######## gray_code ########
Figure 1. Clock wiring as the flow saved it (gray_code).
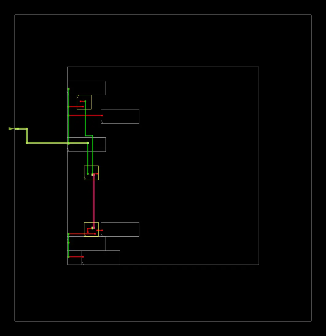

$ cat src/rtl/gray_code.sv
// Registered 4-bit Gray-code unit: binary->Gray, Gray->binary, Gray increment, pass-through.
// One output register stage; result, parity and valid pulse appear one clock after an accepted input.
module gray_code (
    input  logic       clk,
    input  logic       reset,
    input  logic       A,
    input  logic       B,
    input  logic       C,
    input  logic       D,
    input  logic [1:0] mode,
    input  logic       in_valid,
    output logic [3:0] F,
    output logic       out_valid,
    output logic       parity
);

    typedef enum logic [1:0] {
        MODE_B2G  = 2'b00,
        MODE_G2B  = 2'b01,
        MODE_INC  = 2'b10,
        MODE_PASS = 2'b11
    } mode_t;

    function automatic logic [3:0] bin2gray(input logic [3:0] b);
        return b ^ {1'b0, b[3:1]};
    endfunction

    function automatic logic [3:0] gray2bin(input logic [3:0] g);
        logic [3:0] b;
        b[3] = g[3];
        b[2] = b[3] ^ g[2];
        b[1] = b[2] ^ g[1];
        b[0] = b[1] ^ g[0];
        return b;
    endfunction

    logic [3:0] w_x;
    logic [3:0] w_result;
    logic [3:0] r_f;
    logic       r_valid;
    logic       r_parity;

    assign w_x = {A, B, C, D};

    always_comb begin
        w_result = w_x;
        unique case (mode_t'(mode))
            MODE_B2G:  w_result = bin2gray(w_x);
            MODE_G2B:  w_result = gray2bin(w_x);
            // 4-bit add wraps 15 -> 0, giving Gray 1000 -> 0000
            MODE_INC:  w_result = bin2gray(gray2bin(w_x) + 4'd1);
            MODE_PASS: w_result = w_x;
            default:   w_result = w_x;
        endcase
    end

    always_ff @(posedge clk) begin
        if (reset) begin
            r_f      <= '0;
            r_valid  <= 1'b0;
            r_parity <= 1'b0;
        end else if (in_valid) begin
            r_f      <= w_result;
            r_valid  <= 1'b1;
            r_parity <= ^w_result;
        end else begin
            r_valid  <= 1'b0;
        end
    end

    assign F         = r_f;
    assign out_valid = r_valid;
    assign parity    = r_parity;

endmodule

$ cat config.mk
export PLATFORM = sky130hd
export DESIGN_NAME = gray_code
export DESIGN_NICKNAME = d
export VERILOG_FILES = /design/src/rtl/gray_code.sv
export SDC_FILE = /design/constraint.sdc
export NUM_CORES = 1
export LEC_CHECK = 0
export CORE_AREA = 10 10 47 49
export CTS_CLUSTER_SIZE = 8
export DETAILED_ROUTE_END_ITERATION = 16
export DIE_AREA = 0 0 57 59
export GPL_ROUTABILITY_DRIVEN = 0
export PLACE_DENSITY = 0.65
export SLEW_MARGIN = 0
export SYNTH_ARGS = -nofsm -noshare
export SYNTH_HDL_FRONTEND = slang
export SYNTH_SLANG_ARGS = --single-unit
$ cat constraint.sdc
create_clock -name clk -period 4.6 [get_ports clk]
set_clock_uncertainty 0.15 [all_clocks]
set_input_delay 0.92 -clock clk [delete_from_list [all_inputs] [get_ports clk]]
set_output_delay 0.92 -clock clk [all_outputs]
set_load 0.02 [all_outputs]
######## iddrx4_align_ctl ########
## config.mk

```make
export PLATFORM = sky130hd
export DESIGN_NAME = iddrx4_align_ctl
export DESIGN_NICKNAME = d
export VERILOG_FILES = /design/src/rtl/iddrx4_align_ctl.sv
export SDC_FILE = /design/constraint.sdc
export NUM_CORES = 1
export LEC_CHECK = 0
export CORE_MARGIN = 1.5
export CORE_UTILIZATION = 42
export DETAILED_ROUTE_END_ITERATION = 10
export DONT_BUFFER_PORTS = 1
export HOLD_SLACK_MARGIN = 0.15
export PLACE_DENSITY = 0.65
export SYNTH_ARGS = -nofsm -noshare
export SYNTH_HDL_FRONTEND = slang
export SYNTH_SLANG_ARGS = --single-unit
```

## constraint.sdc

```tcl
create_clock -name i_sclk -period 3.5 [get_ports i_sclk]
set_clock_uncertainty 0.2 [all_clocks]
set_input_delay 0.7 -clock i_sclk [delete_from_list [all_inputs] [get_ports i_sclk]]
set_output_delay 0.7 -clock i_sclk [all_outputs]
set_load 0.005 [all_outputs]
```

## src/rtl/iddrx4_align_ctl.sv

```systemverilog
// Bit-slip word-alignment sequencer for a 1:8 DDR input gearbox (SCLK domain).
// Slips until MATCH_CNT consecutive training words match, then optionally monitors lock.
module iddrx4_align_ctl #(
    parameter logic [7:0] PATTERN    = 8'hB4,
    parameter int         MATCH_CNT  = 4,
    parameter int         SETTLE_CYC = 4,
    parameter int         PULSE_W    = 2,
    parameter int         MAX_SLIP   = 8,
    parameter int         ERR_LIMIT  = 3
) (
    input  logic       i_sclk,
    input  logic       i_rst,
    input  logic       i_en,
    input  logic       i_monitor,
    input  logic [7:0] i_q,
    output logic       o_alignwd,
    output logic       o_locked,
    output logic       o_fail,
    output logic [3:0] o_slips,
    output logic [2:0] o_state
);

    typedef enum logic [2:0] {
        ST_IDLE   = 3'd0,
        ST_SETTLE = 3'd1,
        ST_CHECK  = 3'd2,
        ST_SLIP   = 3'd3,
        ST_LOCKED = 3'd4,
        ST_FAIL   = 3'd5
    } state_t;

    localparam logic [3:0] LP_MATCH  = 4'(MATCH_CNT);
    localparam logic [3:0] LP_SETTLE = 4'(SETTLE_CYC);
    localparam logic [3:0] LP_PULSE  = 4'(PULSE_W);
    localparam logic [3:0] LP_MAX    = 4'(MAX_SLIP);
    localparam logic [3:0] LP_ERR    = 4'(ERR_LIMIT);

    state_t     r_state;
    logic [3:0] r_scnt;
    logic [3:0] r_mcnt;
    logic [3:0] r_pcnt;
    logic [3:0] r_ecnt;
    logic [3:0] r_slips;
    logic       r_alignwd;
    logic       r_locked;
    logic       r_fail;
    logic       w_match;

    // Case equality so any X/Z bit on the gearbox word is treated as a mismatch.
    assign w_match = (i_q === PATTERN);

    // NOTE: sequential state uses non-blocking assignments only, so every branch
    // below sees the register values from before this edge.
    always_ff @(posedge i_sclk or posedge i_rst) begin
        if (i_rst) begin
            r_state   <= ST_IDLE;
            r_scnt    <= '0;
            r_mcnt    <= '0;
            r_pcnt    <= '0;
            r_ecnt    <= '0;
            r_slips   <= '0;
            r_alignwd <= 1'b0;
            r_locked  <= 1'b0;
            r_fail    <= 1'b0;
        end else if (!i_en) begin
            // Abort wins over every transition and cuts any pulse in flight.
            r_state   <= ST_IDLE;
            r_scnt    <= '0;
            r_mcnt    <= '0;
            r_pcnt    <= '0;
            r_ecnt    <= '0;
            r_slips   <= '0;
            r_alignwd <= 1'b0;
            r_locked  <= 1'b0;
            r_fail    <= 1'b0;
        end else begin
            case (r_state)
                ST_IDLE: begin
                    r_state <= ST_SETTLE;
                    r_scnt  <= LP_SETTLE;
                end
                ST_SETTLE: begin
                    if (r_scnt <= 4'd1) begin
                        r_scnt  <= '0;
                        r_mcnt  <= '0;
                        r_state <= ST_CHECK;
                    end else begin
                        r_scnt <= r_scnt - 4'd1;
                    end
                end
                ST_CHECK: begin
                    if (w_match) begin
                        r_mcnt <= r_mcnt + 4'd1;
                        if (r_mcnt + 4'd1 >= LP_MATCH) r_state <= ST_LOCKED;
                    end else if (r_slips < LP_MAX) begin
                        r_mcnt    <= '0;
                        r_slips   <= r_slips + 4'd1;
                        r_alignwd <= 1'b1;
                        r_pcnt    <= LP_PULSE;
                        r_state   <= ST_SLIP;
                    end else begin
                        r_state <= ST_FAIL;
                    end
                end
                ST_SLIP: begin
                    if (r_pcnt <= 4'd1) begin
                        r_pcnt    <= '0;
                        r_alignwd <= 1'b0;
                        r_scnt    <= LP_SETTLE;
                        r_state   <= ST_SETTLE;
                    end else begin
                        r_pcnt <= r_pcnt - 4'd1;
                    end
                end
                ST_LOCKED: begin
                    if (i_monitor && !w_match && (r_ecnt + 4'd1 >= LP_ERR)) begin
                        r_locked <= 1'b0;
                        r_slips  <= '0;
                        r_mcnt   <= '0;
                        r_ecnt   <= '0;
                        r_state  <= ST_CHECK;
                    end else begin
                        r_locked <= 1'b1;
                        // Dropping MONITOR, or any good word, restarts the error run.
                        if (i_monitor && !w_match) r_ecnt <= r_ecnt + 4'd1;
                        else                       r_ecnt <= '0;
                    end
                end
                ST_FAIL: begin
                    r_fail <= 1'b1;
                end
                default: begin
                    r_state <= ST_IDLE;
                end
            endcase
        end
    end

    assign o_alignwd = r_alignwd;
    assign o_locked  = r_locked;
    assign o_fail    = r_fail;
    assign o_slips   = r_slips;
    assign o_state   = r_state;

endmodule

```

Figure 2. Clock distribution (gray_code).
Bar = 20 um.
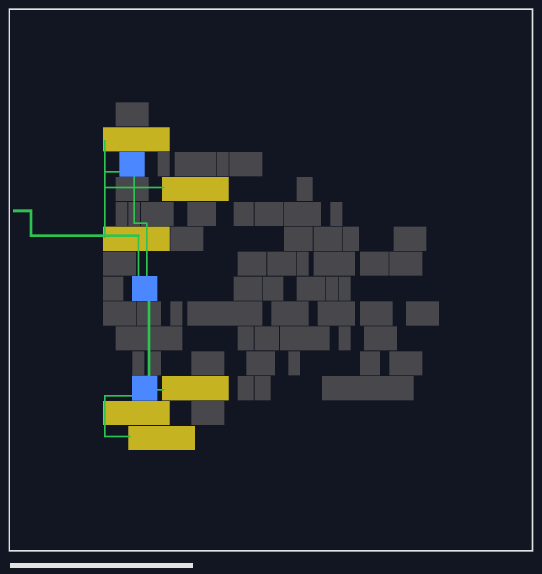
clock-net drivers: drawn in blue, count 3. flip-flops: drawn in yellow, count 6. clock wires: drawn in green, length 84.9 um.
There are 4 routed clock nets.

Notes on Figure 1 above:
FFs & Latches: 6
CTS sink count: 6
clk latency of the worst-skew pair: 0.24 ns

==> summary.txt, gray_code <==
yosys + openroad results -> root buf cell clkbuf_4, status finished clean, Crit. End Element flip-flop, Crit-path slowest cell clkdlybuf4s50_1, Slew Viols, Final 0, Mean Syn Cell Area 9.04 um2, Critical Path AT between 3 and 4 ns, maximum vdd ir drop 0.000141 V, most frequent cells after synthesis dfxtp_1, nor2_1, inv_1, xnor2_1, xor2_1, Crit. Startpoint B, clock tree from TritonCTS yes, min setup slack post-route between 0.8 and 0.9 ns, crit path DRT 4.62 ns, Post-Route WL 1090 um, Max-area cell share 0.246, via/cell ratio 4.99, Top cells excl fill/tap clkdlybuf4s50_1, dfxtp_1, nor2_1, CP delay by family, top XOR/XNOR gates, power per cell area 277 mW/mm2, antenna violations before repair 0, die x size 57 um, post-CTS sizing 0, # Cells Yosys 54, cell taking the most area after synthesis dfxtp_1, Crit Path Max Fanout 8, capture point of the worst reg-to-reg path F[2], Post-synth top flop dfxtp_1, via count 419, fin util 0.470, Worst R2R Path Depth 2, main area contributors dfxtp_1, xnor2_1, a2111oi_4, grt ovf 0, critical path's largest stage delay 0.51 ns, Post-synth EDFFs 0, yosys adder share 0.0256, Core Region 0.00140 mm2, library cells used by synthesis 30, startpoint of the worst hold path F[3], hold depth 2, WHS Endpoint F[3], post-place setup slack approximately 0.55 ns, yosys xor share 0.190
==> gray_code: cell type report <==
cell class / count / area, um2
repair buffers: 14 / 140
flip-flops and latches: 6 / 120
clock buffers: 3 / 22.5
fillers: 150 / 743
well taps: 16 / 20.0
inverters: 6 / 22.5
multi-input cells: 39 / 333
==> gray_code: tightest hold or removal path, cell delays in order (launching register included) <==
cell	delay, ns
dfxtp_1	0.31
nor2_1	0.08
a211oi_1	0.06
==> gray_code: routing by layer <==
layer  vias to the layer above  track usage  share of wire
met1                       183       0.0758           0.46
met4                         0       0.0503         0.0092
met2                        15        0.107           0.43
li1                        219            -              -
met3                         2       0.0429           0.10
met5                         -            0              0
==> gray_code: power by group <==
group / internal [mW] / total, mW / leakage (nW) / switching, mW
clock network: 0.0294 / 0.0472 / 0.0138 / 0.0177
logic: 0.0400 / 0.0759 / 0.205 / 0.0359
registers: 0.0571 / 0.0593 / 0.0498 / 0.00217
==> gray_code: stage by stage <==
step           instances  cell area [um2]  power [mW]
2_1_floorplan         54              488       0.111
5_1_grt               84              658       0.196
3_5_place_dp          81              636       0.137
6_report              84              658       0.182
4_1_cts               84              658       0.185
3_3_place_gp          81              636       0.136
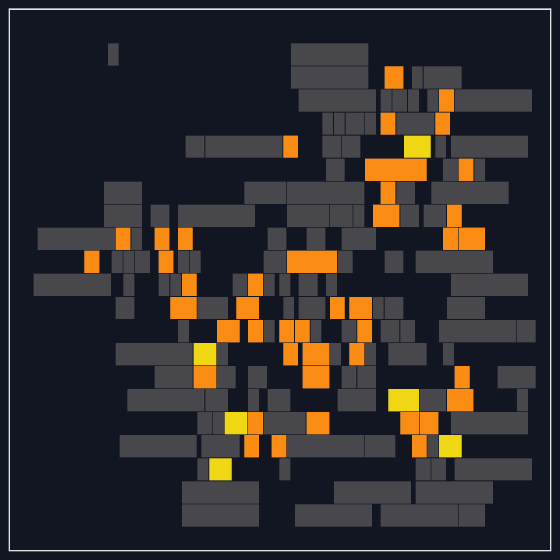
Figure 3: iddrx4_align_ctl, gate-type map.
aoi and oai cells: drawn in orange, cells 43. non-inverting ao/oa cells: drawn in yellow, cells 6.

==> summary.txt, iddrx4_align_ctl <==
yosys + openroad results -> clock tree from TritonCTS yes, Synth Instances approximately 170, period utilization 0.667, YS warnings 0, Crit. Startpoint r_ecnt[0], Worst-Margin Slew approximately 1.0 ns, status finished clean, via/cell ratio 5.89, post-place setup slack between 1 and 1.5 ns, Hold WS 0.319 ns, Post-synth EDFFs 0, ys flops 26, Antenna diodes 0, Seq pwr share 0.502, Design Area, Final 0.00161 mm2, Max Freq 429 MHz, most frequent logic cell in the layout dfrtp_1, Placer Congestion 0.818, largest net degree at the start of global routing 27, Tool Warnings 29, post-CTS sizing 0, capture point of the worst reg-to-reg path r_mcnt[1], area reported by Yosys stat 0.00155 mm2, CTS Buf Count 3, total power 854 uW, Crit. End Element flip-flop, Switch Pwr 313 uW, layout cells sized above 1 0.0542, placed cell count around 210, power per cell area 530 mW/mm2, antenna violations before repair 0, GR Util All Layers 0.171, Power Sequential 429 uW, dpl cell area 0.00157 mm2, die x size 63.7 um, hold depth 2, CTS Buffer Depth 2, Worst R2R Path Depth 7, layout net count 188, Mux area share 0.0129, critical path's largest stage delay 0.47 ns, vias in the first global route about 1200, Critical Path Stages 7
[iddrx4_align_ctl: layer usage]
layer | vias to the layer above | share of wire | track usage | routed length (um)
met5 | - | 0 | 0 | 0
met4 | 0 | 0.0098 | 0.0435 | 31
met3 | 4 | 0.049 | 0.0317 | 155
met2 | 32 | 0.50 | 0.311 | 1580
met1 | 608 | 0.44 | 0.206 | 1410
li1 | 604 | - | - | -
[iddrx4_align_ctl: registers in the layout, summed over array words and instances, names as in the netlist]
signal and cells:
o_fail 1, o_locked 1, r_ecnt 4, r_mcnt 4, r_scnt 4, o_state 3, r_pcnt 4, o_alignwd 1
o_slips 4
[iddrx4_align_ctl: worst register-to-register path: cells and delay by family (launching register included)]
family,cells,cell delay [ns]
compound gates,4,0.99
flops,1,0.44
simple gates,2,0.34
fa+ha+maj,1,0.25
[iddrx4_align_ctl: final cells by class]
type | count | area [um2]
clock buffers | 3 | 41.3
fillers | 330 | 1830
inverters | 9 | 33.8
multi-input cells | 128 | 828
flip-flops and latches | 26 | 651
well taps | 46 | 57.6

######## sci_slave ########
Figure 4. Clock wiring as the flow saved it (sci_slave).
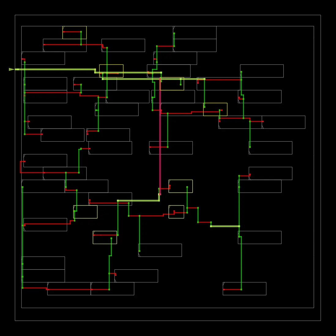

### src/rtl/sci_slave.sv
// sci_slave: peripheral-side endpoint of the Scalable Configuration Interface.
// Deserialises a WNR/address/write-data frame from SCI_CSN/SCI_REQ into a local
// register request. Once the local access finishes, it returns either a write
// completion or serial read data on SCI_ACK/SCI_RESP.
// Optional macro SCI_SLAVE_TRISTATE_EN: SCI_ACK/SCI_RESP become tri-state, and
// float whenever the registered chip select is high or the slave is idle.
module sci_slave #(
    parameter int ADDR_WIDTH = 4,
    parameter int DATA_WIDTH = 8
) (
    input  logic                  CLK,
    input  logic                  RSTN,
    input  logic                  SCI_CSN,
    input  logic                  SCI_REQ,
    output logic                  SCI_RESP,
    output logic                  SCI_ACK,
    output logic                  REG_REQ,
    output logic                  REG_WNR,
    output logic [ADDR_WIDTH-1:0] REG_ADDR,
    output logic [DATA_WIDTH-1:0] REG_WDATA,
    input  logic [DATA_WIDTH-1:0] REG_RDATA,
    input  logic                  REG_ACK
);

    localparam int MAXW = (ADDR_WIDTH > DATA_WIDTH) ? ADDR_WIDTH : DATA_WIDTH;
    localparam int CW   = (MAXW > 1) ? $clog2(MAXW) : 1;
    localparam logic [CW-1:0] ADDR_LAST = CW'(ADDR_WIDTH - 1);
    localparam logic [CW-1:0] DATA_LAST = CW'(DATA_WIDTH - 1);

    typedef enum logic [2:0] {
        S_IDLE,
        S_ADDR,
        S_WDATA,
        S_ACCESS,
        S_WDONE,
        S_RDATA,
        S_RWAIT
    } state_t;

    state_t                  state_q, state_d;
    logic [CW-1:0]           cnt_q, cnt_d;
    logic                    ack_q, ack_d;
    logic                    req_q, req_d;
    logic                    wnr_q, wnr_d;
    logic                    abort_q, abort_d;
    logic [ADDR_WIDTH-1:0]   addr_q, addr_d;
    logic [DATA_WIDTH-1:0]   wdata_q, wdata_d;
    // Address is staged here so an aborted frame leaves REG_ADDR untouched.
    logic [ADDR_WIDTH-1:0]   ash_q, ash_d;
    // Write data staging; the final bit is appended straight from SCI_REQ.
    logic [DATA_WIDTH-2:0]   wsh_q, wsh_d;
    // Read shift register; its MSB is the bit currently on SCI_RESP.
    logic [DATA_WIDTH-1:0]   rsh_q, rsh_d;

    // State register
    always_ff @(posedge CLK or negedge RSTN) begin
        if (!RSTN) begin
            state_q <= S_IDLE;
        end else begin
            state_q <= state_d;
        end
    end

    // Next-state decode from the sampled frame lines and the local handshake
    always_comb begin
        state_d = state_q;
        case (state_q)
            S_IDLE: begin
                if (!SCI_CSN) state_d = S_ADDR;
            end
            S_ADDR: begin
                if (SCI_CSN)                 state_d = S_IDLE;
                else if (cnt_q == ADDR_LAST) state_d = wnr_q ? S_WDATA : S_ACCESS;
            end
            S_WDATA: begin
                if (SCI_CSN)                 state_d = S_IDLE;
                else if (cnt_q == DATA_LAST) state_d = S_ACCESS;
            end
            S_ACCESS: begin
                // The local access always runs to completion; the master is
                // only answered if it kept chip select low throughout.
                if (REG_ACK) begin
                    if (abort_q || SCI_CSN) state_d = S_IDLE;
                    else if (wnr_q)         state_d = S_WDONE;
                    else                    state_d = S_RDATA;
                end
            end
            S_WDONE: begin
                if (SCI_CSN) state_d = S_IDLE;
            end
            S_RDATA: begin
                if (SCI_CSN)                 state_d = S_IDLE;
                else if (cnt_q == DATA_LAST) state_d = S_RWAIT;
            end
            S_RWAIT: begin
                if (SCI_CSN) state_d = S_IDLE;
            end
            default: state_d = S_IDLE;
        endcase
    end

    // Next values of the registered outputs, shift registers and bit counter
    always_comb begin
        ack_d   = ack_q;
        req_d   = req_q;
        wnr_d   = wnr_q;
        abort_d = abort_q;
        addr_d  = addr_q;
        wdata_d = wdata_q;
        ash_d   = ash_q;
        wsh_d   = wsh_q;
        rsh_d   = rsh_q;
        // The counter restarts at every state entry.
        cnt_d   = (state_d != state_q) ? '0 : cnt_q;
        case (state_q)
            S_IDLE: begin
                abort_d = 1'b0;
                if (!SCI_CSN) wnr_d = SCI_REQ;
            end
            S_ADDR: begin
                ash_d = ADDR_WIDTH'({ash_q, SCI_REQ});
                if (state_d == S_ADDR) begin
                    cnt_d = cnt_q + CW'(1);
                end else if (state_d == S_ACCESS) begin
                    req_d  = 1'b1;
                    addr_d = ADDR_WIDTH'({ash_q, SCI_REQ});
                end
            end
            S_WDATA: begin
                wsh_d = (DATA_WIDTH-1)'({wsh_q, SCI_REQ});
                if (state_d == S_WDATA) begin
                    cnt_d = cnt_q + CW'(1);
                end else if (state_d == S_ACCESS) begin
                    req_d   = 1'b1;
                    addr_d  = ash_q;
                    wdata_d = {wsh_q, SCI_REQ};
                end
            end
            S_ACCESS: begin
                if (SCI_CSN) abort_d = 1'b1;
                if (REG_ACK) begin
                    req_d = 1'b0;
                    if (state_d == S_WDONE) begin
                        ack_d = 1'b1;
                    end else if (state_d == S_RDATA) begin
                        ack_d = 1'b1;
                        rsh_d = REG_RDATA;
                    end
                end
            end
            S_WDONE: begin
                if (state_d == S_IDLE) ack_d = 1'b0;
            end
            S_RDATA: begin
                if (state_d == S_RDATA) begin
                    cnt_d = cnt_q + CW'(1);
                    rsh_d = {rsh_q[DATA_WIDTH-2:0], 1'b0};
                end else begin
                    ack_d = 1'b0;
                    rsh_d = '0;
                end
            end
            default: begin
            end
        endcase
    end

    // Output, datapath and counter registers
    always_ff @(posedge CLK or negedge RSTN) begin
        if (!RSTN) begin
            cnt_q   <= '0;
            ack_q   <= 1'b0;
            req_q   <= 1'b0;
            wnr_q   <= 1'b0;
            abort_q <= 1'b0;
            addr_q  <= '0;
            wdata_q <= '0;
            ash_q   <= '0;
            wsh_q   <= '0;
            rsh_q   <= '0;
        end else begin
            cnt_q   <= cnt_d;
            ack_q   <= ack_d;
            req_q   <= req_d;
            wnr_q   <= wnr_d;
            abort_q <= abort_d;
            addr_q  <= addr_d;
            wdata_q <= wdata_d;
            ash_q   <= ash_d;
            wsh_q   <= wsh_d;
            rsh_q   <= rsh_d;
        end
    end

    assign REG_REQ   = req_q;
    assign REG_WNR   = wnr_q;
    assign REG_ADDR  = addr_q;
    assign REG_WDATA = wdata_q;

`ifdef SCI_SLAVE_TRISTATE_EN
    logic csn_q;

    // Registered chip select decides when this slave may drive the shared lines
    always_ff @(posedge CLK or negedge RSTN) begin
        if (!RSTN) begin
            csn_q <= 1'b1;
        end else begin
            csn_q <= SCI_CSN;
        end
    end

    assign SCI_ACK  = (csn_q || (state_q == S_IDLE)) ? 1'bz : ack_q;
    assign SCI_RESP = (csn_q || (state_q == S_IDLE)) ? 1'bz : rsh_q[DATA_WIDTH-1];
`else
    assign SCI_ACK  = ack_q;
    assign SCI_RESP = rsh_q[DATA_WIDTH-1];
`endif

endmodule

### config.mk
export PLATFORM = sky130hd
export DESIGN_NAME = sci_slave
export DESIGN_NICKNAME = d
export VERILOG_FILES = /design/src/rtl/sci_slave.sv
export SDC_FILE = /design/constraint.sdc
export NUM_CORES = 1
export LEC_CHECK = 0
export ABC_AREA = 1
export CAP_MARGIN = 20
export CORE_UTILIZATION = 55
export CTS_CLUSTER_DIAMETER = 40
export DETAILED_ROUTE_END_ITERATION = 12
export PLACE_DENSITY = 0.84
export SLEW_MARGIN = 20
export SYNTH_ARGS = -nofsm -noshare
export SYNTH_HDL_FRONTEND = slang
export SYNTH_SLANG_ARGS = --single-unit
### constraint.sdc
create_clock -name CLK -period 3 [get_ports CLK]
set_clock_uncertainty 0.2 [all_clocks]
set_input_delay 0.3 -clock CLK [delete_from_list [all_inputs] [get_ports CLK]]
set_output_delay 0.3 -clock CLK [all_outputs]
set_load 0.02 [all_outputs]
######## pwm_width_decoder ########
**src/rtl/sine_pkg.sv**
```systemverilog
// Shared defaults and FSM encoding for the PWM width decoder.
// Imported by the decoder top and its helpers.
package sine_pkg;

   localparam int unsigned CNT_W_DEF   = 32;
   localparam int unsigned PERIOD_DEF  = 1000;
   localparam int unsigned TOL_DEF     = 2;
   localparam int unsigned TIMEOUT_DEF = 2000;

   typedef enum logic [1:0] {
      IDLE  = 2'd0,
      MEAS  = 2'd1,
      STUCK = 2'd2
   } state_t;

endpackage

```
**src/rtl/pwm_sync_edge.sv**
```systemverilog
// Three-flop synchronizer with rise/fall detect for an async input.
// Ports: clk, rst (async high), din (async in), level (synced), rise, fall.
module pwm_sync_edge (
   input  logic clk,
   input  logic rst,
   input  logic din,
   output logic level,
   output logic rise,
   output logic fall
);

   logic s1;
   logic s2;
   logic s3;

   always_ff @(posedge clk or posedge rst) begin
      if (rst) begin
         s1 <= 1'b0;
         s2 <= 1'b0;
         s3 <= 1'b0;
      end else begin
         s1 <= din;
         s2 <= s1;
         s3 <= s2;
      end
   end

   // s3 is only the one-cycle-old copy of s2 for edge detect
   assign level = s2;
   assign rise  = s2 & ~s3;
   assign fall  = ~s2 & s3;

endmodule

```
**src/rtl/pwm_width_decoder.sv**
```systemverilog
// Recovers PWM high time and frame period, flags period error and stuck input.
// Ports: clk, rst, pwm_in; width, period, width_valid, period_err, stuck, locked.
module pwm_width_decoder
   import sine_pkg::*;
#(
   parameter int unsigned CNT_W   = CNT_W_DEF,
   parameter int unsigned PERIOD  = PERIOD_DEF,
   parameter int unsigned TOL     = TOL_DEF,
   parameter int unsigned TIMEOUT = TIMEOUT_DEF
) (
   input  logic             clk,
   input  logic             rst,
   input  logic             pwm_in,
   output logic [CNT_W-1:0] width,
   output logic [CNT_W-1:0] period,
   output logic             width_valid,
   output logic             period_err,
   output logic             stuck,
   output logic             locked
);

   localparam int unsigned CW1 = CNT_W + 1;

   localparam logic [CNT_W-1:0] ONE   = CNT_W'(1);
   localparam logic [CNT_W-1:0] ONES  = '1;
   localparam logic [CNT_W-1:0] TO_C  = CNT_W'(TIMEOUT);
   localparam logic [CNT_W-1:0] PER_C = CNT_W'(PERIOD);
   localparam logic [CNT_W:0]   HI_LIM = CW1'(PERIOD + TOL);
   localparam logic [CNT_W:0]   PER_X  = CW1'(PERIOD);
   localparam logic [CNT_W:0]   TOL_X  = CW1'(TOL);

   logic s2;
   logic rise;
   logic fall_unused;

   pwm_sync_edge u_sync (
      .clk   (clk),
      .rst   (rst),
      .din   (pwm_in),
      .level (s2),
      .rise  (rise),
      .fall  (fall_unused)
   );

   state_t           state;
   logic [CNT_W-1:0] tot_cnt;
   logic [CNT_W-1:0] hi_cnt;
   logic [CNT_W:0]   tot_x;
   logic             out_of_tol;

   // One extra bit so PERIOD+TOL and tot+TOL never wrap
   assign tot_x      = {1'b0, tot_cnt};
   assign out_of_tol = (tot_x > HI_LIM) || ((tot_x + TOL_X) < PER_X);

   always_ff @(posedge clk or posedge rst) begin
      if (rst) begin
         state       <= IDLE;
         tot_cnt     <= '0;
         hi_cnt      <= '0;
         width       <= '0;
         period      <= '0;
         width_valid <= 1'b0;
         period_err  <= 1'b0;
         stuck       <= 1'b0;
         locked      <= 1'b0;
      end else begin
         width_valid <= 1'b0;

         // The rise cycle itself is the first cycle of the new frame
         if (rise) begin
            tot_cnt <= ONE;
            hi_cnt  <= ONE;
         end else begin
            if (tot_cnt != ONES)
               tot_cnt <= tot_cnt + ONE;
            if (s2 && (hi_cnt != ONES))
               hi_cnt <= hi_cnt + ONE;
         end

         unique case (state)
            IDLE: begin
               if (rise)
                  state <= MEAS;
            end
            MEAS: begin
               // A rise coinciding with the timeout wins
               if (rise) begin
                  width       <= hi_cnt;
                  period      <= tot_cnt;
                  period_err  <= out_of_tol;
                  width_valid <= 1'b1;
                  locked      <= 1'b1;
               end else if (tot_cnt >= TO_C) begin
                  state       <= STUCK;
                  stuck       <= 1'b1;
                  locked      <= 1'b0;
                  period      <= '0;
                  width       <= s2 ? PER_C : '0;
                  width_valid <= 1'b1;
               end
            end
            STUCK: begin
               // Recovery rise opens a partial frame, no strobe yet
               if (rise) begin
                  state <= MEAS;
                  stuck <= 1'b0;
               end
            end
            default: state <= IDLE;
         endcase
      end
   end

endmodule

```
**config.mk**
```make
export PLATFORM = sky130hd
export DESIGN_NAME = pwm_width_decoder
export DESIGN_NICKNAME = d
export VERILOG_FILES = /design/src/rtl/sine_pkg.sv /design/src/rtl/pwm_sync_edge.sv /design/src/rtl/pwm_width_decoder.sv
export SDC_FILE = /design/constraint.sdc
export NUM_CORES = 1
export LEC_CHECK = 0
export CORE_ASPECT_RATIO = 1.4
export CORE_MARGIN = 2
export CORE_UTILIZATION = 60
export CTS_BUF_LIST = sky130_fd_sc_hd__clkbuf_8
export DETAILED_ROUTE_END_ITERATION = 10
export PLACE_DENSITY = 0.95
export SLEW_MARGIN = 15
export SYNTH_ARGS = -nofsm -noshare
export SYNTH_HDL_FRONTEND = slang
export SYNTH_SLANG_ARGS = --single-unit
```
**constraint.sdc**
```tcl
create_clock -name clk -period 7.15 [get_ports clk]
set_clock_uncertainty 0.2 [all_clocks]
set_input_delay 1.43 -clock clk [delete_from_list [all_inputs] [get_ports clk]]
set_output_delay 1.43 -clock clk [all_outputs]
set_load 0.02 [all_outputs]
```
Figure 5. Gate-type map (pwm_width_decoder).
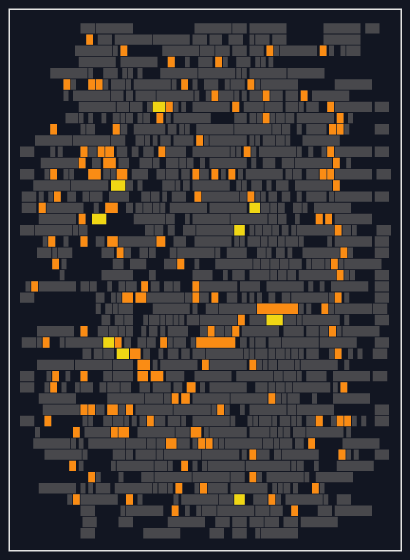
non-inverting ao/oa cells: drawn in yellow, cells 9. aoi and oai cells: drawn in orange, cells 128, where spread over the die.

==> summary.txt, pwm_width_decoder <==
yosys + openroad results -> status finished clean, fillers 877, Ports 71, post-CTS sizing 0, die x size 94.7 um, FFs & Latches between 100 and 150, placed wire-length estimate about 10000 um, via/cell ratio 5.97, Critical Path AT 3.36 ns, CP delay by family, top simple AND/OR/NAND/NOR gates, Reg clk slew, reported paths 0.08 ns, power per cell area around 200 mW/mm2, Buf/Inv on CP 0, maximum vdd ir drop 0.000125 V, Post-synth top flop dfrtp_1, top layer used by detailed routing met4, met2 routed wirelength 8240 um, most frequent cells after synthesis nand2_1, dfrtp_1, o21ai_0, nor2_1, clock network contribution to total cell area 0.0447, GR Util All Layers 0.268, # DRC 0, # Cells Yosys 771, Iteration-0 DRC Markers 469, cell taking the most area after synthesis dfrtp_1, startpoint of the worst hold path u_sync.s1, Final Hold Viols 0, die y size 131 um, met3 Use GR 0.0476, ANT nets after route 0, capture point of the worst reg-to-reg path tot_cnt[8], CTS Buffer Depth 2, Mean Syn Cell Area 8.96 um2, met1 Track Usage GR 0.319, Post-synth EDFFs 0, fin crit period between 3 and 4 ns, combinational share of cell area 0.399, Max Freq roughly 300 MHz, vias in the first global route 5616, layout cells sized above 1 0.0640, crit path cell chain ha_1 -> nand4_1 -> or3_1 -> or4_1 -> nand3_1 -> xor2_1 -> nor2_1, most frequent logic cell in the layout nand2_1, IO buf count 70
pwm_width_decoder: kinds of logic (layout without fill, tap and decap cells):
| group | count (synthesis) | in the layout | synth area share |
|---|---|---|---|
| xor gates and xnor gates | 47 | 47 | 0.0596 |
| and+or+nand+nor | 373 | 373 | 0.268 |
| buffers and inverters | 73 | 115 | 0.0524 |
| muxes | 1 | 1 | 0.00163 |
| AOI/OAI and AO/OA | 137 | 137 | 0.116 |
| DFF | 137 | 137 | 0.496 |
| adders and majority gates | 3 | 3 | 0.00544 |
pwm_width_decoder: per-stage QoR:
| step | cell area (um2) | power, mW | hold slack, ns | cells |
|---|---|---|---|---|
| after floorplan | 6910 | 0.963 | 0.131 | 771 |
| after global placement | 7510 | 1.01 | 0.135 | 925 |
| after detailed placement | 7510 | 1.02 | 0.135 | 925 |
| after CTS | 7860 | 1.59 | 0.151 | 957 |
| after global routing | 7860 | 1.64 | 0.161 | 957 |
| final | 7860 | 1.58 | 0.152 | 957 |
pwm_width_decoder: power breakdown:
part           internal [mW]  switching, mW  total [mW]
sequential             0.808         0.0486       0.857
clock                  0.284          0.289       0.573
combinational         0.0597         0.0913       0.151
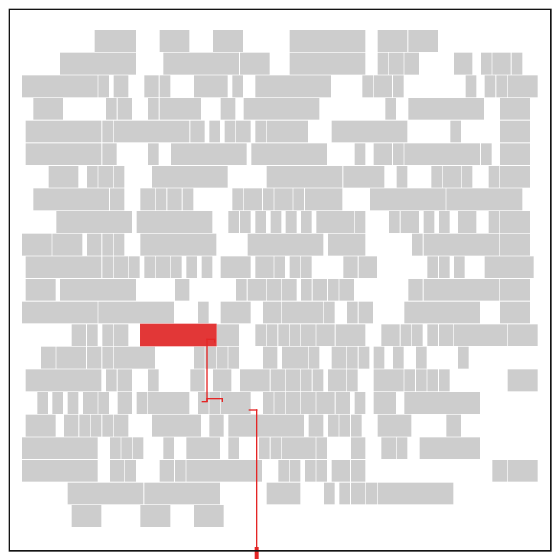
Figure 6: sci_slave, nets reached from selected ports.
REG_REQ: drawn in red, bits 1, direction output, edge bottom, end cells 1, buffers 1, wire 29.3 um.

Notes on Figure 4 above:
CTS Buf Count: 5
P_clk: 408 uW
FFs & Latches: 41

==> summary.txt, sci_slave <==
yosys + openroad results -> Worst R2R Path Depth 10, most used cell, CP nor2_1, top layer used by detailed routing met4, comb pwr 542 uW, Top cells excl fill/tap nand2_1, dfrtp_1, inv_1, Crit Path Category flip-flop to flip-flop, Post-synth EDFFs 0, hold buffers post-CTS 1, area reported by Yosys stat between 0.002 and 0.0025 mm2, Biggest consumer registers, startpoint of the worst hold path SCI_ACK, P&R area growth vs syn 18.1%, # DRC 0, Max Cap Violations 0, Ports 29, most frequent cell after synthesis nand2_1, yosys adder share 0.0172, Synth Instances around 270, status finished clean, r2r setup slk 0.66 ns, grt met2 use 0.397, Crit-path slowest cell dfrtp_1, placed wire-length estimate 3090 um, cell taking the most area after synthesis dfrtp_1, AND/OR/NAND/NOR Cells, Area Fraction 0.304, Antenna diodes 0, Comb pwr share 0.310, fraction of registers with async set/reset 1.00, clock tree from TritonCTS yes, Seq pwr share 0.456, met1 Track Usage GR 0.300, YS warnings 0, relative slew slack 0.409, Slew Viols, Final 0, Max-area cell share 0.471, Hold Path Class flip-flop to flip-flop, Final Hold Viols 0, CTS sink count slightly above 40, Hold WS 0.279 ns, Max Freq between 400 and 500 MHz, grt ovf 0, Final setup viols 0, power per cell area between 600 and 700 mW/mm2
[sci_slave: area by class of cell]
| cell class | instances | area (um2) |
|---|---|---|
| inverter | 34 | 130 |
| sequential | 41 | 1030 |
| tap | 48 | 60.1 |
| multi-input combinational | 186 | 966 |
| clock inverter | 1 | 8.76 |
| timing repair buffer | 29 | 285 |
| clock buffer | 7 | 96.3 |
| fill | 307 | 1140 |
[sci_slave: metrics by stage]
| step | instance area, um2 | setup slack, ns | cells |
|---|---|---|---|
| floorplan | 2180 | 1.10 | 268 |
| global placement | 2460 | 0.544 | 337 |
| detailed placement | 2460 | 0.548 | 337 |
| CTS | 2570 | 0.655 | 346 |
| global route | 2570 | 0.382 | 346 |
| finish | 2570 | 0.660 | 346 |
[sci_slave: worst max-delay path, delay by kind of cell, from the launching register on]
kind	cells	cell delay, ns
buffers and inverters	1	0.09
flip-flops	1	0.69
AND/OR/NAND/NOR	9	1.29
[sci_slave: state kept, by name, summed over array words and instances, names as in the netlist]
register and flops:
REG_WDATA 8, REG_ADDR 4, ash_q 4, REG_REQ 1, wsh_q 7, REG_WNR 1, SCI_ACK 1, cnt_q 3
rsh_q 8, state_q 3, abort_q 1

######## numconv_serial_flat ########
**config.mk**
```make
export PLATFORM = sky130hd
export DESIGN_NAME = numconv_serial_flat
export DESIGN_NICKNAME = d
export VERILOG_FILES = /design/src/rtl/numconv_serial_if.sv /design/src/rtl/numconv_serial.sv /design/src/flat_wrapper.sv
export SDC_FILE = /design/constraint.sdc
export NUM_CORES = 1
export LEC_CHECK = 0
export ABC_AREA = 1
export CORE_ASPECT_RATIO = 0.9
export CORE_MARGIN = 10
export CORE_UTILIZATION = 56
export CTS_CLUSTER_SIZE = 24
export DETAILED_ROUTE_END_ITERATION = 10
export PLACE_DENSITY = 0.84
export SYNTH_ARGS = -nofsm -noshare
export SYNTH_HDL_FRONTEND = slang
export SYNTH_SLANG_ARGS = --single-unit
```
**constraint.sdc**
```tcl
create_clock -name clk -period 5 [get_ports clk]
set_input_delay 0.5 -clock clk [delete_from_list [all_inputs] [get_ports clk]]
set_output_delay 0.5 -clock clk [all_outputs]
set_load 0.01 [all_outputs]
```
**src/rtl/numconv_serial_if.sv**
```systemverilog
// numconv_serial_if: request/response bundle for the bit-serial C2 <-> SM
// converter.
//   start, mode, x : request, driven by the master
//   busy, done     : status, driven by the slave
//   y, ovf         : result, driven by the slave
// Modports: master (requester side), slave (converter side).
interface numconv_serial_if #(
    parameter int W = 8
);
    logic         start;
    logic         mode;
    logic [W-1:0] x;
    logic         busy;
    logic         done;
    logic [W-1:0] y;
    logic         ovf;

    modport master (output start, mode, x, input busy, done, y, ovf);
    modport slave  (input start, mode, x, output busy, done, y, ovf);
endinterface

```
**src/rtl/numconv_serial.sv**
```systemverilog
// numconv_serial: bit-serial W-bit converter between two's complement (C2)
// and sign-magnitude (SM). It handles one magnitude bit per clock, LSB
// first, and flags the non-representable C2 minimum.
//   clk  : rising-edge clock
//   rst  : asynchronous active-high reset
//   bus  : numconv_serial_if.slave (start/mode/x in, busy/done/y/ovf out)
// Optional feature macro: NUMCONV_SATURATE_EN. When it is defined, the C2
// minimum in mode 0 saturates to all ones (SM -(2^(W-1)-1)) instead of
// producing 1 followed by zeros. ovf is set in both builds.
module numconv_serial #(
    parameter int W = 8
) (
    input  logic clk,
    input  logic rst,
    numconv_serial_if.slave bus
);

`ifdef NUMCONV_SATURATE_EN
    localparam bit SAT = 1'b1;
`else
    localparam bit SAT = 1'b0;
`endif

    // The counter must reach W-2. It needs at least one bit, even when W=2.
    localparam int CW = (W > 2) ? $clog2(W - 1) : 1;
    localparam logic [CW-1:0] LAST = CW'(W - 2);

    typedef enum logic [1:0] {IDLE, SHIFT, DONE} state_t;

    state_t        state, state_nxt;
    logic [W-1:0]  xr;
    logic          mode_r;
    logic          s;
    logic          seen;
    logic [CW-1:0] cnt;
    logic [W-1:0]  y_r;
    logic          ovf_r;
    logic          busy_o, done_o;

    logic cur_bit, out_bit, seen_nxt, last, c2_min;

    // Serial negation: copy the bits up to and including the first 1, then
    // invert. This applies only for a negative operand. The sign is the C2
    // sign in mode 0 and the SM sign in mode 1.
    always_comb begin
        cur_bit  = xr[cnt];
        out_bit  = cur_bit ^ (s & seen);
        seen_nxt = seen | cur_bit;
        last     = (cnt == LAST);
        // Sign set and no 1 in the magnitude bits. In mode 0 this is the C2 minimum.
        c2_min   = ~mode_r & s & ~seen_nxt;
    end

    // State register
    always_ff @(posedge clk or posedge rst) begin
        if (rst) state <= IDLE;
        else     state <= state_nxt;
    end

    // Next-state logic
    always_comb begin
        state_nxt = state;
        case (state)
            IDLE:    if (bus.start) state_nxt = SHIFT;
            SHIFT:   if (last)      state_nxt = DONE;
            DONE:                   state_nxt = IDLE;
            default:                state_nxt = IDLE;
        endcase
    end

    // Output logic
    always_comb begin
        busy_o = 1'b0;
        done_o = 1'b0;
        case (state)
            SHIFT: busy_o = 1'b1;
            DONE: begin
                busy_o = 1'b1;
                done_o = 1'b1;
            end
            default: ;
        endcase
    end

    // Datapath
    always_ff @(posedge clk or posedge rst) begin
        if (rst) begin
            xr     <= '0;
            mode_r <= 1'b0;
            s      <= 1'b0;
            seen   <= 1'b0;
            cnt    <= '0;
            y_r    <= '0;
            ovf_r  <= 1'b0;
        end else begin
            case (state)
                IDLE: if (bus.start) begin
                    xr     <= bus.x;
                    mode_r <= bus.mode;
                    s      <= bus.x[W-1];
                    seen   <= 1'b0;
                    cnt    <= '0;
                    y_r    <= '0;
                    ovf_r  <= 1'b0;
                end
                SHIFT: begin
                    y_r[cnt] <= out_bit;
                    seen     <= seen_nxt;
                    cnt      <= cnt + 1'b1;
                    if (last) begin
                        ovf_r <= c2_min;
                        if (c2_min && SAT)
                            y_r <= '1;
                        else
                            // In mode 1, negative zero becomes +0.
                            y_r[W-1] <= mode_r ? (s & seen_nxt) : s;
                    end
                end
                default: ;
            endcase
        end
    end

    assign bus.busy = busy_o;
    assign bus.done = done_o;
    assign bus.y    = y_r;
    assign bus.ovf  = ovf_r;

endmodule

```
**src/flat_wrapper.sv**
```systemverilog
// flat-port wrapper written by rule: the top's interface ports become plain ports
module numconv_serial_flat 
#(
    parameter int W = 8
)
  (clk, rst, bus_start, bus_mode, bus_x, bus_busy, bus_done, bus_y, bus_ovf);
  numconv_serial_if #(.W(W)) bus_i ();
  input  logic clk;
  input  logic rst;
  input wire logic [$bits(bus_i.start)-1:0] bus_start;
  input wire logic [$bits(bus_i.mode)-1:0] bus_mode;
  input wire logic [$bits(bus_i.x)-1:0] bus_x;
  output wire logic [$bits(bus_i.busy)-1:0] bus_busy;
  output wire logic [$bits(bus_i.done)-1:0] bus_done;
  output wire logic [$bits(bus_i.y)-1:0] bus_y;
  output wire logic [$bits(bus_i.ovf)-1:0] bus_ovf;
  assign bus_i.start = bus_start;
  assign bus_i.mode = bus_mode;
  assign bus_i.x = bus_x;
  assign bus_busy = bus_i.busy;
  assign bus_done = bus_i.done;
  assign bus_y = bus_i.y;
  assign bus_ovf = bus_i.ovf;
  numconv_serial #(.W(W)) u_core (.clk(clk), .rst(rst), .bus(bus_i));
endmodule
```
######## window_ctrl ########
<file path="src/rtl/image_pkg.sv">
// ---------------------------------------------------------------------------
// image_pkg
//   Shared constants and types for the 3x3 window line-buffer pipeline.
//   LINE_DEPTH : words per line slot in the 4-line buffer
//   PIX_W      : pixel width
//   WIN_W      : width of one window row (3 pixels)
//   CNT_W      : column step counter width
//   ROW_W      : image row coordinate width
//   PASS_W     : padded-row (pass) counter width; holds 0..IMG_H+3
//   win_state_t: window_ctrl sequencer states
//   win_info_t : window tag travelling alongside the buffer pipeline
// ---------------------------------------------------------------------------
package image_pkg;

    localparam int LINE_DEPTH = 252;
    localparam int PIX_W      = 8;
    localparam int WIN_W      = 24;
    localparam int CNT_W      = 8;
    localparam int ROW_W      = 10;
    localparam int PASS_W     = ROW_W + 1;

    typedef enum logic [2:0] {
        IDLE  = 3'd0,
        FILL  = 3'd1,
        ROW   = 3'd2,
        FLUSH = 3'd3,
        DONE  = 3'd4
    } win_state_t;

    typedef struct packed {
        logic             valid;
        logic [ROW_W-1:0] row;
        logic [CNT_W-1:0] col;
        logic [3:0]       edges;  // {top, bottom, left, right}
    } win_info_t;

    // Border markers for a window centred on (row, col).
    function automatic logic [3:0] edge_flags(
        input logic [ROW_W-1:0] row,
        input logic [CNT_W-1:0] col,
        input logic [ROW_W-1:0] row_last,
        input logic [CNT_W-1:0] col_last
    );
        return {row == '0, row == row_last, col == '0, col == col_last};
    endfunction

endpackage

</file>
<file path="src/rtl/raster_cnt.sv">
// ---------------------------------------------------------------------------
// raster_cnt
//   Column-step / pass counter pair for the window sequencer.  The column
//   counter runs 0..IMG_W; the step that sees cnt==IMG_W wraps it to 0 and
//   advances the pass counter in the same cycle.
//
//   clk, rstn  : clock, asynchronous active-low reset
//   clr        : synchronous clear of both counters
//   step       : advance one column step
//   cnt        : current column step 0..IMG_W
//   pass       : current padded row q
//   col_data   : cnt < IMG_W (a pixel column, not the right border step)
//   col_last   : cnt == IMG_W (next step wraps)
// ---------------------------------------------------------------------------
module raster_cnt
    import image_pkg::*;
#(
    parameter int IMG_W = 8
) (
    input  logic              clk,
    input  logic              rstn,
    input  logic              clr,
    input  logic              step,
    output logic [CNT_W-1:0]  cnt,
    output logic [PASS_W-1:0] pass,
    output logic              col_data,
    output logic              col_last
);

    localparam logic [CNT_W-1:0] COL_END = CNT_W'(IMG_W);

    always_ff @(posedge clk or negedge rstn) begin
        if (!rstn) begin
            cnt  <= '0;
            pass <= '0;
        end else if (clr) begin
            cnt  <= '0;
            pass <= '0;
        end else if (step) begin
            if (cnt == COL_END) begin
                cnt  <= '0;
                pass <= pass + 1'b1;
            end else begin
                cnt <= cnt + 1'b1;
            end
        end
    end

    assign col_data = (cnt < COL_END);
    assign col_last = (cnt == COL_END);

endmodule

</file>
<file path="src/rtl/window_ctrl.sv">
// ---------------------------------------------------------------------------
// window_ctrl
//   Sequencer for the 4-line 3x3 window line buffer.  Accepts a raster pixel
//   stream, writes it into the buffer with a zero row above, two zero rows
//   below and a zero column on the right, and tags each valid window with
//   its centre coordinate and border flags.
//
//   Parameters : IMG_W (2..249), IMG_H (1..1023)
//   clk, rstn  : clock, asynchronous active-low reset
//   start      : one-cycle frame start, honoured only in IDLE
//   s_valid    : source pixel valid
//   s_data     : source pixel (raster order)
//   s_ready    : pixel accepted when s_valid && s_ready
//   buf_en     : buffer step enable (registered)
//   buf_data   : byte written into the buffer (registered)
//   buf_pad    : line slot written, padded row mod 4 (registered)
//   buf_cnt    : column step (registered)
//   win_valid  : buffer outputs hold a valid window this cycle
//   win_row    : image row of the window centre
//   win_col    : image column of the window centre
//   win_edge   : {top, bottom, left, right} border flags
//   busy       : frame in progress
//   done       : one-cycle end-of-frame pulse
// ---------------------------------------------------------------------------
module window_ctrl
    import image_pkg::*;
#(
    parameter int IMG_W = 8,
    parameter int IMG_H = 8
) (
    input  logic             clk,
    input  logic             rstn,
    input  logic             start,
    input  logic             s_valid,
    input  logic [PIX_W-1:0] s_data,
    output logic             s_ready,
    output logic             buf_en,
    output logic [PIX_W-1:0] buf_data,
    output logic [1:0]       buf_pad,
    output logic [CNT_W-1:0] buf_cnt,
    output logic             win_valid,
    output logic [ROW_W-1:0] win_row,
    output logic [CNT_W-1:0] win_col,
    output logic [3:0]       win_edge,
    output logic             busy,
    output logic             done
);

    localparam logic [CNT_W-1:0]  COL_LAST   = CNT_W'(IMG_W - 1);
    localparam logic [ROW_W-1:0]  ROW_LAST   = ROW_W'(IMG_H - 1);
    localparam logic [PASS_W-1:0] Q_DATA_END = PASS_W'(IMG_H);
    localparam logic [PASS_W-1:0] Q_END      = PASS_W'(IMG_H + 2);
    localparam logic [PASS_W-1:0] Q_WIN_MIN  = PASS_W'(3);

    win_state_t        state, state_nxt;
    logic              step;
    logic              clr;
    logic [CNT_W-1:0]  cnt;
    logic [PASS_W-1:0] q;
    logic              col_data;
    logic              col_last;
    logic              data_step;
    logic [PASS_W-1:0] q_centre;
    win_info_t         win_now;
    win_info_t         win_s1;

    raster_cnt #(
        .IMG_W (IMG_W)
    ) u_raster_cnt (
        .clk      (clk),
        .rstn     (rstn),
        .clr      (clr),
        .step     (step),
        .cnt      (cnt),
        .pass     (q),
        .col_data (col_data),
        .col_last (col_last)
    );

    // Counters are held at zero whenever the sequencer is idle, so a start
    // always begins at q=0, cnt=0.
    assign clr = (state == IDLE);

    // Only ROW data columns consume source pixels; every other step writes 0.
    assign data_step = (state == ROW) && col_data;
    assign s_ready   = data_step;

    always_comb begin
        state_nxt = state;
        step      = 1'b0;
        unique case (state)
            IDLE: begin
                if (start) state_nxt = FILL;
            end
            FILL: begin
                step = 1'b1;
                if (col_last) state_nxt = ROW;
            end
            ROW: begin
                // Right-border step runs without waiting on the source.
                step = col_data ? s_valid : 1'b1;
                if (step && col_last && (q == Q_DATA_END)) state_nxt = FLUSH;
            end
            FLUSH: begin
                step = 1'b1;
                if (col_last && (q == Q_END)) state_nxt = DONE;
            end
            DONE: begin
                state_nxt = IDLE;
            end
            default: begin
                state_nxt = IDLE;
            end
        endcase
    end

    always_ff @(posedge clk or negedge rstn) begin
        if (!rstn) state <= IDLE;
        else       state <= state_nxt;
    end

    // The window centred on image row q-3 is complete once pass q is being
    // written; its tag rides two register stages to line up with the
    // buffer's registered pixel outputs.
    assign q_centre = q - Q_WIN_MIN;

    always_comb begin
        win_now       = '0;
        win_now.valid = step && (q >= Q_WIN_MIN) && col_data;
        win_now.row   = q_centre[ROW_W-1:0];
        win_now.col   = cnt;
        win_now.edges = edge_flags(q_centre[ROW_W-1:0], cnt, ROW_LAST, COL_LAST);
    end

    // Buffer write stage.
    always_ff @(posedge clk or negedge rstn) begin
        if (!rstn) begin
            buf_en   <= 1'b0;
            buf_data <= '0;
            buf_pad  <= '0;
            buf_cnt  <= '0;
            win_s1   <= '0;
        end else begin
            buf_en <= step;
            win_s1 <= win_now;
            if (step) begin
                buf_data <= data_step ? s_data : '0;
                buf_pad  <= q[1:0];
                buf_cnt  <= cnt;
            end
        end
    end

    // Window tag stage, aligned with the buffer's pixel outputs.
    always_ff @(posedge clk or negedge rstn) begin
        if (!rstn) begin
            win_valid <= 1'b0;
            win_row   <= '0;
            win_col   <= '0;
            win_edge  <= '0;
        end else begin
            win_valid <= win_s1.valid;
            win_row   <= win_s1.row;
            win_col   <= win_s1.col;
            win_edge  <= win_s1.edges;
        end
    end

    // done is registered off DONE so it lands one cycle after the last
    // win_valid; busy falls in the same cycle.
    always_ff @(posedge clk or negedge rstn) begin
        if (!rstn) begin
            busy <= 1'b0;
            done <= 1'b0;
        end else begin
            done <= (state == DONE);
            if ((state == IDLE) && start) busy <= 1'b1;
            else if (state == DONE)       busy <= 1'b0;
        end
    end

endmodule

</file>
<file path="config.mk">
export PLATFORM = sky130hd
export DESIGN_NAME = window_ctrl
export DESIGN_NICKNAME = d
export VERILOG_FILES = /design/src/rtl/image_pkg.sv /design/src/rtl/raster_cnt.sv /design/src/rtl/window_ctrl.sv
export SDC_FILE = /design/constraint.sdc
export NUM_CORES = 1
export LEC_CHECK = 0
export ABC_AREA = 1
export CORE_MARGIN = 2
export CORE_UTILIZATION = 50
export CTS_CLUSTER_SIZE = 8
export DETAILED_ROUTE_END_ITERATION = 12
export GPL_TIMING_DRIVEN = 0
export PLACE_DENSITY = 0.75
export SYNTH_ARGS = -nofsm -noshare
export SYNTH_HDL_FRONTEND = slang
export SYNTH_SLANG_ARGS = --single-unit
export TNS_END_PERCENT = 30
</file>
<file path="constraint.sdc">
create_clock -name clk -period 1.7 [get_ports clk]
set_input_delay 0.255 -clock clk [delete_from_list [all_inputs] [get_ports clk]]
set_output_delay 0.255 -clock clk [all_outputs]
set_load 0.01 [all_outputs]
</file>
Figure 7. Clock distribution (numconv_serial_flat).
Bar = 20 um.
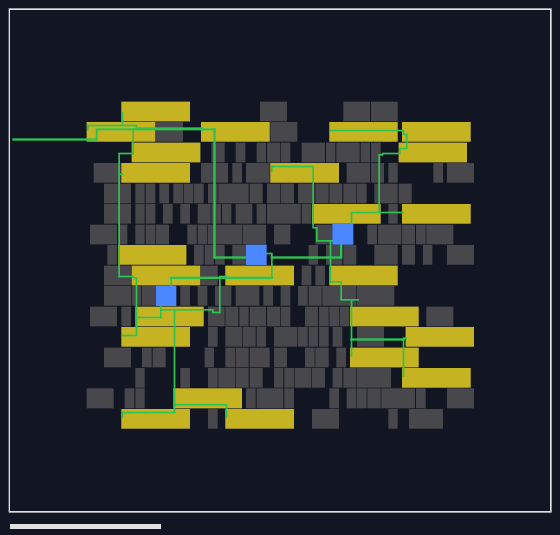
clock-net drivers: drawn in blue, count 3. clock wires: drawn in green, length 276 um. flip-flops: drawn in yellow, count 24.
There are 4 routed clock nets.

==> summary.txt, numconv_serial_flat <==
yosys + openroad results -> root buf cell clkbuf_4, Crit Path Max Fanout 3, Final Hold Viols 0, Crit Path Category flip-flop to output pin, clk latency of the worst-skew pair 0.31 ns, Critical Path AT 1.60 ns, grt met2 use 0.224, status finished clean, met3 Use GR 0.0489, Comb area 597 um2, AND/OR/NAND/NOR Cells, Area Fraction 0.260, Final Non-Filler Cells 219, Crit. End Element output pin, CTS Buf Count 3, period utilization 0.421, global-route wire length before repair between 5000 and 6000 um, fin util 0.719, area reported by Yosys stat 0.00135 mm2, min setup slack post-route 2.90 ns, most frequent cells after synthesis nand2_1, inv_1, dfrtp_1, nor2_1, clock skew 0.00438 ns, floorplan net count 186, fin crit period between 2 and 2.5 ns, Buf/Inv on CP 2, Switch Pwr approximately 430 uW, fillers 174, die area about 0.0048 mm2, Design Area, Final 0.00161 mm2, Biggest consumer combinational cells, post-CTS sizing 0
-- numconv_serial_flat: cell type report --
type | count | area share
flip-flops and latches | 24 | 0.372
inverters | 32 | 0.0776
well taps | 27 | 0.0209
repair buffers | 22 | 0.137
clock buffers | 4 | 0.0225
multi-input cells | 110 | 0.370
-- numconv_serial_flat: path summary, 6_finish.rpt --
| kind | start | to | slack, ns | cells after the start |
|---|---|---|---|---|
| setup / recovery | u_core.state[0] | bus_busy | 2.90 | 3 |
| hold / removal | u_core.xr[2] | u_core.xr[2] | 0.50 | 2 |
| setup reg to reg | u_core.state[0] | u_core.bus.y[5] | 2.98 | 10 |
| hold reg to reg | u_core.xr[2] | u_core.xr[2] | 0.50 | 2 |
| max in group asynchronous | rst | u_core.bus.y[3] | 3.78 | 2 |
| min in group asynchronous | rst | u_core.xr[3] | 0.67 | 2 |
-- numconv_serial_flat: worst reg2reg max path, stage by stage (launching register included) --
cell and delay (ns):
dfrtp_1 0.40, inv_1 0.07, ha_1 0.23, nand2_2 0.19
inv_2 0.15, a21oi_2 0.19, clkinv_1 0.28, nand3_1 0.21
a21oi_1 0.10, o21ai_2 0.09, inv_1 0.05
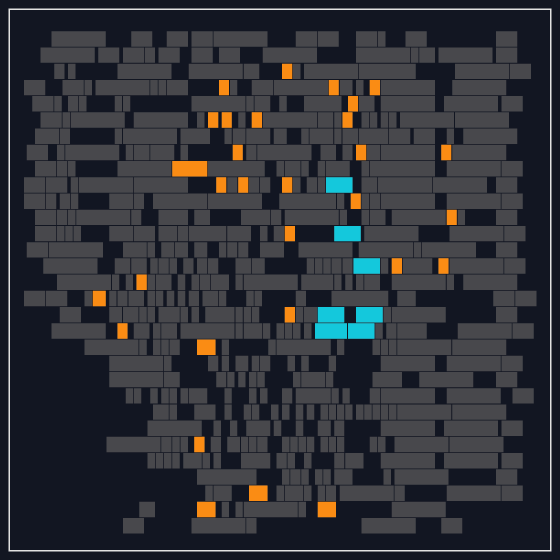
Figure 8: window_ctrl, gate-type map.
fa/ha/maj cells: drawn in cyan, cells 7. aoi and oai cells: drawn in orange, cells 30.

==> summary.txt, window_ctrl <==
yosys + openroad results -> status finished clean, hold buffers post-CTS 1, Worst-Margin Slew 0.461 ns, drt first pass iters 4, total power 6.23 mW, comb pwr 2.19 mW, YS warnings 0, global-route wire length before repair 12700 um, Leak between 2 and 2.5 nW, Reg clk slew, reported paths 0.09 ns, postcts setup bufs 14, Mean Syn Cell Area approximately 9.5 um2, mapped cell area 0.00374 mm2, ANT nets after route 0, ys flops 89, Buf/Inv on CP 2, largest class flip-flops and latches, die x size around 91 um, via/cell ratio between 4 and 5, most frequent cells after synthesis nand2_1, dfrtp_1, inv_1, nand3_1, nor2_1, Synth Instances 395, crit path DRT 1.99 ns, Crit. End Element flip-flop, relative slew slack 0.693, setup TNS 0 ns, Post-synth EDFFs 0, post-route met1 wirelength 3510 um, metal3 WL 395 um, most frequent cell after synthesis nand2_1, gr busiest metal met2, main area contributors dfrtp_1, nand2_1, nand3_1, met2 routed wirelength approximately 3600 um, Hold Path Class flip-flop to flip-flop, dpl cell area ~0.0045 mm2, Max Freq just over 600 MHz, CP delay by family, top simple AND/OR/NAND/NOR gates, root buf cell clkbuf_8, grt met2 use 0.302, Seq pwr share 0.411, Crit-path slowest cell dfrtp_1, die area 0.00820 mm2, period utilization 0.973, critical path's largest stage delay 0.43 ns, crit path cell chain inv_2 -> ha_1 -> nand3_2 -> nor2_4 -> nor2_1 -> nor2_2 -> buf_4 -> nand4_1 -> nand3_1, maximum vdd ir drop 0.000918 V
## window_ctrl: cells by family (layout without fill, tap and decap cells)
kind of cell | count (synthesis) | in the layout | synth area share
adders and majority gates | 7 | 7 | 0.0234
DFF | 89 | 89 | 0.595
buffers and inverters | 50 | 144 | 0.0588
AOI/OAI and AO/OA | 30 | 30 | 0.0475
and+or+nand+nor | 212 | 212 | 0.259
xor gates and xnor gates | 7 | 7 | 0.0164
## window_ctrl: registers in the layout, summed over array words and instances, names as in the netlist, 4 cells and up
| name | count |
|---|---|
| buf_cnt | 8 |
| buf_data | 8 |
| u_raster_cnt.cnt | 8 |
| u_raster_cnt.pass | 11 |
| win_col | 8 |
| win_edge | 4 |
| win_row | 10 |
| win_s1 | 23 |
## window_ctrl: final timing paths
kind / cells after the start / start / slack, ns / endpoint
max in group asynchronous: 3 / rstn / 0.70 / u_raster_cnt.cnt[4]
min reg2reg: 0 / win_s1[16] / 0.34 / win_row[4]
max reg2reg: 9 / u_raster_cnt.cnt[1] / 0.05 / state[1]
max: 9 / u_raster_cnt.cnt[1] / 0.05 / state[1]
min: 0 / win_s1[16] / 0.34 / win_row[4]
min in group asynchronous: 2 / rstn / 0.38 / u_raster_cnt.pass[5]

==> gallery <==
Nets reached from selected ports.
(a)
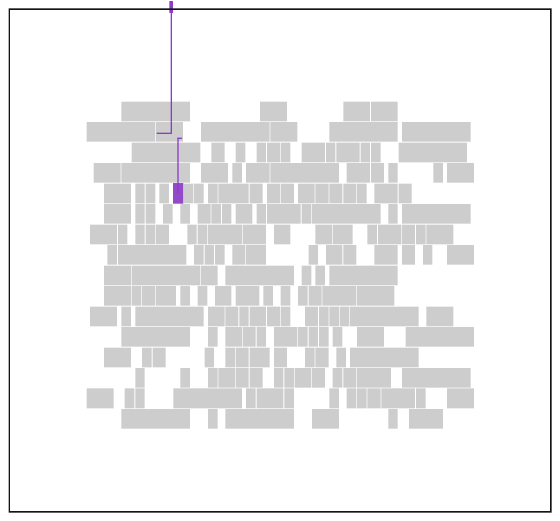
(b)
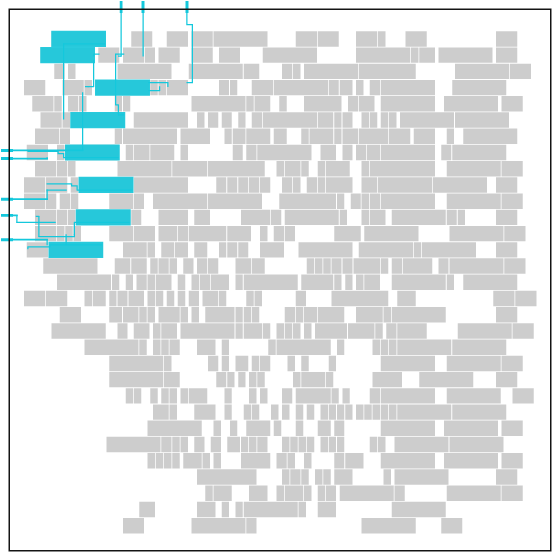
numconv_serial_flat: (a)
window_ctrl: (b)


######## apb_pixel_loader ########
Figure 9. Gate-type map (apb_pixel_loader).
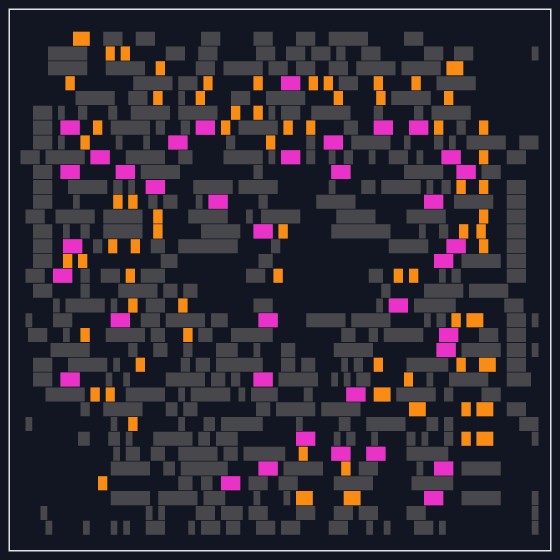

File: config.mk
export PLATFORM = sky130hd
export DESIGN_NAME = apb_pixel_loader
export DESIGN_NICKNAME = d
export VERILOG_FILES = /design/src/rtl/apb_pixel_loader.sv
export SDC_FILE = /design/constraint.sdc
export NUM_CORES = 1
export LEC_CHECK = 0
export ABC_CLOCK_PERIOD_IN_PS = 2600
export CAP_MARGIN = 20
export CELL_PAD_IN_SITES_DETAIL_PLACEMENT = 1
export CELL_PAD_IN_SITES_GLOBAL_PLACEMENT = 1
export CORE_MARGIN = 1.5
export CORE_UTILIZATION = 35
export CTS_BUF_LIST = sky130_fd_sc_hd__clkbuf_4
export DETAILED_ROUTE_END_ITERATION = 10
export HOLD_SLACK_MARGIN = 0.12
export PLACE_DENSITY = 0.81
export SKIP_CTS_REPAIR_TIMING = 1
export SLEW_MARGIN = 25
export SYNTH_ARGS = -nofsm -noshare
export SYNTH_HDL_FRONTEND = slang
export SYNTH_SLANG_ARGS = --single-unit
File: constraint.sdc
create_clock -name clk -period 2.6 [get_ports clk]
set_clock_uncertainty 0.2 [all_clocks]
set_input_delay 0.78 -clock clk [delete_from_list [all_inputs] [get_ports clk]]
set_output_delay 0.78 -clock clk [all_outputs]
set_load 0.03 [all_outputs]
File: src/rtl/apb_pixel_loader.sv
// -----------------------------------------------------------------------------
// apb_pixel_loader
//
// APB3 slave front end for the digit recognizer. It sits directly upstream of
// the pixel register file and the neuron calculator.
//
// It runs the APB handshake through a three-state FSM: IDLE, SETUP and ACCESS.
// The address, direction and write data are captured when the FSM enters
// SETUP, and every decode uses that captured copy. Bus changes made after
// that point have no effect on the transfer.
//
// Address map (Amba_Addr_Depth-bit word addresses):
//   0 .. PIXEL_WORDS-1    pixel words; writes become one-cycle mem_wr_en strobes
//   2^Amba_Addr_Depth-2   CTRL
//                           write: bit0 = start, bit1 = clear done
//                           read : {0, done, busy}
//   2^Amba_Addr_Depth-1   STATUS
//                           read : {0, result, done, busy}; writes ignored
//   anything else         writes dropped, reads return 0
//
// Pixel reads return 0 because there is no readback path to the pixel store.
// PIXEL_WORDS must not exceed 2^Amba_Addr_Depth-2, so the pixel range never
// overlaps CTRL or STATUS.
//
// Ports:
//   clk, rst     rising-edge clock; synchronous active-high reset
//   PSEL, PENABLE, PWRITE, PADDR, PWDATA
//                APB3 request inputs
//   PRDATA       read data; nonzero only in the ACCESS cycle of a read
//   PREADY       1 in the ACCESS cycle (no wait states beyond SETUP)
//   mem_wr_en    one-cycle pixel write strobe
//   mem_addr     pixel write address; holds its value between strobes
//   mem_wdata    pixel write data; holds its value between strobes
//   start_calc   one-cycle start pulse to the neuron calculator
//   calc_done    calculator finished (pulse or level)
//   cat_result   classifier output, valid while calc_done is high
//   PSLVERR      only when APB_SLVERR_EN is defined; flags rejected transfers
//
// Build option:
//   APB_SLVERR_EN  adds the PSLVERR output. Without it, rejected transfers
//                  complete silently.
// -----------------------------------------------------------------------------
module apb_pixel_loader #(
    parameter int Amba_Word       = 24,
    parameter int Amba_Addr_Depth = 12,
    parameter int PIXEL_WORDS     = 1024
) (
    input  logic                       clk,
    input  logic                       rst,
    input  logic                       PSEL,
    input  logic                       PENABLE,
    input  logic                       PWRITE,
    input  logic [Amba_Addr_Depth-1:0] PADDR,
    input  logic [Amba_Word-1:0]       PWDATA,
    output logic [Amba_Word-1:0]       PRDATA,
    output logic                       PREADY,
    output logic                       mem_wr_en,
    output logic [Amba_Addr_Depth-1:0] mem_addr,
    output logic [Amba_Word-1:0]       mem_wdata,
    output logic                       start_calc,
    input  logic                       calc_done,
    input  logic                       cat_result
`ifdef APB_SLVERR_EN
   ,output logic                       PSLVERR
`endif
);

    // -------------------------------------------------------------------------
    // Address map constants
    // -------------------------------------------------------------------------
    localparam logic [Amba_Addr_Depth-1:0] ADDR_STATUS = '1;
    localparam logic [Amba_Addr_Depth-1:0] ADDR_CTRL   =
        {{(Amba_Addr_Depth-1){1'b1}}, 1'b0};

    // One bit wider than the address, so PIXEL_WORDS == 2^Amba_Addr_Depth
    // would still be representable.
    localparam logic [Amba_Addr_Depth:0]   PIX_LIMIT   =
        (Amba_Addr_Depth+1)'(PIXEL_WORDS);

    // -------------------------------------------------------------------------
    // APB state machine
    // -------------------------------------------------------------------------
    typedef enum logic [1:0] {
        ST_IDLE   = 2'd0,
        ST_SETUP  = 2'd1,
        ST_ACCESS = 2'd2
    } apb_state_t;

    apb_state_t state;
    apb_state_t state_next;
    logic       latch_en;

    // Transfer captured on entry to SETUP
    logic [Amba_Addr_Depth-1:0] lat_addr;
    logic                       lat_write;
    logic [Amba_Word-1:0]       lat_wdata;

    // Calculator bookkeeping
    logic busy;
    logic done;
    logic result;

    // NOTE: always_comb assigns every output a default before the case.
    // Any path that left a signal unassigned would infer a latch.
    always_comb begin
        state_next = state;
        latch_en   = 1'b0;
        unique case (state)
            ST_IDLE: begin
                // PENABLE without a preceding setup phase is a protocol
                // error and is ignored here.
                if (PSEL && !PENABLE) begin
                    state_next = ST_SETUP;
                    latch_en   = 1'b1;
                end
            end
            ST_SETUP: begin
                if (PSEL && PENABLE) begin
                    state_next = ST_ACCESS;
                end else begin
                    state_next = ST_IDLE;
                end
            end
            ST_ACCESS: begin
                // A new setup phase in the completing cycle chains the next
                // transfer without an IDLE cycle in between.
                if (PSEL && !PENABLE) begin
                    state_next = ST_SETUP;
                    latch_en   = 1'b1;
                end else begin
                    state_next = ST_IDLE;
                end
            end
            default: state_next = ST_IDLE;
        endcase
    end

    // NOTE: every clocked process uses non-blocking assignments. All
    // registers then update together from pre-edge values, whatever order
    // the processes run in.
    always_ff @(posedge clk) begin
        if (rst) begin
            state     <= ST_IDLE;
            // NOTE: the captured transfer is reset as well. Decode then
            // never works on X after reset, even though ACCESS cannot be
            // reached without a fresh capture.
            lat_addr  <= '0;
            lat_write <= 1'b0;
            lat_wdata <= '0;
        end else begin
            state <= state_next;
            if (latch_en) begin
                lat_addr  <= PADDR;
                lat_write <= PWRITE;
                lat_wdata <= PWDATA;
            end
        end
    end

    // -------------------------------------------------------------------------
    // Decode of the captured transfer
    // -------------------------------------------------------------------------
    logic in_access;
    logic acc_write;
    logic acc_read;
    logic is_pixel;
    logic is_ctrl;
    logic is_status;
    logic is_unmapped;
    logic pix_wr_ok;
    logic start_ok;
    logic clear_req;
    logic completion;

    assign in_access   = (state == ST_ACCESS);
    assign acc_write   = in_access &&  lat_write;
    assign acc_read    = in_access && !lat_write;

    assign is_pixel    = ({1'b0, lat_addr} < PIX_LIMIT);
    assign is_ctrl     = (lat_addr == ADDR_CTRL);
    assign is_status   = (lat_addr == ADDR_STATUS);
    assign is_unmapped = !(is_pixel || is_ctrl || is_status);

    // Busy is sampled before this cycle's completion is applied. A start
    // that lands in the same cycle as calc_done is therefore dropped.
    assign pix_wr_ok   = acc_write && is_pixel && !busy;
    assign start_ok    = acc_write && is_ctrl && lat_wdata[0] && !busy;
    assign clear_req   = acc_write && is_ctrl && lat_wdata[1];
    assign completion  = calc_done && busy;

    assign PREADY = in_access;

    always_comb begin
        PRDATA = '0;
        if (acc_read) begin
            if (is_ctrl) begin
                PRDATA = Amba_Word'({done, busy});
            end else if (is_status) begin
                PRDATA = Amba_Word'({result, done, busy});
            end
        end
    end

`ifdef APB_SLVERR_EN
    // Flag every transfer the block refuses to act on.
    always_comb begin
        PSLVERR = 1'b0;
        if (in_access) begin
            PSLVERR = is_unmapped
                   || (lat_write && is_pixel  && busy)
                   || (lat_write && is_ctrl   && lat_wdata[0] && busy)
                   || (lat_write && is_status);
        end
    end
`endif

    // -------------------------------------------------------------------------
    // Pixel strobe, start pulse and calculator status
    // -------------------------------------------------------------------------
    always_ff @(posedge clk) begin
        if (rst) begin
            mem_wr_en  <= 1'b0;
            mem_addr   <= '0;
            mem_wdata  <= '0;
            start_calc <= 1'b0;
            busy       <= 1'b0;
            done       <= 1'b0;
            result     <= 1'b0;
        end else begin
            mem_wr_en  <= pix_wr_ok;
            start_calc <= start_ok;

            // Address and data move only with a strobe, so the memory
            // side sees stable values between writes.
            if (pix_wr_ok) begin
                mem_addr  <= lat_addr;
                mem_wdata <= lat_wdata;
            end

            // start_ok implies !busy while completion implies busy, so the
            // two branches never compete. The clear branch is last, so a
            // clear that coincides with completion leaves done set.
            if (completion) begin
                busy   <= 1'b0;
                done   <= 1'b1;
                result <= cat_result;
            end else if (start_ok) begin
                busy <= 1'b1;
                done <= 1'b0;
            end else if (clear_req) begin
                done <= 1'b0;
            end
        end
    end

endmodule

######## mapper_reg_capture ########
[src/rtl/mapper_reg_capture.sv]
// mapper_reg_capture
//   Clocked front end for the cart mapper register file. Synchronises the
//   asynchronous Mega Drive bus strobes, glitch-filters LWR writes into the
//   $A130F0-$A130FF window and emits one valid/ready write beat per bus write.
//   After a console reset (vres) the power-on bank defaults are replayed.
// Ports
//   clk, rst            : system clock, async active-high reset
//   cart_address[8:1]   : bus address A8..A1 (async)
//   cart_data[7:0]      : bus data low byte (async)
//   lwr, tme, cas0, ce_0: bus strobes (async)
//   vres                : console reset, active-high (async)
//   wr_valid/wr_ready   : write beat handshake
//   wr_index, wr_data   : register index (0 = SRAM ctrl, 1..7 = bank) and payload
//   busy                : vres held or replay running
//   overrun_count       : saturating count of dropped bus writes
module mapper_reg_capture #(
  parameter int unsigned SYNC_STAGES   = 2,
  parameter int unsigned FILTER_CYCLES = 3,
  parameter logic [4:0]  REG_BASE      = 5'h0F
) (
  input  logic       clk,
  input  logic       rst,
  input  logic [8:1] cart_address,
  input  logic [7:0] cart_data,
  input  logic       lwr,
  input  logic       tme,
  input  logic       cas0,
  input  logic       ce_0,
  input  logic       vres,
  output logic       wr_valid,
  input  logic       wr_ready,
  output logic [2:0] wr_index,
  output logic [5:0] wr_data,
  output logic       busy,
  output logic [7:0] overrun_count
);

  localparam logic [2:0] S_IDLE      = 3'd0;
  localparam logic [2:0] S_FILTER    = 3'd1;
  localparam logic [2:0] S_HOLD      = 3'd2;
  localparam logic [2:0] S_VRES_HOLD = 3'd3;
  localparam logic [2:0] S_REPLAY    = 3'd4;

  localparam int unsigned CNT_W = (FILTER_CYCLES < 2) ? 1 : $clog2(FILTER_CYCLES + 1);
  // Bundle: {vres, ce_0, cas0, tme, lwr, data[5:0], addr[8:1]}; data[7:6] never used.
  localparam int unsigned SW = 19;
  localparam logic [SW-1:0] SYNC_RST = {1'b0, 1'b0, 1'b0, 1'b1, 1'b1, 6'd0, 8'd0};

  logic [SYNC_STAGES-1:0][SW-1:0] sync_q, sync_d;
  logic [SW-1:0] sync_last;
  logic [8:1]    cart_address_s;
  logic [5:0]    cart_data_s;
  logic          lwr_s, tme_s, cas0_s, ce_0_s, vres_s;
  logic          qual;

  logic [2:0]       state_q, state_d;
  logic [CNT_W-1:0] cnt_q, cnt_d;
  logic [2:0]       rep_q, rep_d;
  logic             wr_valid_q, wr_valid_d;
  logic [2:0]       wr_index_q, wr_index_d;
  logic [5:0]       wr_data_q, wr_data_d;
  logic             busy_q, busy_d;
  logic [7:0]       overrun_q, overrun_d;
  logic             accept, cap;
  logic [2:0]       cap_index;
  logic [5:0]       cap_data;

  always_comb begin
    sync_d = {sync_q[SYNC_STAGES-2:0],
              {vres, ce_0, cas0, tme, lwr, cart_data[5:0], cart_address}};
  end

  assign sync_last      = sync_q[SYNC_STAGES-1];
  assign cart_address_s = sync_last[7:0];
  assign cart_data_s    = sync_last[13:8];
  assign lwr_s          = sync_last[14];
  assign tme_s          = sync_last[15];
  assign cas0_s         = sync_last[16];
  assign ce_0_s         = sync_last[17];
  assign vres_s         = sync_last[18];

  assign qual = ~tme_s & cas0_s & ce_0_s & ~lwr_s & (cart_address_s[8:4] == REG_BASE);

  // Index 0 (SRAM control) only carries two payload bits.
  assign cap_index = cart_address_s[3:1];
  assign cap_data  = (cap_index == 3'd0) ? {4'b0, cart_data_s[1:0]} : cart_data_s;

  assign accept = wr_valid_q & wr_ready;

  always_comb begin
    state_d    = state_q;
    cnt_d      = cnt_q;
    rep_d      = rep_q;
    wr_valid_d = wr_valid_q & ~accept;
    wr_index_d = wr_index_q;
    wr_data_d  = wr_data_q;
    busy_d     = busy_q;
    overrun_d  = overrun_q;
    cap        = 1'b0;

    case (state_q)
      S_IDLE: begin
        if (qual) begin
          cnt_d = CNT_W'(1);
          if (FILTER_CYCLES == 1) begin
            cap     = 1'b1;
            state_d = S_HOLD;
          end else begin
            state_d = S_FILTER;
          end
        end
      end
      S_FILTER: begin
        if (!qual) begin
          cnt_d   = '0;
          state_d = S_IDLE;
        end else if (cnt_q == CNT_W'(FILTER_CYCLES - 1)) begin
          cnt_d   = '0;
          cap     = 1'b1;
          state_d = S_HOLD;
        end else begin
          cnt_d = cnt_q + CNT_W'(1);
        end
      end
      S_HOLD: begin
        if (lwr_s || tme_s) state_d = S_IDLE;
      end
      S_VRES_HOLD: begin
        if (!vres_s) begin
          state_d    = S_REPLAY;
          rep_d      = 3'd0;
          wr_valid_d = 1'b1;
          wr_index_d = 3'd0;
          wr_data_d  = 6'd0;
        end
      end
      S_REPLAY: begin
        // Slot r defaults to bank r; slot 0 (SRAM control) defaults to 0.
        if (accept) begin
          if (rep_q == 3'd7) begin
            state_d = S_IDLE;
            busy_d  = 1'b0;
          end else begin
            rep_d      = rep_q + 3'd1;
            wr_valid_d = 1'b1;
            wr_index_d = rep_q + 3'd1;
            wr_data_d  = {3'b0, rep_q + 3'd1};
          end
        end
      end
      default: state_d = S_IDLE;
    endcase

    if (cap) begin
      if (wr_valid_q && !accept) begin
        if (overrun_q != 8'hFF) overrun_d = overrun_q + 8'd1;
      end else begin
        wr_valid_d = 1'b1;
        wr_index_d = cap_index;
        wr_data_d  = cap_data;
      end
    end

    if (vres_s) begin
      state_d    = S_VRES_HOLD;
      cnt_d      = '0;
      wr_valid_d = 1'b0;
      busy_d     = 1'b1;
    end
  end

  always_ff @(posedge clk or posedge rst) begin
    if (rst) begin
      sync_q     <= {SYNC_STAGES{SYNC_RST}};
      state_q    <= S_IDLE;
      cnt_q      <= '0;
      rep_q      <= '0;
      wr_valid_q <= 1'b0;
      wr_index_q <= '0;
      wr_data_q  <= '0;
      busy_q     <= 1'b0;
      overrun_q  <= '0;
    end else begin
      sync_q     <= sync_d;
      state_q    <= state_d;
      cnt_q      <= cnt_d;
      rep_q      <= rep_d;
      wr_valid_q <= wr_valid_d;
      wr_index_q <= wr_index_d;
      wr_data_q  <= wr_data_d;
      busy_q     <= busy_d;
      overrun_q  <= overrun_d;
    end
  end

  assign wr_valid      = wr_valid_q;
  assign wr_index      = wr_index_q;
  assign wr_data       = wr_data_q;
  assign busy          = busy_q;
  assign overrun_count = overrun_q;

endmodule
[config.mk]
export PLATFORM = sky130hd
export DESIGN_NAME = mapper_reg_capture
export DESIGN_NICKNAME = d
export VERILOG_FILES = /design/src/rtl/mapper_reg_capture.sv
export SDC_FILE = /design/constraint.sdc
export NUM_CORES = 1
export LEC_CHECK = 0
export CAP_MARGIN = 40
export CORE_AREA = 4 4 75 77
export CTS_CLUSTER_DIAMETER = 200
export CTS_CLUSTER_SIZE = 20
export DETAILED_ROUTE_END_ITERATION = 6
export DIE_AREA = 0 0 79 81
export PLACE_DENSITY_LB_ADDON = 0.12
export SLEW_MARGIN = 40
export SYNTH_ARGS = -nofsm -noshare
export SYNTH_HDL_FRONTEND = slang
export SYNTH_SLANG_ARGS = --single-unit
[constraint.sdc]
create_clock -name clk -period 2.7 [get_ports clk]
set_input_delay 0.54 -clock clk [delete_from_list [all_inputs] [get_ports clk]]
set_output_delay 0.54 -clock clk [all_outputs]
set_load 0.1 [all_outputs]
######## axis_ch_arbiter_flat ########
==> config.mk <==
export PLATFORM = sky130hd
export DESIGN_NAME = axis_ch_arbiter_flat
export DESIGN_NICKNAME = d
export VERILOG_FILES = /design/src/rtl/daq_pkg.sv /design/src/rtl/axi_if.sv /design/src/rtl/rr_select.sv /design/src/rtl/axis_ch_arbiter.sv /design/src/flat_wrapper.sv
export SDC_FILE = /design/constraint.sdc
export NUM_CORES = 1
export LEC_CHECK = 0
export CORE_MARGIN = 2
export CORE_UTILIZATION = 35
export DETAILED_ROUTE_END_ITERATION = 10
export GPL_ROUTABILITY_DRIVEN = 0
export PLACE_DENSITY_LB_ADDON = 0.15
export SETUP_SLACK_MARGIN = 0.2
export SLEW_MARGIN = 10
export SYNTH_ARGS = -nofsm -noshare
export SYNTH_HDL_FRONTEND = slang
export SYNTH_SLANG_ARGS = --single-unit
export TNS_END_PERCENT = 30
==> constraint.sdc <==
create_clock -name clk -period 2.3 [get_ports clk]
set_clock_uncertainty 0.15 [all_clocks]
set_input_delay 0.575 -clock clk [delete_from_list [all_inputs] [get_ports clk]]
set_output_delay 0.575 -clock clk [all_outputs]
set_load 0.02 [all_outputs]
==> src/rtl/daq_pkg.sv <==
// Shared types and helpers for the DAQ stream-merging blocks.
// Holds the arbiter FSM state encoding and the channel-index width derivation.
package daq_pkg;

  typedef enum logic {
    IDLE = 1'b0,
    XFER = 1'b1
  } arb_state_e;

  // Width of a channel index; never below one bit so single-channel builds still elaborate.
  function automatic int ch_width(input int n);
    return (n > 1) ? $clog2(n) : 1;
  endfunction

endpackage

==> src/rtl/axi_if.sv <==
// AXI4-Stream bundle used between the channel arbiter and the downstream FIFO.
interface axi_if #(
  parameter int DATA_W = 32,
  parameter int USER_W = 8
);

  logic              tvalid;
  logic              tready;
  logic [DATA_W-1:0] tdata;
  logic              tlast;
  logic [USER_W-1:0] tuser;

  modport master (output tvalid, output tdata, output tlast, output tuser, input tready);
  modport slave  (input tvalid, input tdata, input tlast, input tuser, output tready);

endinterface

==> src/rtl/rr_select.sv <==
// Round-robin selector: picks the first requester strictly after ptr, wrapping modulo N.
module rr_select
  import daq_pkg::*;
#(
  parameter  int N = 4,
  localparam int W = ch_width(N)
) (
  input  logic [N-1:0] req,
  input  logic [W-1:0] ptr,
  output logic [W-1:0] grant,
  output logic         any
);

  logic [W-1:0] idx;

  always_comb begin
    grant = '0;
    any   = 1'b0;
    idx   = '0;
    for (int k = 1; k <= N; k++) begin
      idx = W'((int'(ptr) + k) % N);
      if (!any && req[idx]) begin
        grant = idx;
        any   = 1'b1;
      end
    end
  end

endmodule

==> src/rtl/axis_ch_arbiter.sv <==
// Merges N_CH AXI-Stream inputs into one registered output, granting whole bursts round-robin.
// Bursts end on the source tlast or after MAX_BURST beats, whichever comes first.
module axis_ch_arbiter
  import daq_pkg::*;
#(
  parameter  int DATA_W    = 32,
  parameter  int USER_W    = 8,
  parameter  int N_CH      = 4,
  parameter  int MAX_BURST = 16,
  localparam int CH_W      = ch_width(N_CH)
) (
  input  logic                     clk,
  input  logic                     rst,
  input  logic [N_CH-1:0]          ch_en,
  input  logic [N_CH-1:0]          s_tvalid,
  output logic [N_CH-1:0]          s_tready,
  input  logic [N_CH*DATA_W-1:0]   s_tdata,
  input  logic [N_CH-1:0]          s_tlast,
  input  logic [N_CH*USER_W-1:0]   s_tuser,
  axi_if.master                    m_axi_if,
  output logic [CH_W-1:0]          grant_id,
  output logic                     busy
);

  localparam int              BEAT_W    = (MAX_BURST > 1) ? $clog2(MAX_BURST) : 1;
  localparam logic [BEAT_W-1:0] LAST_BEAT = BEAT_W'(MAX_BURST - 1);

  arb_state_e        state_q, state_d;
  logic [CH_W-1:0]   grant_q, grant_d;
  logic [CH_W-1:0]   ptr_q, ptr_d;
  logic [BEAT_W-1:0] beat_q, beat_d;
  logic              mvalid_q, mvalid_d;
  logic [DATA_W-1:0] mdata_q, mdata_d;
  logic              mlast_q, mlast_d;
  logic [USER_W-1:0] muser_q, muser_d;

  logic [CH_W-1:0]   rr_grant;
  logic              rr_any;
  logic              out_free;
  logic              accept;
  logic              eff_last;
  logic [DATA_W-1:0] sel_data;
  logic [USER_W-1:0] sel_user;

  rr_select #(.N(N_CH)) u_rr_select (
    .req   (s_tvalid & ch_en),
    .ptr   (ptr_q),
    .grant (rr_grant),
    .any   (rr_any)
  );

  // The output register can take a new beat when empty or draining this cycle.
  assign out_free = !mvalid_q || m_axi_if.tready;
  assign sel_data = s_tdata[grant_q*DATA_W +: DATA_W];
  assign sel_user = s_tuser[grant_q*USER_W +: USER_W];
  assign accept   = (state_q == XFER) && out_free && s_tvalid[grant_q];
  assign eff_last = s_tlast[grant_q] || (beat_q == LAST_BEAT);

  always_comb begin
    s_tready = '0;
    if (state_q == XFER && out_free) begin
      s_tready[grant_q] = 1'b1;
    end
  end

  always_comb begin
    state_d  = state_q;
    grant_d  = grant_q;
    ptr_d    = ptr_q;
    beat_d   = beat_q;
    mvalid_d = mvalid_q;
    mdata_d  = mdata_q;
    mlast_d  = mlast_q;
    muser_d  = muser_q;

    case (state_q)
      IDLE: begin
        if (rr_any) begin
          grant_d = rr_grant;
          ptr_d   = rr_grant;
          beat_d  = '0;
          state_d = XFER;
        end
      end
      XFER: begin
        if (accept) begin
          beat_d = beat_q + 1'b1;
          if (eff_last) begin
            state_d = IDLE;
          end
        end
      end
      default: state_d = IDLE;
    endcase

    // Low tuser bits are replaced by the source channel so the sink can demultiplex.
    if (accept) begin
      mvalid_d              = 1'b1;
      mdata_d               = sel_data;
      mlast_d               = eff_last;
      muser_d               = sel_user;
      muser_d[CH_W-1:0]     = grant_q;
    end else if (m_axi_if.tready) begin
      mvalid_d = 1'b0;
    end
  end

  always_ff @(posedge clk or posedge rst) begin
    if (rst) begin
      state_q  <= IDLE;
      grant_q  <= '0;
      ptr_q    <= CH_W'(N_CH - 1);
      beat_q   <= '0;
      mvalid_q <= 1'b0;
      mdata_q  <= '0;
      mlast_q  <= 1'b0;
      muser_q  <= '0;
    end else begin
      state_q  <= state_d;
      grant_q  <= grant_d;
      ptr_q    <= ptr_d;
      beat_q   <= beat_d;
      mvalid_q <= mvalid_d;
      mdata_q  <= mdata_d;
      mlast_q  <= mlast_d;
      muser_q  <= muser_d;
    end
  end

  assign m_axi_if.tvalid = mvalid_q;
  assign m_axi_if.tdata  = mdata_q;
  assign m_axi_if.tlast  = mlast_q;
  assign m_axi_if.tuser  = muser_q;
  assign grant_id        = grant_q;
  assign busy            = (state_q == XFER);

endmodule

==> src/flat_wrapper.sv <==
// flat-port wrapper written by rule: the top's interface ports become plain ports
module axis_ch_arbiter_flat import daq_pkg::*;
#(
  parameter  int DATA_W    = 32,
  parameter  int USER_W    = 8,
  parameter  int N_CH      = 4,
  parameter  int MAX_BURST = 16,
  localparam int CH_W      = ch_width(N_CH)
)
  (clk, rst, ch_en, s_tvalid, s_tready, s_tdata, s_tlast, s_tuser, grant_id, busy, m_axi_if_tvalid, m_axi_if_tdata, m_axi_if_tlast, m_axi_if_tuser, m_axi_if_tready);
  axi_if #(.DATA_W(DATA_W), .USER_W(USER_W)) m_axi_if_i ();
  input  logic clk;
  input  logic rst;
  input  logic [N_CH-1:0] ch_en;
  input  logic [N_CH-1:0] s_tvalid;
  output logic [N_CH-1:0] s_tready;
  input  logic [N_CH*DATA_W-1:0] s_tdata;
  input  logic [N_CH-1:0] s_tlast;
  input  logic [N_CH*USER_W-1:0] s_tuser;
  output logic [CH_W-1:0] grant_id;
  output logic busy;
  output wire logic [$bits(m_axi_if_i.tvalid)-1:0] m_axi_if_tvalid;
  output wire logic [$bits(m_axi_if_i.tdata)-1:0] m_axi_if_tdata;
  output wire logic [$bits(m_axi_if_i.tlast)-1:0] m_axi_if_tlast;
  output wire logic [$bits(m_axi_if_i.tuser)-1:0] m_axi_if_tuser;
  input wire logic [$bits(m_axi_if_i.tready)-1:0] m_axi_if_tready;
  assign m_axi_if_tvalid = m_axi_if_i.tvalid;
  assign m_axi_if_tdata = m_axi_if_i.tdata;
  assign m_axi_if_tlast = m_axi_if_i.tlast;
  assign m_axi_if_tuser = m_axi_if_i.tuser;
  assign m_axi_if_i.tready = m_axi_if_tready;
  axis_ch_arbiter #(.DATA_W(DATA_W), .USER_W(USER_W), .N_CH(N_CH), .MAX_BURST(MAX_BURST)) u_core (.clk(clk), .rst(rst), .ch_en(ch_en), .s_tvalid(s_tvalid), .s_tready(s_tready), .s_tdata(s_tdata), .s_tlast(s_tlast), .s_tuser(s_tuser), .m_axi_if(m_axi_if_i), .grant_id(grant_id), .busy(busy));
endmodule
######## sprite_pos_ctrl_flat ########
File: config.mk
export PLATFORM = sky130hd
export DESIGN_NAME = sprite_pos_ctrl_flat
export DESIGN_NICKNAME = d
export VERILOG_FILES = /design/src/rtl/sprite_pkg.sv /design/src/rtl/sprite_pos_ctrl_if.sv /design/src/rtl/sprite_pos_ctrl_rr_arb2.sv /design/src/rtl/sprite_pos_ctrl.sv /design/src/flat_wrapper.sv
export SDC_FILE = /design/constraint.sdc
export NUM_CORES = 1
export LEC_CHECK = 0
export CELL_PAD_IN_SITES_DETAIL_PLACEMENT = 0
export CELL_PAD_IN_SITES_GLOBAL_PLACEMENT = 2
export CORE_MARGIN = 2
export CORE_UTILIZATION = 33
export DETAILED_ROUTE_END_ITERATION = 8
export MAX_ROUTING_LAYER = met4
export PLACE_DENSITY_LB_ADDON = 0.25
export RECOVER_POWER = 100
export SLEW_MARGIN = 20
export SYNTH_ARGS = -nofsm -noshare
export SYNTH_HDL_FRONTEND = slang
export SYNTH_HIERARCHICAL = 1
export SYNTH_SLANG_ARGS = --single-unit
File: constraint.sdc
create_clock -name i_clk -period 3.84 [get_ports i_clk]
set_input_delay 0.768 -clock i_clk [delete_from_list [all_inputs] [get_ports i_clk]]
set_output_delay 0.768 -clock i_clk [all_outputs]
set_load 0.01 [all_outputs]
File: src/rtl/sprite_pkg.sv
// Shared types and constants for the sprite position controller.
// SPRITE_POS_WRAP_EN selects wrap-around instead of saturation at the screen edges.
package sprite_pkg;

  localparam int H_ACTIVE = 640;
  localparam int V_ACTIVE = 480;
  localparam int SPRITE_W = 5;
  localparam int SPRITE_H = 5;
  localparam int POS_W    = 10;

  typedef enum logic [1:0] {
    DIR_PY = 2'b00,
    DIR_NY = 2'b01,
    DIR_PX = 2'b10,
    DIR_NX = 2'b11
  } dir_e;

  typedef enum logic {
    S_ARB  = 1'b0,
    S_HOLD = 1'b1
  } state_e;

  // One axis step in 11 bits; bit 10 of the difference flags an underflow.
  function automatic logic [POS_W-1:0] step_axis(
    input logic [POS_W-1:0] cur,
    input logic             inc,
    input logic [10:0]      step,
    input logic [10:0]      max_v
  );
    logic [10:0] res;
    if (inc) begin
      res = {1'b0, cur} + step;
      if (res > max_v) begin
`ifdef SPRITE_POS_WRAP_EN
        res = 11'd0;
`else
        res = max_v;
`endif
      end
    end else begin
      res = {1'b0, cur} - step;
      if (res[10]) begin
`ifdef SPRITE_POS_WRAP_EN
        res = max_v;
`else
        res = 11'd0;
`endif
      end
    end
    return res[POS_W-1:0];
  endfunction

endpackage

File: src/rtl/sprite_pos_ctrl_if.sv
// Move-request handshake bundle shared by the two requesters and the controller.
// Used identically whether or not SPRITE_POS_WRAP_EN is defined.
interface sprite_pos_ctrl_if;
  logic [1:0] req_valid;
  logic [1:0] req_dir0;
  logic [1:0] req_dir1;
  logic [1:0] req_ready;

  modport master (output req_valid, output req_dir0, output req_dir1, input req_ready);
  modport slave  (input req_valid, input req_dir0, input req_dir1, output req_ready);
endinterface

File: src/rtl/sprite_pos_ctrl_rr_arb2.sv
// Two-way round-robin arbiter; the pointer moves only when a grant is accepted.
// Independent of SPRITE_POS_WRAP_EN.
module rr_arb2 (
  input  logic       i_clk,
  input  logic       i_rst_n,
  input  logic       i_en,
  input  logic [1:0] i_req,
  output logic [1:0] o_gnt,
  output logic       o_accept
);

  logic ptr_q, ptr_d;  // 1 = requester 1 has priority on a tie

  always_comb begin
    o_gnt = 2'b00;
    if (i_en) begin
      case (i_req)
        2'b01:   o_gnt = 2'b01;
        2'b10:   o_gnt = 2'b10;
        2'b11:   o_gnt = ptr_q ? 2'b10 : 2'b01;
        default: o_gnt = 2'b00;
      endcase
    end
    o_accept = |(o_gnt & i_req);
    ptr_d    = ptr_q;
    if (o_accept) ptr_d = o_gnt[0];
  end

  always_ff @(posedge i_clk) begin
    if (!i_rst_n) ptr_q <= 1'b0;
    else          ptr_q <= ptr_d;
  end

endmodule

File: src/rtl/sprite_pos_ctrl.sv
// Sprite position controller: one arbitrated move per frame into a shadow position,
// committed on each VSYNC falling edge. SPRITE_POS_WRAP_EN enables edge wrap-around.
module sprite_pos_ctrl
  import sprite_pkg::*;
#(
  parameter int P_X_MAX  = H_ACTIVE - SPRITE_W,
  parameter int P_Y_MAX  = V_ACTIVE - SPRITE_H,
  parameter int P_STEP   = 1,
  parameter int P_X_INIT = 0,
  parameter int P_Y_INIT = 0
) (
  input  logic                 i_clk,
  input  logic                 i_rst_n,
  input  logic                 i_vs,
  sprite_pos_ctrl_if.slave     req_if,
  output logic [POS_W-1:0]     o_x_pos,
  output logic [POS_W-1:0]     o_y_pos,
  output logic                 o_frame_tick
);

  localparam logic [10:0]      X_MAX  = 11'(P_X_MAX);
  localparam logic [10:0]      Y_MAX  = 11'(P_Y_MAX);
  localparam logic [10:0]      STEP   = 11'(P_STEP);
  localparam logic [POS_W-1:0] X_INIT = POS_W'(P_X_INIT);
  localparam logic [POS_W-1:0] Y_INIT = POS_W'(P_Y_INIT);

  logic             vs_meta_q, vs_sync_q, vs_prev_q, tick_q;
  state_e           state_q;
  logic [POS_W-1:0] shadow_x_q, shadow_y_q, shadow_x_d, shadow_y_d;
  logic [POS_W-1:0] pos_x_q, pos_y_q;
  logic [1:0]       gnt;
  logic             accept, arb_en;
  dir_e             sel_dir;

  // i_vs is asynchronous: two flops for metastability, a third for edge detection.
  always_ff @(posedge i_clk) begin
    if (!i_rst_n) begin
      vs_meta_q <= 1'b1;
      vs_sync_q <= 1'b1;
      vs_prev_q <= 1'b1;
      tick_q    <= 1'b0;
    end else begin
      vs_meta_q <= i_vs;
      vs_sync_q <= vs_meta_q;
      vs_prev_q <= vs_sync_q;
      tick_q    <= vs_prev_q & ~vs_sync_q;
    end
  end

  // The frame tick always wins, so a request in that cycle stays pending.
  assign arb_en = i_rst_n & (state_q == S_ARB) & ~tick_q;

  rr_arb2 u_arb (
    .i_clk    (i_clk),
    .i_rst_n  (i_rst_n),
    .i_en     (arb_en),
    .i_req    (req_if.req_valid),
    .o_gnt    (gnt),
    .o_accept (accept)
  );

  assign req_if.req_ready = gnt;
  assign sel_dir          = dir_e'(gnt[1] ? req_if.req_dir1 : req_if.req_dir0);

  always_comb begin
    shadow_x_d = shadow_x_q;
    shadow_y_d = shadow_y_q;
    if (accept) begin
      case (sel_dir)
        DIR_PY:  shadow_y_d = step_axis(shadow_y_q, 1'b1, STEP, Y_MAX);
        DIR_NY:  shadow_y_d = step_axis(shadow_y_q, 1'b0, STEP, Y_MAX);
        DIR_PX:  shadow_x_d = step_axis(shadow_x_q, 1'b1, STEP, X_MAX);
        default: shadow_x_d = step_axis(shadow_x_q, 1'b0, STEP, X_MAX);
      endcase
    end
  end

  always_ff @(posedge i_clk) begin
    if (!i_rst_n) begin
      state_q    <= S_ARB;
      shadow_x_q <= X_INIT;
      shadow_y_q <= Y_INIT;
      pos_x_q    <= X_INIT;
      pos_y_q    <= Y_INIT;
    end else begin
      shadow_x_q <= shadow_x_d;
      shadow_y_q <= shadow_y_d;
      case (state_q)
        S_ARB: begin
          if (tick_q) begin
            pos_x_q <= shadow_x_q;
            pos_y_q <= shadow_y_q;
          end else if (accept) begin
            state_q <= S_HOLD;
          end
        end
        default: begin
          if (tick_q) begin
            pos_x_q <= shadow_x_q;
            pos_y_q <= shadow_y_q;
            state_q <= S_ARB;
          end
        end
      endcase
    end
  end

  assign o_x_pos      = pos_x_q;
  assign o_y_pos      = pos_y_q;
  assign o_frame_tick = tick_q;

endmodule
File: src/flat_wrapper.sv
// flat-port wrapper written by rule: the top's interface ports become plain ports
module sprite_pos_ctrl_flat import sprite_pkg::*;
#(
  parameter int P_X_MAX  = H_ACTIVE - SPRITE_W,
  parameter int P_Y_MAX  = V_ACTIVE - SPRITE_H,
  parameter int P_STEP   = 1,
  parameter int P_X_INIT = 0,
  parameter int P_Y_INIT = 0
)
  (i_clk, i_rst_n, i_vs, o_x_pos, o_y_pos, o_frame_tick, req_if_req_valid, req_if_req_dir0, req_if_req_dir1, req_if_req_ready);
  sprite_pos_ctrl_if req_if_i ();
  input  logic i_clk;
  input  logic i_rst_n;
  input  logic i_vs;
  output logic [POS_W-1:0] o_x_pos;
  output logic [POS_W-1:0] o_y_pos;
  output logic o_frame_tick;
  input wire logic [$bits(req_if_i.req_valid)-1:0] req_if_req_valid;
  input wire logic [$bits(req_if_i.req_dir0)-1:0] req_if_req_dir0;
  input wire logic [$bits(req_if_i.req_dir1)-1:0] req_if_req_dir1;
  output wire logic [$bits(req_if_i.req_ready)-1:0] req_if_req_ready;
  assign req_if_i.req_valid = req_if_req_valid;
  assign req_if_i.req_dir0 = req_if_req_dir0;
  assign req_if_i.req_dir1 = req_if_req_dir1;
  assign req_if_req_ready = req_if_i.req_ready;
  sprite_pos_ctrl #(.P_X_MAX(P_X_MAX), .P_Y_MAX(P_Y_MAX), .P_STEP(P_STEP), .P_X_INIT(P_X_INIT), .P_Y_INIT(P_Y_INIT)) u_core (.i_clk(i_clk), .i_rst_n(i_rst_n), .i_vs(i_vs), .req_if(req_if_i), .o_x_pos(o_x_pos), .o_y_pos(o_y_pos), .o_frame_tick(o_frame_tick));
endmodule
Figure 10. Metal layers overlaid (axis_ch_arbiter_flat).
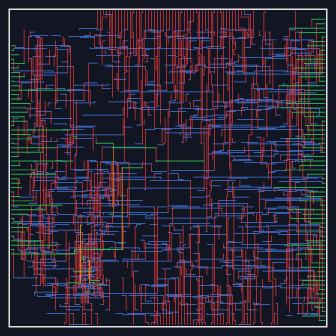
M1: drawn in blue, wire length 3690 um. M4: drawn in orange, wire length 70.0 um. M2: drawn in red, wire length 5170 um. M3: drawn in green, wire length 752 um.

==> summary.txt, axis_ch_arbiter_flat <==
yosys + openroad results -> Hold Path Class flip-flop to flip-flop, # DRC 0, Iteration-0 DRC Markers 71, post-place setup slack -0.458 ns, vias in the first global route 3045, root buf cell clkbuf_8, clk latency of the worst-skew pair 0.30 ns, total power roughly 6.6 mW, dpl cell area about 0.0054 mm2, max reg flops 32, worst reg2reg startpoint u_core.grant_id[1], Worst R2R Path Depth 5, # Cells Yosys 203, fin crit period 2.07 ns, met3 Use GR 0.0549, mapped cell area 0.00303 mm2, status finished clean, GR Util All Layers 0.206, period utilization 0.901, clock tree from TritonCTS yes, drt wl/cell ~18 um, H-tree lvl count 2, Top cells excl fill/tap clkdlybuf4s50_1, dfrtp_1, mux4_2, fin util 0.678, Mux area share 0.442, Critical Path Stages 1, CP delay by family, top buffers and inverters, Comb area around 0.0017 mm2
axis_ch_arbiter_flat: power breakdown:
part	leakage [nW]	internal (mW)	total (mW)	switching, mW
Combinational	1.62	2.54	4.41	1.87
Sequential	0.600	1.38	1.66	0.280
Clock	0.0412	0.213	0.505	0.292
Total	2.26	4.13	6.58	2.44
axis_ch_arbiter_flat: cells by family (layout without fill, tap and decap cells):
| logic type | count (synthesis) | after routing |
|---|---|---|
| simple gates | 31 | 31 |
| mux | 79 | 79 |
| fa+ha+maj | 1 | 1 |
| buf+inv | 20 | 256 |
| compound gates | 21 | 21 |
| flops | 51 | 51 |
axis_ch_arbiter_flat: repair_timing:
item                                    CTS  global route
endpoints found under the hold margin     0             0
buffers inserted                          1             4
pin swaps                                 3             2
resized                                  32             3
gates cloned                              0             3
endpoints found under the setup margin   46            42
axis_ch_arbiter_flat: metal layers:
metal	vias to the layer above	wire, um
li1	1270	-
met1	1387	3690
met2	138	5170
met3	8	751
met4	0	70
met5	-	0
axis_ch_arbiter_flat: layout make-up:
type	count	share of cell area
inverters	5	0.00334
clock buffers	6	0.0129
well taps	105	0.0234
flip-flops and latches	51	0.228
multi-input cells	132	0.296
repair buffers	243	0.434
clock inverters	2	0.00222
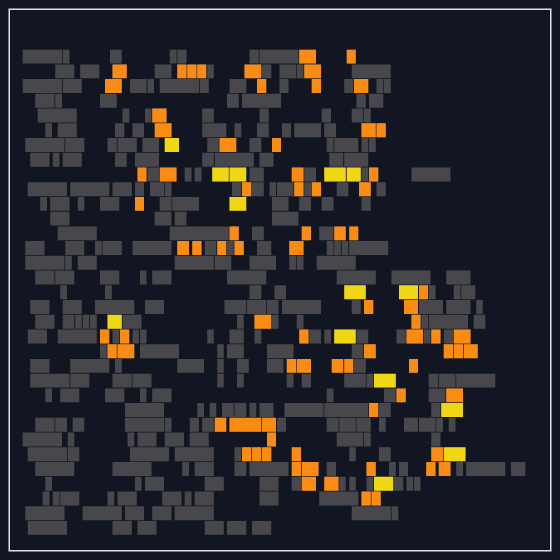
Figure 11: sprite_pos_ctrl_flat, gate-type map.
non-inverting ao/oa cells: drawn in yellow, cells 14. aoi and oai cells: drawn in orange, cells 79.

==> summary.txt, sprite_pos_ctrl_flat <==
yosys + openroad results -> Max Cap Violations 0, Final non-clock buffer share 0.102, Reg clk slew, reported paths around 0.10 ns, clk latency of the worst-skew pair ~0.30 ns, library cells used by synthesis 65, Antenna diodes 0, Clock power frac 0.332, Core Rows 34, main area contributors dfxtp_1, mux2i_1, nor2_1, Biggest consumer registers, Ports 32, placed wire-length estimate 6250 um, startpoint of the worst hold path u_core/vs_prev_q, ANT nets after route 0, fillers 922, Worst R2R Path Depth 8, cell taking the most area after synthesis dfxtp_1, crit path DRT 3.07 ns, grt ovf 0, postcts setup bufs 0, vias in the first global route 2770, setup TNS 0 ns, Crit Path Category primary input to output pin, Power Sequential 536 uW, status finished clean, Buf/Inv on CP 2, Placer Congestion 0.846, Mean Syn Cell Area 7.75 um2, P&R area growth vs syn 15.2%, unrepaired setup endpoints after global routing no, most frequent logic cell in the layout dfxtp_1, clk_buf instances 5, Final Hold Viols 0, most frequent cells after synthesis dfxtp_1, nor2_1, clkbuf_1, nand2_1, FFs & Latches 46, comb pwr ~250 uW, Crit. End Element output pin, P_clk 391 uW, Critical Path Stages 6, inverters 16, capture point of the worst reg-to-reg path u_core/shadow_x_q[7], # DRC 0, Sw Share 0.329, number of logic gates about 300
## sprite_pos_ctrl_flat: per-stage QoR
stage               worst slack (ns)  instances
finish                         0.548        511
global route                   0.274        511
detailed placement             0.516        503
global placement               0.569        503
floorplan                      0.592        390
CTS                            0.652        511
## sprite_pos_ctrl_flat: metal layers
layer,part of all wire,vias to the layer above,GRT usage
li1,-,1444,-
met5,0,-,-
met1,0.51,1410,0.261
met3,0.044,2,0.0316
met4,0.0028,0,0.0274
met2,0.45,68,0.290
## sprite_pos_ctrl_flat: cell families (layout without fill, tap and decap cells)
group                      Yosys count  count (layout)  synth area share
muxes                               25              25            0.0873
xor gates and xnor gates             7               7            0.0203
AOI/OAI and AO/OA                   93              93             0.209
DFF                                 46              46             0.305
buffers and inverters               51              64            0.0687
and+or+nand+nor                    162             162             0.286
adders and majority gates            6               6            0.0248
## sprite_pos_ctrl_flat: worst register-to-register path: cells and delay by family, from the launching register on
family / cells / cell delay (ns)
compound gates: 2 / 0.48
flops: 1 / 0.46
fa+ha+maj: 1 / 0.18
buf+inv: 1 / 0.14
simple gates: 4 / 1.33
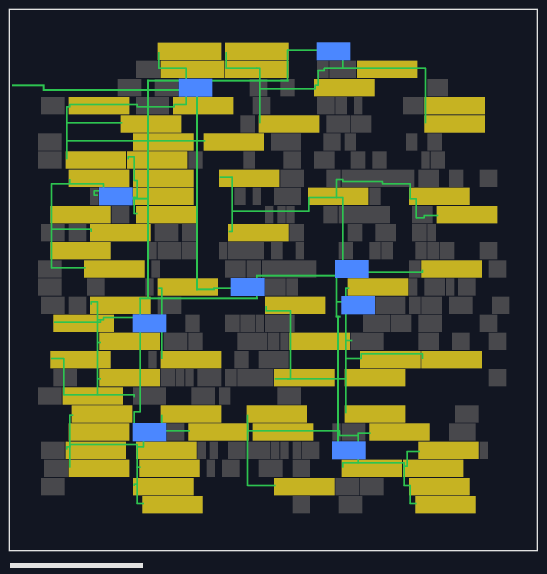
Figure 12: mapper_reg_capture, clock distribution.
Bar = 20 um.
clock wires: drawn in green, length 700 um. flip-flops: drawn in yellow, count 65. clock-net drivers: drawn in blue, count 9.
Position of the flops: spread over the die.

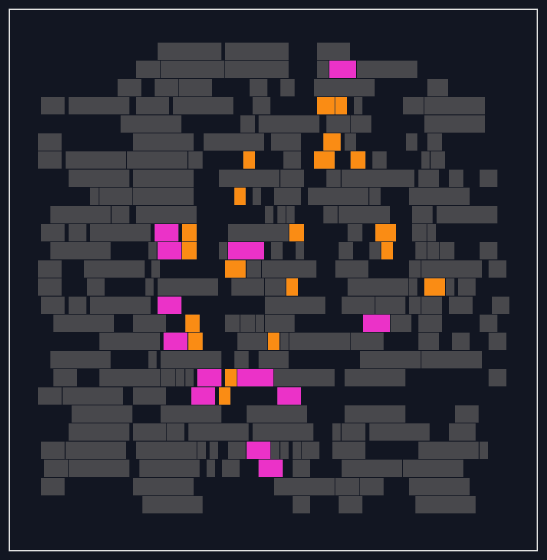
Figure 13: mapper_reg_capture, gate-type map.
aoi and oai cells: drawn in orange, cells 20. mux cells: drawn in magenta, cells 13.

==> summary.txt, mapper_reg_capture <==
yosys + openroad results -> status finished clean, main area contributors dfrtp_1, dfstp_2, mux2i_1, largest class flip-flops and latches, hold buffers post-CTS 0, cell taking the most area after synthesis dfrtp_1, drt wl/cell 13.7 um, Leak 1.50 nW, Iteration-0 DRC Markers 49, clk_buf instances 14, Mean Syn Cell Area 13.8 um2, fin util 0.612, clk latency of the worst-skew pair 0.33 ns, fin crit period 1.85 ns, Design Area, Final between 0.003 and 0.004 mm2, ys flops approximately 65, via count 1502, Hold WS approximately 0.35 ns, placed cell count approximately 290, r2r setup slk between 0.8 and 0.9 ns, min setup slack post-route 0.850 ns, Worst-Margin Slew 0.531 ns, # Cells Yosys 176, grt ovf 0
mapper_reg_capture: logic make-up after synthesis:
logic type	count (synthesis)	synth area share
buf+inv	12	0.0247
compound gates	21	0.0618
fa+ha+maj	4	0.0206
simple gates	54	0.137
xor+xnor	7	0.0252
flops	65	0.672
mux	13	0.0587
mapper_reg_capture: power breakdown:
part / switching [mW] / total (mW) / internal, mW
registers: 0.0171 / 1.03 / 1.01
clock network: 0.323 / 0.824 / 0.501
logic: 0.0579 / 0.103 / 0.0452
mapper_reg_capture: critical path, delay by kind of cell, from the launching register on:
kind,cells,cell delay (ns)
muxes,1,0.20
and+or+nand+nor,3,1.14
DFF,1,0.36
mapper_reg_capture: final timing paths:
check,from,endpoint,depth (start not counted)
max,sync_last[7],wr_data[5],4
min,sync_d[20],sync_last[1],0
max reg2reg,sync_last[7],wr_data[5],4
min reg2reg,sync_d[20],sync_last[1],0
max in group asynchronous,rst,sync_last[14],3
min in group asynchronous,rst,sync_last[16],2
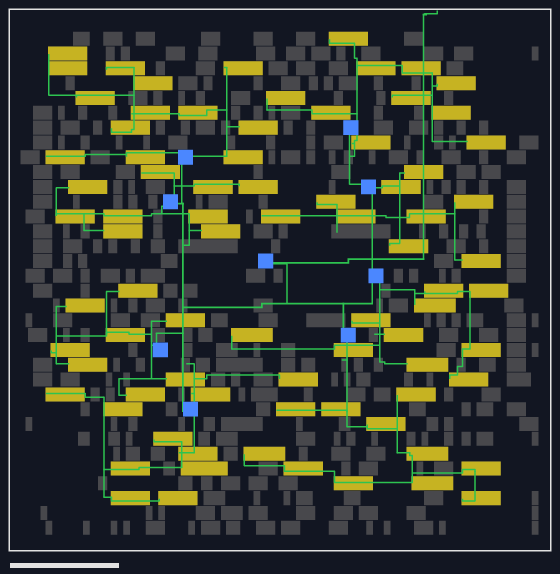
Figure 14: apb_pixel_loader, clock distribution.
Bar = 20 um.
clock wires: drawn in green, length 975 um. flip-flops: drawn in yellow, count 80. clock-net drivers: drawn in blue, count 9.
Position of the flops: spread over the die. There are 10 routed clock nets.

Notes on Figure 9 above:
aoi and oai cells: drawn in orange, cells 72, where spread over the die. mux cells: drawn in magenta, cells 37, where spread over the die.

==> summary.txt, apb_pixel_loader <==
yosys + openroad results -> AND/OR/NAND/NOR Cells, Area Fraction 0.161, ANT nets after route 0, CP Capture Point PRDATA[2], min setup slack post-route -0.0723 ns, layout cells sized above 1 0.132, largest net degree at the start of global routing 37, CTS Buffer Depth 2, area reported by Yosys stat about 0.0032 mm2, die y size 99.1 um, Buf/Inv on CP 1, Final setup viols 3, failing checks negative setup slack, Mean Syn Cell Area 9.45 um2, Antenna diodes 0, CTS Buf Count 9, Comb area 0.00140 mm2, Placer Congestion 0.683, status finished, violations left
==> apb_pixel_loader: worst register-to-register path, cell delays in order (launching register included) <==
cell and delay (ns):
dfxtp_1 0.44, or4b_4 0.82, o21ai_0 0.32, a21oi_1 0.09
==> apb_pixel_loader: stage by stage <==
step	cells	setup WS, ns	power (mW)	hold slack [ns]	setup TNS, ns
after floorplan	362	0.251	1.47	0.222	0
after global placement	516	0.183	1.53	0.251	0
after detailed placement	516	0.136	1.54	0.259	0
after CTS	532	-0.315	2.34	0.278	-1.13
after global routing	533	-0.169	2.43	0.299	-0.419
final	533	-0.0723	2.32	0.270	-0.126
==> apb_pixel_loader: area by class of cell <==
type	count	share of cell area
flip-flops and latches	80	0.380
multi-input cells	232	0.330
repair buffers	96	0.222
well taps	108	0.0318
clock inverters	7	0.0203
clock buffers	9	0.0159
inverters	1	0.000884
==> apb_pixel_loader: power by group <==
part	switching [mW]	internal, mW
Clock	0.423	0.382
Sequential	0.0197	1.25
Combinational	0.133	0.104
==> apb_pixel_loader: metal layers <==
layer	global-route usage	share of wire	up-vias
met4	0.0618	0.010	0
met3	0.0344	0.042	8
met2	0.320	0.51	72
li1	-	-	1299
met5	0	0	-
met1	0.217	0.44	1299

==> gallery <==
Nets reached from selected ports.
picture 1
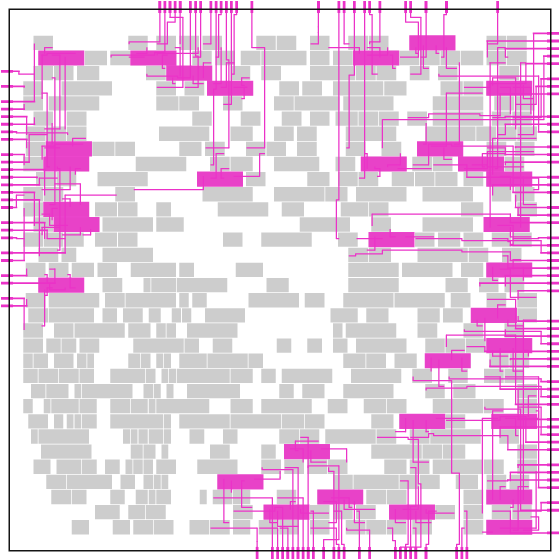
picture 2
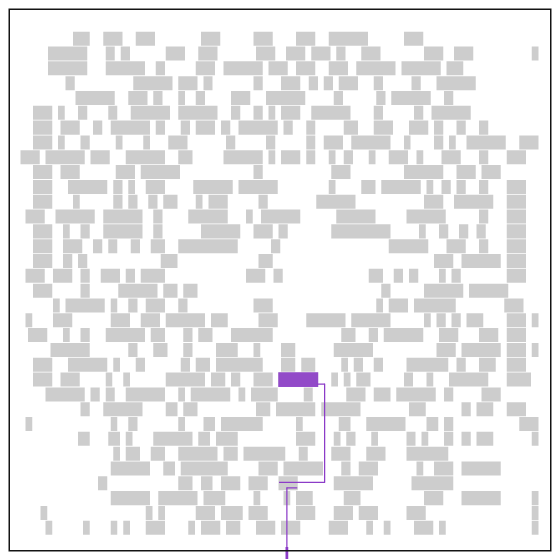
picture 3
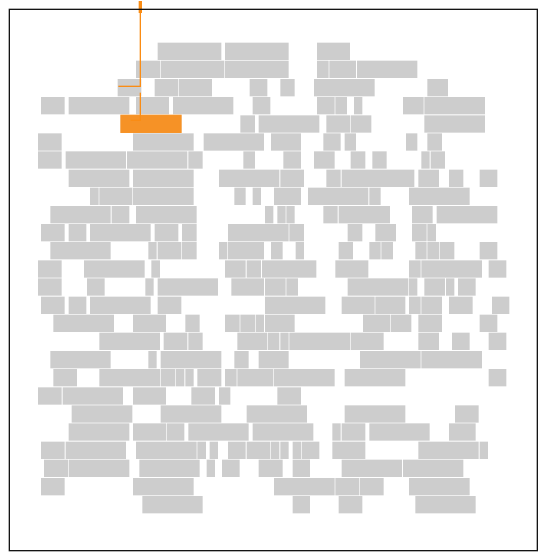
picture 4
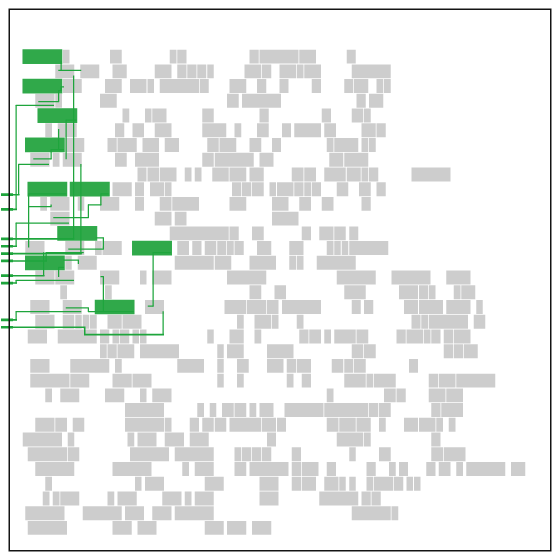
- fewest cells: picture 3
axis_ch_arbiter_flat: picture 1
mapper_reg_capture: picture 3
apb_pixel_loader: picture 2
sprite_pos_ctrl_flat: picture 4

Key to picture 4:
o_x_pos: drawn in green, bits 10, direction output, edge left, end cells 10, buffers 10, wire 327 um.


######## im_loader ########
Figure 15. Nets reached from selected ports (im_loader).
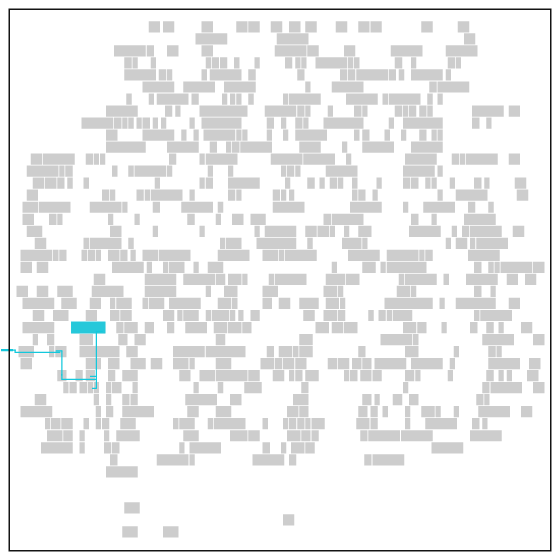

--- config.mk ---
export PLATFORM = sky130hd
export DESIGN_NAME = im_loader
export DESIGN_NICKNAME = d
export VERILOG_FILES = /design/src/rtl/im_loader.sv
export SDC_FILE = /design/constraint.sdc
export NUM_CORES = 1
export LEC_CHECK = 0
export CORE_UTILIZATION = 29
export DETAILED_ROUTE_END_ITERATION = 12
export MAX_ROUTING_LAYER = met4
export PLACE_DENSITY = 0.47
export SYNTH_ARGS = -nofsm -noshare
export SYNTH_HDL_FRONTEND = slang
export SYNTH_SLANG_ARGS = --single-unit
--- constraint.sdc ---
create_clock -name clk -period 2.7 [get_ports clk]
set_input_delay 0.405 -clock clk [delete_from_list [all_inputs] [get_ports clk]]
set_output_delay 0.405 -clock clk [all_outputs]
set_load 0.1 [all_outputs]
--- src/rtl/im_loader.sv ---
`default_nettype none
// ============================================================================
//  Module      : im_loader
//  Description : Serial byte-stream loader for the instruction memory.
//                Stream: 16-bit word count N (high byte first), then 4*N
//                data bytes (each word MSB first), then one checksum byte
//                when LOADER_CHECKSUM_EN is defined. Holds the core in
//                reset until the load completes.
//  Options     : LOADER_CHECKSUM_EN - adds the CHK state and a modulo-256
//                running sum of all length and data bytes.
//  Revision    : 1.0 - initial release
// ============================================================================
module im_loader #(
    parameter int MAX_WORDS = 1024
) (
    input  logic        clk,
    input  logic        reset,
    input  logic [7:0]  byte_i,
    input  logic        byte_valid_i,
    output logic        byte_ready_o,
    output logic        im_we_o,
    output logic [9:0]  im_addr_o,
    output logic [31:0] im_wdata_o,
    output logic        cpu_reset_o,
    output logic        done_o,
    output logic        err_o
);

    localparam logic [2:0]  c_LEN_HI = 3'd0;
    localparam logic [2:0]  c_LEN_LO = 3'd1;
    localparam logic [2:0]  c_DATA   = 3'd2;
`ifdef LOADER_CHECKSUM_EN
    localparam logic [2:0]  c_CHK    = 3'd3;
`endif
    localparam logic [2:0]  c_DONE   = 3'd4;
    localparam logic [2:0]  c_ERR    = 3'd5;
    localparam logic [16:0] c_MAX    = 17'(MAX_WORDS);

    logic [2:0]  r_state;
    logic [15:0] r_count;
    logic [9:0]  r_word_idx;
    logic [1:0]  r_byte_cnt;
    // Only the first three bytes of a word need storing; the fourth is
    // taken straight from byte_i when the word is written.
    logic [23:0] r_asm;
`ifdef LOADER_CHECKSUM_EN
    logic [7:0]  r_sum;
`endif

    logic        w_accept;
    logic [15:0] w_len;
    logic [31:0] w_word;
    logic        w_last;

    assign w_accept = byte_valid_i & byte_ready_o;
    assign w_len    = {r_count[15:8], byte_i};
    assign w_word   = {r_asm, byte_i};
    assign w_last   = ({6'd0, r_word_idx} == (r_count - 16'd1));

    // Loader state machine with registered outputs
    always_ff @(posedge clk) begin
        if (reset) begin
            r_state      <= c_LEN_HI;
            r_count      <= '0;
            r_word_idx   <= '0;
            r_byte_cnt   <= '0;
            r_asm        <= '0;
`ifdef LOADER_CHECKSUM_EN
            r_sum        <= '0;
`endif
            byte_ready_o <= 1'b1;
            im_we_o      <= 1'b0;
            im_addr_o    <= '0;
            im_wdata_o   <= '0;
            cpu_reset_o  <= 1'b1;
            done_o       <= 1'b0;
            err_o        <= 1'b0;
        end else begin
            im_we_o <= 1'b0;
`ifdef LOADER_CHECKSUM_EN
            if (w_accept && (r_state != c_CHK)) begin
                r_sum <= r_sum + byte_i;
            end
`endif
            case (r_state)
                c_LEN_HI: begin
                    if (w_accept) begin
                        r_count[15:8] <= byte_i;
                        r_state       <= c_LEN_LO;
                    end
                end
                c_LEN_LO: begin
                    if (w_accept) begin
                        r_count[7:0] <= byte_i;
                        if ((w_len == 16'd0) || ({1'b0, w_len} > c_MAX)) begin
                            r_state      <= c_ERR;
                            byte_ready_o <= 1'b0;
                            err_o        <= 1'b1;
                        end else begin
                            r_state <= c_DATA;
                        end
                    end
                end
                c_DATA: begin
                    if (w_accept) begin
                        r_asm      <= w_word[23:0];
                        r_byte_cnt <= r_byte_cnt + 2'd1;
                        if (r_byte_cnt == 2'd3) begin
                            im_we_o    <= 1'b1;
                            im_addr_o  <= r_word_idx;
                            im_wdata_o <= w_word;
                            r_word_idx <= r_word_idx + 10'd1;
                            if (w_last) begin
`ifdef LOADER_CHECKSUM_EN
                                r_state      <= c_CHK;
`else
                                r_state      <= c_DONE;
                                byte_ready_o <= 1'b0;
`endif
                            end
                        end
                    end
                end
`ifdef LOADER_CHECKSUM_EN
                c_CHK: begin
                    if (w_accept) begin
                        byte_ready_o <= 1'b0;
                        if (byte_i == r_sum) begin
                            r_state <= c_DONE;
                        end else begin
                            r_state <= c_ERR;
                            err_o   <= 1'b1;
                        end
                    end
                end
`endif
                c_DONE: begin
                    // Entered on the last write edge, so done_o and the core
                    // release land one cycle after the final strobe.
                    done_o      <= 1'b1;
                    cpu_reset_o <= 1'b0;
                end
                c_ERR: begin
                    err_o <= 1'b1;
                end
                default: begin
                    r_state      <= c_ERR;
                    byte_ready_o <= 1'b0;
                    err_o        <= 1'b1;
                end
            endcase
        end
    end

endmodule
`default_nettype wire

######## ahb_simctl ########
--- config.mk ---
export PLATFORM = sky130hd
export DESIGN_NAME = ahb_simctl
export DESIGN_NICKNAME = d
export VERILOG_FILES = /design/src/rtl/ahb_simctl.sv
export SDC_FILE = /design/constraint.sdc
export NUM_CORES = 1
export LEC_CHECK = 0
export ABC_AREA = 1
export CAP_MARGIN = 0
export CORE_UTILIZATION = 40
export DETAILED_ROUTE_END_ITERATION = 8
export PLACE_DENSITY = 0.64
export REMOVE_ABC_BUFFERS = 1
export SETUP_SLACK_MARGIN = 0.1
export SLEW_MARGIN = 20
export SYNTH_ARGS = -nofsm -noshare
export SYNTH_HDL_FRONTEND = slang
export SYNTH_SLANG_ARGS = --single-unit
--- constraint.sdc ---
create_clock -name HCLK_I -period 3.8 [get_ports HCLK_I]
set_input_delay 0.76 -clock HCLK_I [delete_from_list [all_inputs] [get_ports HCLK_I]]
set_output_delay 0.76 -clock HCLK_I [all_outputs]
set_load 0.01 [all_outputs]
--- src/rtl/ahb_simctl.sv ---
// ahb_simctl: AHB-lite simulation/debug control slave.
// Provides a TX character FIFO with a valid/ready sink, a sticky exit-code register,
// a free-running 64-bit cycle counter and scratch registers.
// Ports:
//   HCLK_I, HRESET_N_I                  clock, async active-low reset
//   HSEL_I, HREADY_I, HTRANS_I, HWRITE_I,
//   HSIZE_I, HADDR_I, HWDATA_I          AHB-lite slave request
//   HRDATA_O, HREADY_O, HRESP_O         AHB-lite slave response
//   TX_VALID_O, TX_DATA_O, TX_READY_I   character sink handshake
//   EXIT_VALID_O, EXIT_CODE_O           sticky exit status
module ahb_simctl #(
  parameter int unsigned FIFO_DEPTH  = 8,
  parameter int unsigned NUM_SCRATCH = 4,
  parameter logic [31:0] ID_VALUE    = 32'h51C7_0001
) (
  input  logic        HCLK_I,
  input  logic        HRESET_N_I,
  input  logic        HSEL_I,
  input  logic        HREADY_I,
  input  logic [1:0]  HTRANS_I,
  input  logic        HWRITE_I,
  input  logic [2:0]  HSIZE_I,
  input  logic [11:0] HADDR_I,
  input  logic [31:0] HWDATA_I,
  output logic [31:0] HRDATA_O,
  output logic        HREADY_O,
  output logic        HRESP_O,
  output logic        TX_VALID_O,
  output logic [7:0]  TX_DATA_O,
  input  logic        TX_READY_I,
  output logic        EXIT_VALID_O,
  output logic [31:0] EXIT_CODE_O
);

  localparam int unsigned AW = (FIFO_DEPTH > 1) ? $clog2(FIFO_DEPTH) : 1;
  localparam int unsigned PW = AW + 1;
  localparam logic [PW-1:0] DEPTH_P = PW'(FIFO_DEPTH);
  localparam logic [3:0]    NSCR    = 4'(NUM_SCRATCH);

  localparam logic [4:0] OFF_ID     = 5'd0;
  localparam logic [4:0] OFF_STATUS = 5'd1;
  localparam logic [4:0] OFF_TXDATA = 5'd2;
  localparam logic [4:0] OFF_EXIT   = 5'd3;
  localparam logic [4:0] OFF_CYC_LO = 5'd4;
  localparam logic [4:0] OFF_CYC_HI = 5'd5;

  // Registered state
  logic          r_dp_valid;
  logic          r_dp_write;
  logic [4:0]    r_dp_off;
  logic          r_hready;
  logic [31:0]   r_hrdata;
  logic [PW-1:0] r_wr_ptr;
  logic [PW-1:0] r_rd_ptr;
  logic [7:0]    r_mem [FIFO_DEPTH];
  logic          r_tx_valid;
  logic [7:0]    r_tx_data;
  logic          r_exit_valid;
  logic [31:0]   r_exit_code;
  logic [63:0]   r_cyc;
  logic [31:0]   r_cyc_hi;
  logic [31:0]   r_scratch [8];

  // Combinational next-state
  logic          w_accept;
  logic [4:0]    w_addr_off;
  logic          w_wr;
  logic          w_push;
  logic          w_pop;
  logic [PW-1:0] w_level;
  logic          w_full;
  logic [PW-1:0] w_wr_ptr_n;
  logic [PW-1:0] w_rd_ptr_n;
  logic [PW-1:0] w_level_n;
  logic          w_dp_valid_n;
  logic          w_dp_write_n;
  logic [4:0]    w_dp_off_n;
  logic          w_hready_n;
  logic [7:0]    w_head_n;
  logic [31:0]   w_rdata;
  logic          w_scr_wr;
  logic          w_unused;

  assign w_unused = ^{HSIZE_I, HADDR_I[11:7], HADDR_I[1:0], HTRANS_I[0]};

  // Bus decode, FIFO bookkeeping and next data-phase state
  always_comb begin
    w_accept     = HSEL_I & HREADY_I & HTRANS_I[1];
    w_addr_off   = HADDR_I[6:2];
    // A data phase completes on any edge where we are driving ready high
    w_wr         = r_dp_valid & r_dp_write & r_hready;
    w_push       = w_wr & (r_dp_off == OFF_TXDATA);
    w_pop        = r_tx_valid & TX_READY_I;
    w_level      = r_wr_ptr - r_rd_ptr;
    w_full       = (w_level == DEPTH_P);
    w_wr_ptr_n   = r_wr_ptr + PW'(w_push);
    w_rd_ptr_n   = r_rd_ptr + PW'(w_pop);
    w_level_n    = w_wr_ptr_n - w_rd_ptr_n;
    w_scr_wr     = w_wr & (r_dp_off[4:3] == 2'b01) & ({1'b0, r_dp_off[2:0]} < NSCR);

    w_dp_valid_n = r_dp_valid;
    w_dp_write_n = r_dp_write;
    w_dp_off_n   = r_dp_off;
    if (w_accept) begin
      w_dp_valid_n = 1'b1;
      w_dp_write_n = HWRITE_I;
      w_dp_off_n   = w_addr_off;
    end else if (r_dp_valid & r_hready) begin
      w_dp_valid_n = 1'b0;
    end

    // Stall a TXDATA write data phase for as long as the FIFO will be full
    w_hready_n = ~(w_dp_valid_n & w_dp_write_n & (w_dp_off_n == OFF_TXDATA) &
                   (w_level_n == DEPTH_P));

    // Registered head: bypass when the pushed byte becomes the new head
    w_head_n = 8'h00;
    if (w_level_n != '0) begin
      if (w_push && (r_wr_ptr[AW-1:0] == w_rd_ptr_n[AW-1:0])) begin
        w_head_n = HWDATA_I[7:0];
      end else begin
        w_head_n = r_mem[w_rd_ptr_n[AW-1:0]];
      end
    end
  end

  // Read mux, evaluated in the address phase
  always_comb begin
    w_rdata = 32'h0;
    case (w_addr_off)
      OFF_ID:     w_rdata = ID_VALUE;
      OFF_STATUS: w_rdata = {16'h0, 8'(w_level), 6'h0, w_full, (w_level == '0)};
      OFF_CYC_LO: w_rdata = r_cyc[31:0];
      OFF_CYC_HI: w_rdata = r_cyc_hi;
      default: begin
        if ((w_addr_off[4:3] == 2'b01) && ({1'b0, w_addr_off[2:0]} < NSCR)) begin
          w_rdata = r_scratch[w_addr_off[2:0]];
        end
      end
    endcase
  end

  // FIFO storage, no reset needed
  always_ff @(posedge HCLK_I) begin
    if (w_push) begin
      r_mem[r_wr_ptr[AW-1:0]] <= HWDATA_I[7:0];
    end
  end

  // Control and register state
  always_ff @(posedge HCLK_I or negedge HRESET_N_I) begin
    if (!HRESET_N_I) begin
      r_dp_valid   <= 1'b0;
      r_dp_write   <= 1'b0;
      r_dp_off     <= 5'h0;
      r_hready     <= 1'b1;
      r_hrdata     <= 32'h0;
      r_wr_ptr     <= '0;
      r_rd_ptr     <= '0;
      r_tx_valid   <= 1'b0;
      r_tx_data    <= 8'h00;
      r_exit_valid <= 1'b0;
      r_exit_code  <= 32'h0;
      r_cyc        <= 64'h0;
      r_cyc_hi     <= 32'h0;
      for (int i = 0; i < 8; i++) begin
        r_scratch[i] <= 32'h0;
      end
    end else begin
      r_dp_valid <= w_dp_valid_n;
      r_dp_write <= w_dp_write_n;
      r_dp_off   <= w_dp_off_n;
      r_hready   <= w_hready_n;
      r_wr_ptr   <= w_wr_ptr_n;
      r_rd_ptr   <= w_rd_ptr_n;
      r_tx_valid <= (w_level_n != '0);
      r_tx_data  <= w_head_n;
      if (w_accept) begin
        r_hrdata <= HWRITE_I ? 32'h0 : w_rdata;
      end
      // Reading the low word snapshots the high word for a coherent 64-bit read
      if (w_accept && !HWRITE_I && (w_addr_off == OFF_CYC_LO)) begin
        r_cyc_hi <= r_cyc[63:32];
      end
      if (w_wr && (r_dp_off == OFF_CYC_LO)) begin
        r_cyc <= 64'h0;
      end else begin
        r_cyc <= r_cyc + 64'd1;
      end
      if (w_wr && (r_dp_off == OFF_EXIT) && !r_exit_valid) begin
        r_exit_valid <= 1'b1;
        r_exit_code  <= HWDATA_I;
      end
      if (w_scr_wr) begin
        r_scratch[r_dp_off[2:0]] <= HWDATA_I;
      end
    end
  end

  assign HRDATA_O     = r_hrdata;
  assign HREADY_O     = r_hready;
  assign HRESP_O      = 1'b0;
  assign TX_VALID_O   = r_tx_valid;
  assign TX_DATA_O    = r_tx_data;
  assign EXIT_VALID_O = r_exit_valid;
  assign EXIT_CODE_O  = r_exit_code;

endmodule
######## pwm_color_decoder ########
==> config.mk <==
export PLATFORM = sky130hd
export DESIGN_NAME = pwm_color_decoder
export DESIGN_NICKNAME = d
export VERILOG_FILES = /design/src/rtl/pwm_color_decoder.sv
export SDC_FILE = /design/constraint.sdc
export NUM_CORES = 1
export LEC_CHECK = 0
export ABC_AREA = 1
export ABC_CLOCK_PERIOD_IN_PS = 3100
export CAP_MARGIN = 40
export CORE_MARGIN = 2
export CORE_UTILIZATION = 55
export CTS_BUF_LIST = sky130_fd_sc_hd__clkbuf_8 sky130_fd_sc_hd__clkbuf_16
export CTS_CLUSTER_SIZE = 28
export DETAILED_ROUTE_END_ITERATION = 8
export PLACE_DENSITY = 0.78
export SLEW_MARGIN = 20
export SYNTH_ARGS = -nofsm -noshare
export SYNTH_HDL_FRONTEND = slang
export SYNTH_SLANG_ARGS = --single-unit
==> constraint.sdc <==
create_clock -name clk_i -period 3.1 [get_ports clk_i]
set_clock_uncertainty 0.1 [all_clocks]
set_input_delay 0.775 -clock clk_i [delete_from_list [all_inputs] [get_ports clk_i]]
set_output_delay 0.775 -clock clk_i [all_outputs]
set_load 0.1 [all_outputs]
==> src/rtl/pwm_color_decoder.sv <==
// -----------------------------------------------------------------------------
// pwm_color_decoder
//   Recovers an RGB color from three 256-sample PWM channels. Each channel's
//   high samples are counted over one PWM period (delimited by frame_i on the
//   last sample) and the saturated 8-bit counts are published as color_o with
//   a valid/ready handshake. Framing, overrun and (optionally) waveform-shape
//   problems are reported through sticky error flags.
//
// Parameters
//   CHECK_SHAPE : 1 = flag non single-pulse channel waveforms, 0 = no check
//
// Ports
//   clk_i    in   1  system clock, rising edge
//   rst_i    in   1  asynchronous active-high reset
//   pwm_i    in   3  PWM samples {R, G, B}
//   frame_i  in   1  high on the 256th sample of each period
//   ready_i  in   1  consumer takes color_o when valid_o && ready_i
//   clr_i    in   1  synchronous clear of err_o
//   color_o  out 24  {R, G, B} decoded color
//   valid_o  out  1  color_o holds an unconsumed result
//   err_o    out  3  sticky {overrun, shape, frame length}
// -----------------------------------------------------------------------------
module pwm_color_decoder #(
  parameter int CHECK_SHAPE = 1
) (
  input  logic        clk_i,
  input  logic        rst_i,
  input  logic [2:0]  pwm_i,
  input  logic        frame_i,
  input  logic        ready_i,
  input  logic        clr_i,
  output logic [23:0] color_o,
  output logic        valid_o,
  output logic [2:0]  err_o
);

  typedef enum logic {
    ST_SYNC    = 1'b0,
    ST_MEASURE = 1'b1
  } state_t;

  state_t           r_state;
  logic [7:0]       r_pos;
  logic [2:0][8:0]  r_cnt;
  logic [2:0]       r_prev;   // previous sample per channel
  logic [2:0]       r_fell;   // channel has gone 1->0 in this frame

  logic [2:0][8:0]  w_cnt_next;
  logic [2:0][7:0]  w_sat;
  logic [2:0]       w_full;
  logic [2:0]       w_fall;
  logic [2:0]       w_rise;
  logic             w_meas;
  logic             w_at_end;
  logic             w_complete;
  logic             w_early;
  logic             w_lost;
  logic             w_overrun;
  logic             w_shape;
  logic [2:0]       w_err_set;

  // Per-channel counts including the current sample, saturation and edges
  always_comb begin
    w_cnt_next = '0;
    w_sat      = '0;
    w_full     = 3'b000;
    for (int c = 0; c < 3; c++) begin
      w_cnt_next[c] = r_cnt[c] + {8'd0, pwm_i[c]};
      if (w_cnt_next[c][8]) begin
        w_sat[c] = 8'hFF;
      end else begin
        w_sat[c] = w_cnt_next[c][7:0];
      end
      w_full[c] = (w_cnt_next[c] == 9'd256);
    end
    // Edges are only meaningful inside a frame; the boundary between the
    // last sample of one period and the first of the next is not a transition.
    if (r_pos != 8'd0) begin
      w_fall = r_prev & ~pwm_i;
      w_rise = ~r_prev & pwm_i & r_fell;
    end else begin
      w_fall = 3'b000;
      w_rise = 3'b000;
    end
  end

  // Frame classification and error detection for the current cycle
  always_comb begin
    w_meas     = (r_state == ST_MEASURE);
    w_at_end   = (r_pos == 8'd255);
    w_complete = w_meas & frame_i & w_at_end;
    w_early    = w_meas & frame_i & ~w_at_end;
    w_lost     = w_meas & ~frame_i & w_at_end;
    w_overrun  = w_complete & valid_o & ~ready_i;
    if ((CHECK_SHAPE != 0) && w_meas) begin
      w_shape = (|w_rise) | (w_complete & (|w_full));
    end else begin
      w_shape = 1'b0;
    end
    w_err_set = {w_overrun, w_shape, w_early | w_lost};
  end

  // Sequencer, counters, result register, handshake and sticky errors
  always_ff @(posedge clk_i or posedge rst_i) begin
    if (rst_i) begin
      r_state <= ST_SYNC;
      r_pos   <= 8'd0;
      r_cnt   <= '0;
      r_prev  <= 3'b000;
      r_fell  <= 3'b000;
      color_o <= 24'h000000;
      valid_o <= 1'b0;
      err_o   <= 3'b000;
    end else begin
      r_prev <= pwm_i;
      // New errors win over a simultaneous clear
      if (clr_i) begin
        err_o <= w_err_set;
      end else begin
        err_o <= err_o | w_err_set;
      end

      if (w_complete) begin
        color_o <= {w_sat[2], w_sat[1], w_sat[0]};
        valid_o <= 1'b1;
      end else if (valid_o && ready_i) begin
        valid_o <= 1'b0;
      end else begin
        valid_o <= valid_o;
      end

      case (r_state)
        ST_SYNC: begin
          if (frame_i) begin
            r_state <= ST_MEASURE;
            r_pos   <= 8'd0;
            r_cnt   <= '0;
            r_fell  <= 3'b000;
          end else begin
            r_state <= ST_SYNC;
          end
        end
        ST_MEASURE: begin
          if (frame_i || w_at_end) begin
            // Completed, early or missing frame end: restart counting; only
            // a missing end loses alignment.
            r_state <= (frame_i) ? ST_MEASURE : ST_SYNC;
            r_pos   <= 8'd0;
            r_cnt   <= '0;
            r_fell  <= 3'b000;
          end else begin
            r_pos  <= r_pos + 8'd1;
            r_cnt  <= w_cnt_next;
            r_fell <= r_fell | w_fall;
          end
        end
        default: begin
          r_state <= ST_SYNC;
          r_pos   <= 8'd0;
          r_cnt   <= '0;
          r_fell  <= 3'b000;
        end
      endcase
    end
  end

endmodule

######## btn_debounce_arbiter ########
File: config.mk
export PLATFORM = sky130hd
export DESIGN_NAME = btn_debounce_arbiter
export DESIGN_NICKNAME = d
export VERILOG_FILES = /design/src/rtl/btn_pkg.sv /design/src/rtl/rr_priority_select.sv /design/src/rtl/btn_debounce_arbiter.sv
export SDC_FILE = /design/constraint.sdc
export NUM_CORES = 1
export LEC_CHECK = 0
export ABC_CLOCK_PERIOD_IN_PS = 2000
export CAP_MARGIN = 20
export CORE_MARGIN = 3
export CORE_UTILIZATION = 28
export DETAILED_ROUTE_END_ITERATION = 10
export PLACE_DENSITY_LB_ADDON = 0.05
export SETUP_SLACK_MARGIN = 0.2
export SLEW_MARGIN = 20
export SYNTH_ARGS = -nofsm -noshare
export SYNTH_HDL_FRONTEND = slang
export SYNTH_HIERARCHICAL = 1
export SYNTH_SLANG_ARGS = --single-unit
export TNS_END_PERCENT = 50
File: constraint.sdc
create_clock -name clk_i -period 2 [get_ports clk_i]
set_clock_uncertainty 0.2 [all_clocks]
set_input_delay 0.4 -clock clk_i [delete_from_list [all_inputs] [get_ports clk_i]]
set_output_delay 0.4 -clock clk_i [all_outputs]
set_load 0.02 [all_outputs]
File: src/rtl/btn_pkg.sv
// Shared definitions for the button debounce arbiter.
package btn_pkg;

    typedef enum logic [1:0] {
        IDLE    = 2'd0,
        COUNT   = 2'd1,
        RELEASE = 2'd2
    } state_e;

endpackage

File: src/rtl/rr_priority_select.sv
// Round-robin first-hit selector: scans from last_i+1 upward, wrapping mod N_BTN.
module rr_priority_select #(
    parameter int N_BTN = 4
) (
    input  logic [N_BTN-1:0]         req_i,
    input  logic [$clog2(N_BTN)-1:0] last_i,
    output logic                     hit_o,
    output logic [$clog2(N_BTN)-1:0] idx_o
);

    localparam int GW = $clog2(N_BTN);

    logic [GW-1:0] sel;

    // Walk from the farthest candidate to the nearest so the nearest hit is the last write.
    always_comb begin
        hit_o = 1'b0;
        idx_o = '0;
        sel   = '0;
        for (int k = N_BTN; k >= 1; k--) begin
            sel = GW'((int'(last_i) + k) % N_BTN);
            if (req_i[sel]) begin
                hit_o = 1'b1;
                idx_o = sel;
            end
        end
    end

endmodule

File: src/rtl/btn_debounce_arbiter.sv
// N_BTN buttons share one debounce timer; each accepted press yields one registered pulse.
module btn_debounce_arbiter
    import btn_pkg::*;
#(
    parameter int N_BTN        = 4,
    parameter int DELAY_CYCLES = 2000000
) (
    input  logic                     clk_i,
    input  logic                     rst_i,
    input  logic [N_BTN-1:0]         btn_i,
    output logic [N_BTN-1:0]         pulse_o,
    output logic                     busy_o,
    output logic [$clog2(N_BTN)-1:0] grant_o
);

    localparam int GW = $clog2(N_BTN);
    localparam int CW = $clog2(DELAY_CYCLES);
    localparam logic [CW-1:0] CNT_MAX = CW'(DELAY_CYCLES - 1);

    state_e          state_q, state_d;
    logic [CW-1:0]   cnt_q, cnt_d;
    logic [GW-1:0]   grant_q, grant_d;
    logic [GW-1:0]   last_q, last_d;
    logic [N_BTN-1:0] pulse_q, pulse_d;

    logic          sel_hit;
    logic [GW-1:0] sel_idx;

    rr_priority_select #(.N_BTN(N_BTN)) u_rr (
        .req_i  (btn_i),
        .last_i (last_q),
        .hit_o  (sel_hit),
        .idx_o  (sel_idx)
    );

    always_comb begin
        state_d = state_q;
        cnt_d   = cnt_q;
        grant_d = grant_q;
        last_d  = last_q;
        pulse_d = '0;
        case (state_q)
            IDLE: begin
                if (sel_hit) begin
                    grant_d = sel_idx;
                    cnt_d   = '0;
                    state_d = COUNT;
                end
            end
            COUNT: begin
                if (!btn_i[grant_q]) begin
                    state_d = IDLE;
                    last_d  = grant_q;
                end else if (cnt_q == CNT_MAX) begin
                    state_d          = RELEASE;
                    pulse_d[grant_q] = 1'b1;
                end else begin
                    cnt_d = cnt_q + CW'(1);
                end
            end
            RELEASE: begin
                // Hold ownership until the button drops so a long press pulses once.
                if (!btn_i[grant_q]) begin
                    state_d = IDLE;
                    last_d  = grant_q;
                end
            end
            default: state_d = IDLE;
        endcase
    end

    always_ff @(posedge clk_i) begin
        if (rst_i) begin
            state_q <= IDLE;
            cnt_q   <= '0;
            grant_q <= '0;
            last_q  <= GW'(N_BTN - 1);
            pulse_q <= '0;
        end else begin
            state_q <= state_d;
            cnt_q   <= cnt_d;
            grant_q <= grant_d;
            last_q  <= last_d;
            pulse_q <= pulse_d;
        end
    end

    assign pulse_o = pulse_q;
    assign busy_o  = (state_q != IDLE);
    assign grant_o = grant_q;

endmodule

Figure 16. Metal layers overlaid (pwm_color_decoder).
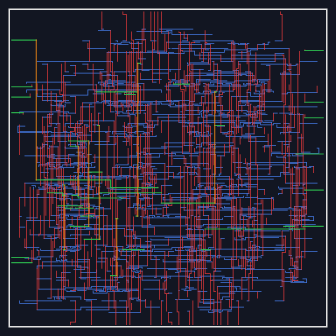
M3: drawn in green, wire length 241 um. M2: drawn in red, wire length 3750 um. M4: drawn in orange, wire length 203 um. M1: drawn in blue, wire length 3310 um.

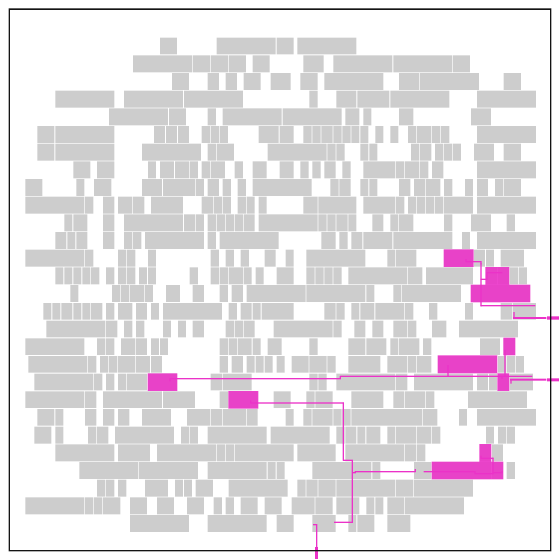
Figure 17: pwm_color_decoder, nets reached from selected ports.
pwm_i: drawn in magenta, bits 3, direction input, edge 2 right, 1 bottom, end cells 12, buffers 4, wire 164 um.

==> summary.txt, pwm_color_decoder <==
yosys + openroad results -> clk_buf instances 10, antenna violations before repair 0, FFs & Latches 70, cell taking the most area after synthesis dfrtp_1, min setup slack post-route 0.421 ns, Reg clk slew, reported paths about 0.080 ns, clk latency of the worst-skew pair 0.34 ns, ANT nets after route 0, yosys adder share 0.0291, setup TNS 0 ns, clock tree from TritonCTS yes, # DRC 0, gr busiest metal met2, Final non-clock buffer share 0.0892, Tool Warnings 27, placed cell count between 500 and 600, layout net count between 400 and 500, Antenna diodes 0, status finished clean, largest net degree at the start of global routing 50, top layer used by detailed routing met4, Iteration-0 DRC Markers 128, Final setup viols 0, capture point of the worst reg-to-reg path r_fell[2], Top cells excl fill/tap nand2_1, dfrtp_1, inv_1, clock network contribution to total cell area 0.0490, Non-CTS buffers 44, fillers 471, maximum vdd ir drop 0.000350 V, # Cells Yosys 413, post-route met1 wirelength 3310 um, startpoint of the worst hold path color_o[3], die area 0.00690 mm2, CTS sink count 70, metal3 WL 240 um, placed wire-length estimate 5440 um, Hold WS 0.386 ns, fin util 0.674, power per cell area 497 mW/mm2, yosys xor share 0.0127, main area contributors dfrtp_1, nand2_1, inv_1
[pwm_color_decoder: registers in the layout, indices dropped and copies added (netlist names)]
signal   flops
r_state      1
err_o        3
color_o     24
r_pos        8
r_cnt       27
valid_o      1
r_fell       3
r_prev       3
[pwm_color_decoder: power by group through the flow]
stage / registers, mW / clock network, mW / logic [mW]
after floorplan: 1.12 / 0 / 0.0950
after global placement: 0.985 / 0 / 0.297
after detailed placement: 0.987 / 0 / 0.299
after CTS: 0.969 / 0.747 / 0.301
after global routing: 0.974 / 0.790 / 0.322
final: 0.969 / 0.740 / 0.299
[pwm_color_decoder: tightest hold or removal path: cells and delay by family, from the launching register on]
| kind | cells | cell delay (ns) |
|---|---|---|
| flops | 1 | 0.35 |
| simple gates | 2 | 0.10 |
[pwm_color_decoder: worst max path at each step]
stage | start | end | slack [ns] | cells past startpoint
6_report | pwm_i[1] | err_o[1] | 0.42 | 14
5_1_grt | pwm_i[1] | err_o[1] | 0.14 | 15
4_1_cts | r_pos[0] | r_cnt[15] | 0.38 | 10
3_5_place_dp | pwm_i[1] | err_o[1] | 0.08 | 14
3_3_place_gp | pwm_i[2] | err_o[1] | 0.18 | 14
2_1_floorplan | rst_i | color_o[0] | 0.46 | 1
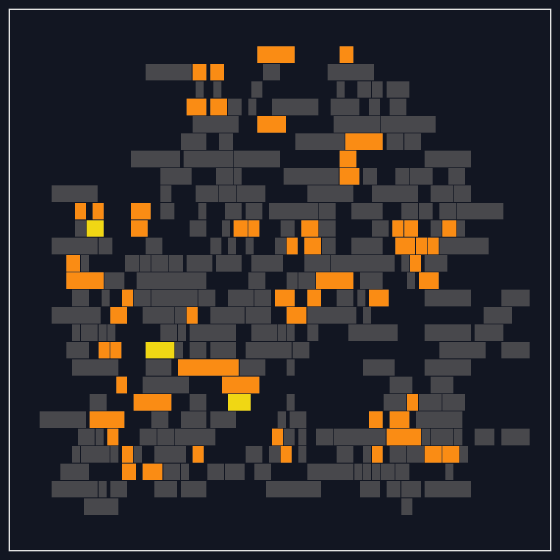
Figure 18: btn_debounce_arbiter, gate-type map.
aoi and oai cells: drawn in orange, cells 58. non-inverting ao/oa cells: drawn in yellow, cells 3.

==> summary.txt, btn_debounce_arbiter <==
yosys + openroad results -> startpoint types flip-flop, floorplan net count 212, postcts setup bufs 3, Slew Viols, Final 0, fillers ~570, Reg clk slew, reported paths ~0.070 ns, unrepaired setup endpoints after global routing yes, P&R area growth vs syn 55.8%, Post-synth top flop dfxtp_1, crit path DRT 2.01 ns, min setup slack post-route 0.0255 ns, post-place setup slack -0.440 ns, Critical Path AT 1.98 ns, Final setup viols 0, post-CTS sizing around 45, maximum vdd ir drop 0.000397 V, Tapcell Cnt 72, total power 1.87 mW, status finished clean, global-route wire length before repair between 9000 and 10000 um, Crit. Startpoint cnt_q[12], most frequent logic cell in the layout buf_4, Max-area cell share 0.359, fin util 0.468, Post-synth EDFFs 0, drt first pass iters 4, Crit Path Max Fanout 5, Worst-Margin Slew slightly above 0.4 ns, Synth Instances 202, die x size 84.5 um, largest net degree at the start of global routing 13, yosys aoi share 0.251
btn_debounce_arbiter: per-stage QoR:
step | instance area (um2) | hold WS, ns
2_1_floorplan | 1780 | 0.233
6_report | 2690 | 0.295
3_5_place_dp | 2290 | 0.257
5_1_grt | 2690 | 0.313
4_1_cts | 2590 | 0.284
3_3_place_gp | 2290 | 0.256
btn_debounce_arbiter: critical path, cell delays in order, from the launching register on:
cell and delay, ns:
dfxtp_2 0.35, nor4b_4 0.34, nand4_4 0.19, buf_6 0.17, o21ai_4 0.22, buf_4 0.17, nand2_4 0.08, a31oi_1 0.17
btn_debounce_arbiter: state kept, by name, indices dropped and copies added (netlist names):
name,flops
last_q,2
state_q,2
cnt_q,21
grant_o,2
pulse_o,4
btn_debounce_arbiter: routing by layer:
metal,share of wire,track usage,vias to the layer above
met3,0.058,0.0324,15
met2,0.43,0.237,47
met1,0.48,0.220,872
met5,0,0,-
li1,-,-,891
met4,0.029,0.0633,0
btn_debounce_arbiter: power breakdown:
part	switching (mW)	internal, mW	leakage (nW)
sequential	0.0181	0.638	0.254
combinational	0.305	0.256	0.813
clock	0.251	0.403	0.0612
total	0.573	1.30	1.13
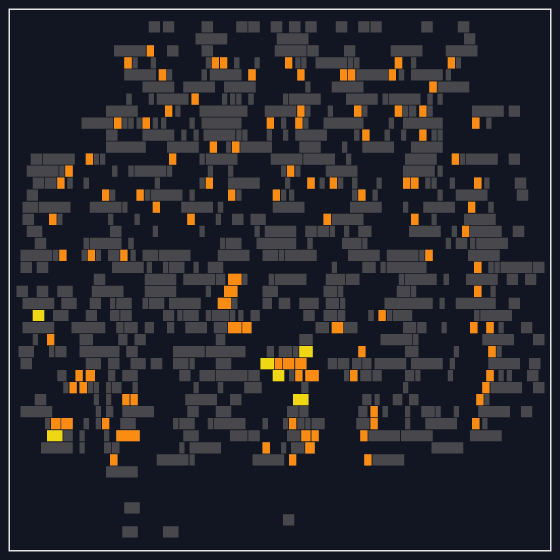
Figure 19: im_loader, gate-type map.
aoi and oai cells: drawn in orange, cells 102, where spread over the die. non-inverting ao/oa cells: drawn in yellow, cells 6.

Notes on Figure 15 above:
byte_ready_o: drawn in cyan, bits 1, direction output, edge left, end cells 1, buffers 1, wire 43.7 um.

==> summary.txt, im_loader <==
yosys + openroad results -> Max-area cell share 0.488, most used cell, CP or4_4, via count 3627, status finished clean, Leak 1.91 nW, Hold WS 0.455 ns, setup TNS 0 ns, die y size approximately 120 um, dpl cell area 0.00487 mm2, hold depth 2, met3 Use GR 0.0407, Hold Path Class flip-flop to flip-flop, ys flops 102, total power approximately 3.5 mW, vias in the first global route 3367, grt met2 use 0.238, Crit. End Element flip-flop, Crit Path Category flip-flop to flip-flop, Buf/Inv on CP 0, Slew Viols, Final 0, Final Hold Viols 0, fraction of registers with async set/reset 0, fin util 0.373, layout cells sized above 1 0.169, Crit Path Max Fanout 5, sequential-to-total area share from yosys stat 0.488, post-place setup slack slightly above 0.06 ns, hold buffers post-CTS 0, Max Cap Violations 0, metal3 WL 411 um, # Cells Yosys roughly 520, Synth Instances 517, CTS Buffer Depth 2, startpoint types flip-flop, via/cell ratio ~4.8
im_loader: report_power, final:
group | internal, mW | total, mW | leakage [nW] | switching [mW]
Combinational | 0.202 | 0.481 | 0.928 | 0.279
Sequential | 1.55 | 1.60 | 0.824 | 0.0571
Clock | 0.863 | 1.43 | 0.162 | 0.571
im_loader: area by class of cell:
cell class | instances | area, um2
Clock buffer | 11 | 253
Clock inverter | 5 | 81.3
Fill cell | 1521 | 8770
Inverter | 8 | 30.0
Multi-Input combinational cell | 375 | 1970
Sequential cell | 102 | 2040
Tap cell | 180 | 225
Timing Repair Buffer | 79 | 616
im_loader: cells by family after synthesis:
family,synth area share
DFF,0.488
buffers and inverters,0.0436
AOI/OAI and AO/OA,0.145
and+or+nand+nor,0.236
muxes,0.0383
xor gates and xnor gates,0.0398
adders and majority gates,0.00897
im_loader: registers in the layout (all words and copies together), names as in the netlist, 2 cells and up:
signal      cells
r_word_idx     10
r_byte_cnt      2
r_asm          24
im_addr_o      10
im_wdata_o     32
r_count        16
r_state         3
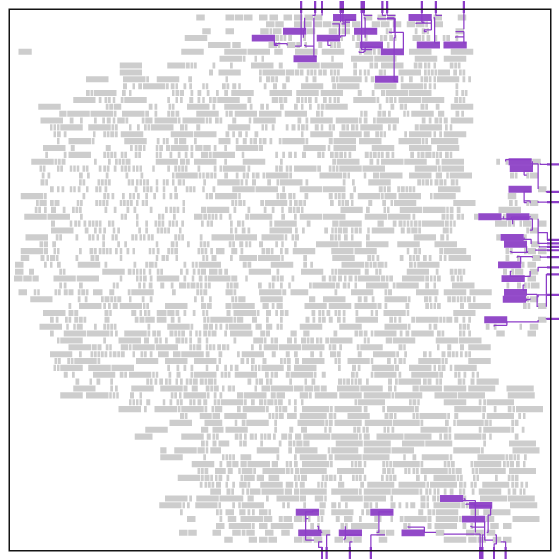
Figure 20: ahb_simctl, nets reached from selected ports.
EXIT_CODE_O: drawn in purple, bits 32, direction output, edge 12 right, 12 top, 8 bottom, end cells 32, buffers 32, wire 669 um.

==> summary.txt, ahb_simctl <==
yosys + openroad results -> drt wl/cell 17.0 um, status finished clean, Crit Path Category flip-flop to flip-flop, Critical Path Stages 14, FP Util 0.406, Tapcell Cnt between 500 and 600, library cells used by synthesis 38, sequential-to-total area share from yosys stat 0.545, Buf/Inv on CP 2, placed cell count 2892, largest net degree at the start of global routing 78, ys flops 378, clk_buf instances 58, CP Capture Point TX_DATA_O[5], Hold WS approximately 0.18 ns, most used cell, CP ha_1, grt ovf 0, cell taking the most area after synthesis dfrtp_1, maximum vdd ir drop between 0.0003 and 0.0004 V, Final Hold Viols 0, Comb area 0.00720 mm2, clock tree from TritonCTS yes, Antenna diodes 0, H-tree lvl count 2, fraction of registers with async set/reset 0.831, Max-area cell share 0.437, number of logic gates 1625, Placer Congestion ~0.9, combinational share of cell area 0.341, Crit-path slowest cell dfstp_2
ahb_simctl: power breakdown:
part           total (mW)  internal (mW)  switching [mW]
registers            5.28           4.85           0.434
logic                2.96           1.17            1.79
clock network        3.98           2.31            1.66
total                12.2           8.33            3.89
ahb_simctl: stage by stage:
stage	area, um2	util	setup slack [ns]
final	21100	0.477	0.452
after global routing	21100	0.477	0.240
after CTS	21100	0.477	0.541
after detailed placement	19800	0.447	0.542
after global placement	19800	0.447	0.637
after floorplan	17500	-	0.231
ahb_simctl: cell families (layout without fill, tap and decap cells):
| family | count (synthesis) | after routing | share of synthesized area |
|---|---|---|---|
| flops | 378 | 378 | 0.545 |
| fa+ha+maj | 12 | 12 | 0.00879 |
| other cells | 1 | 1 | 0.000209 |
| compound gates | 341 | 341 | 0.0975 |
| xor+xnor | 21 | 21 | 0.0103 |
| simple gates | 1250 | 1250 | 0.284 |
| buf+inv | 235 | 369 | 0.0542 |
ahb_simctl: per-layer routing:
layer	vias to the layer above	track usage	share of wire
li1	7408	-	-
met1	7311	0.315	0.45
met2	414	0.364	0.47
met3	72	0.0308	0.053
met4	0	0.0783	0.026
met5	-	0	0

######## rst_seq_ctrl ########
Figure 21. Metal layers overlaid (rst_seq_ctrl).
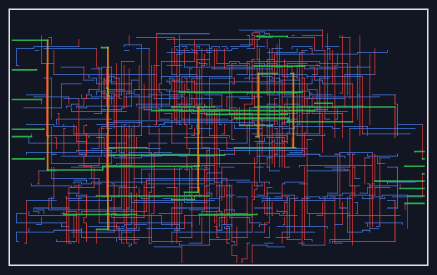

## src/rtl/rst_seq_ctrl.sv

```systemverilog
`default_nettype none
// ============================================================================
//  Module      : rst_seq_ctrl
//  Description : Merges reset requests, holds every reset domain for a minimum
//                time, then releases the domains one at a time at a fixed
//                spacing. Also selects between the RC and crystal clocks.
//  Revision    : 1.0  initial release
// ============================================================================
module rst_seq_ctrl #(
    parameter int N_DOM     = 4,
    parameter int PULSE_MIN = 8,
    parameter int GAP_CYC   = 16,
    parameter int OSC_WAIT  = 64,
    parameter int CW        = 8
) (
    input  logic             clk,
    input  logic             rst,
    input  logic             ext_req,
    input  logic             wdt_req,
    input  logic             soft_req,
    input  logic             osc_ok,
    input  logic             sw_en,
    output logic [N_DOM-1:0] dom_rst_n,
    output logic             clk_sel,
    output logic             busy,
    output logic             done,
    output logic [3:0]       cause
);

    localparam int IW = $clog2(N_DOM + 1);

    localparam logic [CW-1:0] c_pulse_last = CW'(PULSE_MIN - 1);
    localparam logic [CW-1:0] c_gap_last   = CW'(GAP_CYC - 1);
    localparam logic [CW-1:0] c_osc_last   = CW'(OSC_WAIT - 1);
    localparam logic [IW-1:0] c_last_idx   = IW'(N_DOM - 1);

    typedef enum logic [1:0] {
        ST_ASSERT  = 2'd0,
        ST_RELEASE = 2'd1,
        ST_RUN     = 2'd2
    } state_t;

    state_t            r_state;
    logic [CW-1:0]     r_cnt;
    logic [IW-1:0]     r_idx;
    logic [CW-1:0]     r_stab;
    logic [N_DOM-1:0]  r_dom_rst_n;
    logic              r_clk_sel;
    logic              r_busy;
    logic              r_done;
    logic [3:0]        r_cause;

    state_t            w_state_nxt;
    logic [CW-1:0]     w_cnt_nxt;
    logic [IW-1:0]     w_idx_nxt;
    logic [CW-1:0]     w_stab_nxt;
    logic [N_DOM-1:0]  w_dom_rst_n_nxt;
    logic              w_clk_sel_nxt;
    logic              w_busy_nxt;
    logic              w_done_nxt;
    logic [3:0]        w_cause_nxt;

    logic              w_osc_fail;
    logic [3:0]        w_req;
    logic [N_DOM-1:0]  w_rel_mask;

    // Losing the crystal while running from it is treated as a reset request.
    assign w_osc_fail = r_clk_sel & ~osc_ok;
    assign w_req      = {w_osc_fail, soft_req, wdt_req, ext_req};
    assign w_rel_mask = N_DOM'(1) << r_idx;

    always_comb begin
        w_state_nxt     = r_state;
        w_cnt_nxt       = r_cnt;
        w_idx_nxt       = r_idx;
        w_stab_nxt      = r_stab;
        w_dom_rst_n_nxt = r_dom_rst_n;
        w_clk_sel_nxt   = r_clk_sel;
        w_busy_nxt      = r_busy;
        w_done_nxt      = r_done;
        w_cause_nxt     = r_cause;

        if (|w_req) begin
            w_state_nxt     = ST_ASSERT;
            w_cnt_nxt       = '0;
            w_idx_nxt       = '0;
            w_stab_nxt      = '0;
            w_dom_rst_n_nxt = '0;
            w_done_nxt      = 1'b0;
            w_busy_nxt      = 1'b1;
            // A request arriving during the hold accumulates causes and restarts it.
            w_cause_nxt     = (r_state == ST_ASSERT) ? (r_cause | w_req) : w_req;
            if (w_osc_fail) begin
                w_clk_sel_nxt = 1'b0;
            end
        end else begin
            case (r_state)
                ST_ASSERT: begin
                    if (r_cnt == c_pulse_last) begin
                        w_cnt_nxt       = '0;
                        w_idx_nxt       = IW'(1);
                        w_dom_rst_n_nxt = r_dom_rst_n | N_DOM'(1);
                        if (N_DOM == 1) begin
                            w_state_nxt = ST_RUN;
                            w_done_nxt  = 1'b1;
                            w_busy_nxt  = 1'b0;
                        end else begin
                            w_state_nxt = ST_RELEASE;
                        end
                    end else begin
                        w_cnt_nxt = r_cnt + CW'(1);
                    end
                end
                ST_RELEASE: begin
                    if (r_cnt == c_gap_last) begin
                        w_cnt_nxt       = '0;
                        w_idx_nxt       = r_idx + IW'(1);
                        w_dom_rst_n_nxt = r_dom_rst_n | w_rel_mask;
                        if (r_idx == c_last_idx) begin
                            w_state_nxt = ST_RUN;
                            w_done_nxt  = 1'b1;
                            w_busy_nxt  = 1'b0;
                        end
                    end else begin
                        w_cnt_nxt = r_cnt + CW'(1);
                    end
                end
                ST_RUN: begin
                    if (!r_clk_sel) begin
                        if (osc_ok && sw_en) begin
                            if (r_stab == c_osc_last) begin
                                w_clk_sel_nxt = 1'b1;
                                w_stab_nxt    = '0;
                            end else begin
                                w_stab_nxt = r_stab + CW'(1);
                            end
                        end else begin
                            w_stab_nxt = '0;
                        end
                    end else if (!sw_en) begin
                        w_clk_sel_nxt = 1'b0;
                    end
                end
                default: begin
                    w_state_nxt = ST_ASSERT;
                end
            endcase
        end
    end

    always_ff @(posedge clk) begin
        if (rst) begin
            r_state     <= ST_ASSERT;
            r_cnt       <= '0;
            r_idx       <= '0;
            r_stab      <= '0;
            r_dom_rst_n <= '0;
            r_clk_sel   <= 1'b0;
            r_busy      <= 1'b1;
            r_done      <= 1'b0;
            r_cause     <= '0;
        end else begin
            r_state     <= w_state_nxt;
            r_cnt       <= w_cnt_nxt;
            r_idx       <= w_idx_nxt;
            r_stab      <= w_stab_nxt;
            r_dom_rst_n <= w_dom_rst_n_nxt;
            r_clk_sel   <= w_clk_sel_nxt;
            r_busy      <= w_busy_nxt;
            r_done      <= w_done_nxt;
            r_cause     <= w_cause_nxt;
        end
    end

    assign dom_rst_n = r_dom_rst_n;
    assign clk_sel   = r_clk_sel;
    assign busy      = r_busy;
    assign done      = r_done;
    assign cause     = r_cause;

endmodule
`default_nettype wire
```

## config.mk

```make
export PLATFORM = sky130hd
export DESIGN_NAME = rst_seq_ctrl
export DESIGN_NICKNAME = d
export VERILOG_FILES = /design/src/rtl/rst_seq_ctrl.sv
export SDC_FILE = /design/constraint.sdc
export NUM_CORES = 1
export LEC_CHECK = 0
export ABC_AREA = 1
export CAP_MARGIN = 20
export CORE_ASPECT_RATIO = 0.6
export CORE_UTILIZATION = 50
export CTS_CLUSTER_SIZE = 25
export DETAILED_ROUTE_END_ITERATION = 6
export PLACE_DENSITY = 0.8
export SETUP_SLACK_MARGIN = 0.1
export SLEW_MARGIN = 20
export SYNTH_ARGS = -nofsm -noshare
export SYNTH_HDL_FRONTEND = slang
export SYNTH_SLANG_ARGS = --single-unit
```

## constraint.sdc

```tcl
create_clock -name clk -period 1.5 [get_ports clk]
set_clock_uncertainty 0.2 [all_clocks]
set_input_delay 0.3 -clock clk [delete_from_list [all_inputs] [get_ports clk]]
set_output_delay 0.3 -clock clk [all_outputs]
set_load 0.01 [all_outputs]
```

######## lcd_capture_writer ########
$ cat src/rtl/lcd_fb_pkg.sv
// Framebuffer geometry shared by the panel capture side and the VGA scan-out side,
// plus the layout of one queued nibble.
package lcd_fb_pkg;

   localparam int FB_H_SIZE = 640;
   localparam int FB_V_SIZE = 240;
   localparam int ADDR_W    = 19;

   typedef struct packed {
      logic [ADDR_W-1:0] addr;
      logic [3:0]        nib;
   } fifo_entry_t;

   typedef enum logic {
      CAP_WAIT_FRAME,
      CAP_CAPTURE
   } cap_state_t;

   typedef enum logic [2:0] {
      SER_IDLE,
      SER_PIX0,
      SER_PIX1,
      SER_PIX2,
      SER_PIX3
   } ser_state_t;

endpackage

$ cat src/rtl/lcd_capture_writer_fifo.sv
// Small synchronous FIFO holding captured nibbles and their base addresses.
module nibble_fifo #(
   parameter int WIDTH = 23,
   parameter int DEPTH = 4
) (
   input  logic             clk,
   input  logic             rst_n,
   input  logic             push,
   input  logic [WIDTH-1:0] push_data,
   input  logic             pop,
   output logic [WIDTH-1:0] pop_data,
   output logic             full,
   output logic             empty
);

   localparam int PTR_W = (DEPTH > 1) ? $clog2(DEPTH) : 1;

   logic [WIDTH-1:0] mem [DEPTH];
   logic [PTR_W-1:0] wr_ptr;
   logic [PTR_W-1:0] rd_ptr;
   logic [PTR_W:0]   count;
   logic             do_push;
   logic             do_pop;

   assign full     = (count == (PTR_W+1)'(DEPTH));
   assign empty    = (count == '0);
   // A push into a full FIFO still lands when the same cycle frees a slot.
   assign do_pop   = pop && !empty;
   assign do_push  = push && (!full || do_pop);
   assign pop_data = mem[rd_ptr];

   always_ff @(posedge clk) begin
      if (do_push) mem[wr_ptr] <= push_data;
   end

   always_ff @(posedge clk or negedge rst_n) begin
      if (!rst_n) begin
         wr_ptr <= '0;
         rd_ptr <= '0;
         count  <= '0;
      end else begin
         if (do_push) wr_ptr <= wr_ptr + 1'b1;
         if (do_pop)  rd_ptr <= rd_ptr + 1'b1;
         case ({do_push, do_pop})
            2'b10:   count <= count + 1'b1;
            2'b01:   count <= count - 1'b1;
            default: count <= count;
         endcase
      end
   end

endmodule

$ cat src/rtl/lcd_capture_writer.sv
// Captures the mono STN panel bus (FLM/LP/CP, 4 px per CP) into the 1-bit framebuffer,
// one pixel write per cycle.
module lcd_capture_writer
   import lcd_fb_pkg::*;
#(
   parameter int H_SKIP      = 0,
   parameter int SYNC_STAGES = 2,
   parameter int FIFO_DEPTH  = 4
) (
   input  logic              PixelClk,
   input  logic              nRST,
   input  logic              LCD_FLM,
   input  logic              LCD_LP,
   input  logic              LCD_CP,
   input  logic [3:0]        LCD_D,
   output logic [ADDR_W-1:0] fb_write_addr,
   output logic              fb_write_data,
   output logic              fb_write_en,
   output logic              frame_done,
   output logic              overflow
);

   localparam int Y_W = $clog2(FB_V_SIZE + 1);

   if (FB_H_SIZE * FB_V_SIZE > 2 ** ADDR_W) begin : g_size_check
      $error("framebuffer does not fit in ADDR_W address bits");
   end

   logic [6:0]        sync_pipe [SYNC_STAGES];
   logic [6:0]        pins;
   logic [1:0]        edge_prev;
   logic              flm, cp_fall, lp_fall, in_window;
   logic [3:0]        nib;
   cap_state_t        cap_state;
   ser_state_t        ser_state;
   logic [11:0]       x;
   logic [Y_W-1:0]    y;
   logic [ADDR_W-1:0] line_base;
   logic              push;
   fifo_entry_t       push_entry;
   fifo_entry_t       head;
   fifo_entry_t       cur;
   logic              pop, full, empty, pix_active;
   logic [1:0]        pix_idx;

   // FLM/LP/CP/D travel through one chain so D stays aligned with its CP edge.
   always_ff @(posedge PixelClk or negedge nRST) begin
      if (!nRST) begin
         for (int i = 0; i < SYNC_STAGES; i++) sync_pipe[i] <= '0;
         edge_prev <= '0;
      end else begin
         sync_pipe[0] <= {LCD_FLM, LCD_LP, LCD_CP, LCD_D};
         for (int i = 1; i < SYNC_STAGES; i++) sync_pipe[i] <= sync_pipe[i-1];
         edge_prev <= sync_pipe[SYNC_STAGES-1][5:4];
      end
   end

   assign pins    = sync_pipe[SYNC_STAGES-1];
   assign flm     = pins[6];
   assign nib     = pins[3:0];
   assign lp_fall = edge_prev[1] & ~pins[5];
   assign cp_fall = edge_prev[0] & ~pins[4];

   assign in_window = (int'(x) >= H_SKIP) && (int'(x) - H_SKIP < FB_H_SIZE)
                      && (int'(y) < FB_V_SIZE);

   // CP handling precedes LP so a coincident LP edge overrides the x/y update.
   always_ff @(posedge PixelClk or negedge nRST) begin
      if (!nRST) begin
         cap_state  <= CAP_WAIT_FRAME;
         x          <= '0;
         y          <= '0;
         line_base  <= '0;
         frame_done <= 1'b0;
         push       <= 1'b0;
         push_entry <= '0;
         overflow   <= 1'b0;
      end else begin
         frame_done <= 1'b0;
         push       <= 1'b0;
         if (push && full && !pop) overflow <= 1'b1;
         case (cap_state)
            CAP_WAIT_FRAME: begin
               if (lp_fall && flm) begin
                  cap_state <= CAP_CAPTURE;
                  x         <= '0;
                  y         <= '0;
                  line_base <= '0;
               end
            end
            CAP_CAPTURE: begin
               if (cp_fall) begin
                  if (in_window) begin
                     push            <= 1'b1;
                     push_entry.addr <= line_base + ADDR_W'(x) - ADDR_W'(H_SKIP);
                     push_entry.nib  <= nib;
                  end
                  x <= (x > 12'hFFB) ? 12'hFFF : x + 12'd4;
               end
               if (lp_fall) begin
                  x <= '0;
                  if (flm) begin
                     y          <= '0;
                     line_base  <= '0;
                     frame_done <= 1'b1;
                  end else if (int'(y) < FB_V_SIZE) begin
                     y         <= y + 1'b1;
                     line_base <= line_base + ADDR_W'(FB_H_SIZE);
                  end
               end
            end
            default: cap_state <= CAP_WAIT_FRAME;
         endcase
      end
   end

   nibble_fifo #(
      .WIDTH (ADDR_W + 4),
      .DEPTH (FIFO_DEPTH)
   ) u_fifo (
      .clk       (PixelClk),
      .rst_n     (nRST),
      .push      (push),
      .push_data (push_entry),
      .pop       (pop),
      .pop_data  (head),
      .full      (full),
      .empty     (empty)
   );

   assign pop = !empty && (ser_state == SER_IDLE || ser_state == SER_PIX3);

   always_comb begin
      pix_active = 1'b1;
      pix_idx    = 2'd0;
      case (ser_state)
         SER_PIX0: pix_idx = 2'd0;
         SER_PIX1: pix_idx = 2'd1;
         SER_PIX2: pix_idx = 2'd2;
         SER_PIX3: pix_idx = 2'd3;
         default:  pix_active = 1'b0;
      endcase
   end

   // Write outputs are registered from the serializer state, one pixel per cycle.
   always_ff @(posedge PixelClk or negedge nRST) begin
      if (!nRST) begin
         ser_state     <= SER_IDLE;
         cur           <= '0;
         fb_write_en   <= 1'b0;
         fb_write_addr <= '0;
         fb_write_data <= 1'b0;
      end else begin
         fb_write_en <= pix_active;
         if (pix_active) begin
            fb_write_addr <= cur.addr + ADDR_W'(pix_idx);
            fb_write_data <= cur.nib[2'd3 - pix_idx];
         end
         case (ser_state)
            SER_PIX0: ser_state <= SER_PIX1;
            SER_PIX1: ser_state <= SER_PIX2;
            SER_PIX2: ser_state <= SER_PIX3;
            SER_IDLE, SER_PIX3: begin
               if (!empty) begin
                  cur       <= head;
                  ser_state <= SER_PIX0;
               end else begin
                  ser_state <= SER_IDLE;
               end
            end
            default: ser_state <= SER_IDLE;
         endcase
      end
   end

endmodule
$ cat config.mk
export PLATFORM = sky130hd
export DESIGN_NAME = lcd_capture_writer
export DESIGN_NICKNAME = d
export VERILOG_FILES = /design/src/rtl/lcd_fb_pkg.sv /design/src/rtl/lcd_capture_writer_fifo.sv /design/src/rtl/lcd_capture_writer.sv
export SDC_FILE = /design/constraint.sdc
export NUM_CORES = 1
export LEC_CHECK = 0
export CAP_MARGIN = 40
export CORE_UTILIZATION = 40
export CTS_CLUSTER_SIZE = 40
export DETAILED_ROUTE_END_ITERATION = 16
export GPL_ROUTABILITY_DRIVEN = 0
export PLACE_DENSITY = 0.61
export SLEW_MARGIN = 5
export SYNTH_ARGS = -nofsm -noshare
export SYNTH_HDL_FRONTEND = slang
export SYNTH_SLANG_ARGS = --single-unit
$ cat constraint.sdc
create_clock -name PixelClk -period 8.25 [get_ports PixelClk]
set_clock_uncertainty 0.1 [all_clocks]
set_input_delay 1.65 -clock PixelClk [delete_from_list [all_inputs] [get_ports PixelClk]]
set_output_delay 1.65 -clock PixelClk [all_outputs]
set_load 0.01 [all_outputs]
######## multicycle_seq_control_flat ########
$ cat src/rtl/multicycle_seq_control_pkg.sv
// Shared core definitions for the multi-cycle sequencer: opcodes, ALU modes,
// sequencer states and the legal-opcode list used by DECODE.
package multicycle_seq_control_pkg;

    typedef logic [6:0] opcode_t;

    localparam opcode_t OP_LUI    = 7'b0110111;
    localparam opcode_t OP_AUIPC  = 7'b0010111;
    localparam opcode_t OP_JAL    = 7'b1101111;
    localparam opcode_t OP_JALR   = 7'b1100111;
    localparam opcode_t OP_BRANCH = 7'b1100011;
    localparam opcode_t OP_LOAD   = 7'b0000011;
    localparam opcode_t OP_STORE  = 7'b0100011;
    localparam opcode_t OP_IMM    = 7'b0010011;
    localparam opcode_t OP_OP     = 7'b0110011;

    typedef enum logic [1:0] {
        ALUM_ADD   = 2'd0,
        ALUM_OPEXE = 2'd1,
        ALUM_CMP   = 2'd2,
        ALUM_PASS  = 2'd3
    } alu_mode_t;

    typedef enum logic [2:0] {
        S_RESET, S_FETCH, S_DECODE, S_EXEC, S_MEM, S_WB, S_PCUP, S_TRAP
    } seq_state_t;

    localparam int NUM_LEGAL = 9;
    localparam opcode_t LEGAL_OPS [NUM_LEGAL] = '{
        OP_LUI, OP_AUIPC, OP_JAL, OP_JALR, OP_BRANCH,
        OP_LOAD, OP_STORE, OP_IMM, OP_OP
    };

    function automatic logic is_legal(input opcode_t op);
        logic hit;
        hit = 1'b0;
        for (int i = 0; i < NUM_LEGAL; i++) begin
            if (op == LEGAL_OPS[i]) hit = 1'b1;
        end
        return hit;
    endfunction

endpackage

$ cat src/rtl/multicycle_seq_control_if.sv
// Control bundle between the sequencer (master) and the datapath/memory side (slave).
interface multicycle_seq_control_if #(
    parameter int IDX_W = 1
);
    import multicycle_seq_control_pkg::*;

    opcode_t          opcode;
    logic             br_taken;
    logic             mem_ack;
    logic             mem_req;
    logic             mem_we;
    logic             ir_wren;
    logic             rf_wren;
    logic             pc_wren;
    logic             pc_sel;
    logic             alu_en;
    logic [IDX_W-1:0] slice_idx;
    alu_mode_t        alu_mode;
    logic             alu_a_pc;
    logic             alu_b_imm;
    logic             trap;

    modport master (
        input  opcode, br_taken, mem_ack,
        output mem_req, mem_we, ir_wren, rf_wren, pc_wren, pc_sel,
               alu_en, slice_idx, alu_mode, alu_a_pc, alu_b_imm, trap
    );

    modport slave (
        output opcode, br_taken, mem_ack,
        input  mem_req, mem_we, ir_wren, rf_wren, pc_wren, pc_sel,
               alu_en, slice_idx, alu_mode, alu_a_pc, alu_b_imm, trap
    );
endinterface

$ cat src/rtl/multicycle_seq_control_slice_counter.sv
// Beat counter for the sliced execute phase: clear to zero, step, flag the last slice.
module multicycle_seq_control_slice_counter #(
    parameter int SLICES = 1,
    parameter int CNT_W  = $clog2(SLICES) + 1
) (
    input  logic             clk,
    input  logic             rst,
    input  logic             clr,
    input  logic             inc,
    output logic [CNT_W-1:0] count,
    output logic             last
);
    localparam logic [CNT_W-1:0] LAST_VAL = CNT_W'(SLICES - 1);

    logic [CNT_W-1:0] count_reg;

    assign count = count_reg;
    assign last  = (count_reg == LAST_VAL);

    // Wrap on the last beat so a single-slice ALU keeps the counter at zero.
    always_ff @(posedge clk) begin
        if (rst || clr) begin
            count_reg <= '0;
        end else if (inc) begin
            count_reg <= last ? '0 : count_reg + CNT_W'(1);
        end
    end
endmodule

$ cat src/rtl/multicycle_seq_control.sv
// Multi-cycle RV32I control sequencer: fetch/decode/sliced execute/memory/writeback/PC update,
// with a valid/ack memory handshake and a sticky trap on illegal opcodes.
module multicycle_seq_control
    import multicycle_seq_control_pkg::*;
#(
    parameter int XLEN    = 32,
    parameter int SLICE_W = 32
) (
    input  logic clk,
    input  logic rst,
    multicycle_seq_control_if.master bus
);
    localparam int SLICES = XLEN / SLICE_W;
    localparam int CNT_W  = $clog2(SLICES) + 1;

    seq_state_t       state_reg;
    opcode_t          cur_op_reg;
    logic             taken_reg;
    logic [CNT_W-1:0] count;
    logic             last;
    logic             cnt_clr;
    logic             cnt_inc;

    assign cnt_clr = (state_reg == S_DECODE);
    assign cnt_inc = (state_reg == S_EXEC);

    multicycle_seq_control_slice_counter #(
        .SLICES(SLICES),
        .CNT_W (CNT_W)
    ) u_slice_counter (
        .clk  (clk),
        .rst  (rst),
        .clr  (cnt_clr),
        .inc  (cnt_inc),
        .count(count),
        .last (last)
    );

    always_ff @(posedge clk) begin
        if (rst) begin
            state_reg  <= S_RESET;
            cur_op_reg <= '0;
            taken_reg  <= 1'b0;
        end else begin
            case (state_reg)
                S_RESET:  state_reg <= S_FETCH;
                S_FETCH:  if (bus.mem_ack) state_reg <= S_DECODE;
                S_DECODE: begin
                    cur_op_reg <= bus.opcode;
                    state_reg  <= is_legal(bus.opcode) ? S_EXEC : S_TRAP;
                end
                S_EXEC: begin
                    if (last) begin
                        if (cur_op_reg == OP_LOAD || cur_op_reg == OP_STORE) begin
                            state_reg <= S_MEM;
                        end else if (cur_op_reg == OP_BRANCH) begin
                            taken_reg <= bus.br_taken;
                            state_reg <= S_PCUP;
                        end else begin
                            state_reg <= S_WB;
                        end
                    end
                end
                S_MEM: begin
                    if (bus.mem_ack) state_reg <= (cur_op_reg == OP_STORE) ? S_PCUP : S_WB;
                end
                S_WB:     state_reg <= S_PCUP;
                S_PCUP:   state_reg <= S_FETCH;
                S_TRAP:   state_reg <= S_TRAP;
                default:  state_reg <= S_RESET;
            endcase
        end
    end

    // Moore decode of the registered state; only ir_wren looks at mem_ack directly.
    always_comb begin
        bus.mem_req   = 1'b0;
        bus.mem_we    = 1'b0;
        bus.ir_wren   = 1'b0;
        bus.rf_wren   = 1'b0;
        bus.pc_wren   = 1'b0;
        bus.pc_sel    = 1'b0;
        bus.alu_en    = 1'b0;
        bus.slice_idx = '0;
        bus.alu_mode  = ALUM_ADD;
        bus.alu_a_pc  = 1'b0;
        bus.alu_b_imm = 1'b0;
        bus.trap      = 1'b0;
        case (state_reg)
            S_FETCH: begin
                bus.mem_req = 1'b1;
                bus.ir_wren = bus.mem_ack;
            end
            S_EXEC: begin
                bus.alu_en    = 1'b1;
                bus.slice_idx = count;
                case (cur_op_reg)
                    OP_OP, OP_IMM: bus.alu_mode = ALUM_OPEXE;
                    OP_BRANCH:     bus.alu_mode = ALUM_CMP;
                    OP_LUI:        bus.alu_mode = ALUM_PASS;
                    default:       bus.alu_mode = ALUM_ADD;
                endcase
                bus.alu_a_pc  = (cur_op_reg == OP_AUIPC) || (cur_op_reg == OP_JAL) ||
                                (cur_op_reg == OP_BRANCH);
                bus.alu_b_imm = !((cur_op_reg == OP_OP) || (cur_op_reg == OP_BRANCH));
            end
            S_MEM: begin
                bus.mem_req = 1'b1;
                bus.mem_we  = (cur_op_reg == OP_STORE);
            end
            S_WB:   bus.rf_wren = 1'b1;
            S_PCUP: begin
                bus.pc_wren = 1'b1;
                bus.pc_sel  = (cur_op_reg == OP_JAL) || (cur_op_reg == OP_JALR) ||
                              ((cur_op_reg == OP_BRANCH) && taken_reg);
            end
            S_TRAP: bus.trap = 1'b1;
            default: ;
        endcase
    end
endmodule

$ cat src/flat_wrapper.sv
// flat-port wrapper written by rule: the top's interface ports become plain ports
module multicycle_seq_control_flat import multicycle_seq_control_pkg::*;
#(
    parameter int XLEN    = 32,
    parameter int SLICE_W = 32
)
  (clk, rst, bus_opcode, bus_br_taken, bus_mem_ack, bus_mem_req, bus_mem_we, bus_ir_wren, bus_rf_wren, bus_pc_wren, bus_pc_sel, bus_alu_en, bus_slice_idx, bus_alu_mode, bus_alu_a_pc, bus_alu_b_imm, bus_trap);
  multicycle_seq_control_if #(.IDX_W(1)) bus_i ();
  input  logic clk;
  input  logic rst;
  input wire logic [$bits(bus_i.opcode)-1:0] bus_opcode;
  input wire logic [$bits(bus_i.br_taken)-1:0] bus_br_taken;
  input wire logic [$bits(bus_i.mem_ack)-1:0] bus_mem_ack;
  output wire logic [$bits(bus_i.mem_req)-1:0] bus_mem_req;
  output wire logic [$bits(bus_i.mem_we)-1:0] bus_mem_we;
  output wire logic [$bits(bus_i.ir_wren)-1:0] bus_ir_wren;
  output wire logic [$bits(bus_i.rf_wren)-1:0] bus_rf_wren;
  output wire logic [$bits(bus_i.pc_wren)-1:0] bus_pc_wren;
  output wire logic [$bits(bus_i.pc_sel)-1:0] bus_pc_sel;
  output wire logic [$bits(bus_i.alu_en)-1:0] bus_alu_en;
  output wire logic [$bits(bus_i.slice_idx)-1:0] bus_slice_idx;
  output wire logic [$bits(bus_i.alu_mode)-1:0] bus_alu_mode;
  output wire logic [$bits(bus_i.alu_a_pc)-1:0] bus_alu_a_pc;
  output wire logic [$bits(bus_i.alu_b_imm)-1:0] bus_alu_b_imm;
  output wire logic [$bits(bus_i.trap)-1:0] bus_trap;
  assign bus_i.opcode = bus_opcode;
  assign bus_i.br_taken = bus_br_taken;
  assign bus_i.mem_ack = bus_mem_ack;
  assign bus_mem_req = bus_i.mem_req;
  assign bus_mem_we = bus_i.mem_we;
  assign bus_ir_wren = bus_i.ir_wren;
  assign bus_rf_wren = bus_i.rf_wren;
  assign bus_pc_wren = bus_i.pc_wren;
  assign bus_pc_sel = bus_i.pc_sel;
  assign bus_alu_en = bus_i.alu_en;
  assign bus_slice_idx = bus_i.slice_idx;
  assign bus_alu_mode = bus_i.alu_mode;
  assign bus_alu_a_pc = bus_i.alu_a_pc;
  assign bus_alu_b_imm = bus_i.alu_b_imm;
  assign bus_trap = bus_i.trap;
  multicycle_seq_control #(.XLEN(XLEN), .SLICE_W(SLICE_W)) u_core (.clk(clk), .rst(rst), .bus(bus_i));
endmodule
$ cat config.mk
export PLATFORM = sky130hd
export DESIGN_NAME = multicycle_seq_control_flat
export DESIGN_NICKNAME = d
export VERILOG_FILES = /design/src/rtl/multicycle_seq_control_pkg.sv /design/src/rtl/multicycle_seq_control_if.sv /design/src/rtl/multicycle_seq_control_slice_counter.sv /design/src/rtl/multicycle_seq_control.sv /design/src/flat_wrapper.sv
export SDC_FILE = /design/constraint.sdc
export NUM_CORES = 1
export LEC_CHECK = 0
export CAP_MARGIN = 15
export CORE_MARGIN = 2
export CORE_UTILIZATION = 49
export DETAILED_ROUTE_END_ITERATION = 8
export GPL_TIMING_DRIVEN = 0
export PLACE_DENSITY = 0.82
export SETUP_SLACK_MARGIN = 0.1
export SYNTH_ARGS = -nofsm -noshare
export SYNTH_HDL_FRONTEND = slang
export SYNTH_SLANG_ARGS = --single-unit
$ cat constraint.sdc
create_clock -name clk -period 3.2 [get_ports clk]
set_input_delay 0.48 -clock clk [delete_from_list [all_inputs] [get_ports clk]]
set_output_delay 0.48 -clock clk [all_outputs]
set_load 0.1 [all_outputs]
######## load_store_unit ########
<file path="config.mk">
export PLATFORM = sky130hd
export DESIGN_NAME = load_store_unit
export DESIGN_NICKNAME = d
export VERILOG_FILES = /design/src/rtl/load_store_unit.sv
export SDC_FILE = /design/constraint.sdc
export NUM_CORES = 1
export LEC_CHECK = 0
export ABC_CLOCK_PERIOD_IN_PS = 2300
export CAP_MARGIN = 15
export CORE_ASPECT_RATIO = 1.5
export CORE_MARGIN = 2
export CORE_UTILIZATION = 48
export CTS_CLUSTER_SIZE = 40
export DETAILED_ROUTE_END_ITERATION = 7
export PLACE_DENSITY = 0.81
export SLEW_MARGIN = 20
export SYNTH_ARGS = -nofsm -noshare
export SYNTH_HDL_FRONTEND = slang
export SYNTH_SLANG_ARGS = --single-unit
</file>
<file path="constraint.sdc">
create_clock -name CLK -period 2.3 [get_ports CLK]
set_clock_uncertainty 0.2 [all_clocks]
set_input_delay 0.345 -clock CLK [delete_from_list [all_inputs] [get_ports CLK]]
set_output_delay 0.345 -clock CLK [all_outputs]
set_load 0.01 [all_outputs]
</file>
<file path="src/rtl/load_store_unit.sv">
// Load/store sequencer: turns byte-addressed RV32I memory requests into word
// accesses on a single-port, asynchronous-read data memory. Sub-word stores
// are done as read-modify-write; loads are sign- or zero-extended.
module load_store_unit #(
  parameter int unsigned MEM_WORDS = 65536
) (
  input  logic        CLK,
  input  logic        rst,
  input  logic        req_valid,
  output logic        req_ready,
  input  logic        req_we,
  input  logic [2:0]  req_funct3,
  input  logic [31:0] req_addr,
  input  logic [31:0] req_wdata,
  output logic        resp_valid,
  output logic [31:0] resp_rdata,
  output logic        resp_err,
  output logic [31:0] mem_A,
  output logic [31:0] mem_WD,
  output logic        mem_WE,
  input  logic [31:0] mem_RD
);

  localparam logic [33:0] AddrLimit = 34'(MEM_WORDS) << 2;

  localparam logic [2:0] Funct3B  = 3'b000;
  localparam logic [2:0] Funct3H  = 3'b001;
  localparam logic [2:0] Funct3W  = 3'b010;
  localparam logic [2:0] Funct3Bu = 3'b100;
  localparam logic [2:0] Funct3Hu = 3'b101;

  typedef enum logic [1:0] {StIdle, StAccess, StRmwWrite, StResp} state_e;

  state_e      state_q;
  logic        we_q;
  logic [2:0]  funct3_q;
  logic [31:0] addr_q;
  logic [31:0] wdata_q;
  logic [31:0] merged_q;
  logic        resp_valid_q;
  logic        resp_err_q;
  logic [31:0] resp_rdata_q;

  logic        req_err;
  logic        word_store;
  logic [4:0]  lane_shift;
  logic [31:0] rd_lane;
  logic [31:0] lane_mask;
  logic [31:0] merged;
  logic [31:0] load_data;

  // Classify the incoming request; evaluated on the raw inputs, used only at accept.
  always_comb begin
    req_err = 1'b0;
    case (req_funct3)
      Funct3B:  req_err = 1'b0;
      Funct3H:  req_err = req_addr[0];
      Funct3W:  req_err = |req_addr[1:0];
      Funct3Bu: req_err = req_we;
      Funct3Hu: req_err = req_we | req_addr[0];
      default:  req_err = 1'b1;
    endcase
    if ({2'b00, req_addr} >= AddrLimit) req_err = 1'b1;
  end

  assign word_store = we_q && (funct3_q == Funct3W);
  assign lane_shift = {addr_q[1:0], 3'b000};
  assign rd_lane    = mem_RD >> lane_shift;
  assign lane_mask  = (funct3_q[0] ? 32'h0000_ffff : 32'h0000_00ff) << lane_shift;
  assign merged     = (mem_RD & ~lane_mask) | ((wdata_q << lane_shift) & lane_mask);

  // Select and extend the addressed byte/half of the read word.
  always_comb begin
    load_data = 32'h0;
    case (funct3_q)
      Funct3B:  load_data = {{24{rd_lane[7]}}, rd_lane[7:0]};
      Funct3H:  load_data = {{16{rd_lane[15]}}, rd_lane[15:0]};
      Funct3W:  load_data = mem_RD;
      Funct3Bu: load_data = {24'h0, rd_lane[7:0]};
      Funct3Hu: load_data = {16'h0, rd_lane[15:0]};
      default:  load_data = 32'h0;
    endcase
  end

  // Memory-side drive; rst gating keeps a reset edge from ever committing a write.
  always_comb begin
    mem_WD = 32'h0;
    if (state_q == StRmwWrite) begin
      mem_WD = merged_q;
    end else if (state_q == StAccess && word_store) begin
      mem_WD = wdata_q;
    end
  end

  assign mem_WE = rst && ((state_q == StAccess && word_store) || state_q == StRmwWrite);
  assign mem_A  = {2'b00, addr_q[31:2]};

  assign req_ready  = (state_q == StIdle);
  assign resp_valid = resp_valid_q;
  assign resp_err   = resp_err_q;
  assign resp_rdata = resp_rdata_q;

  // Transaction sequencer with registered response outputs.
  always_ff @(posedge CLK) begin
    if (!rst) begin
      state_q      <= StIdle;
      we_q         <= 1'b0;
      funct3_q     <= 3'b000;
      addr_q       <= 32'h0;
      wdata_q      <= 32'h0;
      merged_q     <= 32'h0;
      resp_valid_q <= 1'b0;
      resp_err_q   <= 1'b0;
      resp_rdata_q <= 32'h0;
    end else begin
      resp_valid_q <= 1'b0;
      unique case (state_q)
        StIdle: begin
          if (req_valid) begin
            we_q         <= req_we;
            funct3_q     <= req_funct3;
            addr_q       <= req_addr;
            wdata_q      <= req_wdata;
            resp_rdata_q <= 32'h0;
            resp_err_q   <= req_err;
            if (req_err) begin
              resp_valid_q <= 1'b1;
              state_q      <= StResp;
            end else begin
              state_q <= StAccess;
            end
          end
        end
        StAccess: begin
          // Only legal stores get here, so any non-word store is SB or SH.
          if (we_q && !word_store) begin
            merged_q <= merged;
            state_q  <= StRmwWrite;
          end else begin
            if (!we_q) resp_rdata_q <= load_data;
            resp_valid_q <= 1'b1;
            state_q      <= StResp;
          end
        end
        StRmwWrite: begin
          resp_valid_q <= 1'b1;
          state_q      <= StResp;
        end
        StResp: begin
          state_q <= StIdle;
        end
        default: state_q <= StIdle;
      endcase
    end
  end

endmodule

</file>

## Gallery

Clock distribution.
shot_01.png
Bar = 20 um.
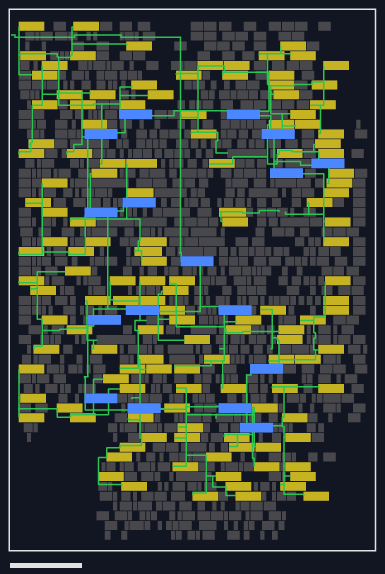
shot_02.png
Bar = 10 um.
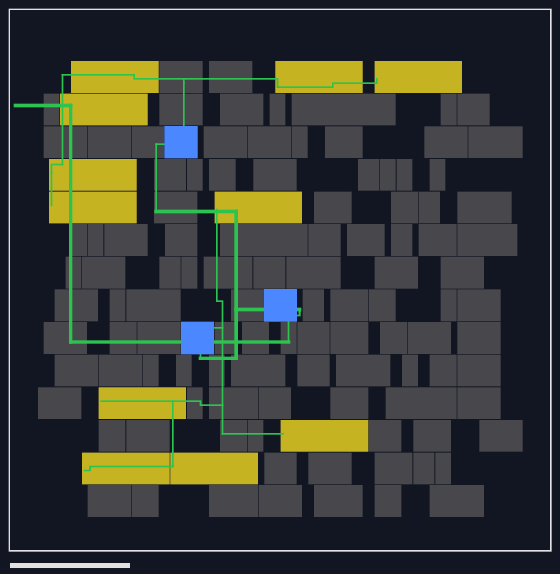
shot_03.png
Bar = 20 um.
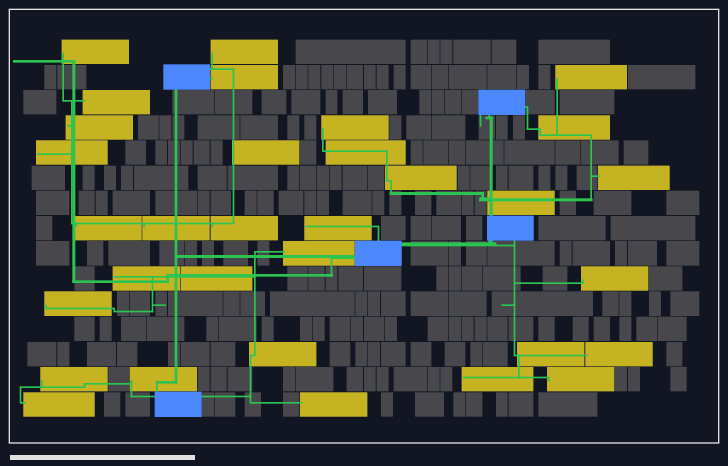
shot_04.png
Bar = 50 um.
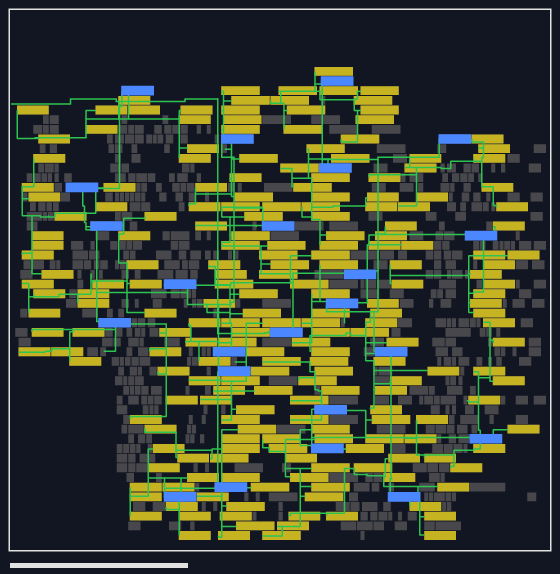
load_store_unit is shot_01.png.
lcd_capture_writer is shot_04.png.
rst_seq_ctrl is shot_03.png.
multicycle_seq_control_flat is shot_02.png.

Figure 22. Gate-type map (lcd_capture_writer).
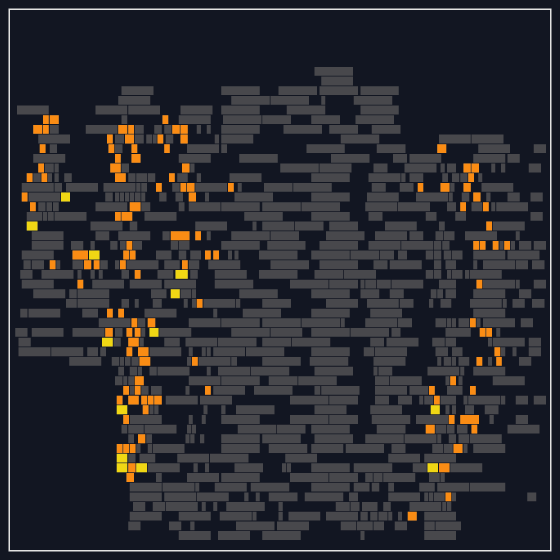
non-inverting ao/oa cells: drawn in yellow, cells 13. aoi and oai cells: drawn in orange, cells 115.

==> summary.txt, lcd_capture_writer <==
yosys + openroad results -> status finished, violations left, failing checks design-rule violations, Hold WS 0.243 ns, met1 Track Usage GR 0.188, Internal 2.37 mW, met3 Use GR 0.0228, Sw Share 0.306, P&R area growth vs syn 14.8%, CP delay by family, top buffers and inverters, Final non-clock buffer share 0.0428, combinational share of cell area 0.291, Synth Instances 672, Iteration-0 DRC Markers 238, comb pwr around 980 uW, Critical Path Stages 1, # DRC 7, # Cells Yosys between 600 and 700, Ports 32, min setup slack post-route slightly above 5 ns, largest net degree at the start of global routing 54, clock tree from TritonCTS yes, post-CTS sizing 0, Reg clk slew, reported paths 0.06 ns, sequential-to-total area share from yosys stat 0.645, maximum vdd ir drop approximately 0.00016 V, most frequent cells after synthesis dfrtp_1, edfxtp_1, nand2_1, o21ai_0, a21oi_1, Slew Viols, Final 0, Mean Syn Cell Area ~13 um2, clk_buf instances 29, capture point of the worst reg-to-reg path fb_write_addr[16], Worst-Margin Slew 0.721 ns, Final setup viols 0, Max Freq 318 MHz, P_clk 892 uW, Worst R2R Path Depth 8, gr busiest metal met2, via/cell ratio between 5 and 6, CP Capture Point overflow, top layer used by detailed routing met4, library cells used by synthesis roughly 56, grt met2 use 0.249, met2 routed wirelength 7950 um
==> lcd_capture_writer: logic make-up (layout without fill, tap and decap cells) <==
family          Yosys count  in the layout  synth area share
fa+ha+maj                18             18            0.0267
xor+xnor                 26             26            0.0253
mux                      44             44            0.0827
simple gates            191            191             0.110
flops                   214            214             0.645
buf+inv                  51            105            0.0227
compound gates          128            128            0.0872
==> lcd_capture_writer: worst register-to-register path: cells and delay by family, from the launching register on <==
family          cells  cell delay [ns]
simple gates        4             1.44
flops               1             0.48
fa+ha+maj           1             0.46
compound gates      2             0.30
buf+inv             1             0.13
==> lcd_capture_writer: metrics by stage <==
step            util  power, mW
3_3_place_gp   0.437       2.48
6_report       0.470       3.41
3_5_place_dp   0.440       2.55
5_1_grt        0.470       3.63
4_1_cts        0.470       3.46
2_1_floorplan      -       2.22
==> lcd_capture_writer: sequential cells by signal, indices dropped and copies added, names as in the netlist, 3 cells and up <==
| register | count |
|---|---|
| u_fifo.count | 3 |
| cur | 22 |
| u_fifo.mem | 88 |
| fb_write_addr | 19 |
| pins | 7 |
| push_entry | 22 |
| line_base | 12 |
| y | 8 |
| ser_state | 3 |
| x | 11 |
| sync_pipe | 7 |
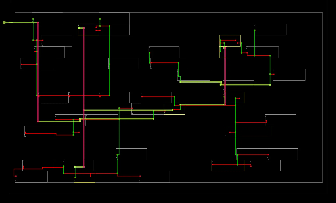
Figure 23: rst_seq_ctrl, clock wiring as the flow saved it.
clk_buf instances: 6
CTS sink count: 32
P_clk: 826 uW
FFs & Latches: 32
clk latency of the worst-skew pair: 0.29 ns

Notes on Figure 21 above:
M2: drawn in red, wire length 1810 um. M1: drawn in blue, wire length 2020 um. M4: drawn in orange, wire length 97.9 um. M3: drawn in green, wire length 331 um.

==> summary.txt, rst_seq_ctrl <==
yosys + openroad results -> status finished, violations left, failing checks negative setup slack, CTS Buffer Depth 2, Hold WS 0.208 ns, post-place setup slack -0.388 ns, worst reg2reg startpoint r_cnt[0], Crit-path slowest cell dfxtp_4, fin crit period 1.51 ns, ANT nets after route 0, mapped cell area 0.00166 mm2, critical path's largest stage delay 0.37 ns, Mean Syn Cell Area about 7.5 um2, most frequent cells after synthesis nand2_1, dfxtp_1, nor2_1, inv_1, nand3_1, Post-synth EDFFs 0, largest net degree at the start of global routing 11, Hold Path Class primary input to flip-flop, relative slew slack 0.861, Final setup viols 1, cell taking the most area after synthesis dfxtp_1, Biggest consumer registers, metal3 WL ~330 um, fin util 0.785, die y size roughly 47 um, startpoint types flip-flop, Top cells excl fill/tap nand2_1, inv_1, dfxtp_1, die x size between 70 and 80 um, Slew Viols, Final 0, period utilization 1.00, crit path DRT between 1 and 1.5 ns, setup TNS -0.00686 ns, Internal 1.39 mW, Tool Warnings 31, r2r setup slk -0.007 ns, vias in the first global route 1441, FP Util 0.551, ys flops 32, min setup slack post-route -0.00686 ns, grt ovf 0, Power Sequential approximately 860 uW, Worst-Margin Slew 0.209 ns, Final Non-Filler Cells around 310, die area 0.00357 mm2, root buf cell clkbuf_8, power per cell area 745 mW/mm2
rst_seq_ctrl: critical path: cells and delay by family, from the launching register on:
kind / cells / cell delay (ns)
simple gates: 7 / 0.66
flops: 1 / 0.37
fa+ha+maj: 1 / 0.17
rst_seq_ctrl: cell type report:
type	instances	area, um2	area share
Clock buffer	6	72.6	0.0306
Clock inverter	2	35.0	0.0148
Multi-Input combinational cell	158	1050	0.444
Inverter	31	121	0.0512
Tap cell	42	52.6	0.0222
Timing Repair Buffer	41	382	0.161
Sequential cell	32	656	0.276
rst_seq_ctrl: what timing repair did:
action | CTS | global route
pin swaps | 11 | 13
resized | 49 | 34
buffers inserted | 2 | 2
cloned | 1 | 0
endpoints found under the setup margin | 43 | 41
rst_seq_ctrl: registers in the layout, summed over array words and instances (netlist names), 2 cells and up:
| signal | count |
|---|---|
| r_cnt | 8 |
| r_state | 2 |
| cause | 4 |
| r_stab | 8 |
| dom_rst_n | 4 |
| r_idx | 3 |
rst_seq_ctrl: logic make-up after synthesis:
group	synth area share
adder cells (fa/ha/maj)	0.0526
XOR/XNOR	0.0316
AND-OR/OR-AND	0.0835
AND/OR/NAND/NOR	0.365
buffers and inverters	0.0827
flip-flops	0.385
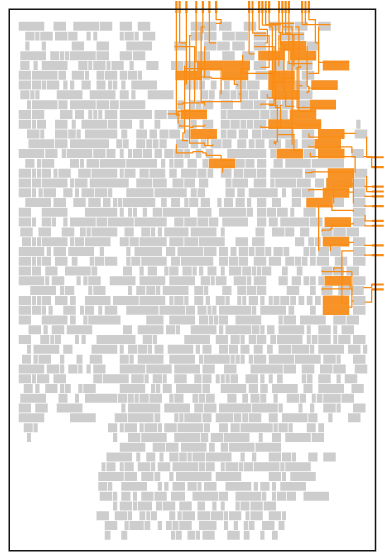
Figure 24: load_store_unit, nets reached from selected ports.
resp_rdata: drawn in orange, bits 32, direction output, edge 20 top, 12 right, end cells 32, buffers 32, wire 1070 um.

==> summary.txt, load_store_unit <==
yosys + openroad results -> status finished clean, fin util 0.693, grt met2 use 0.472, # DRC 0, Crit-path slowest cell dfxtp_2, startpoint types flip-flop, startpoint of the worst hold path rst, Antenna diodes 0, Core Rows 53, Max Cap Violations 0, Post-Route WL 21600 um, post-place setup slack 0.0119 ns, Hold Path Class primary input to flip-flop, yosys xor share 0, fraction of registers with async set/reset 0, period utilization 0.974, met2 routed wirelength around 11000 um, Power Sequential between 3 and 4 mW, CTS sink count roughly 140, yosys aoi share 0.248, sequential-to-total area share from yosys stat 0.399, yosys adder share 0.00733, IO buf count 200, Switch Pwr 3.13 mW, via/cell ratio 5.59, Max-area cell share 0.399, fin crit period 2.24 ns, Worst-Margin Slew 0.729 ns, Leak 3.55 nW, Core Region approximately 0.014 mm2, met3 Use GR 0.0747, layout net count between 1000 and 1500
==> load_store_unit: synthesized netlist by cell type, types with 2 or more instances <==
cell type,n
and3b_1,2
ha_1,4
o21ai_0,26
a21boi_0,84
a31oi_1,9
a221o_1,17
clkbuf_1,42
a21oi_1,32
buf_1,8
o211ai_1,18
nor3b_1,2
a221oi_1,8
inv_1,3
o211a_1,9
buf_2,10
mux4_2,2
nand2_1,190
buf_6,4
mux2i_1,49
o2bb2ai_1,8
nand2b_1,3
a22oi_1,8
a211oi_1,7
nor2b_1,2
nand3_1,9
nand3b_1,18
dfxtp_1,136
o21a_1,2
nor4_1,4
and2_1,9
nor2_1,39
o31ai_1,2
nand4b_1,2
buf_4,36
==> load_store_unit: state kept, by name, indices dropped and copies added, names as in the netlist <==
signal	flops
wdata_q	32
addr_q	32
resp_rdata	32
merged_q	32
state_q	2
resp_err	1
we_q	1
resp_valid	1
funct3_q	3
==> load_store_unit: kinds of logic (layout without fill, tap and decap cells) <==
group           count (synthesis)  in the layout
simple gates                  287            287
flops                         136            136
mux                            51             51
compound gates                233            233
other cells                     1              2
buf+inv                       103            287
fa+ha+maj                       4              4
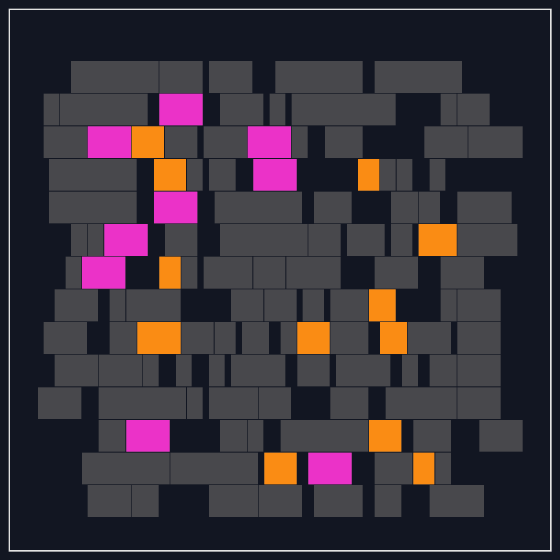
Figure 25: multicycle_seq_control_flat, gate-type map.
aoi and oai cells: drawn in orange, cells 12. mux cells: drawn in magenta, cells 9.

==> summary.txt, multicycle_seq_control_flat <==
yosys + openroad results -> status finished clean, via count 775, via/cell ratio 5.66, floorplan net count between 100 and 150, Biggest consumer combinational cells, global-route wire length before repair 3190 um, die y size approximately 45 um, Ports 24, Mux area share 0.109, Critical Path AT between 2 and 3 ns, sequential-to-total area share from yosys stat 0.267, Crit Path Max Fanout 4, Worst-Margin Slew 0.967 ns, Core Rows 14, Hold Path Class flip-flop to flip-flop, Antenna diodes 0, antenna violations before repair 0, grt ovf 0, Leak around 0.46 nW, Storage cell area ~220 um2, CP delay by family, top buffers and inverters, Comb area 556 um2, CP Capture Point bus_ir_wren, Post-synth top flop dfxtp_1, # DRC 0, ys flops 11, Max Cap Violations 0, comb pwr about 180 uW, YS warnings 0, layout net count about 130, Synth Instances 95, grt met2 use 0.360, CTS sink count 11, total power 434 uW, fin crit period about 3.0 ns, Placer Congestion 0.731
-- multicycle_seq_control_flat: layer usage --
layer  share of wire  routed length, um  vias to the layer above
met1            0.45                839                      355
met2            0.47                887                       28
met3           0.063                119                        5
met5               0                  0                        -
met4           0.016                 31                        0
li1                -                  -                      387
-- multicycle_seq_control_flat: cell usage after synthesis, types with 3 or more instances --
library cell | number | area, um2
buf_4 | 3 | 22.5
nand3_1 | 3 | 15.0
nor3_1 | 3 | 15.0
buf_6 | 3 | 33.8
nand2_1 | 4 | 15.0
mux2i_1 | 9 | 90.1
nor3b_1 | 4 | 30.0
nor2_1 | 11 | 41.3
nand2b_1 | 3 | 18.8
inv_1 | 3 | 11.3
dfxtp_1 | 11 | 220
a21oi_1 | 4 | 20.0
-- multicycle_seq_control_flat: layout make-up --
type / count / area share
inverter: 4 / 0.0132
sequential: 11 / 0.194
timing repair buffer: 22 / 0.197
tap: 16 / 0.0176
multi-input combinational: 72 / 0.490
clock buffer: 4 / 0.0232
buffer: 8 / 0.0650
-- multicycle_seq_control_flat: what timing repair did --
item | in CTS | in global routing
pin swaps | 0 | 0
cloned | 0 | 0
setup endpoints to repair | 1 | 2
hold endpoints to repair | 0 | 0
gates resized | 1 | 2

######## if_fetch_queue ########
Figure 26. Nets reached from selected ports (if_fetch_queue).
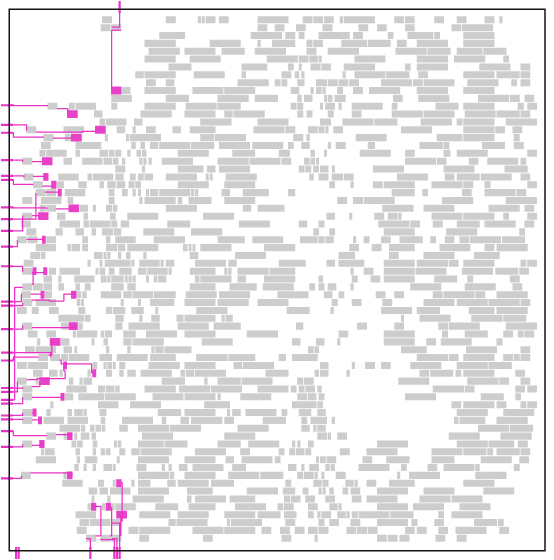

<file path="src/rtl/if_pkg.sv">
// Shared types and constants for the instruction fetch queue.
package if_pkg;

   localparam int unsigned XLEN             = 32;
   localparam logic [31:0] RESET_PC_DEFAULT = 32'hBFC00000;
   localparam logic [31:0] NOP              = 32'h0;

   typedef struct packed {
      logic [31:0] pc;
      logic [31:0] instr;
   } fq_entry_t;

endpackage

</file>
<file path="src/rtl/if_fetch_queue_fetch_fifo.sv">
// Circular instruction buffer: FETCH_W entries written per cycle, one read per cycle.
module fetch_fifo
   import if_pkg::*;
#(
   parameter int unsigned FETCH_W = 2,
   parameter int unsigned DEPTH   = 4,
   localparam int unsigned PW     = (DEPTH > 1) ? $clog2(DEPTH) : 1,
   localparam int unsigned CW     = $clog2(DEPTH + 1)
) (
   input  logic                    CLK,
   input  logic                    RESET,
   input  logic                    flush,
   input  logic                    wr_en,
   input  fq_entry_t [FETCH_W-1:0] wr_data,
   input  logic                    rd_en,
   output fq_entry_t               rd_data,
   output logic                    rd_valid,
   output logic [CW-1:0]           free
);

   fq_entry_t     mem [DEPTH];
   logic [PW-1:0] head;
   logic [PW-1:0] tail;
   logic [CW-1:0] count;
   logic          rd_ok;

   function automatic logic [PW-1:0] wrap_idx(input logic [PW-1:0] base, input int unsigned off);
      return PW'((32'(base) + off) % DEPTH);
   endfunction

   assign rd_valid = (count != '0);
   assign rd_ok    = rd_en && rd_valid;
   assign rd_data  = mem[head];
   assign free     = CW'(DEPTH) - count;

   always_ff @(posedge CLK) begin
      if (RESET || flush) begin
         head  <= '0;
         tail  <= '0;
         count <= '0;
      end else begin
         if (wr_en) tail <= wrap_idx(tail, FETCH_W);
         if (rd_ok) head <= wrap_idx(head, 1);
         count <= count + (wr_en ? CW'(FETCH_W) : CW'(0)) - (rd_ok ? CW'(1) : CW'(0));
      end
   end

   // Storage needs no reset; occupancy is tracked by count alone.
   always_ff @(posedge CLK) begin
      if (wr_en) begin
         for (int i = 0; i < int'(FETCH_W); i++) begin
            mem[wrap_idx(tail, i)] <= wr_data[i];
         end
      end
   end

endmodule

</file>
<file path="src/rtl/if_fetch_queue.sv">
// Multi-word instruction fetch stage feeding ID through a circular queue.
module if_fetch_queue
   import if_pkg::*;
#(
   parameter int unsigned FETCH_W  = 2,
   parameter int unsigned DEPTH    = 4,
   parameter logic [31:0] RESET_PC = RESET_PC_DEFAULT
) (
   input  logic                    CLK,
   input  logic                    RESET,
   input  logic                    STALL,
   input  logic                    Request_Alt_PC,
   input  logic [31:0]             Alt_PC,
   output logic [31:0]             Instr_address_2IM,
   output logic                    Fetch_Enable_2IM,
   input  logic [32*FETCH_W-1:0]   Instr_fIM,
   output logic                    Instr_Valid_OUT,
   output logic [31:0]             Instr1_OUT,
   output logic [31:0]             Instr_PC_OUT,
   output logic [31:0]             Instr_PC_Plus4
);

   localparam int unsigned CW = $clog2(DEPTH + 1);

   logic [31:0]             fetch_pc;
   logic                    enq;
   logic                    pop;
   logic [CW-1:0]           free;
   logic                    head_valid;
   fq_entry_t               head;
   fq_entry_t [FETCH_W-1:0] wr_data;

   // Free space is judged at cycle start; a same-cycle pop does not make room.
   assign enq = !RESET && !Request_Alt_PC && (32'(free) >= FETCH_W);
   assign pop = head_valid && !STALL && !Request_Alt_PC;

   always_comb begin
      wr_data = '0;
      for (int i = 0; i < int'(FETCH_W); i++) begin
         wr_data[i].pc    = fetch_pc + 32'(4 * i);
         wr_data[i].instr = Instr_fIM[32*i +: 32];
      end
   end

   always_ff @(posedge CLK) begin
      if (RESET)               fetch_pc <= RESET_PC;
      else if (Request_Alt_PC) fetch_pc <= {Alt_PC[31:2], 2'b00};
      else if (enq)            fetch_pc <= fetch_pc + 32'(4 * FETCH_W);
   end

   fetch_fifo #(
      .FETCH_W (FETCH_W),
      .DEPTH   (DEPTH)
   ) u_fifo (
      .CLK      (CLK),
      .RESET    (RESET),
      .flush    (Request_Alt_PC),
      .wr_en    (enq),
      .wr_data  (wr_data),
      .rd_en    (pop),
      .rd_data  (head),
      .rd_valid (head_valid),
      .free     (free)
   );

   assign Instr_address_2IM = fetch_pc;
   assign Fetch_Enable_2IM  = enq;
   assign Instr_Valid_OUT   = head_valid;
   assign Instr1_OUT        = head_valid ? head.instr       : NOP;
   assign Instr_PC_OUT      = head_valid ? head.pc          : NOP;
   assign Instr_PC_Plus4    = head_valid ? head.pc + 32'd4  : NOP;

endmodule

</file>
<file path="config.mk">
export PLATFORM = sky130hd
export DESIGN_NAME = if_fetch_queue
export DESIGN_NICKNAME = d
export VERILOG_FILES = /design/src/rtl/if_pkg.sv /design/src/rtl/if_fetch_queue_fetch_fifo.sv /design/src/rtl/if_fetch_queue.sv
export SDC_FILE = /design/constraint.sdc
export NUM_CORES = 1
export LEC_CHECK = 0
export CORE_AREA = 2 2 183 185
export DETAILED_ROUTE_END_ITERATION = 16
export DIE_AREA = 0 0 185 187
export GPL_ROUTABILITY_DRIVEN = 0
export PLACE_DENSITY_LB_ADDON = 0.15
export SYNTH_ARGS = -nofsm -noshare
export SYNTH_HDL_FRONTEND = slang
export SYNTH_SLANG_ARGS = --single-unit
</file>
<file path="constraint.sdc">
create_clock -name CLK -period 13.4 [get_ports CLK]
set_input_delay 2.01 -clock CLK [delete_from_list [all_inputs] [get_ports CLK]]
set_output_delay 2.01 -clock CLK [all_outputs]
set_load 0.02 [all_outputs]
</file>
######## wb_cmd_master ########
===== config.mk =====
export PLATFORM = sky130hd
export DESIGN_NAME = wb_cmd_master
export DESIGN_NICKNAME = d
export VERILOG_FILES = /design/src/rtl/wb_cmd_master.sv
export SDC_FILE = /design/constraint.sdc
export NUM_CORES = 1
export LEC_CHECK = 0
export CORE_MARGIN = 2
export CORE_UTILIZATION = 27
export CTS_BUF_LIST = sky130_fd_sc_hd__clkbuf_4 sky130_fd_sc_hd__clkbuf_8
export DETAILED_ROUTE_END_ITERATION = 16
export PLACE_DENSITY = 0.6
export SLEW_MARGIN = 20
export SYNTH_ARGS = -nofsm -noshare
export SYNTH_HDL_FRONTEND = slang
export SYNTH_SLANG_ARGS = --single-unit

===== constraint.sdc =====
create_clock -name clk -period 2.7 [get_ports clk]
set_input_delay 0.54 -clock clk [delete_from_list [all_inputs] [get_ports clk]]
set_output_delay 0.54 -clock clk [all_outputs]
set_load 0.005 [all_outputs]

===== src/rtl/wb_cmd_master.sv =====
// wb_cmd_master
// Wishbone B4 pipelined initiator. Turns a simple command (single write or
// incrementing read burst of 1..16 beats) into bus cycles, honours slave
// stall, and returns one registered response per acknowledged beat.
//
// Optional feature macro: WB_CMD_MASTER_TIMEOUT_EN
//   defined   -> watchdog counter and ABORT state are built; a hung cycle is
//                aborted with a single rsp_err/rsp_last pulse.
//   undefined -> no watchdog; BUS waits indefinitely and rsp_err stays 0.
module wb_cmd_master #(
    parameter int ADDR_W  = 32,
    parameter int DATA_W  = 32,
    parameter int TIMEOUT = 255
) (
    input  logic                clk,
    input  logic                reset_n,
    input  logic                cmd_valid,
    output logic                cmd_ready,
    input  logic                cmd_we,
    input  logic [3:0]          cmd_len,
    input  logic [ADDR_W-1:0]   cmd_addr,
    input  logic [DATA_W-1:0]   cmd_wdata,
    output logic                rsp_valid,
    output logic [DATA_W-1:0]   rsp_rdata,
    output logic                rsp_err,
    output logic                rsp_last,
    output logic                busy,
    output logic                o_wb_cyc,
    output logic                o_wb_stb,
    output logic                o_wb_we,
    output logic [ADDR_W-1:0]   o_wb_addr,
    output logic [DATA_W-1:0]   o_wb_data,
    output logic [DATA_W/8-1:0] o_wb_sel,
    input  logic                i_wb_ack,
    input  logic                i_wb_stall,
    input  logic [DATA_W-1:0]   i_wb_data
);

    localparam int SEL_W = DATA_W / 8;
    // Byte address increment between consecutive beats.
    localparam logic [ADDR_W-1:0] ADDR_STEP = ADDR_W'(SEL_W);

    // Reject parameter combinations the datapath cannot represent.
    if (((DATA_W % 8) != 0) || (TIMEOUT < 1) || (TIMEOUT > 65535)) begin : g_param_check
        $error("wb_cmd_master: DATA_W must be a multiple of 8 and TIMEOUT in 1..65535");
    end

    typedef enum logic [1:0] {
        ST_IDLE  = 2'd0,
        ST_BUS   = 2'd1,
        ST_ABORT = 2'd2
    } state_t;

    state_t state_r;
    state_t state_s;

    // Latched command and beat bookkeeping.
    logic              we_r,    we_s;
    logic [ADDR_W-1:0] addr_r,  addr_s;
    logic [DATA_W-1:0] wdata_r, wdata_s;
    logic [4:0]        beats_r,  beats_s;
    logic [4:0]        issued_r, issued_s;
    logic [4:0]        acked_r,  acked_s;

    // Registered bus / status outputs.
    logic cyc_r, cyc_s;
    logic stb_r, stb_s;
    logic busy_r, busy_s;
    logic cmd_ready_r, cmd_ready_s;

    // Registered response outputs.
    logic              rsp_valid_r, rsp_valid_s;
    logic [DATA_W-1:0] rsp_rdata_r, rsp_rdata_s;
    logic              rsp_err_r,   rsp_err_s;
    logic              rsp_last_r,  rsp_last_s;

    // Per-cycle bus events.
    logic issue_s;
    logic ack_s;
    logic timeout_s;

    // Bus events: a beat issues on stb without stall; only acks for
    // outstanding beats count, everything else is a spurious ack.
    always_comb begin
        issue_s = (state_r == ST_BUS) && stb_r && !i_wb_stall;
        ack_s   = (state_r == ST_BUS) && i_wb_ack && (acked_r < issued_r);
    end

`ifdef WB_CMD_MASTER_TIMEOUT_EN
    localparam logic [15:0] WDOG_LIMIT = 16'(TIMEOUT);

    logic [15:0] wdog_r;
    logic [15:0] wdog_s;

    // Watchdog next value: restarts on BUS entry and on any bus progress,
    // otherwise counts idle BUS cycles.
    always_comb begin
        wdog_s = wdog_r;
        if (state_r == ST_BUS) begin
            if (issue_s || ack_s) begin
                wdog_s = 16'd0;
            end else begin
                wdog_s = wdog_r + 16'd1;
            end
        end else begin
            wdog_s = 16'd0;
        end
    end

    // Abort request: limit reached and nothing happened this cycle (an ack
    // in the same cycle takes precedence).
    always_comb begin
        timeout_s = (state_r == ST_BUS) && (wdog_r == WDOG_LIMIT) && !issue_s && !ack_s;
    end

    // Watchdog counter register.
    always_ff @(posedge clk) begin
        if (!reset_n) begin
            wdog_r <= 16'd0;
        end else begin
            wdog_r <= wdog_s;
        end
    end
`else
    // Without the watchdog a hung cycle is never aborted.
    always_comb begin
        timeout_s = 1'b0;
    end
`endif

    // Next-state, command latch, beat counters and response generation.
    always_comb begin
        state_s     = state_r;
        we_s        = we_r;
        addr_s      = addr_r;
        wdata_s     = wdata_r;
        beats_s     = beats_r;
        issued_s    = issued_r;
        acked_s     = acked_r;
        rsp_valid_s = 1'b0;
        rsp_rdata_s = {DATA_W{1'b0}};
        rsp_err_s   = 1'b0;
        rsp_last_s  = 1'b0;

        case (state_r)
            ST_IDLE: begin
                if (cmd_valid) begin
                    we_s     = cmd_we;
                    addr_s   = cmd_addr;
                    wdata_s  = cmd_we ? cmd_wdata : {DATA_W{1'b0}};
                    beats_s  = cmd_we ? 5'd1 : ({1'b0, cmd_len} + 5'd1);
                    issued_s = 5'd0;
                    acked_s  = 5'd0;
                    state_s  = ST_BUS;
                end else begin
                    state_s = ST_IDLE;
                end
            end

            ST_BUS: begin
                if (issue_s) begin
                    issued_s = issued_r + 5'd1;
                    addr_s   = addr_r + ADDR_STEP;
                end else begin
                    issued_s = issued_r;
                end

                if (ack_s) begin
                    acked_s     = acked_r + 5'd1;
                    rsp_valid_s = 1'b1;
                    rsp_rdata_s = we_r ? {DATA_W{1'b0}} : i_wb_data;
                    rsp_last_s  = ((acked_r + 5'd1) == beats_r);
                    if ((acked_r + 5'd1) == beats_r) begin
                        state_s = ST_IDLE;
                    end else begin
                        state_s = ST_BUS;
                    end
                end else if (timeout_s) begin
                    rsp_valid_s = 1'b1;
                    rsp_err_s   = 1'b1;
                    rsp_last_s  = 1'b1;
                    state_s     = ST_ABORT;
                end else begin
                    state_s = ST_BUS;
                end
            end

`ifdef WB_CMD_MASTER_TIMEOUT_EN
            ST_ABORT: begin
                state_s = ST_IDLE;
            end
`endif

            default: begin
                state_s = ST_IDLE;
            end
        endcase

        // Outputs are derived from the next state so they register cleanly.
        cyc_s       = (state_s == ST_BUS);
        stb_s       = (state_s == ST_BUS) && (issued_s < beats_s);
        busy_s      = (state_s != ST_IDLE);
        cmd_ready_s = (state_s == ST_IDLE);
    end

    // FSM state register.
    always_ff @(posedge clk) begin
        if (!reset_n) begin
            state_r <= ST_IDLE;
        end else begin
            state_r <= state_s;
        end
    end

    // Datapath, bus control and response registers.
    always_ff @(posedge clk) begin
        if (!reset_n) begin
            we_r        <= 1'b0;
            addr_r      <= {ADDR_W{1'b0}};
            wdata_r     <= {DATA_W{1'b0}};
            beats_r     <= 5'd0;
            issued_r    <= 5'd0;
            acked_r     <= 5'd0;
            cyc_r       <= 1'b0;
            stb_r       <= 1'b0;
            busy_r      <= 1'b0;
            cmd_ready_r <= 1'b1;
            rsp_valid_r <= 1'b0;
            rsp_rdata_r <= {DATA_W{1'b0}};
            rsp_err_r   <= 1'b0;
            rsp_last_r  <= 1'b0;
        end else begin
            we_r        <= we_s;
            addr_r      <= addr_s;
            wdata_r     <= wdata_s;
            beats_r     <= beats_s;
            issued_r    <= issued_s;
            acked_r     <= acked_s;
            cyc_r       <= cyc_s;
            stb_r       <= stb_s;
            busy_r      <= busy_s;
            cmd_ready_r <= cmd_ready_s;
            rsp_valid_r <= rsp_valid_s;
            rsp_rdata_r <= rsp_rdata_s;
            rsp_err_r   <= rsp_err_s;
            rsp_last_r  <= rsp_last_s;
        end
    end

    assign cmd_ready = cmd_ready_r;
    assign busy      = busy_r;
    assign o_wb_cyc  = cyc_r;
    assign o_wb_stb  = stb_r;
    assign o_wb_we   = we_r;
    assign o_wb_addr = addr_r;
    assign o_wb_data = wdata_r;
    assign o_wb_sel  = {SEL_W{1'b1}};
    assign rsp_valid = rsp_valid_r;
    assign rsp_rdata = rsp_rdata_r;
    assign rsp_err   = rsp_err_r;
    assign rsp_last  = rsp_last_r;

endmodule


Figure 27. Clock distribution (wb_cmd_master).
Bar = 50 um.
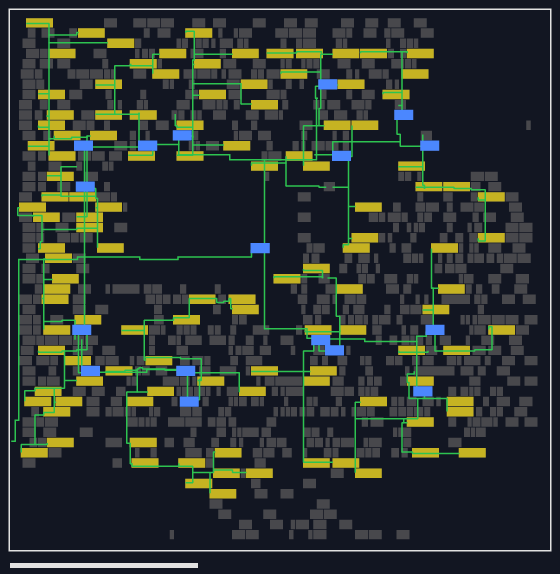
clock wires: drawn in green, length 1670 um. clock-net drivers: drawn in blue, count 17. flip-flops: drawn in yellow, count 117.
Position of the flops: spread over the die.

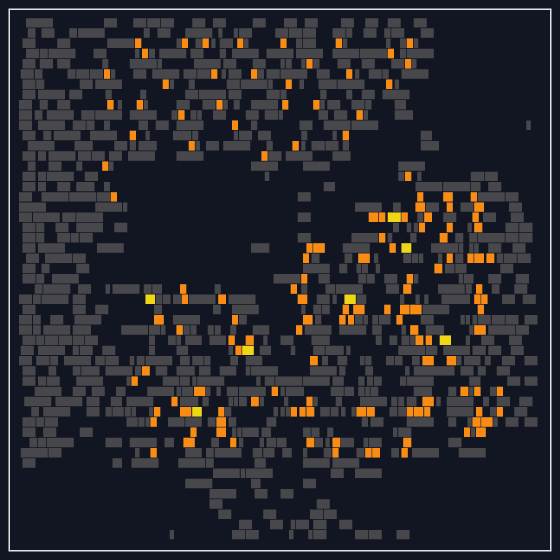
Figure 28: wb_cmd_master, gate-type map.
non-inverting ao/oa cells: drawn in yellow, cells 7. aoi and oai cells: drawn in orange, cells 137.

==> summary.txt, wb_cmd_master <==
yosys + openroad results -> relative slew slack 0.650, root buf cell clkbuf_8, largest net degree at the start of global routing 71, most frequent cells after synthesis dfxtp_1, a21oi_1, nand2_1, nand3_1, and2_1, CP Capture Point o_wb_stb, setup TNS 0 ns, layout net count 946, clock tree from TritonCTS yes, startpoint of the worst hold path o_wb_data[13], Top cells excl fill/tap clkdlybuf4s50_1, dfxtp_1, a21oi_1, AND/OR/NAND/NOR Cells, Area Fraction 0.274, Mean Syn Cell Area 8.33 um2, most frequent logic cell in the layout clkdlybuf4s50_1, sequential-to-total area share from yosys stat 0.446, capture point of the worst reg-to-reg path o_wb_addr[25], postcts setup bufs 0, worst reg2reg startpoint o_wb_addr[4], Placer Congestion 0.824, dpl cell area 0.00759 mm2, Final Hold Viols 0, Tool Warnings 26, yosys xor share 0.0133, ANT nets after route 0, status finished clean, Core Rows between 50 and 60, library cells used by synthesis approximately 61, yosys aoi share 0.162, Hold WS 0.452 ns, cell taking the most area after synthesis dfxtp_1
-- wb_cmd_master: flip-flops by register name, indices dropped and copies added, names as in the netlist --
| name | cells |
|---|---|
| beats_r | 5 |
| o_wb_stb | 1 |
| rsp_valid | 1 |
| rsp_rdata | 32 |
| o_wb_addr | 32 |
| o_wb_we | 1 |
| o_wb_data | 32 |
| cmd_ready | 1 |
| rsp_last | 1 |
| issued_r | 5 |
| o_wb_cyc | 1 |
| acked_r | 5 |
-- wb_cmd_master: layout make-up --
class	instances	area share
Antenna cell	1	0.000315
Clock buffer	17	0.0294
Clock inverter	14	0.0162
Inverter	13	0.00614
Multi-Input combinational cell	452	0.329
Sequential cell	117	0.295
Tap cell	265	0.0417
Timing Repair Buffer	227	0.283
-- wb_cmd_master: report_power, final --
| group | switching [mW] | internal [mW] | leakage [nW] |
|---|---|---|---|
| registers | 0.0678 | 1.79 | 0.952 |
| clock network | 0.776 | 0.729 | 0.179 |
| logic | 0.256 | 0.337 | 1.68 |
-- wb_cmd_master: worst max-delay path, stage by stage --
cell and delay (ns):
clkdlybuf4s50_1 0.41, and3b_1 0.29, nand4_1 0.14, xnor2_1 0.15
o22ai_1 0.21, ha_1 0.30, a21o_1 0.16, a2111oi_0 0.42
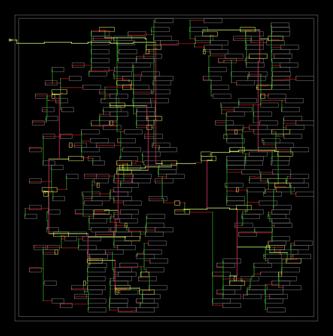
Figure 29: if_fetch_queue, clock wiring as the flow saved it.
CTS Buf Count: 30
FFs & Latches: 286
P_clk: 821 uW
CTS sink count: 286

## Picture notes: Figure 26
Alt_PC: drawn in magenta, bits 32, direction input, edge 25 left, 6 bottom, 1 top, end cells 30, buffers 30, wire 536 um.

==> summary.txt, if_fetch_queue <==
yosys + openroad results -> status finished clean, most frequent cell after synthesis edfxtp_1, power per cell area 136 mW/mm2, grt met2 use 0.270, Post-synth top flop edfxtp_1, met1 Track Usage GR 0.238, Power Sequential 1.05 mW, FP Util 0.392, Antenna diodes 0, die x size 185 um, postcts setup bufs 0, top layer used by detailed routing met4, drt wl/cell ~19 um, via/cell ratio 4.94, comb pwr 340 uW, P&R area growth vs syn 26.3%, capture point of the worst reg-to-reg path u_fifo.mem[1][22], Switch Pwr 551 uW, # DRC 0, root buf cell clkbuf_16, setup TNS 0 ns, placed cell count 1478, gr busiest metal met2, antenna violations before repair 0, sequential-to-total area share from yosys stat 0.636, Seq pwr share 0.475, Core Rows 67, crit path DRT 11.39 ns, met2 routed wirelength 13600 um, relative slew slack 0.284, YS warnings 0, Ports 230, cell taking the most area after synthesis edfxtp_1, Leak 5.33 nW, placed wire-length estimate 19800 um, metal3 WL 1700 um, largest net degree at the start of global routing 78, Worst-Margin Slew 1.07 ns, Internal 1.66 mW, H-tree lvl count 1, fillers 2897
if_fetch_queue: state kept, by name, summed over array words and instances, names as in the netlist, named ones only:
name / cells
u_fifo.count: 3
u_fifo.head: 2
Instr_address_2IM: 30
u_fifo.mem: 248
u_fifo.tail: 1
if_fetch_queue: cells by family (layout without fill, tap and decap cells):
| family | after synthesis | count (layout) | synth area share |
|---|---|---|---|
| xor gates and xnor gates | 80 | 80 | 0.0543 |
| muxes | 78 | 78 | 0.123 |
| DFF | 286 | 286 | 0.636 |
| buffers and inverters | 93 | 301 | 0.0416 |
| AOI/OAI and AO/OA | 30 | 30 | 0.0134 |
| adders and majority gates | 9 | 9 | 0.00873 |
| and+or+nand+nor | 296 | 296 | 0.123 |
| other | 1 | 6 | 0.000291 |
if_fetch_queue: layout make-up:
class,instances,area [um2],share of cell area
multi-input cells,499,4180,0.257
flip-flops and latches,286,8210,0.504
clock inverters,21,199,0.0122
inverters,12,45.0,0.00276
well taps,448,561,0.0344
repair buffers,233,2300,0.141
clock buffers,35,790,0.0485
if_fetch_queue: worst max-delay path, cell delays in order:
cell	delay [ns]
clkdlybuf4s50_1	0.90
nor2_1	0.52
nand2_1	0.24
inv_1	0.21
clkdlybuf4s50_1	0.64

######## tx_lane_gain_monitor ########
Figure 30. Clock distribution (tx_lane_gain_monitor).
Bar = 100 um.
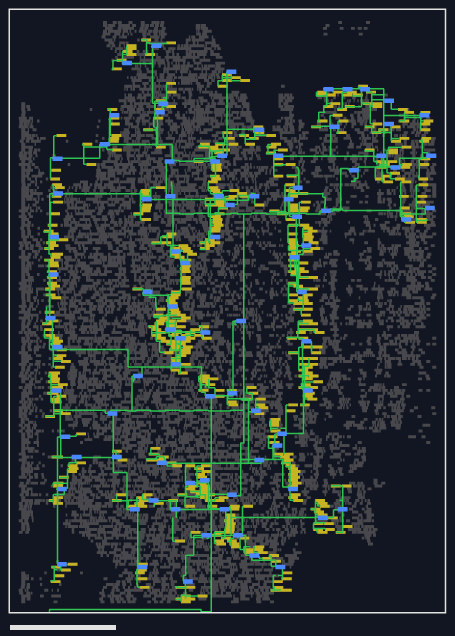

`src/rtl/tx_core_pkg.sv`:
```
// tx_core_pkg: shared gain constant, saturation/magnitude helpers and peak FSM states for the TX lane datapath
package tx_core_pkg;
   localparam int GAIN_FRAC = 6;
   typedef enum logic {IDLE, RUN} peak_state_t;
   function automatic longint sat_sample(input longint v, input int w);
      longint hi, lo;
      hi = (longint'(1) <<< (w - 1)) - 1;
      lo = -(longint'(1) <<< (w - 1));
      return (v > hi) ? hi : (v < lo) ? lo : v;
   endfunction
   function automatic longint abs_clamp(input longint v, input int w);
      longint hi;
      hi = (longint'(1) <<< (w - 1)) - 1;
      return (v < 0) ? ((-v > hi) ? hi : -v) : v;
   endfunction
endpackage

```
`src/rtl/tx_gain_lane.sv`:
```
// tx_gain_lane: one lane's gain multiply, scaled arithmetic shift and saturation with its saturation flag
module tx_gain_lane
   import tx_core_pkg::*;
#(
   parameter int SAMPLE_W = 16,
   parameter int GAIN_W   = 8
) (
   input  logic                       clock,
   input  logic                       resetn,
   input  logic signed [SAMPLE_W-1:0] sample,
   input  logic [GAIN_W-1:0]          gain,
   input  logic [3:0]                 scale,
   output logic signed [SAMPLE_W-1:0] dac,
   output logic                       sat
);
   localparam int PROD_W = SAMPLE_W + GAIN_W + 1;
   logic signed [PROD_W-1:0] prod_q, shifted;
   logic [3:0] scale_q;
   longint pre, post;
   always_comb begin
      shifted = prod_q >>> (scale_q + 5'(GAIN_FRAC));
      pre = longint'(shifted);
      post = sat_sample(pre, SAMPLE_W);
   end
   always_ff @(posedge clock or negedge resetn)
      if (!resetn) begin
         prod_q  <= '0;
         scale_q <= '0;
         dac     <= '0;
         sat     <= 1'b0;
      end else begin
         prod_q  <= PROD_W'(sample) * PROD_W'($signed({1'b0, gain}));
         scale_q <= scale;
         dac     <= SAMPLE_W'(post);
         sat     <= post != pre;
      end
endmodule

```
`src/rtl/tx_lane_gain_monitor.sv`:
```
// tx_lane_gain_monitor: source mux, gain lanes and interval peak monitor; TX_SAT_COUNT_EN adds sat_count
module tx_lane_gain_monitor
   import tx_core_pkg::*;
#(
   parameter int NUM_LANES  = 8,
   parameter int SAMPLE_W   = 16,
   parameter int NUM_SRC    = 3,
   parameter int GAIN_W     = 8,
   parameter int INTERVAL_W = 16
) (
   input  logic                                  clock,
   input  logic                                  resetn,
   input  logic                                  tx_enable,
   input  logic [$clog2(NUM_SRC)-1:0]            src_sel,
   input  logic [NUM_SRC*NUM_LANES*SAMPLE_W-1:0] adc_data,
   input  logic [GAIN_W-1:0]                     gain,
   input  logic [3:0]                            scale_select,
   input  logic [INTERVAL_W-1:0]                 interval_len,
   output logic [NUM_LANES*SAMPLE_W-1:0]         dac_data,
   output logic [SAMPLE_W-1:0]                   interval_max,
   output logic                                  interval_valid
`ifdef TX_SAT_COUNT_EN
   ,
   output logic [15:0]                           sat_count
`endif
);
   localparam int BUS_W = NUM_LANES * SAMPLE_W;
   logic [BUS_W-1:0] sel_bus, s1_data;
   logic [GAIN_W-1:0] s1_gain;
   logic [3:0] s1_scale;
   logic [NUM_LANES-1:0] lane_sat;
   logic [SAMPLE_W-1:0] lane_max, mag;
   always_comb begin
      sel_bus = '0;
      for (int s = 0; s < NUM_SRC; s++)
         if (int'(src_sel) == s) sel_bus = adc_data[s*BUS_W +: BUS_W];
   end
   // gain and shift travel with the data so a config change only affects later samples
   always_ff @(posedge clock or negedge resetn)
      if (!resetn) begin
         s1_data  <= '0;
         s1_gain  <= '0;
         s1_scale <= '0;
      end else begin
         s1_data  <= tx_enable ? sel_bus : '0;
         s1_gain  <= gain;
         s1_scale <= scale_select;
      end
   for (genvar l = 0; l < NUM_LANES; l++) begin : g_lane
      tx_gain_lane #(.SAMPLE_W(SAMPLE_W), .GAIN_W(GAIN_W)) u_lane (
         .clock  (clock),
         .resetn (resetn),
         .sample (s1_data[l*SAMPLE_W +: SAMPLE_W]),
         .gain   (s1_gain),
         .scale  (s1_scale),
         .dac    (dac_data[l*SAMPLE_W +: SAMPLE_W]),
         .sat    (lane_sat[l])
      );
   end
   always_comb begin
      lane_max = '0;
      mag = '0;
      for (int i = 0; i < NUM_LANES; i++) begin
         mag = SAMPLE_W'(abs_clamp(longint'($signed(dac_data[i*SAMPLE_W +: SAMPLE_W])), SAMPLE_W));
         lane_max = (mag > lane_max) ? mag : lane_max;
      end
   end
   peak_state_t state, state_d;
   logic [INTERVAL_W-1:0] cnt, cnt_d, len_q, len_d;
   logic [SAMPLE_W-1:0] peak, peak_d, peak_next, max_d;
   logic valid_d, boundary;
   always_comb begin
      peak_next = (lane_max > peak) ? lane_max : peak;
      boundary = (state == RUN) && (cnt == len_q - INTERVAL_W'(1));
      state_d = state;
      cnt_d = cnt + INTERVAL_W'(1);
      len_d = len_q;
      peak_d = peak_next;
      max_d = interval_max;
      valid_d = 1'b0;
      if (state == IDLE) begin
         cnt_d = '0;
         peak_d = '0;
         len_d = (interval_len != '0) ? interval_len : len_q;
         state_d = (interval_len != '0) ? RUN : IDLE;
      end else if (boundary) begin
         max_d = peak_next;
         valid_d = 1'b1;
         cnt_d = '0;
         peak_d = '0;
         len_d = interval_len;
         state_d = (interval_len == '0) ? IDLE : RUN;
      end
   end
   always_ff @(posedge clock or negedge resetn)
      if (!resetn) begin
         state          <= IDLE;
         cnt            <= '0;
         len_q          <= '0;
         peak           <= '0;
         interval_max   <= '0;
         interval_valid <= 1'b0;
      end else begin
         state          <= state_d;
         cnt            <= cnt_d;
         len_q          <= len_d;
         peak           <= peak_d;
         interval_max   <= max_d;
         interval_valid <= valid_d;
      end
`ifdef TX_SAT_COUNT_EN
   logic [16:0] sat_sum;
   assign sat_sum = {1'b0, sat_count} + 17'($countones(lane_sat));
   always_ff @(posedge clock or negedge resetn)
      if (!resetn) sat_count <= '0;
      else sat_count <= boundary ? '0 : sat_sum[16] ? 16'hFFFF : sat_sum[15:0];
`else
   logic unused_sat;
   assign unused_sat = ^{lane_sat, boundary};
`endif
endmodule

```
`config.mk`:
```
export PLATFORM = sky130hd
export DESIGN_NAME = tx_lane_gain_monitor
export DESIGN_NICKNAME = d
export VERILOG_FILES = /design/src/rtl/tx_core_pkg.sv /design/src/rtl/tx_gain_lane.sv /design/src/rtl/tx_lane_gain_monitor.sv
export SDC_FILE = /design/constraint.sdc
export NUM_CORES = 2
export LEC_CHECK = 0
export CAP_MARGIN = 30
export CORE_ASPECT_RATIO = 1.4
export CORE_MARGIN = 8
export CORE_UTILIZATION = 35
export CTS_CLUSTER_DIAMETER = 40
export CTS_CLUSTER_SIZE = 20
export DETAILED_ROUTE_END_ITERATION = 6
export PLACE_DENSITY = 0.59
export SLEW_MARGIN = 0
export SYNTH_ARGS = -nofsm -noshare
export SYNTH_HDL_FRONTEND = slang
export SYNTH_SLANG_ARGS = --single-unit
export TNS_END_PERCENT = 30
```
`constraint.sdc`:
```
create_clock -name clock -period 66.3 [get_ports clock]
set_input_delay 13.26 -clock clock [delete_from_list [all_inputs] [get_ports clock]]
set_output_delay 13.26 -clock clock [all_outputs]
set_load 0.02 [all_outputs]
```
######## uart_tx_buffered_flat ########
## config.mk

```make
export PLATFORM = sky130hd
export DESIGN_NAME = uart_tx_buffered_flat
export DESIGN_NICKNAME = d
export VERILOG_FILES = /design/src/rtl/uart_pkg.sv /design/src/rtl/uart_tx_buffered_if.sv /design/src/rtl/sync_fifo.sv /design/src/rtl/uart_tx_buffered.sv /design/src/flat_wrapper.sv
export SDC_FILE = /design/constraint.sdc
export NUM_CORES = 1
export LEC_CHECK = 0
export CORE_AREA = 4 4 133 135
export DETAILED_ROUTE_END_ITERATION = 8
export DIE_AREA = 0 0 137 139
export GPL_ROUTABILITY_DRIVEN = 1
export PLACE_DENSITY = 0.71
export SLEW_MARGIN = 10
export SYNTH_ARGS = -nofsm -noshare
export SYNTH_HDL_FRONTEND = slang
export SYNTH_SLANG_ARGS = --single-unit
```

## constraint.sdc

```tcl
create_clock -name CLK -period 2.6 [get_ports CLK]
set_input_delay 0.52 -clock CLK [delete_from_list [all_inputs] [get_ports CLK]]
set_output_delay 0.52 -clock CLK [all_outputs]
set_load 0.02 [all_outputs]
```

## src/rtl/uart_pkg.sv

```systemverilog
// Shared UART definitions: transmitter state encoding and the default baud divisor.
package uart_pkg;

  typedef enum logic [1:0] {IDLE, START, DATA, STOP} tx_state_t;

  // 100 MHz / 115200 baud
  localparam int unsigned DEFAULT_CLKS_PER_BIT = 868;

endpackage

```

## src/rtl/uart_tx_buffered_if.sv

```systemverilog
// Byte push handshake between the core's OUT path and the buffered UART transmitter.
interface uart_tx_buffered_if;

  logic [7:0] in_data;
  logic       in_valid;
  logic       in_ready;

  modport master (output in_data, output in_valid, input in_ready);
  modport slave  (input in_data, input in_valid, output in_ready);

endinterface

```

## src/rtl/sync_fifo.sv

```systemverilog
// Synchronous FIFO with combinational read port; count has one extra bit to tell full from empty.
module sync_fifo #(
  parameter int unsigned WIDTH      = 8,
  parameter int unsigned DEPTH_LOG2 = 4
) (
  input  logic                  CLK,
  input  logic                  RST,
  input  logic                  push,
  input  logic [WIDTH-1:0]      din,
  input  logic                  pop,
  output logic [WIDTH-1:0]      dout,
  output logic [DEPTH_LOG2:0]   count,
  output logic                  full,
  output logic                  empty
);

  localparam int unsigned Depth = 2 ** DEPTH_LOG2;
  localparam logic [DEPTH_LOG2:0] DepthCnt = (DEPTH_LOG2 + 1)'(Depth);

  logic [WIDTH-1:0]      mem_q [Depth];
  logic [DEPTH_LOG2-1:0] wr_q, rd_q;
  logic [DEPTH_LOG2:0]   count_q;
  logic                  do_push, do_pop;

  // A full FIFO refuses a push even when a pop happens on the same edge.
  assign do_push = push && !full;
  assign do_pop  = pop && !empty;

  always_ff @(posedge CLK) begin
    if (RST) begin
      wr_q    <= '0;
      rd_q    <= '0;
      count_q <= '0;
    end else begin
      if (do_push) wr_q <= wr_q + 1'b1;
      if (do_pop)  rd_q <= rd_q + 1'b1;
      if (do_push && !do_pop) begin
        count_q <= count_q + 1'b1;
      end else if (!do_push && do_pop) begin
        count_q <= count_q - 1'b1;
      end
    end
  end

  always_ff @(posedge CLK) begin
    if (do_push) mem_q[wr_q] <= din;
  end

  assign dout  = mem_q[rd_q];
  assign count = count_q;
  assign full  = (count_q == DepthCnt);
  assign empty = (count_q == '0);

endmodule

```

## src/rtl/uart_tx_buffered.sv

```systemverilog
// Byte FIFO in front of an 8N1 UART serializer so the core can issue OUT without waiting a frame.
module uart_tx_buffered
  import uart_pkg::*;
#(
  parameter int unsigned CLKS_PER_BIT    = DEFAULT_CLKS_PER_BIT,
  parameter int unsigned FIFO_DEPTH_LOG2 = 4
) (
  input  logic                CLK,
  input  logic                RST,
  uart_tx_buffered_if.slave   in_if,
  output logic                UART_TX,
  output logic                busy
);

  localparam int unsigned TimerW = $clog2(CLKS_PER_BIT);
  localparam logic [TimerW-1:0] TimerMax = TimerW'(CLKS_PER_BIT - 1);

  logic [7:0]               fifo_dout;
  logic [FIFO_DEPTH_LOG2:0] fifo_count;
  logic                     fifo_full, fifo_empty;
  logic                     push, pop;

  tx_state_t         state_q, state_d;
  logic [TimerW-1:0] timer_q, timer_d;
  logic [2:0]        bit_q, bit_d;
  logic [7:0]        shift_q, shift_d;
  logic              tx_q, tx_d;

  assign in_if.in_ready = !RST && !fifo_full;
  assign push           = in_if.in_valid && in_if.in_ready;
  assign pop            = (state_q == IDLE) && !fifo_empty;

  sync_fifo #(
    .WIDTH      (8),
    .DEPTH_LOG2 (FIFO_DEPTH_LOG2)
  ) u_fifo (
    .CLK   (CLK),
    .RST   (RST),
    .push  (push),
    .din   (in_if.in_data),
    .pop   (pop),
    .dout  (fifo_dout),
    .count (fifo_count),
    .full  (fifo_full),
    .empty (fifo_empty)
  );

  always_comb begin
    state_d = state_q;
    timer_d = timer_q;
    bit_d   = bit_q;
    shift_d = shift_q;
    tx_d    = tx_q;
    unique case (state_q)
      IDLE: begin
        tx_d = 1'b1;
        if (pop) begin
          shift_d = fifo_dout;
          timer_d = '0;
          tx_d    = 1'b0;
          state_d = START;
        end
      end
      START: begin
        if (timer_q == TimerMax) begin
          timer_d = '0;
          bit_d   = '0;
          tx_d    = shift_q[0];
          state_d = DATA;
        end else begin
          timer_d = timer_q + 1'b1;
        end
      end
      DATA: begin
        if (timer_q == TimerMax) begin
          timer_d = '0;
          if (bit_q == 3'd7) begin
            tx_d    = 1'b1;
            state_d = STOP;
          end else begin
            // Shift right so the next bit to send is always at shift_q[1] -> shift_q[0].
            bit_d   = bit_q + 1'b1;
            shift_d = {1'b0, shift_q[7:1]};
            tx_d    = shift_q[1];
          end
        end else begin
          timer_d = timer_q + 1'b1;
        end
      end
      STOP: begin
        if (timer_q == TimerMax) begin
          timer_d = '0;
          state_d = IDLE;
        end else begin
          timer_d = timer_q + 1'b1;
        end
      end
      default: state_d = IDLE;
    endcase
  end

  always_ff @(posedge CLK) begin
    if (RST) begin
      state_q <= IDLE;
      timer_q <= '0;
      bit_q   <= '0;
      shift_q <= '0;
      tx_q    <= 1'b1;
    end else begin
      state_q <= state_d;
      timer_q <= timer_d;
      bit_q   <= bit_d;
      shift_q <= shift_d;
      tx_q    <= tx_d;
    end
  end

  assign UART_TX = tx_q;
  assign busy    = (fifo_count != '0) || (state_q != IDLE);

endmodule
```

## src/flat_wrapper.sv

```systemverilog
// flat-port wrapper written by rule: the top's interface ports become plain ports
module uart_tx_buffered_flat import uart_pkg::*;
#(
  parameter int unsigned CLKS_PER_BIT    = DEFAULT_CLKS_PER_BIT,
  parameter int unsigned FIFO_DEPTH_LOG2 = 4
)
  (CLK, RST, UART_TX, busy, in_if_in_data, in_if_in_valid, in_if_in_ready);
  uart_tx_buffered_if in_if_i ();
  input  logic CLK;
  input  logic RST;
  output logic UART_TX;
  output logic busy;
  input wire logic [$bits(in_if_i.in_data)-1:0] in_if_in_data;
  input wire logic [$bits(in_if_i.in_valid)-1:0] in_if_in_valid;
  output wire logic [$bits(in_if_i.in_ready)-1:0] in_if_in_ready;
  assign in_if_i.in_data = in_if_in_data;
  assign in_if_i.in_valid = in_if_in_valid;
  assign in_if_in_ready = in_if_i.in_ready;
  uart_tx_buffered #(.CLKS_PER_BIT(CLKS_PER_BIT), .FIFO_DEPTH_LOG2(FIFO_DEPTH_LOG2)) u_core (.CLK(CLK), .RST(RST), .in_if(in_if_i), .UART_TX(UART_TX), .busy(busy));
endmodule
```

######## obj_table_sync_ctrl ########
===== config.mk =====
export PLATFORM = sky130hd
export DESIGN_NAME = obj_table_sync_ctrl
export DESIGN_NICKNAME = d
export VERILOG_FILES = /design/src/rtl/hw_sw_comm_pkg.sv /design/src/rtl/hs_code_filter.sv /design/src/rtl/obj_table_sync_ctrl.sv
export SDC_FILE = /design/constraint.sdc
export NUM_CORES = 2
export LEC_CHECK = 0
export CAP_MARGIN = 40
export CORE_AREA = 2 2 350 352
export DETAILED_ROUTE_END_ITERATION = 10
export DIE_AREA = 0 0 352 354
export HOLD_SLACK_MARGIN = 0.12
export SLEW_MARGIN = 40
export SYNTH_ARGS = -nofsm -noshare
export SYNTH_HDL_FRONTEND = slang
export SYNTH_SLANG_ARGS = --single-unit

===== constraint.sdc =====
create_clock -name clk -period 1.7 [get_ports clk]
set_clock_uncertainty 0.15 [all_clocks]
set_input_delay 0.17 -clock clk [delete_from_list [all_inputs] [get_ports clk]]
set_output_delay 0.17 -clock clk [all_outputs]
set_load 0.005 [all_outputs]

===== src/rtl/hw_sw_comm_pkg.sv =====
// Shared types and constants for the software-to-hardware object-table handshake.
// Lane layout: each object owns a 32-bit lane of the PIO port bus.
package hw_sw_comm_pkg;

  typedef enum logic [1:0] {
    PH_IDLE = 2'd0,
    PH_X    = 2'd1,
    PH_Y    = 2'd2,
    PH_ST   = 2'd3
  } phase_e;

  typedef enum logic [3:0] {
    S_IDLE,
    S_CAP_X,
    S_ACK_X,
    S_WAIT_Y,
    S_CAP_Y,
    S_ACK_Y,
    S_WAIT_ST,
    S_CAP_ST,
    S_ACK_ST
  } sync_state_e;

  localparam int DEF_N_OBJ   = 15;
  localparam int DEF_COORD_W = 10;
  localparam int DEF_Y_FLIP  = 480;

  localparam int LANE_W = 32;
  localparam int X_LSB  = 0;
  localparam int Y_LSB  = 0;
  localparam int ST_LSB = 0;
  localparam int TY_LSB = 3;
  localparam int ST_W   = 3;

endpackage


===== src/rtl/hs_code_filter.sv =====
// Debounces the software phase code: a code is accepted only after it has
// been sampled unchanged for STABLE_CYCLES consecutive clocks.
module hs_code_filter
  import hw_sw_comm_pkg::*;
#(
  parameter int STABLE_CYCLES = 2
) (
  input  logic       clk,
  input  logic       reset,
  input  logic [1:0] code_in,
  output phase_e     code_acc
);

  localparam int CNT_W = (STABLE_CYCLES < 2) ? 1 : $clog2(STABLE_CYCLES + 1);
  localparam logic [CNT_W-1:0] CNT_MAX = CNT_W'(STABLE_CYCLES);

  logic [1:0]       sample_q, sample_d;
  logic [CNT_W-1:0] cnt_q, cnt_d;
  phase_e           acc_q, acc_d;

  always_comb begin
    sample_d = code_in;
    acc_d    = acc_q;
    if (code_in == sample_q)
      cnt_d = (cnt_q == CNT_MAX) ? cnt_q : cnt_q + 1'b1;
    else
      cnt_d = CNT_W'(1);
    if (cnt_d == CNT_MAX)
      acc_d = phase_e'(code_in);
  end

  // NOTE: sequential state uses non-blocking assignments only, with the async active-low reset in the sensitivity list.
  always_ff @(posedge clk or negedge reset) begin
    if (!reset) begin
      sample_q <= 2'd0;
      cnt_q    <= '0;
      acc_q    <= PH_IDLE;
    end else begin
      sample_q <= sample_d;
      cnt_q    <= cnt_d;
      acc_q    <= acc_d;
    end
  end

  assign code_acc = acc_q;

endmodule


===== src/rtl/obj_table_sync_ctrl.sv =====
// Three-phase object-table transfer into a shadow table, committed to the
// active table only on frame_start so the renderer never sees a torn frame.
module obj_table_sync_ctrl
  import hw_sw_comm_pkg::*;
#(
  parameter int N_OBJ         = DEF_N_OBJ,
  parameter int COORD_W       = DEF_COORD_W,
  parameter int Y_FLIP        = DEF_Y_FLIP,
  parameter int STABLE_CYCLES = 2
) (
  input  logic                     clk,
  input  logic                     reset,
  input  logic [1:0]               to_hw_sig,
  input  logic [32*N_OBJ-1:0]      port_bus,
  input  logic                     frame_start,
  output logic [1:0]               to_sw_sig,
  output logic [COORD_W*N_OBJ-1:0] xcoord_bus,
  output logic [COORD_W*N_OBJ-1:0] ycoord_bus,
  output logic [3*N_OBJ-1:0]       state_bus,
  output logic [3*N_OBJ-1:0]       type_bus,
  output logic                     table_valid,
  output logic                     frame_pending,
  output logic                     seq_err,
  output logic [7:0]               commit_count
);

  typedef logic [N_OBJ-1:0][COORD_W-1:0] coord_tbl_t;
  typedef logic [N_OBJ-1:0][ST_W-1:0]    attr_tbl_t;

  phase_e      acc;
  sync_state_e state_q, state_d;
  phase_e      to_sw_q, to_sw_d;
  coord_tbl_t  sh_x_q, sh_x_d, sh_y_q, sh_y_d, act_x_q, act_x_d, act_y_q, act_y_d;
  attr_tbl_t   sh_st_q, sh_st_d, sh_ty_q, sh_ty_d, act_st_q, act_st_d, act_ty_q, act_ty_d;
  logic        valid_q, valid_d, pend_q, pend_d, err_q, err_d;
  logic [7:0]  cnt_q, cnt_d;

  hs_code_filter #(.STABLE_CYCLES(STABLE_CYCLES)) u_filter (
    .clk      (clk),
    .reset    (reset),
    .code_in  (to_hw_sig),
    .code_acc (acc)
  );

  // NOTE: every variable gets its hold value first so no path can infer a latch.
  always_comb begin
    state_d  = state_q;
    to_sw_d  = to_sw_q;
    sh_x_d   = sh_x_q;
    sh_y_d   = sh_y_q;
    sh_st_d  = sh_st_q;
    sh_ty_d  = sh_ty_q;
    act_x_d  = act_x_q;
    act_y_d  = act_y_q;
    act_st_d = act_st_q;
    act_ty_d = act_ty_q;
    valid_d  = valid_q;
    pend_d   = pend_q;
    err_d    = err_q;
    cnt_d    = cnt_q;

    unique case (state_q)
      S_IDLE: begin
        if (acc == PH_X && !pend_q) state_d = S_CAP_X;
        else if (acc == PH_Y || acc == PH_ST) err_d = 1'b1;
      end
      S_CAP_X: begin
        for (int i = 0; i < N_OBJ; i++)
          sh_x_d[i] = port_bus[LANE_W*i + X_LSB +: COORD_W];
        to_sw_d = PH_X;
        err_d   = 1'b0;
        state_d = S_ACK_X;
      end
      S_CAP_Y: begin
        for (int i = 0; i < N_OBJ; i++)
          sh_y_d[i] = COORD_W'(Y_FLIP) - port_bus[LANE_W*i + Y_LSB +: COORD_W];
        to_sw_d = PH_Y;
        state_d = S_ACK_Y;
      end
      S_CAP_ST: begin
        for (int i = 0; i < N_OBJ; i++) begin
          sh_st_d[i] = port_bus[LANE_W*i + ST_LSB +: ST_W];
          sh_ty_d[i] = port_bus[LANE_W*i + TY_LSB +: ST_W];
        end
        to_sw_d = PH_ST;
        state_d = S_ACK_ST;
      end
      S_ACK_X, S_ACK_Y, S_ACK_ST: begin
        if (acc == PH_IDLE) begin
          to_sw_d = PH_IDLE;
          if (state_q == S_ACK_X)      state_d = S_WAIT_Y;
          else if (state_q == S_ACK_Y) state_d = S_WAIT_ST;
          else begin
            pend_d  = 1'b1;
            state_d = S_IDLE;
          end
        end
      end
      S_WAIT_Y, S_WAIT_ST: begin
        if (state_q == S_WAIT_Y && acc == PH_Y)        state_d = S_CAP_Y;
        else if (state_q == S_WAIT_ST && acc == PH_ST) state_d = S_CAP_ST;
        else if (acc != PH_IDLE) begin
          err_d   = 1'b1;
          to_sw_d = PH_IDLE;
          state_d = S_IDLE;
        end
      end
      default: state_d = S_IDLE;
    endcase

    // Commit uses the registered pending flag, so a release landing on frame_start waits a frame.
    if (frame_start && pend_q) begin
      act_x_d  = sh_x_q;
      act_y_d  = sh_y_q;
      act_st_d = sh_st_q;
      act_ty_d = sh_ty_q;
      pend_d   = 1'b0;
      valid_d  = 1'b1;
      cnt_d    = cnt_q + 8'd1;
    end
  end

  // NOTE: the shadow and active tables are flops, not RAM, so they take the async reset like the rest of the state.
  always_ff @(posedge clk or negedge reset) begin
    if (!reset) begin
      state_q  <= S_IDLE;
      to_sw_q  <= PH_IDLE;
      sh_x_q   <= '0;
      sh_y_q   <= '0;
      sh_st_q  <= '0;
      sh_ty_q  <= '0;
      act_x_q  <= '0;
      act_y_q  <= '0;
      act_st_q <= '0;
      act_ty_q <= '0;
      valid_q  <= 1'b0;
      pend_q   <= 1'b0;
      err_q    <= 1'b0;
      cnt_q    <= 8'd0;
    end else begin
      state_q  <= state_d;
      to_sw_q  <= to_sw_d;
      sh_x_q   <= sh_x_d;
      sh_y_q   <= sh_y_d;
      sh_st_q  <= sh_st_d;
      sh_ty_q  <= sh_ty_d;
      act_x_q  <= act_x_d;
      act_y_q  <= act_y_d;
      act_st_q <= act_st_d;
      act_ty_q <= act_ty_d;
      valid_q  <= valid_d;
      pend_q   <= pend_d;
      err_q    <= err_d;
      cnt_q    <= cnt_d;
    end
  end

  assign to_sw_sig     = to_sw_q;
  assign xcoord_bus    = act_x_q;
  assign ycoord_bus    = act_y_q;
  assign state_bus     = act_st_q;
  assign type_bus      = act_ty_q;
  assign table_valid   = valid_q;
  assign frame_pending = pend_q;
  assign seq_err       = err_q;
  assign commit_count  = cnt_q;

endmodule


Figure 31. Nets reached from selected ports (tx_lane_gain_monitor).
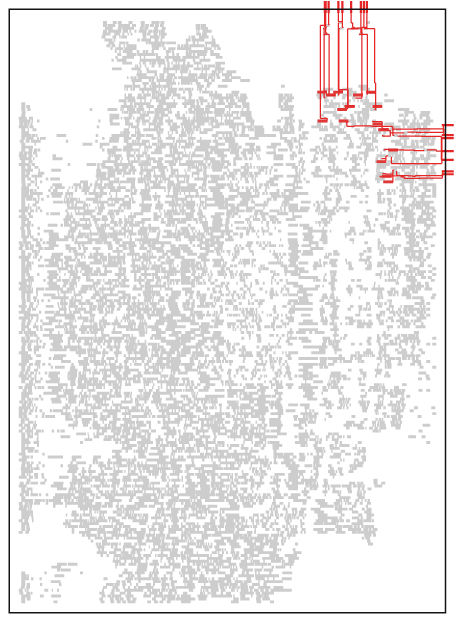
interval_max: drawn in red, bits 16, direction output, edge 9 top, 7 right, end cells 16, buffers 16, wire 1470 um.

Notes on Figure 30 above:
clock-net drivers: drawn in blue, count 86. clock wires: drawn in green, length 8950 um. flip-flops: drawn in yellow, count 538.
Position of the flops: spread over the die. There are 87 routed clock nets.

==> summary.txt, tx_lane_gain_monitor <==
yosys + openroad results -> Core Region 0.214 mm2, met2 routed wirelength 110000 um, max reg flops 200, FFs & Latches 538, Tapcell Cnt 2842, Critical Path Stages 99, Design Area, Final 0.0869 mm2, fin crit period 26.72 ns, clock network contribution to total cell area 0.0368, Final non-clock buffer share 0.0728, fillers 21635, Non-CTS buffers 646, Ports between 500 and 600, largest net degree at the start of global routing 145, GR Util All Layers 0.198, Hold Path Class flip-flop to flip-flop, antenna violations before repair 11, clock tree from TritonCTS yes, post-place setup slack 39.77 ns, largest class combinational gates, Crit. End Element flip-flop, Post-Route WL 233000 um, clk_buf instances 93, status finished clean, capture point of the worst reg-to-reg path interval_max[2], critical path's largest stage delay 0.85 ns, IO buf count 561, placed cell count 11880, Max Freq 37.4 MHz, Worst-Margin Slew between 1 and 1.5 ns
## tx_lane_gain_monitor: logic make-up (layout without fill, tap and decap cells)
family | count (synthesis) | after routing | share of synthesized area
xor+xnor | 162 | 162 | 0.0188
simple gates | 2892 | 2892 | 0.191
buf+inv | 1766 | 2122 | 0.0879
fa+ha+maj | 1474 | 1474 | 0.326
mux | 518 | 518 | 0.0800
other cells | 0 | 2 | 0
flops | 538 | 538 | 0.178
compound gates | 1497 | 1497 | 0.119
## tx_lane_gain_monitor: Yosys cell counts (36+ instances only)
cell,n,area share
a31oi_1,103,0.0085
inv_1,1311,0.065
a21boi_0,66,0.0066
ha_1,657,0.11
nand3_1,49,0.0033
o21a_1,36,0.0036
nand2b_1,64,0.0053
a21oi_1,354,0.023
buf_1,67,0.0033
nand4_1,64,0.0053
fa_1,816,0.22
clkbuf_1,383,0.019
o21ai_0,614,0.041
mux2_2,53,0.0079
nor2b_1,57,0.0047
and2_1,805,0.067
nand2_1,1018,0.051
mux4_2,62,0.019
xnor2_1,136,0.016
a211oi_1,77,0.0077
mux2i_1,401,0.053
nor2_1,489,0.024
or3_1,146,0.012
nor4_1,45,0.0037
dfrtp_1,538,0.18
nor3_1,47,0.0031
a21o_1,41,0.0041
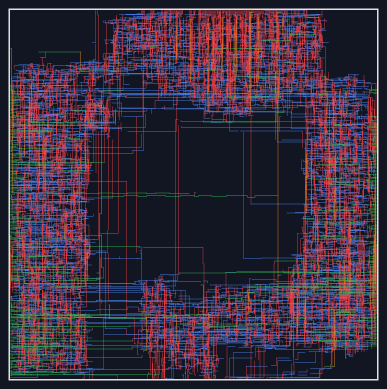
Figure 32: obj_table_sync_ctrl, metal layers overlaid.
M3: drawn in green, wire length 9710 um. M5: drawn in purple, wire length 12.0 um. M1: drawn in blue, wire length 50.1 mm. M4: drawn in orange, wire length 3450 um. M2: drawn in red, wire length 49.4 mm.

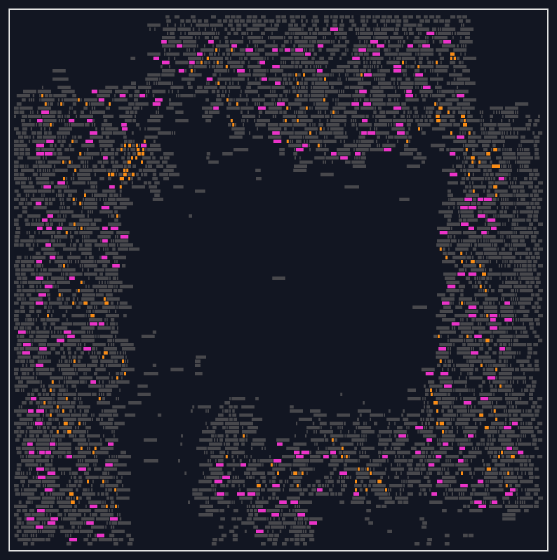
Figure 33: obj_table_sync_ctrl, gate-type map.
mux cells: drawn in magenta, cells 230, where spread over the die. aoi and oai cells: drawn in orange, cells 194, where spread over the die.

==> summary.txt, obj_table_sync_ctrl <==
yosys + openroad results -> most used cell, CP buf_6, die area 0.125 mm2, Hold Path Class primary input to flip-flop, setup TNS -31.61 ns, period utilization 1.12, Final Non-Filler Cells 5904, Antenna diodes 1, WHS Endpoint sh_x_q[70], met3 Use GR 0.0558, most frequent cell after synthesis nand2_1, min setup slack post-route -0.206 ns, Crit Path Max Fanout 23, Core Region about 0.12 mm2, combinational share of cell area 0.245, relative slew slack 0.700, Final setup viols just over 300, status finished, violations left, crit path cell chain buf_6 -> nor3_4 -> buf_6 -> buf_12 -> buf_16 -> mux2_1, most frequent cells after synthesis nand2_1, dfrtp_1, o21ai_0, mux2_2, clkbuf_1, failing checks negative setup slack, clock network contribution to total cell area 0.0620, post-route met1 wirelength around 50000 um, Synth Instances 3115, inverters 36, Design Area, Final 0.0490 mm2, met2 routed wirelength 49400 um, P&R area growth vs syn 54.1%
[obj_table_sync_ctrl: repair_timing]
| action | CTS | global route |
|---|---|---|
| gates cloned | 7 | 27 |
| setup endpoints to repair | 791 | 516 |
| hold buffers | 113 | 4 |
| buffers inserted | 49 | 48 |
| pin swaps | 3 | 71 |
| resized | 917 | 451 |
| endpoints found under the hold margin | 987 | 5 |
[obj_table_sync_ctrl: logic make-up (layout without fill, tap and decap cells)]
| family | count (synthesis) | in the layout | synth area share |
|---|---|---|---|
| buffers and inverters | 189 | 1352 | 0.0249 |
| multiplexers | 230 | 230 | 0.0814 |
| flip-flops | 803 | 803 | 0.632 |
| adder cells (fa/ha/maj) | 17 | 17 | 0.00669 |
| AND-OR/OR-AND | 196 | 196 | 0.0316 |
| AND/OR/NAND/NOR | 1564 | 1564 | 0.192 |
| XOR/XNOR | 116 | 116 | 0.0319 |
| other | 0 | 1 | 0 |
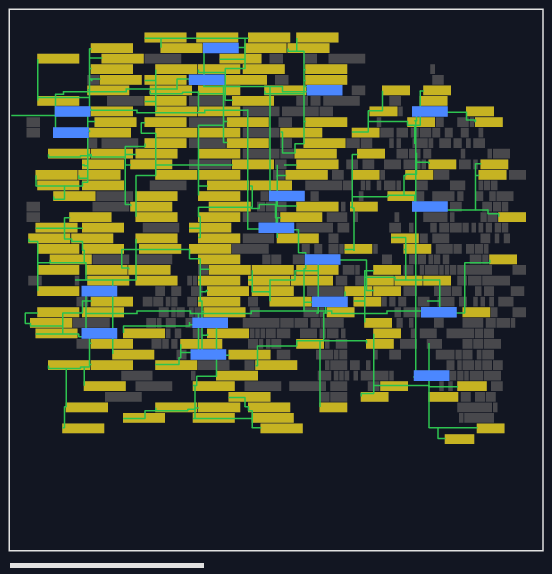
Figure 34: uart_tx_buffered_flat, clock distribution.
Bar = 50 um.
clock-net drivers: drawn in blue, count 17. flip-flops: drawn in yellow, count 169. clock wires: drawn in green, length 1820 um.
There are 18 routed clock nets.

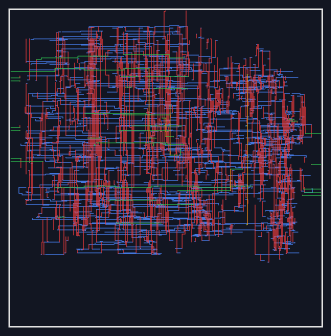
Figure 35: uart_tx_buffered_flat, metal layers overlaid.
M1: drawn in blue, wire length 5970 um. M3: drawn in green, wire length 576 um. M2: drawn in red, wire length 6920 um. M4: drawn in orange, wire length 136 um.

==> summary.txt, uart_tx_buffered_flat <==
yosys + openroad results -> metal3 WL 576 um, Slew Viols, Final 0, library cells used by synthesis 53, status finished, violations left, H-tree lvl count 4, mapped cell area 0.00721 mm2, area reported by Yosys stat 0.00721 mm2, Critical Path Stages 11, Final Hold Viols 0, failing checks negative setup slack, top layer used by detailed routing met4, Post-synth EDFFs around 130, Max-area cell share 0.533, Core Rows between 40 and 50, drt first pass iters 4, min setup slack post-route -0.00166 ns, die x size 137 um, setup TNS -0.00166 ns, dpl cell area 0.00777 mm2, Synth Instances 452, Final setup viols 1
-- uart_tx_buffered_flat: area by class of cell --
cell class	instances	area (um2)	share of cell area
Multi-Input combinational cell	249	2380	0.284
Sequential cell	169	4670	0.557
Tap cell	220	275	0.0329
Inverter	11	43.8	0.00523
Timing Repair Buffer	50	427	0.0509
Clock buffer	17	425	0.0508
Clock inverter	15	158	0.0188
-- uart_tx_buffered_flat: registers in the layout, summed over array words and instances, names as in the netlist, named ones only --
signal	count
u_core.u_fifo.count	5
u_core.UART_TX	1
u_core.u_fifo.wr_q	4
u_core.timer_q	10
u_core.state_q	2
u_core.shift_q	8
u_core.u_fifo.mem_q	128
u_core.bit_q	3
u_core.u_fifo.rd_q	4
-- uart_tx_buffered_flat: cells by family after synthesis --
family	after synthesis	share of synthesized area
buffers and inverters	34	0.0288
adder cells (fa/ha/maj)	18	0.0323
AND-OR/OR-AND	52	0.0552
multiplexers	47	0.136
XOR/XNOR	16	0.0194
flip-flops	169	0.647
AND/OR/NAND/NOR	116	0.0807

==> layout pictures side by side <==
Clock wiring as the flow saved it.
Plate I
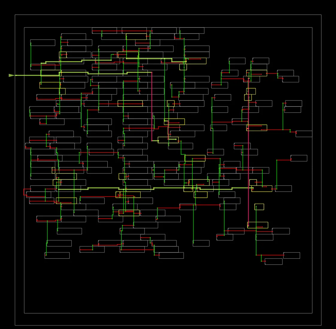
Plate II
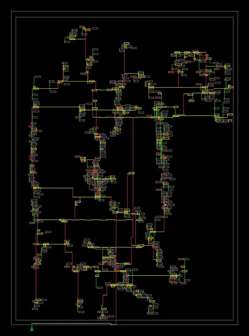
Plate III
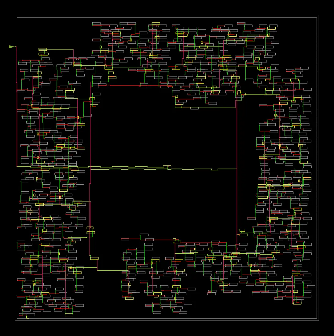
Plate I: uart_tx_buffered_flat
Plate III: obj_table_sync_ctrl
Plate II: tx_lane_gain_monitor
Of these, most sequential cells: Plate III
Of these, fewest clock buffers: Plate I



## Gallery

Clock distribution.
panel A
Bar = 20 um.
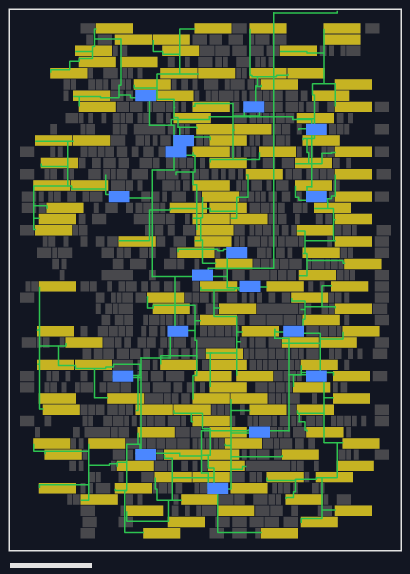
panel B
Bar = 20 um.
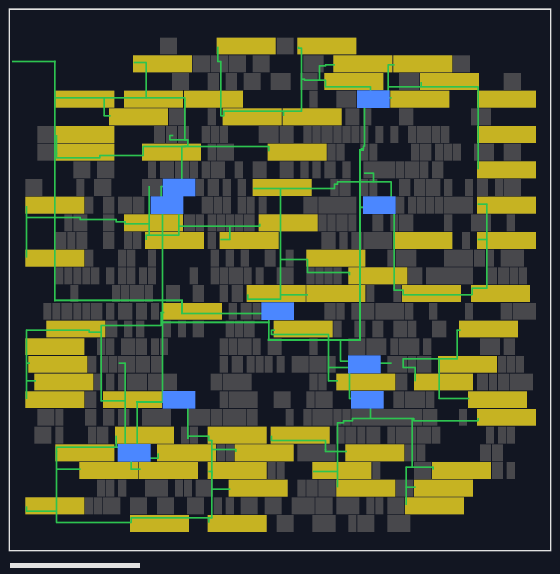
panel C
Bar = 50 um.
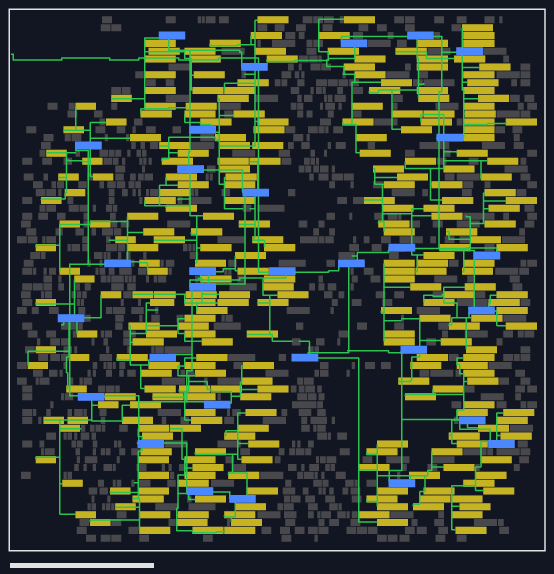
panel D
Bar = 20 um.
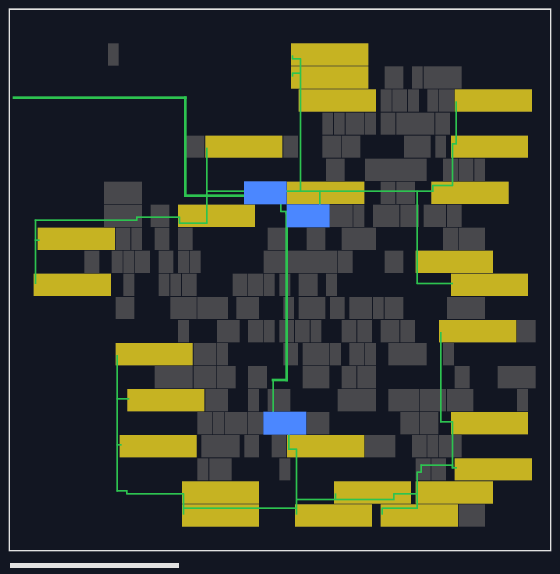
panel E
Bar = 20 um.
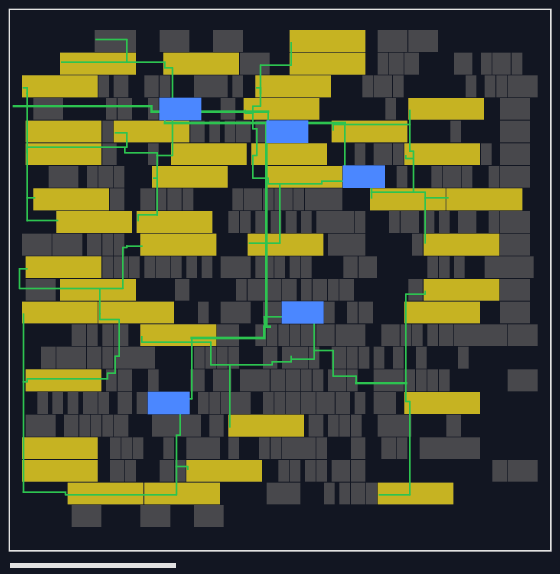
panel F
Bar = 50 um.
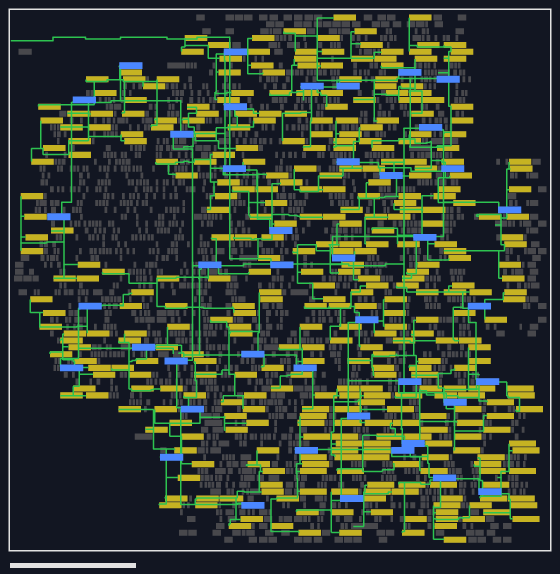
sci_slave is panel E.
if_fetch_queue is panel C.
ahb_simctl is panel F.
pwm_width_decoder is panel A.
pwm_color_decoder is panel B.
iddrx4_align_ctl is panel D.
- most sequential cells: panel F
- largest die: panel F


==> gallery <==
Clock distribution.
image #1
Bar = 20 um.
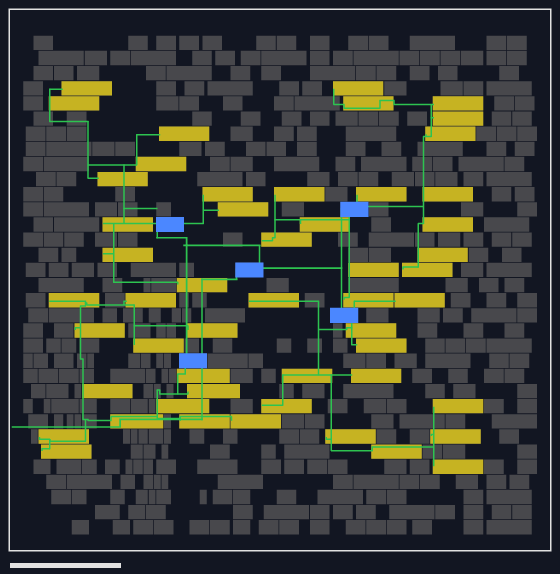
image #2
Bar = 100 um.
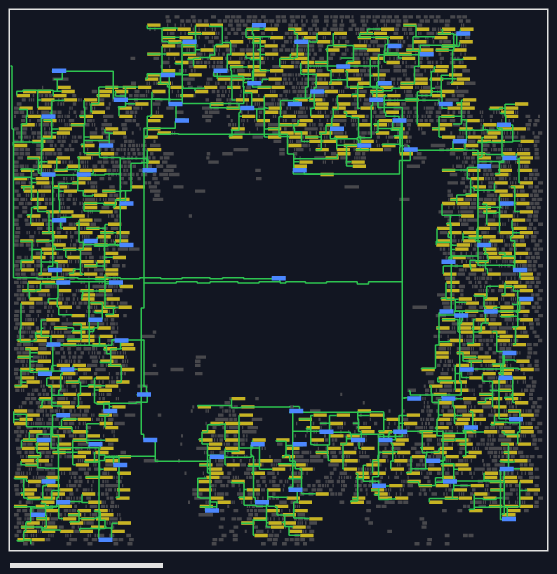
image #3
Bar = 20 um.
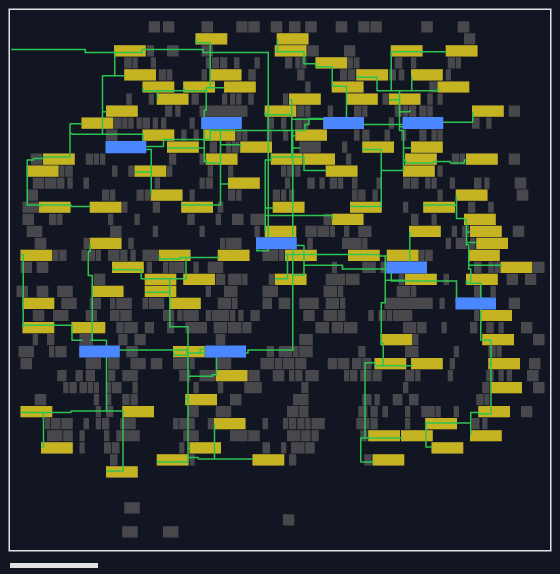
image #4
Bar = 20 um.
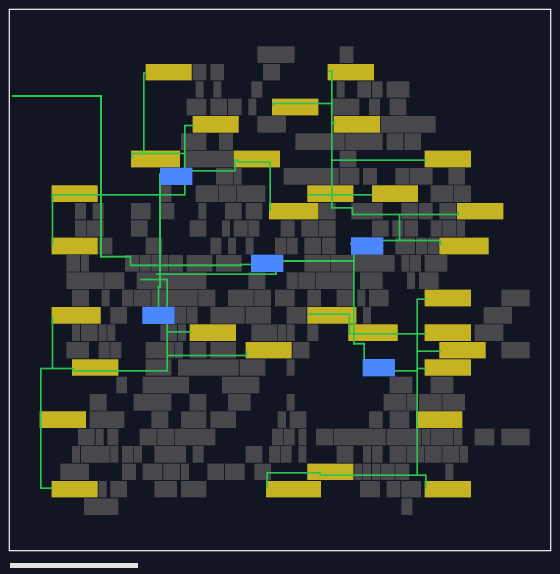
Image #1 is axis_ch_arbiter_flat.
Image #3 is im_loader.
Image #2 is obj_table_sync_ctrl.
Image #4 is btn_debounce_arbiter.
- smallest die: image #4
- largest die: image #2

Key to image #2:
flip-flops: drawn in yellow, count 803. clock-net drivers: drawn in blue, count 89. clock wires: drawn in green, length 11100 um.
There are 90 routed clock nets.

Power is estimated from default activity; no workload was simulated.
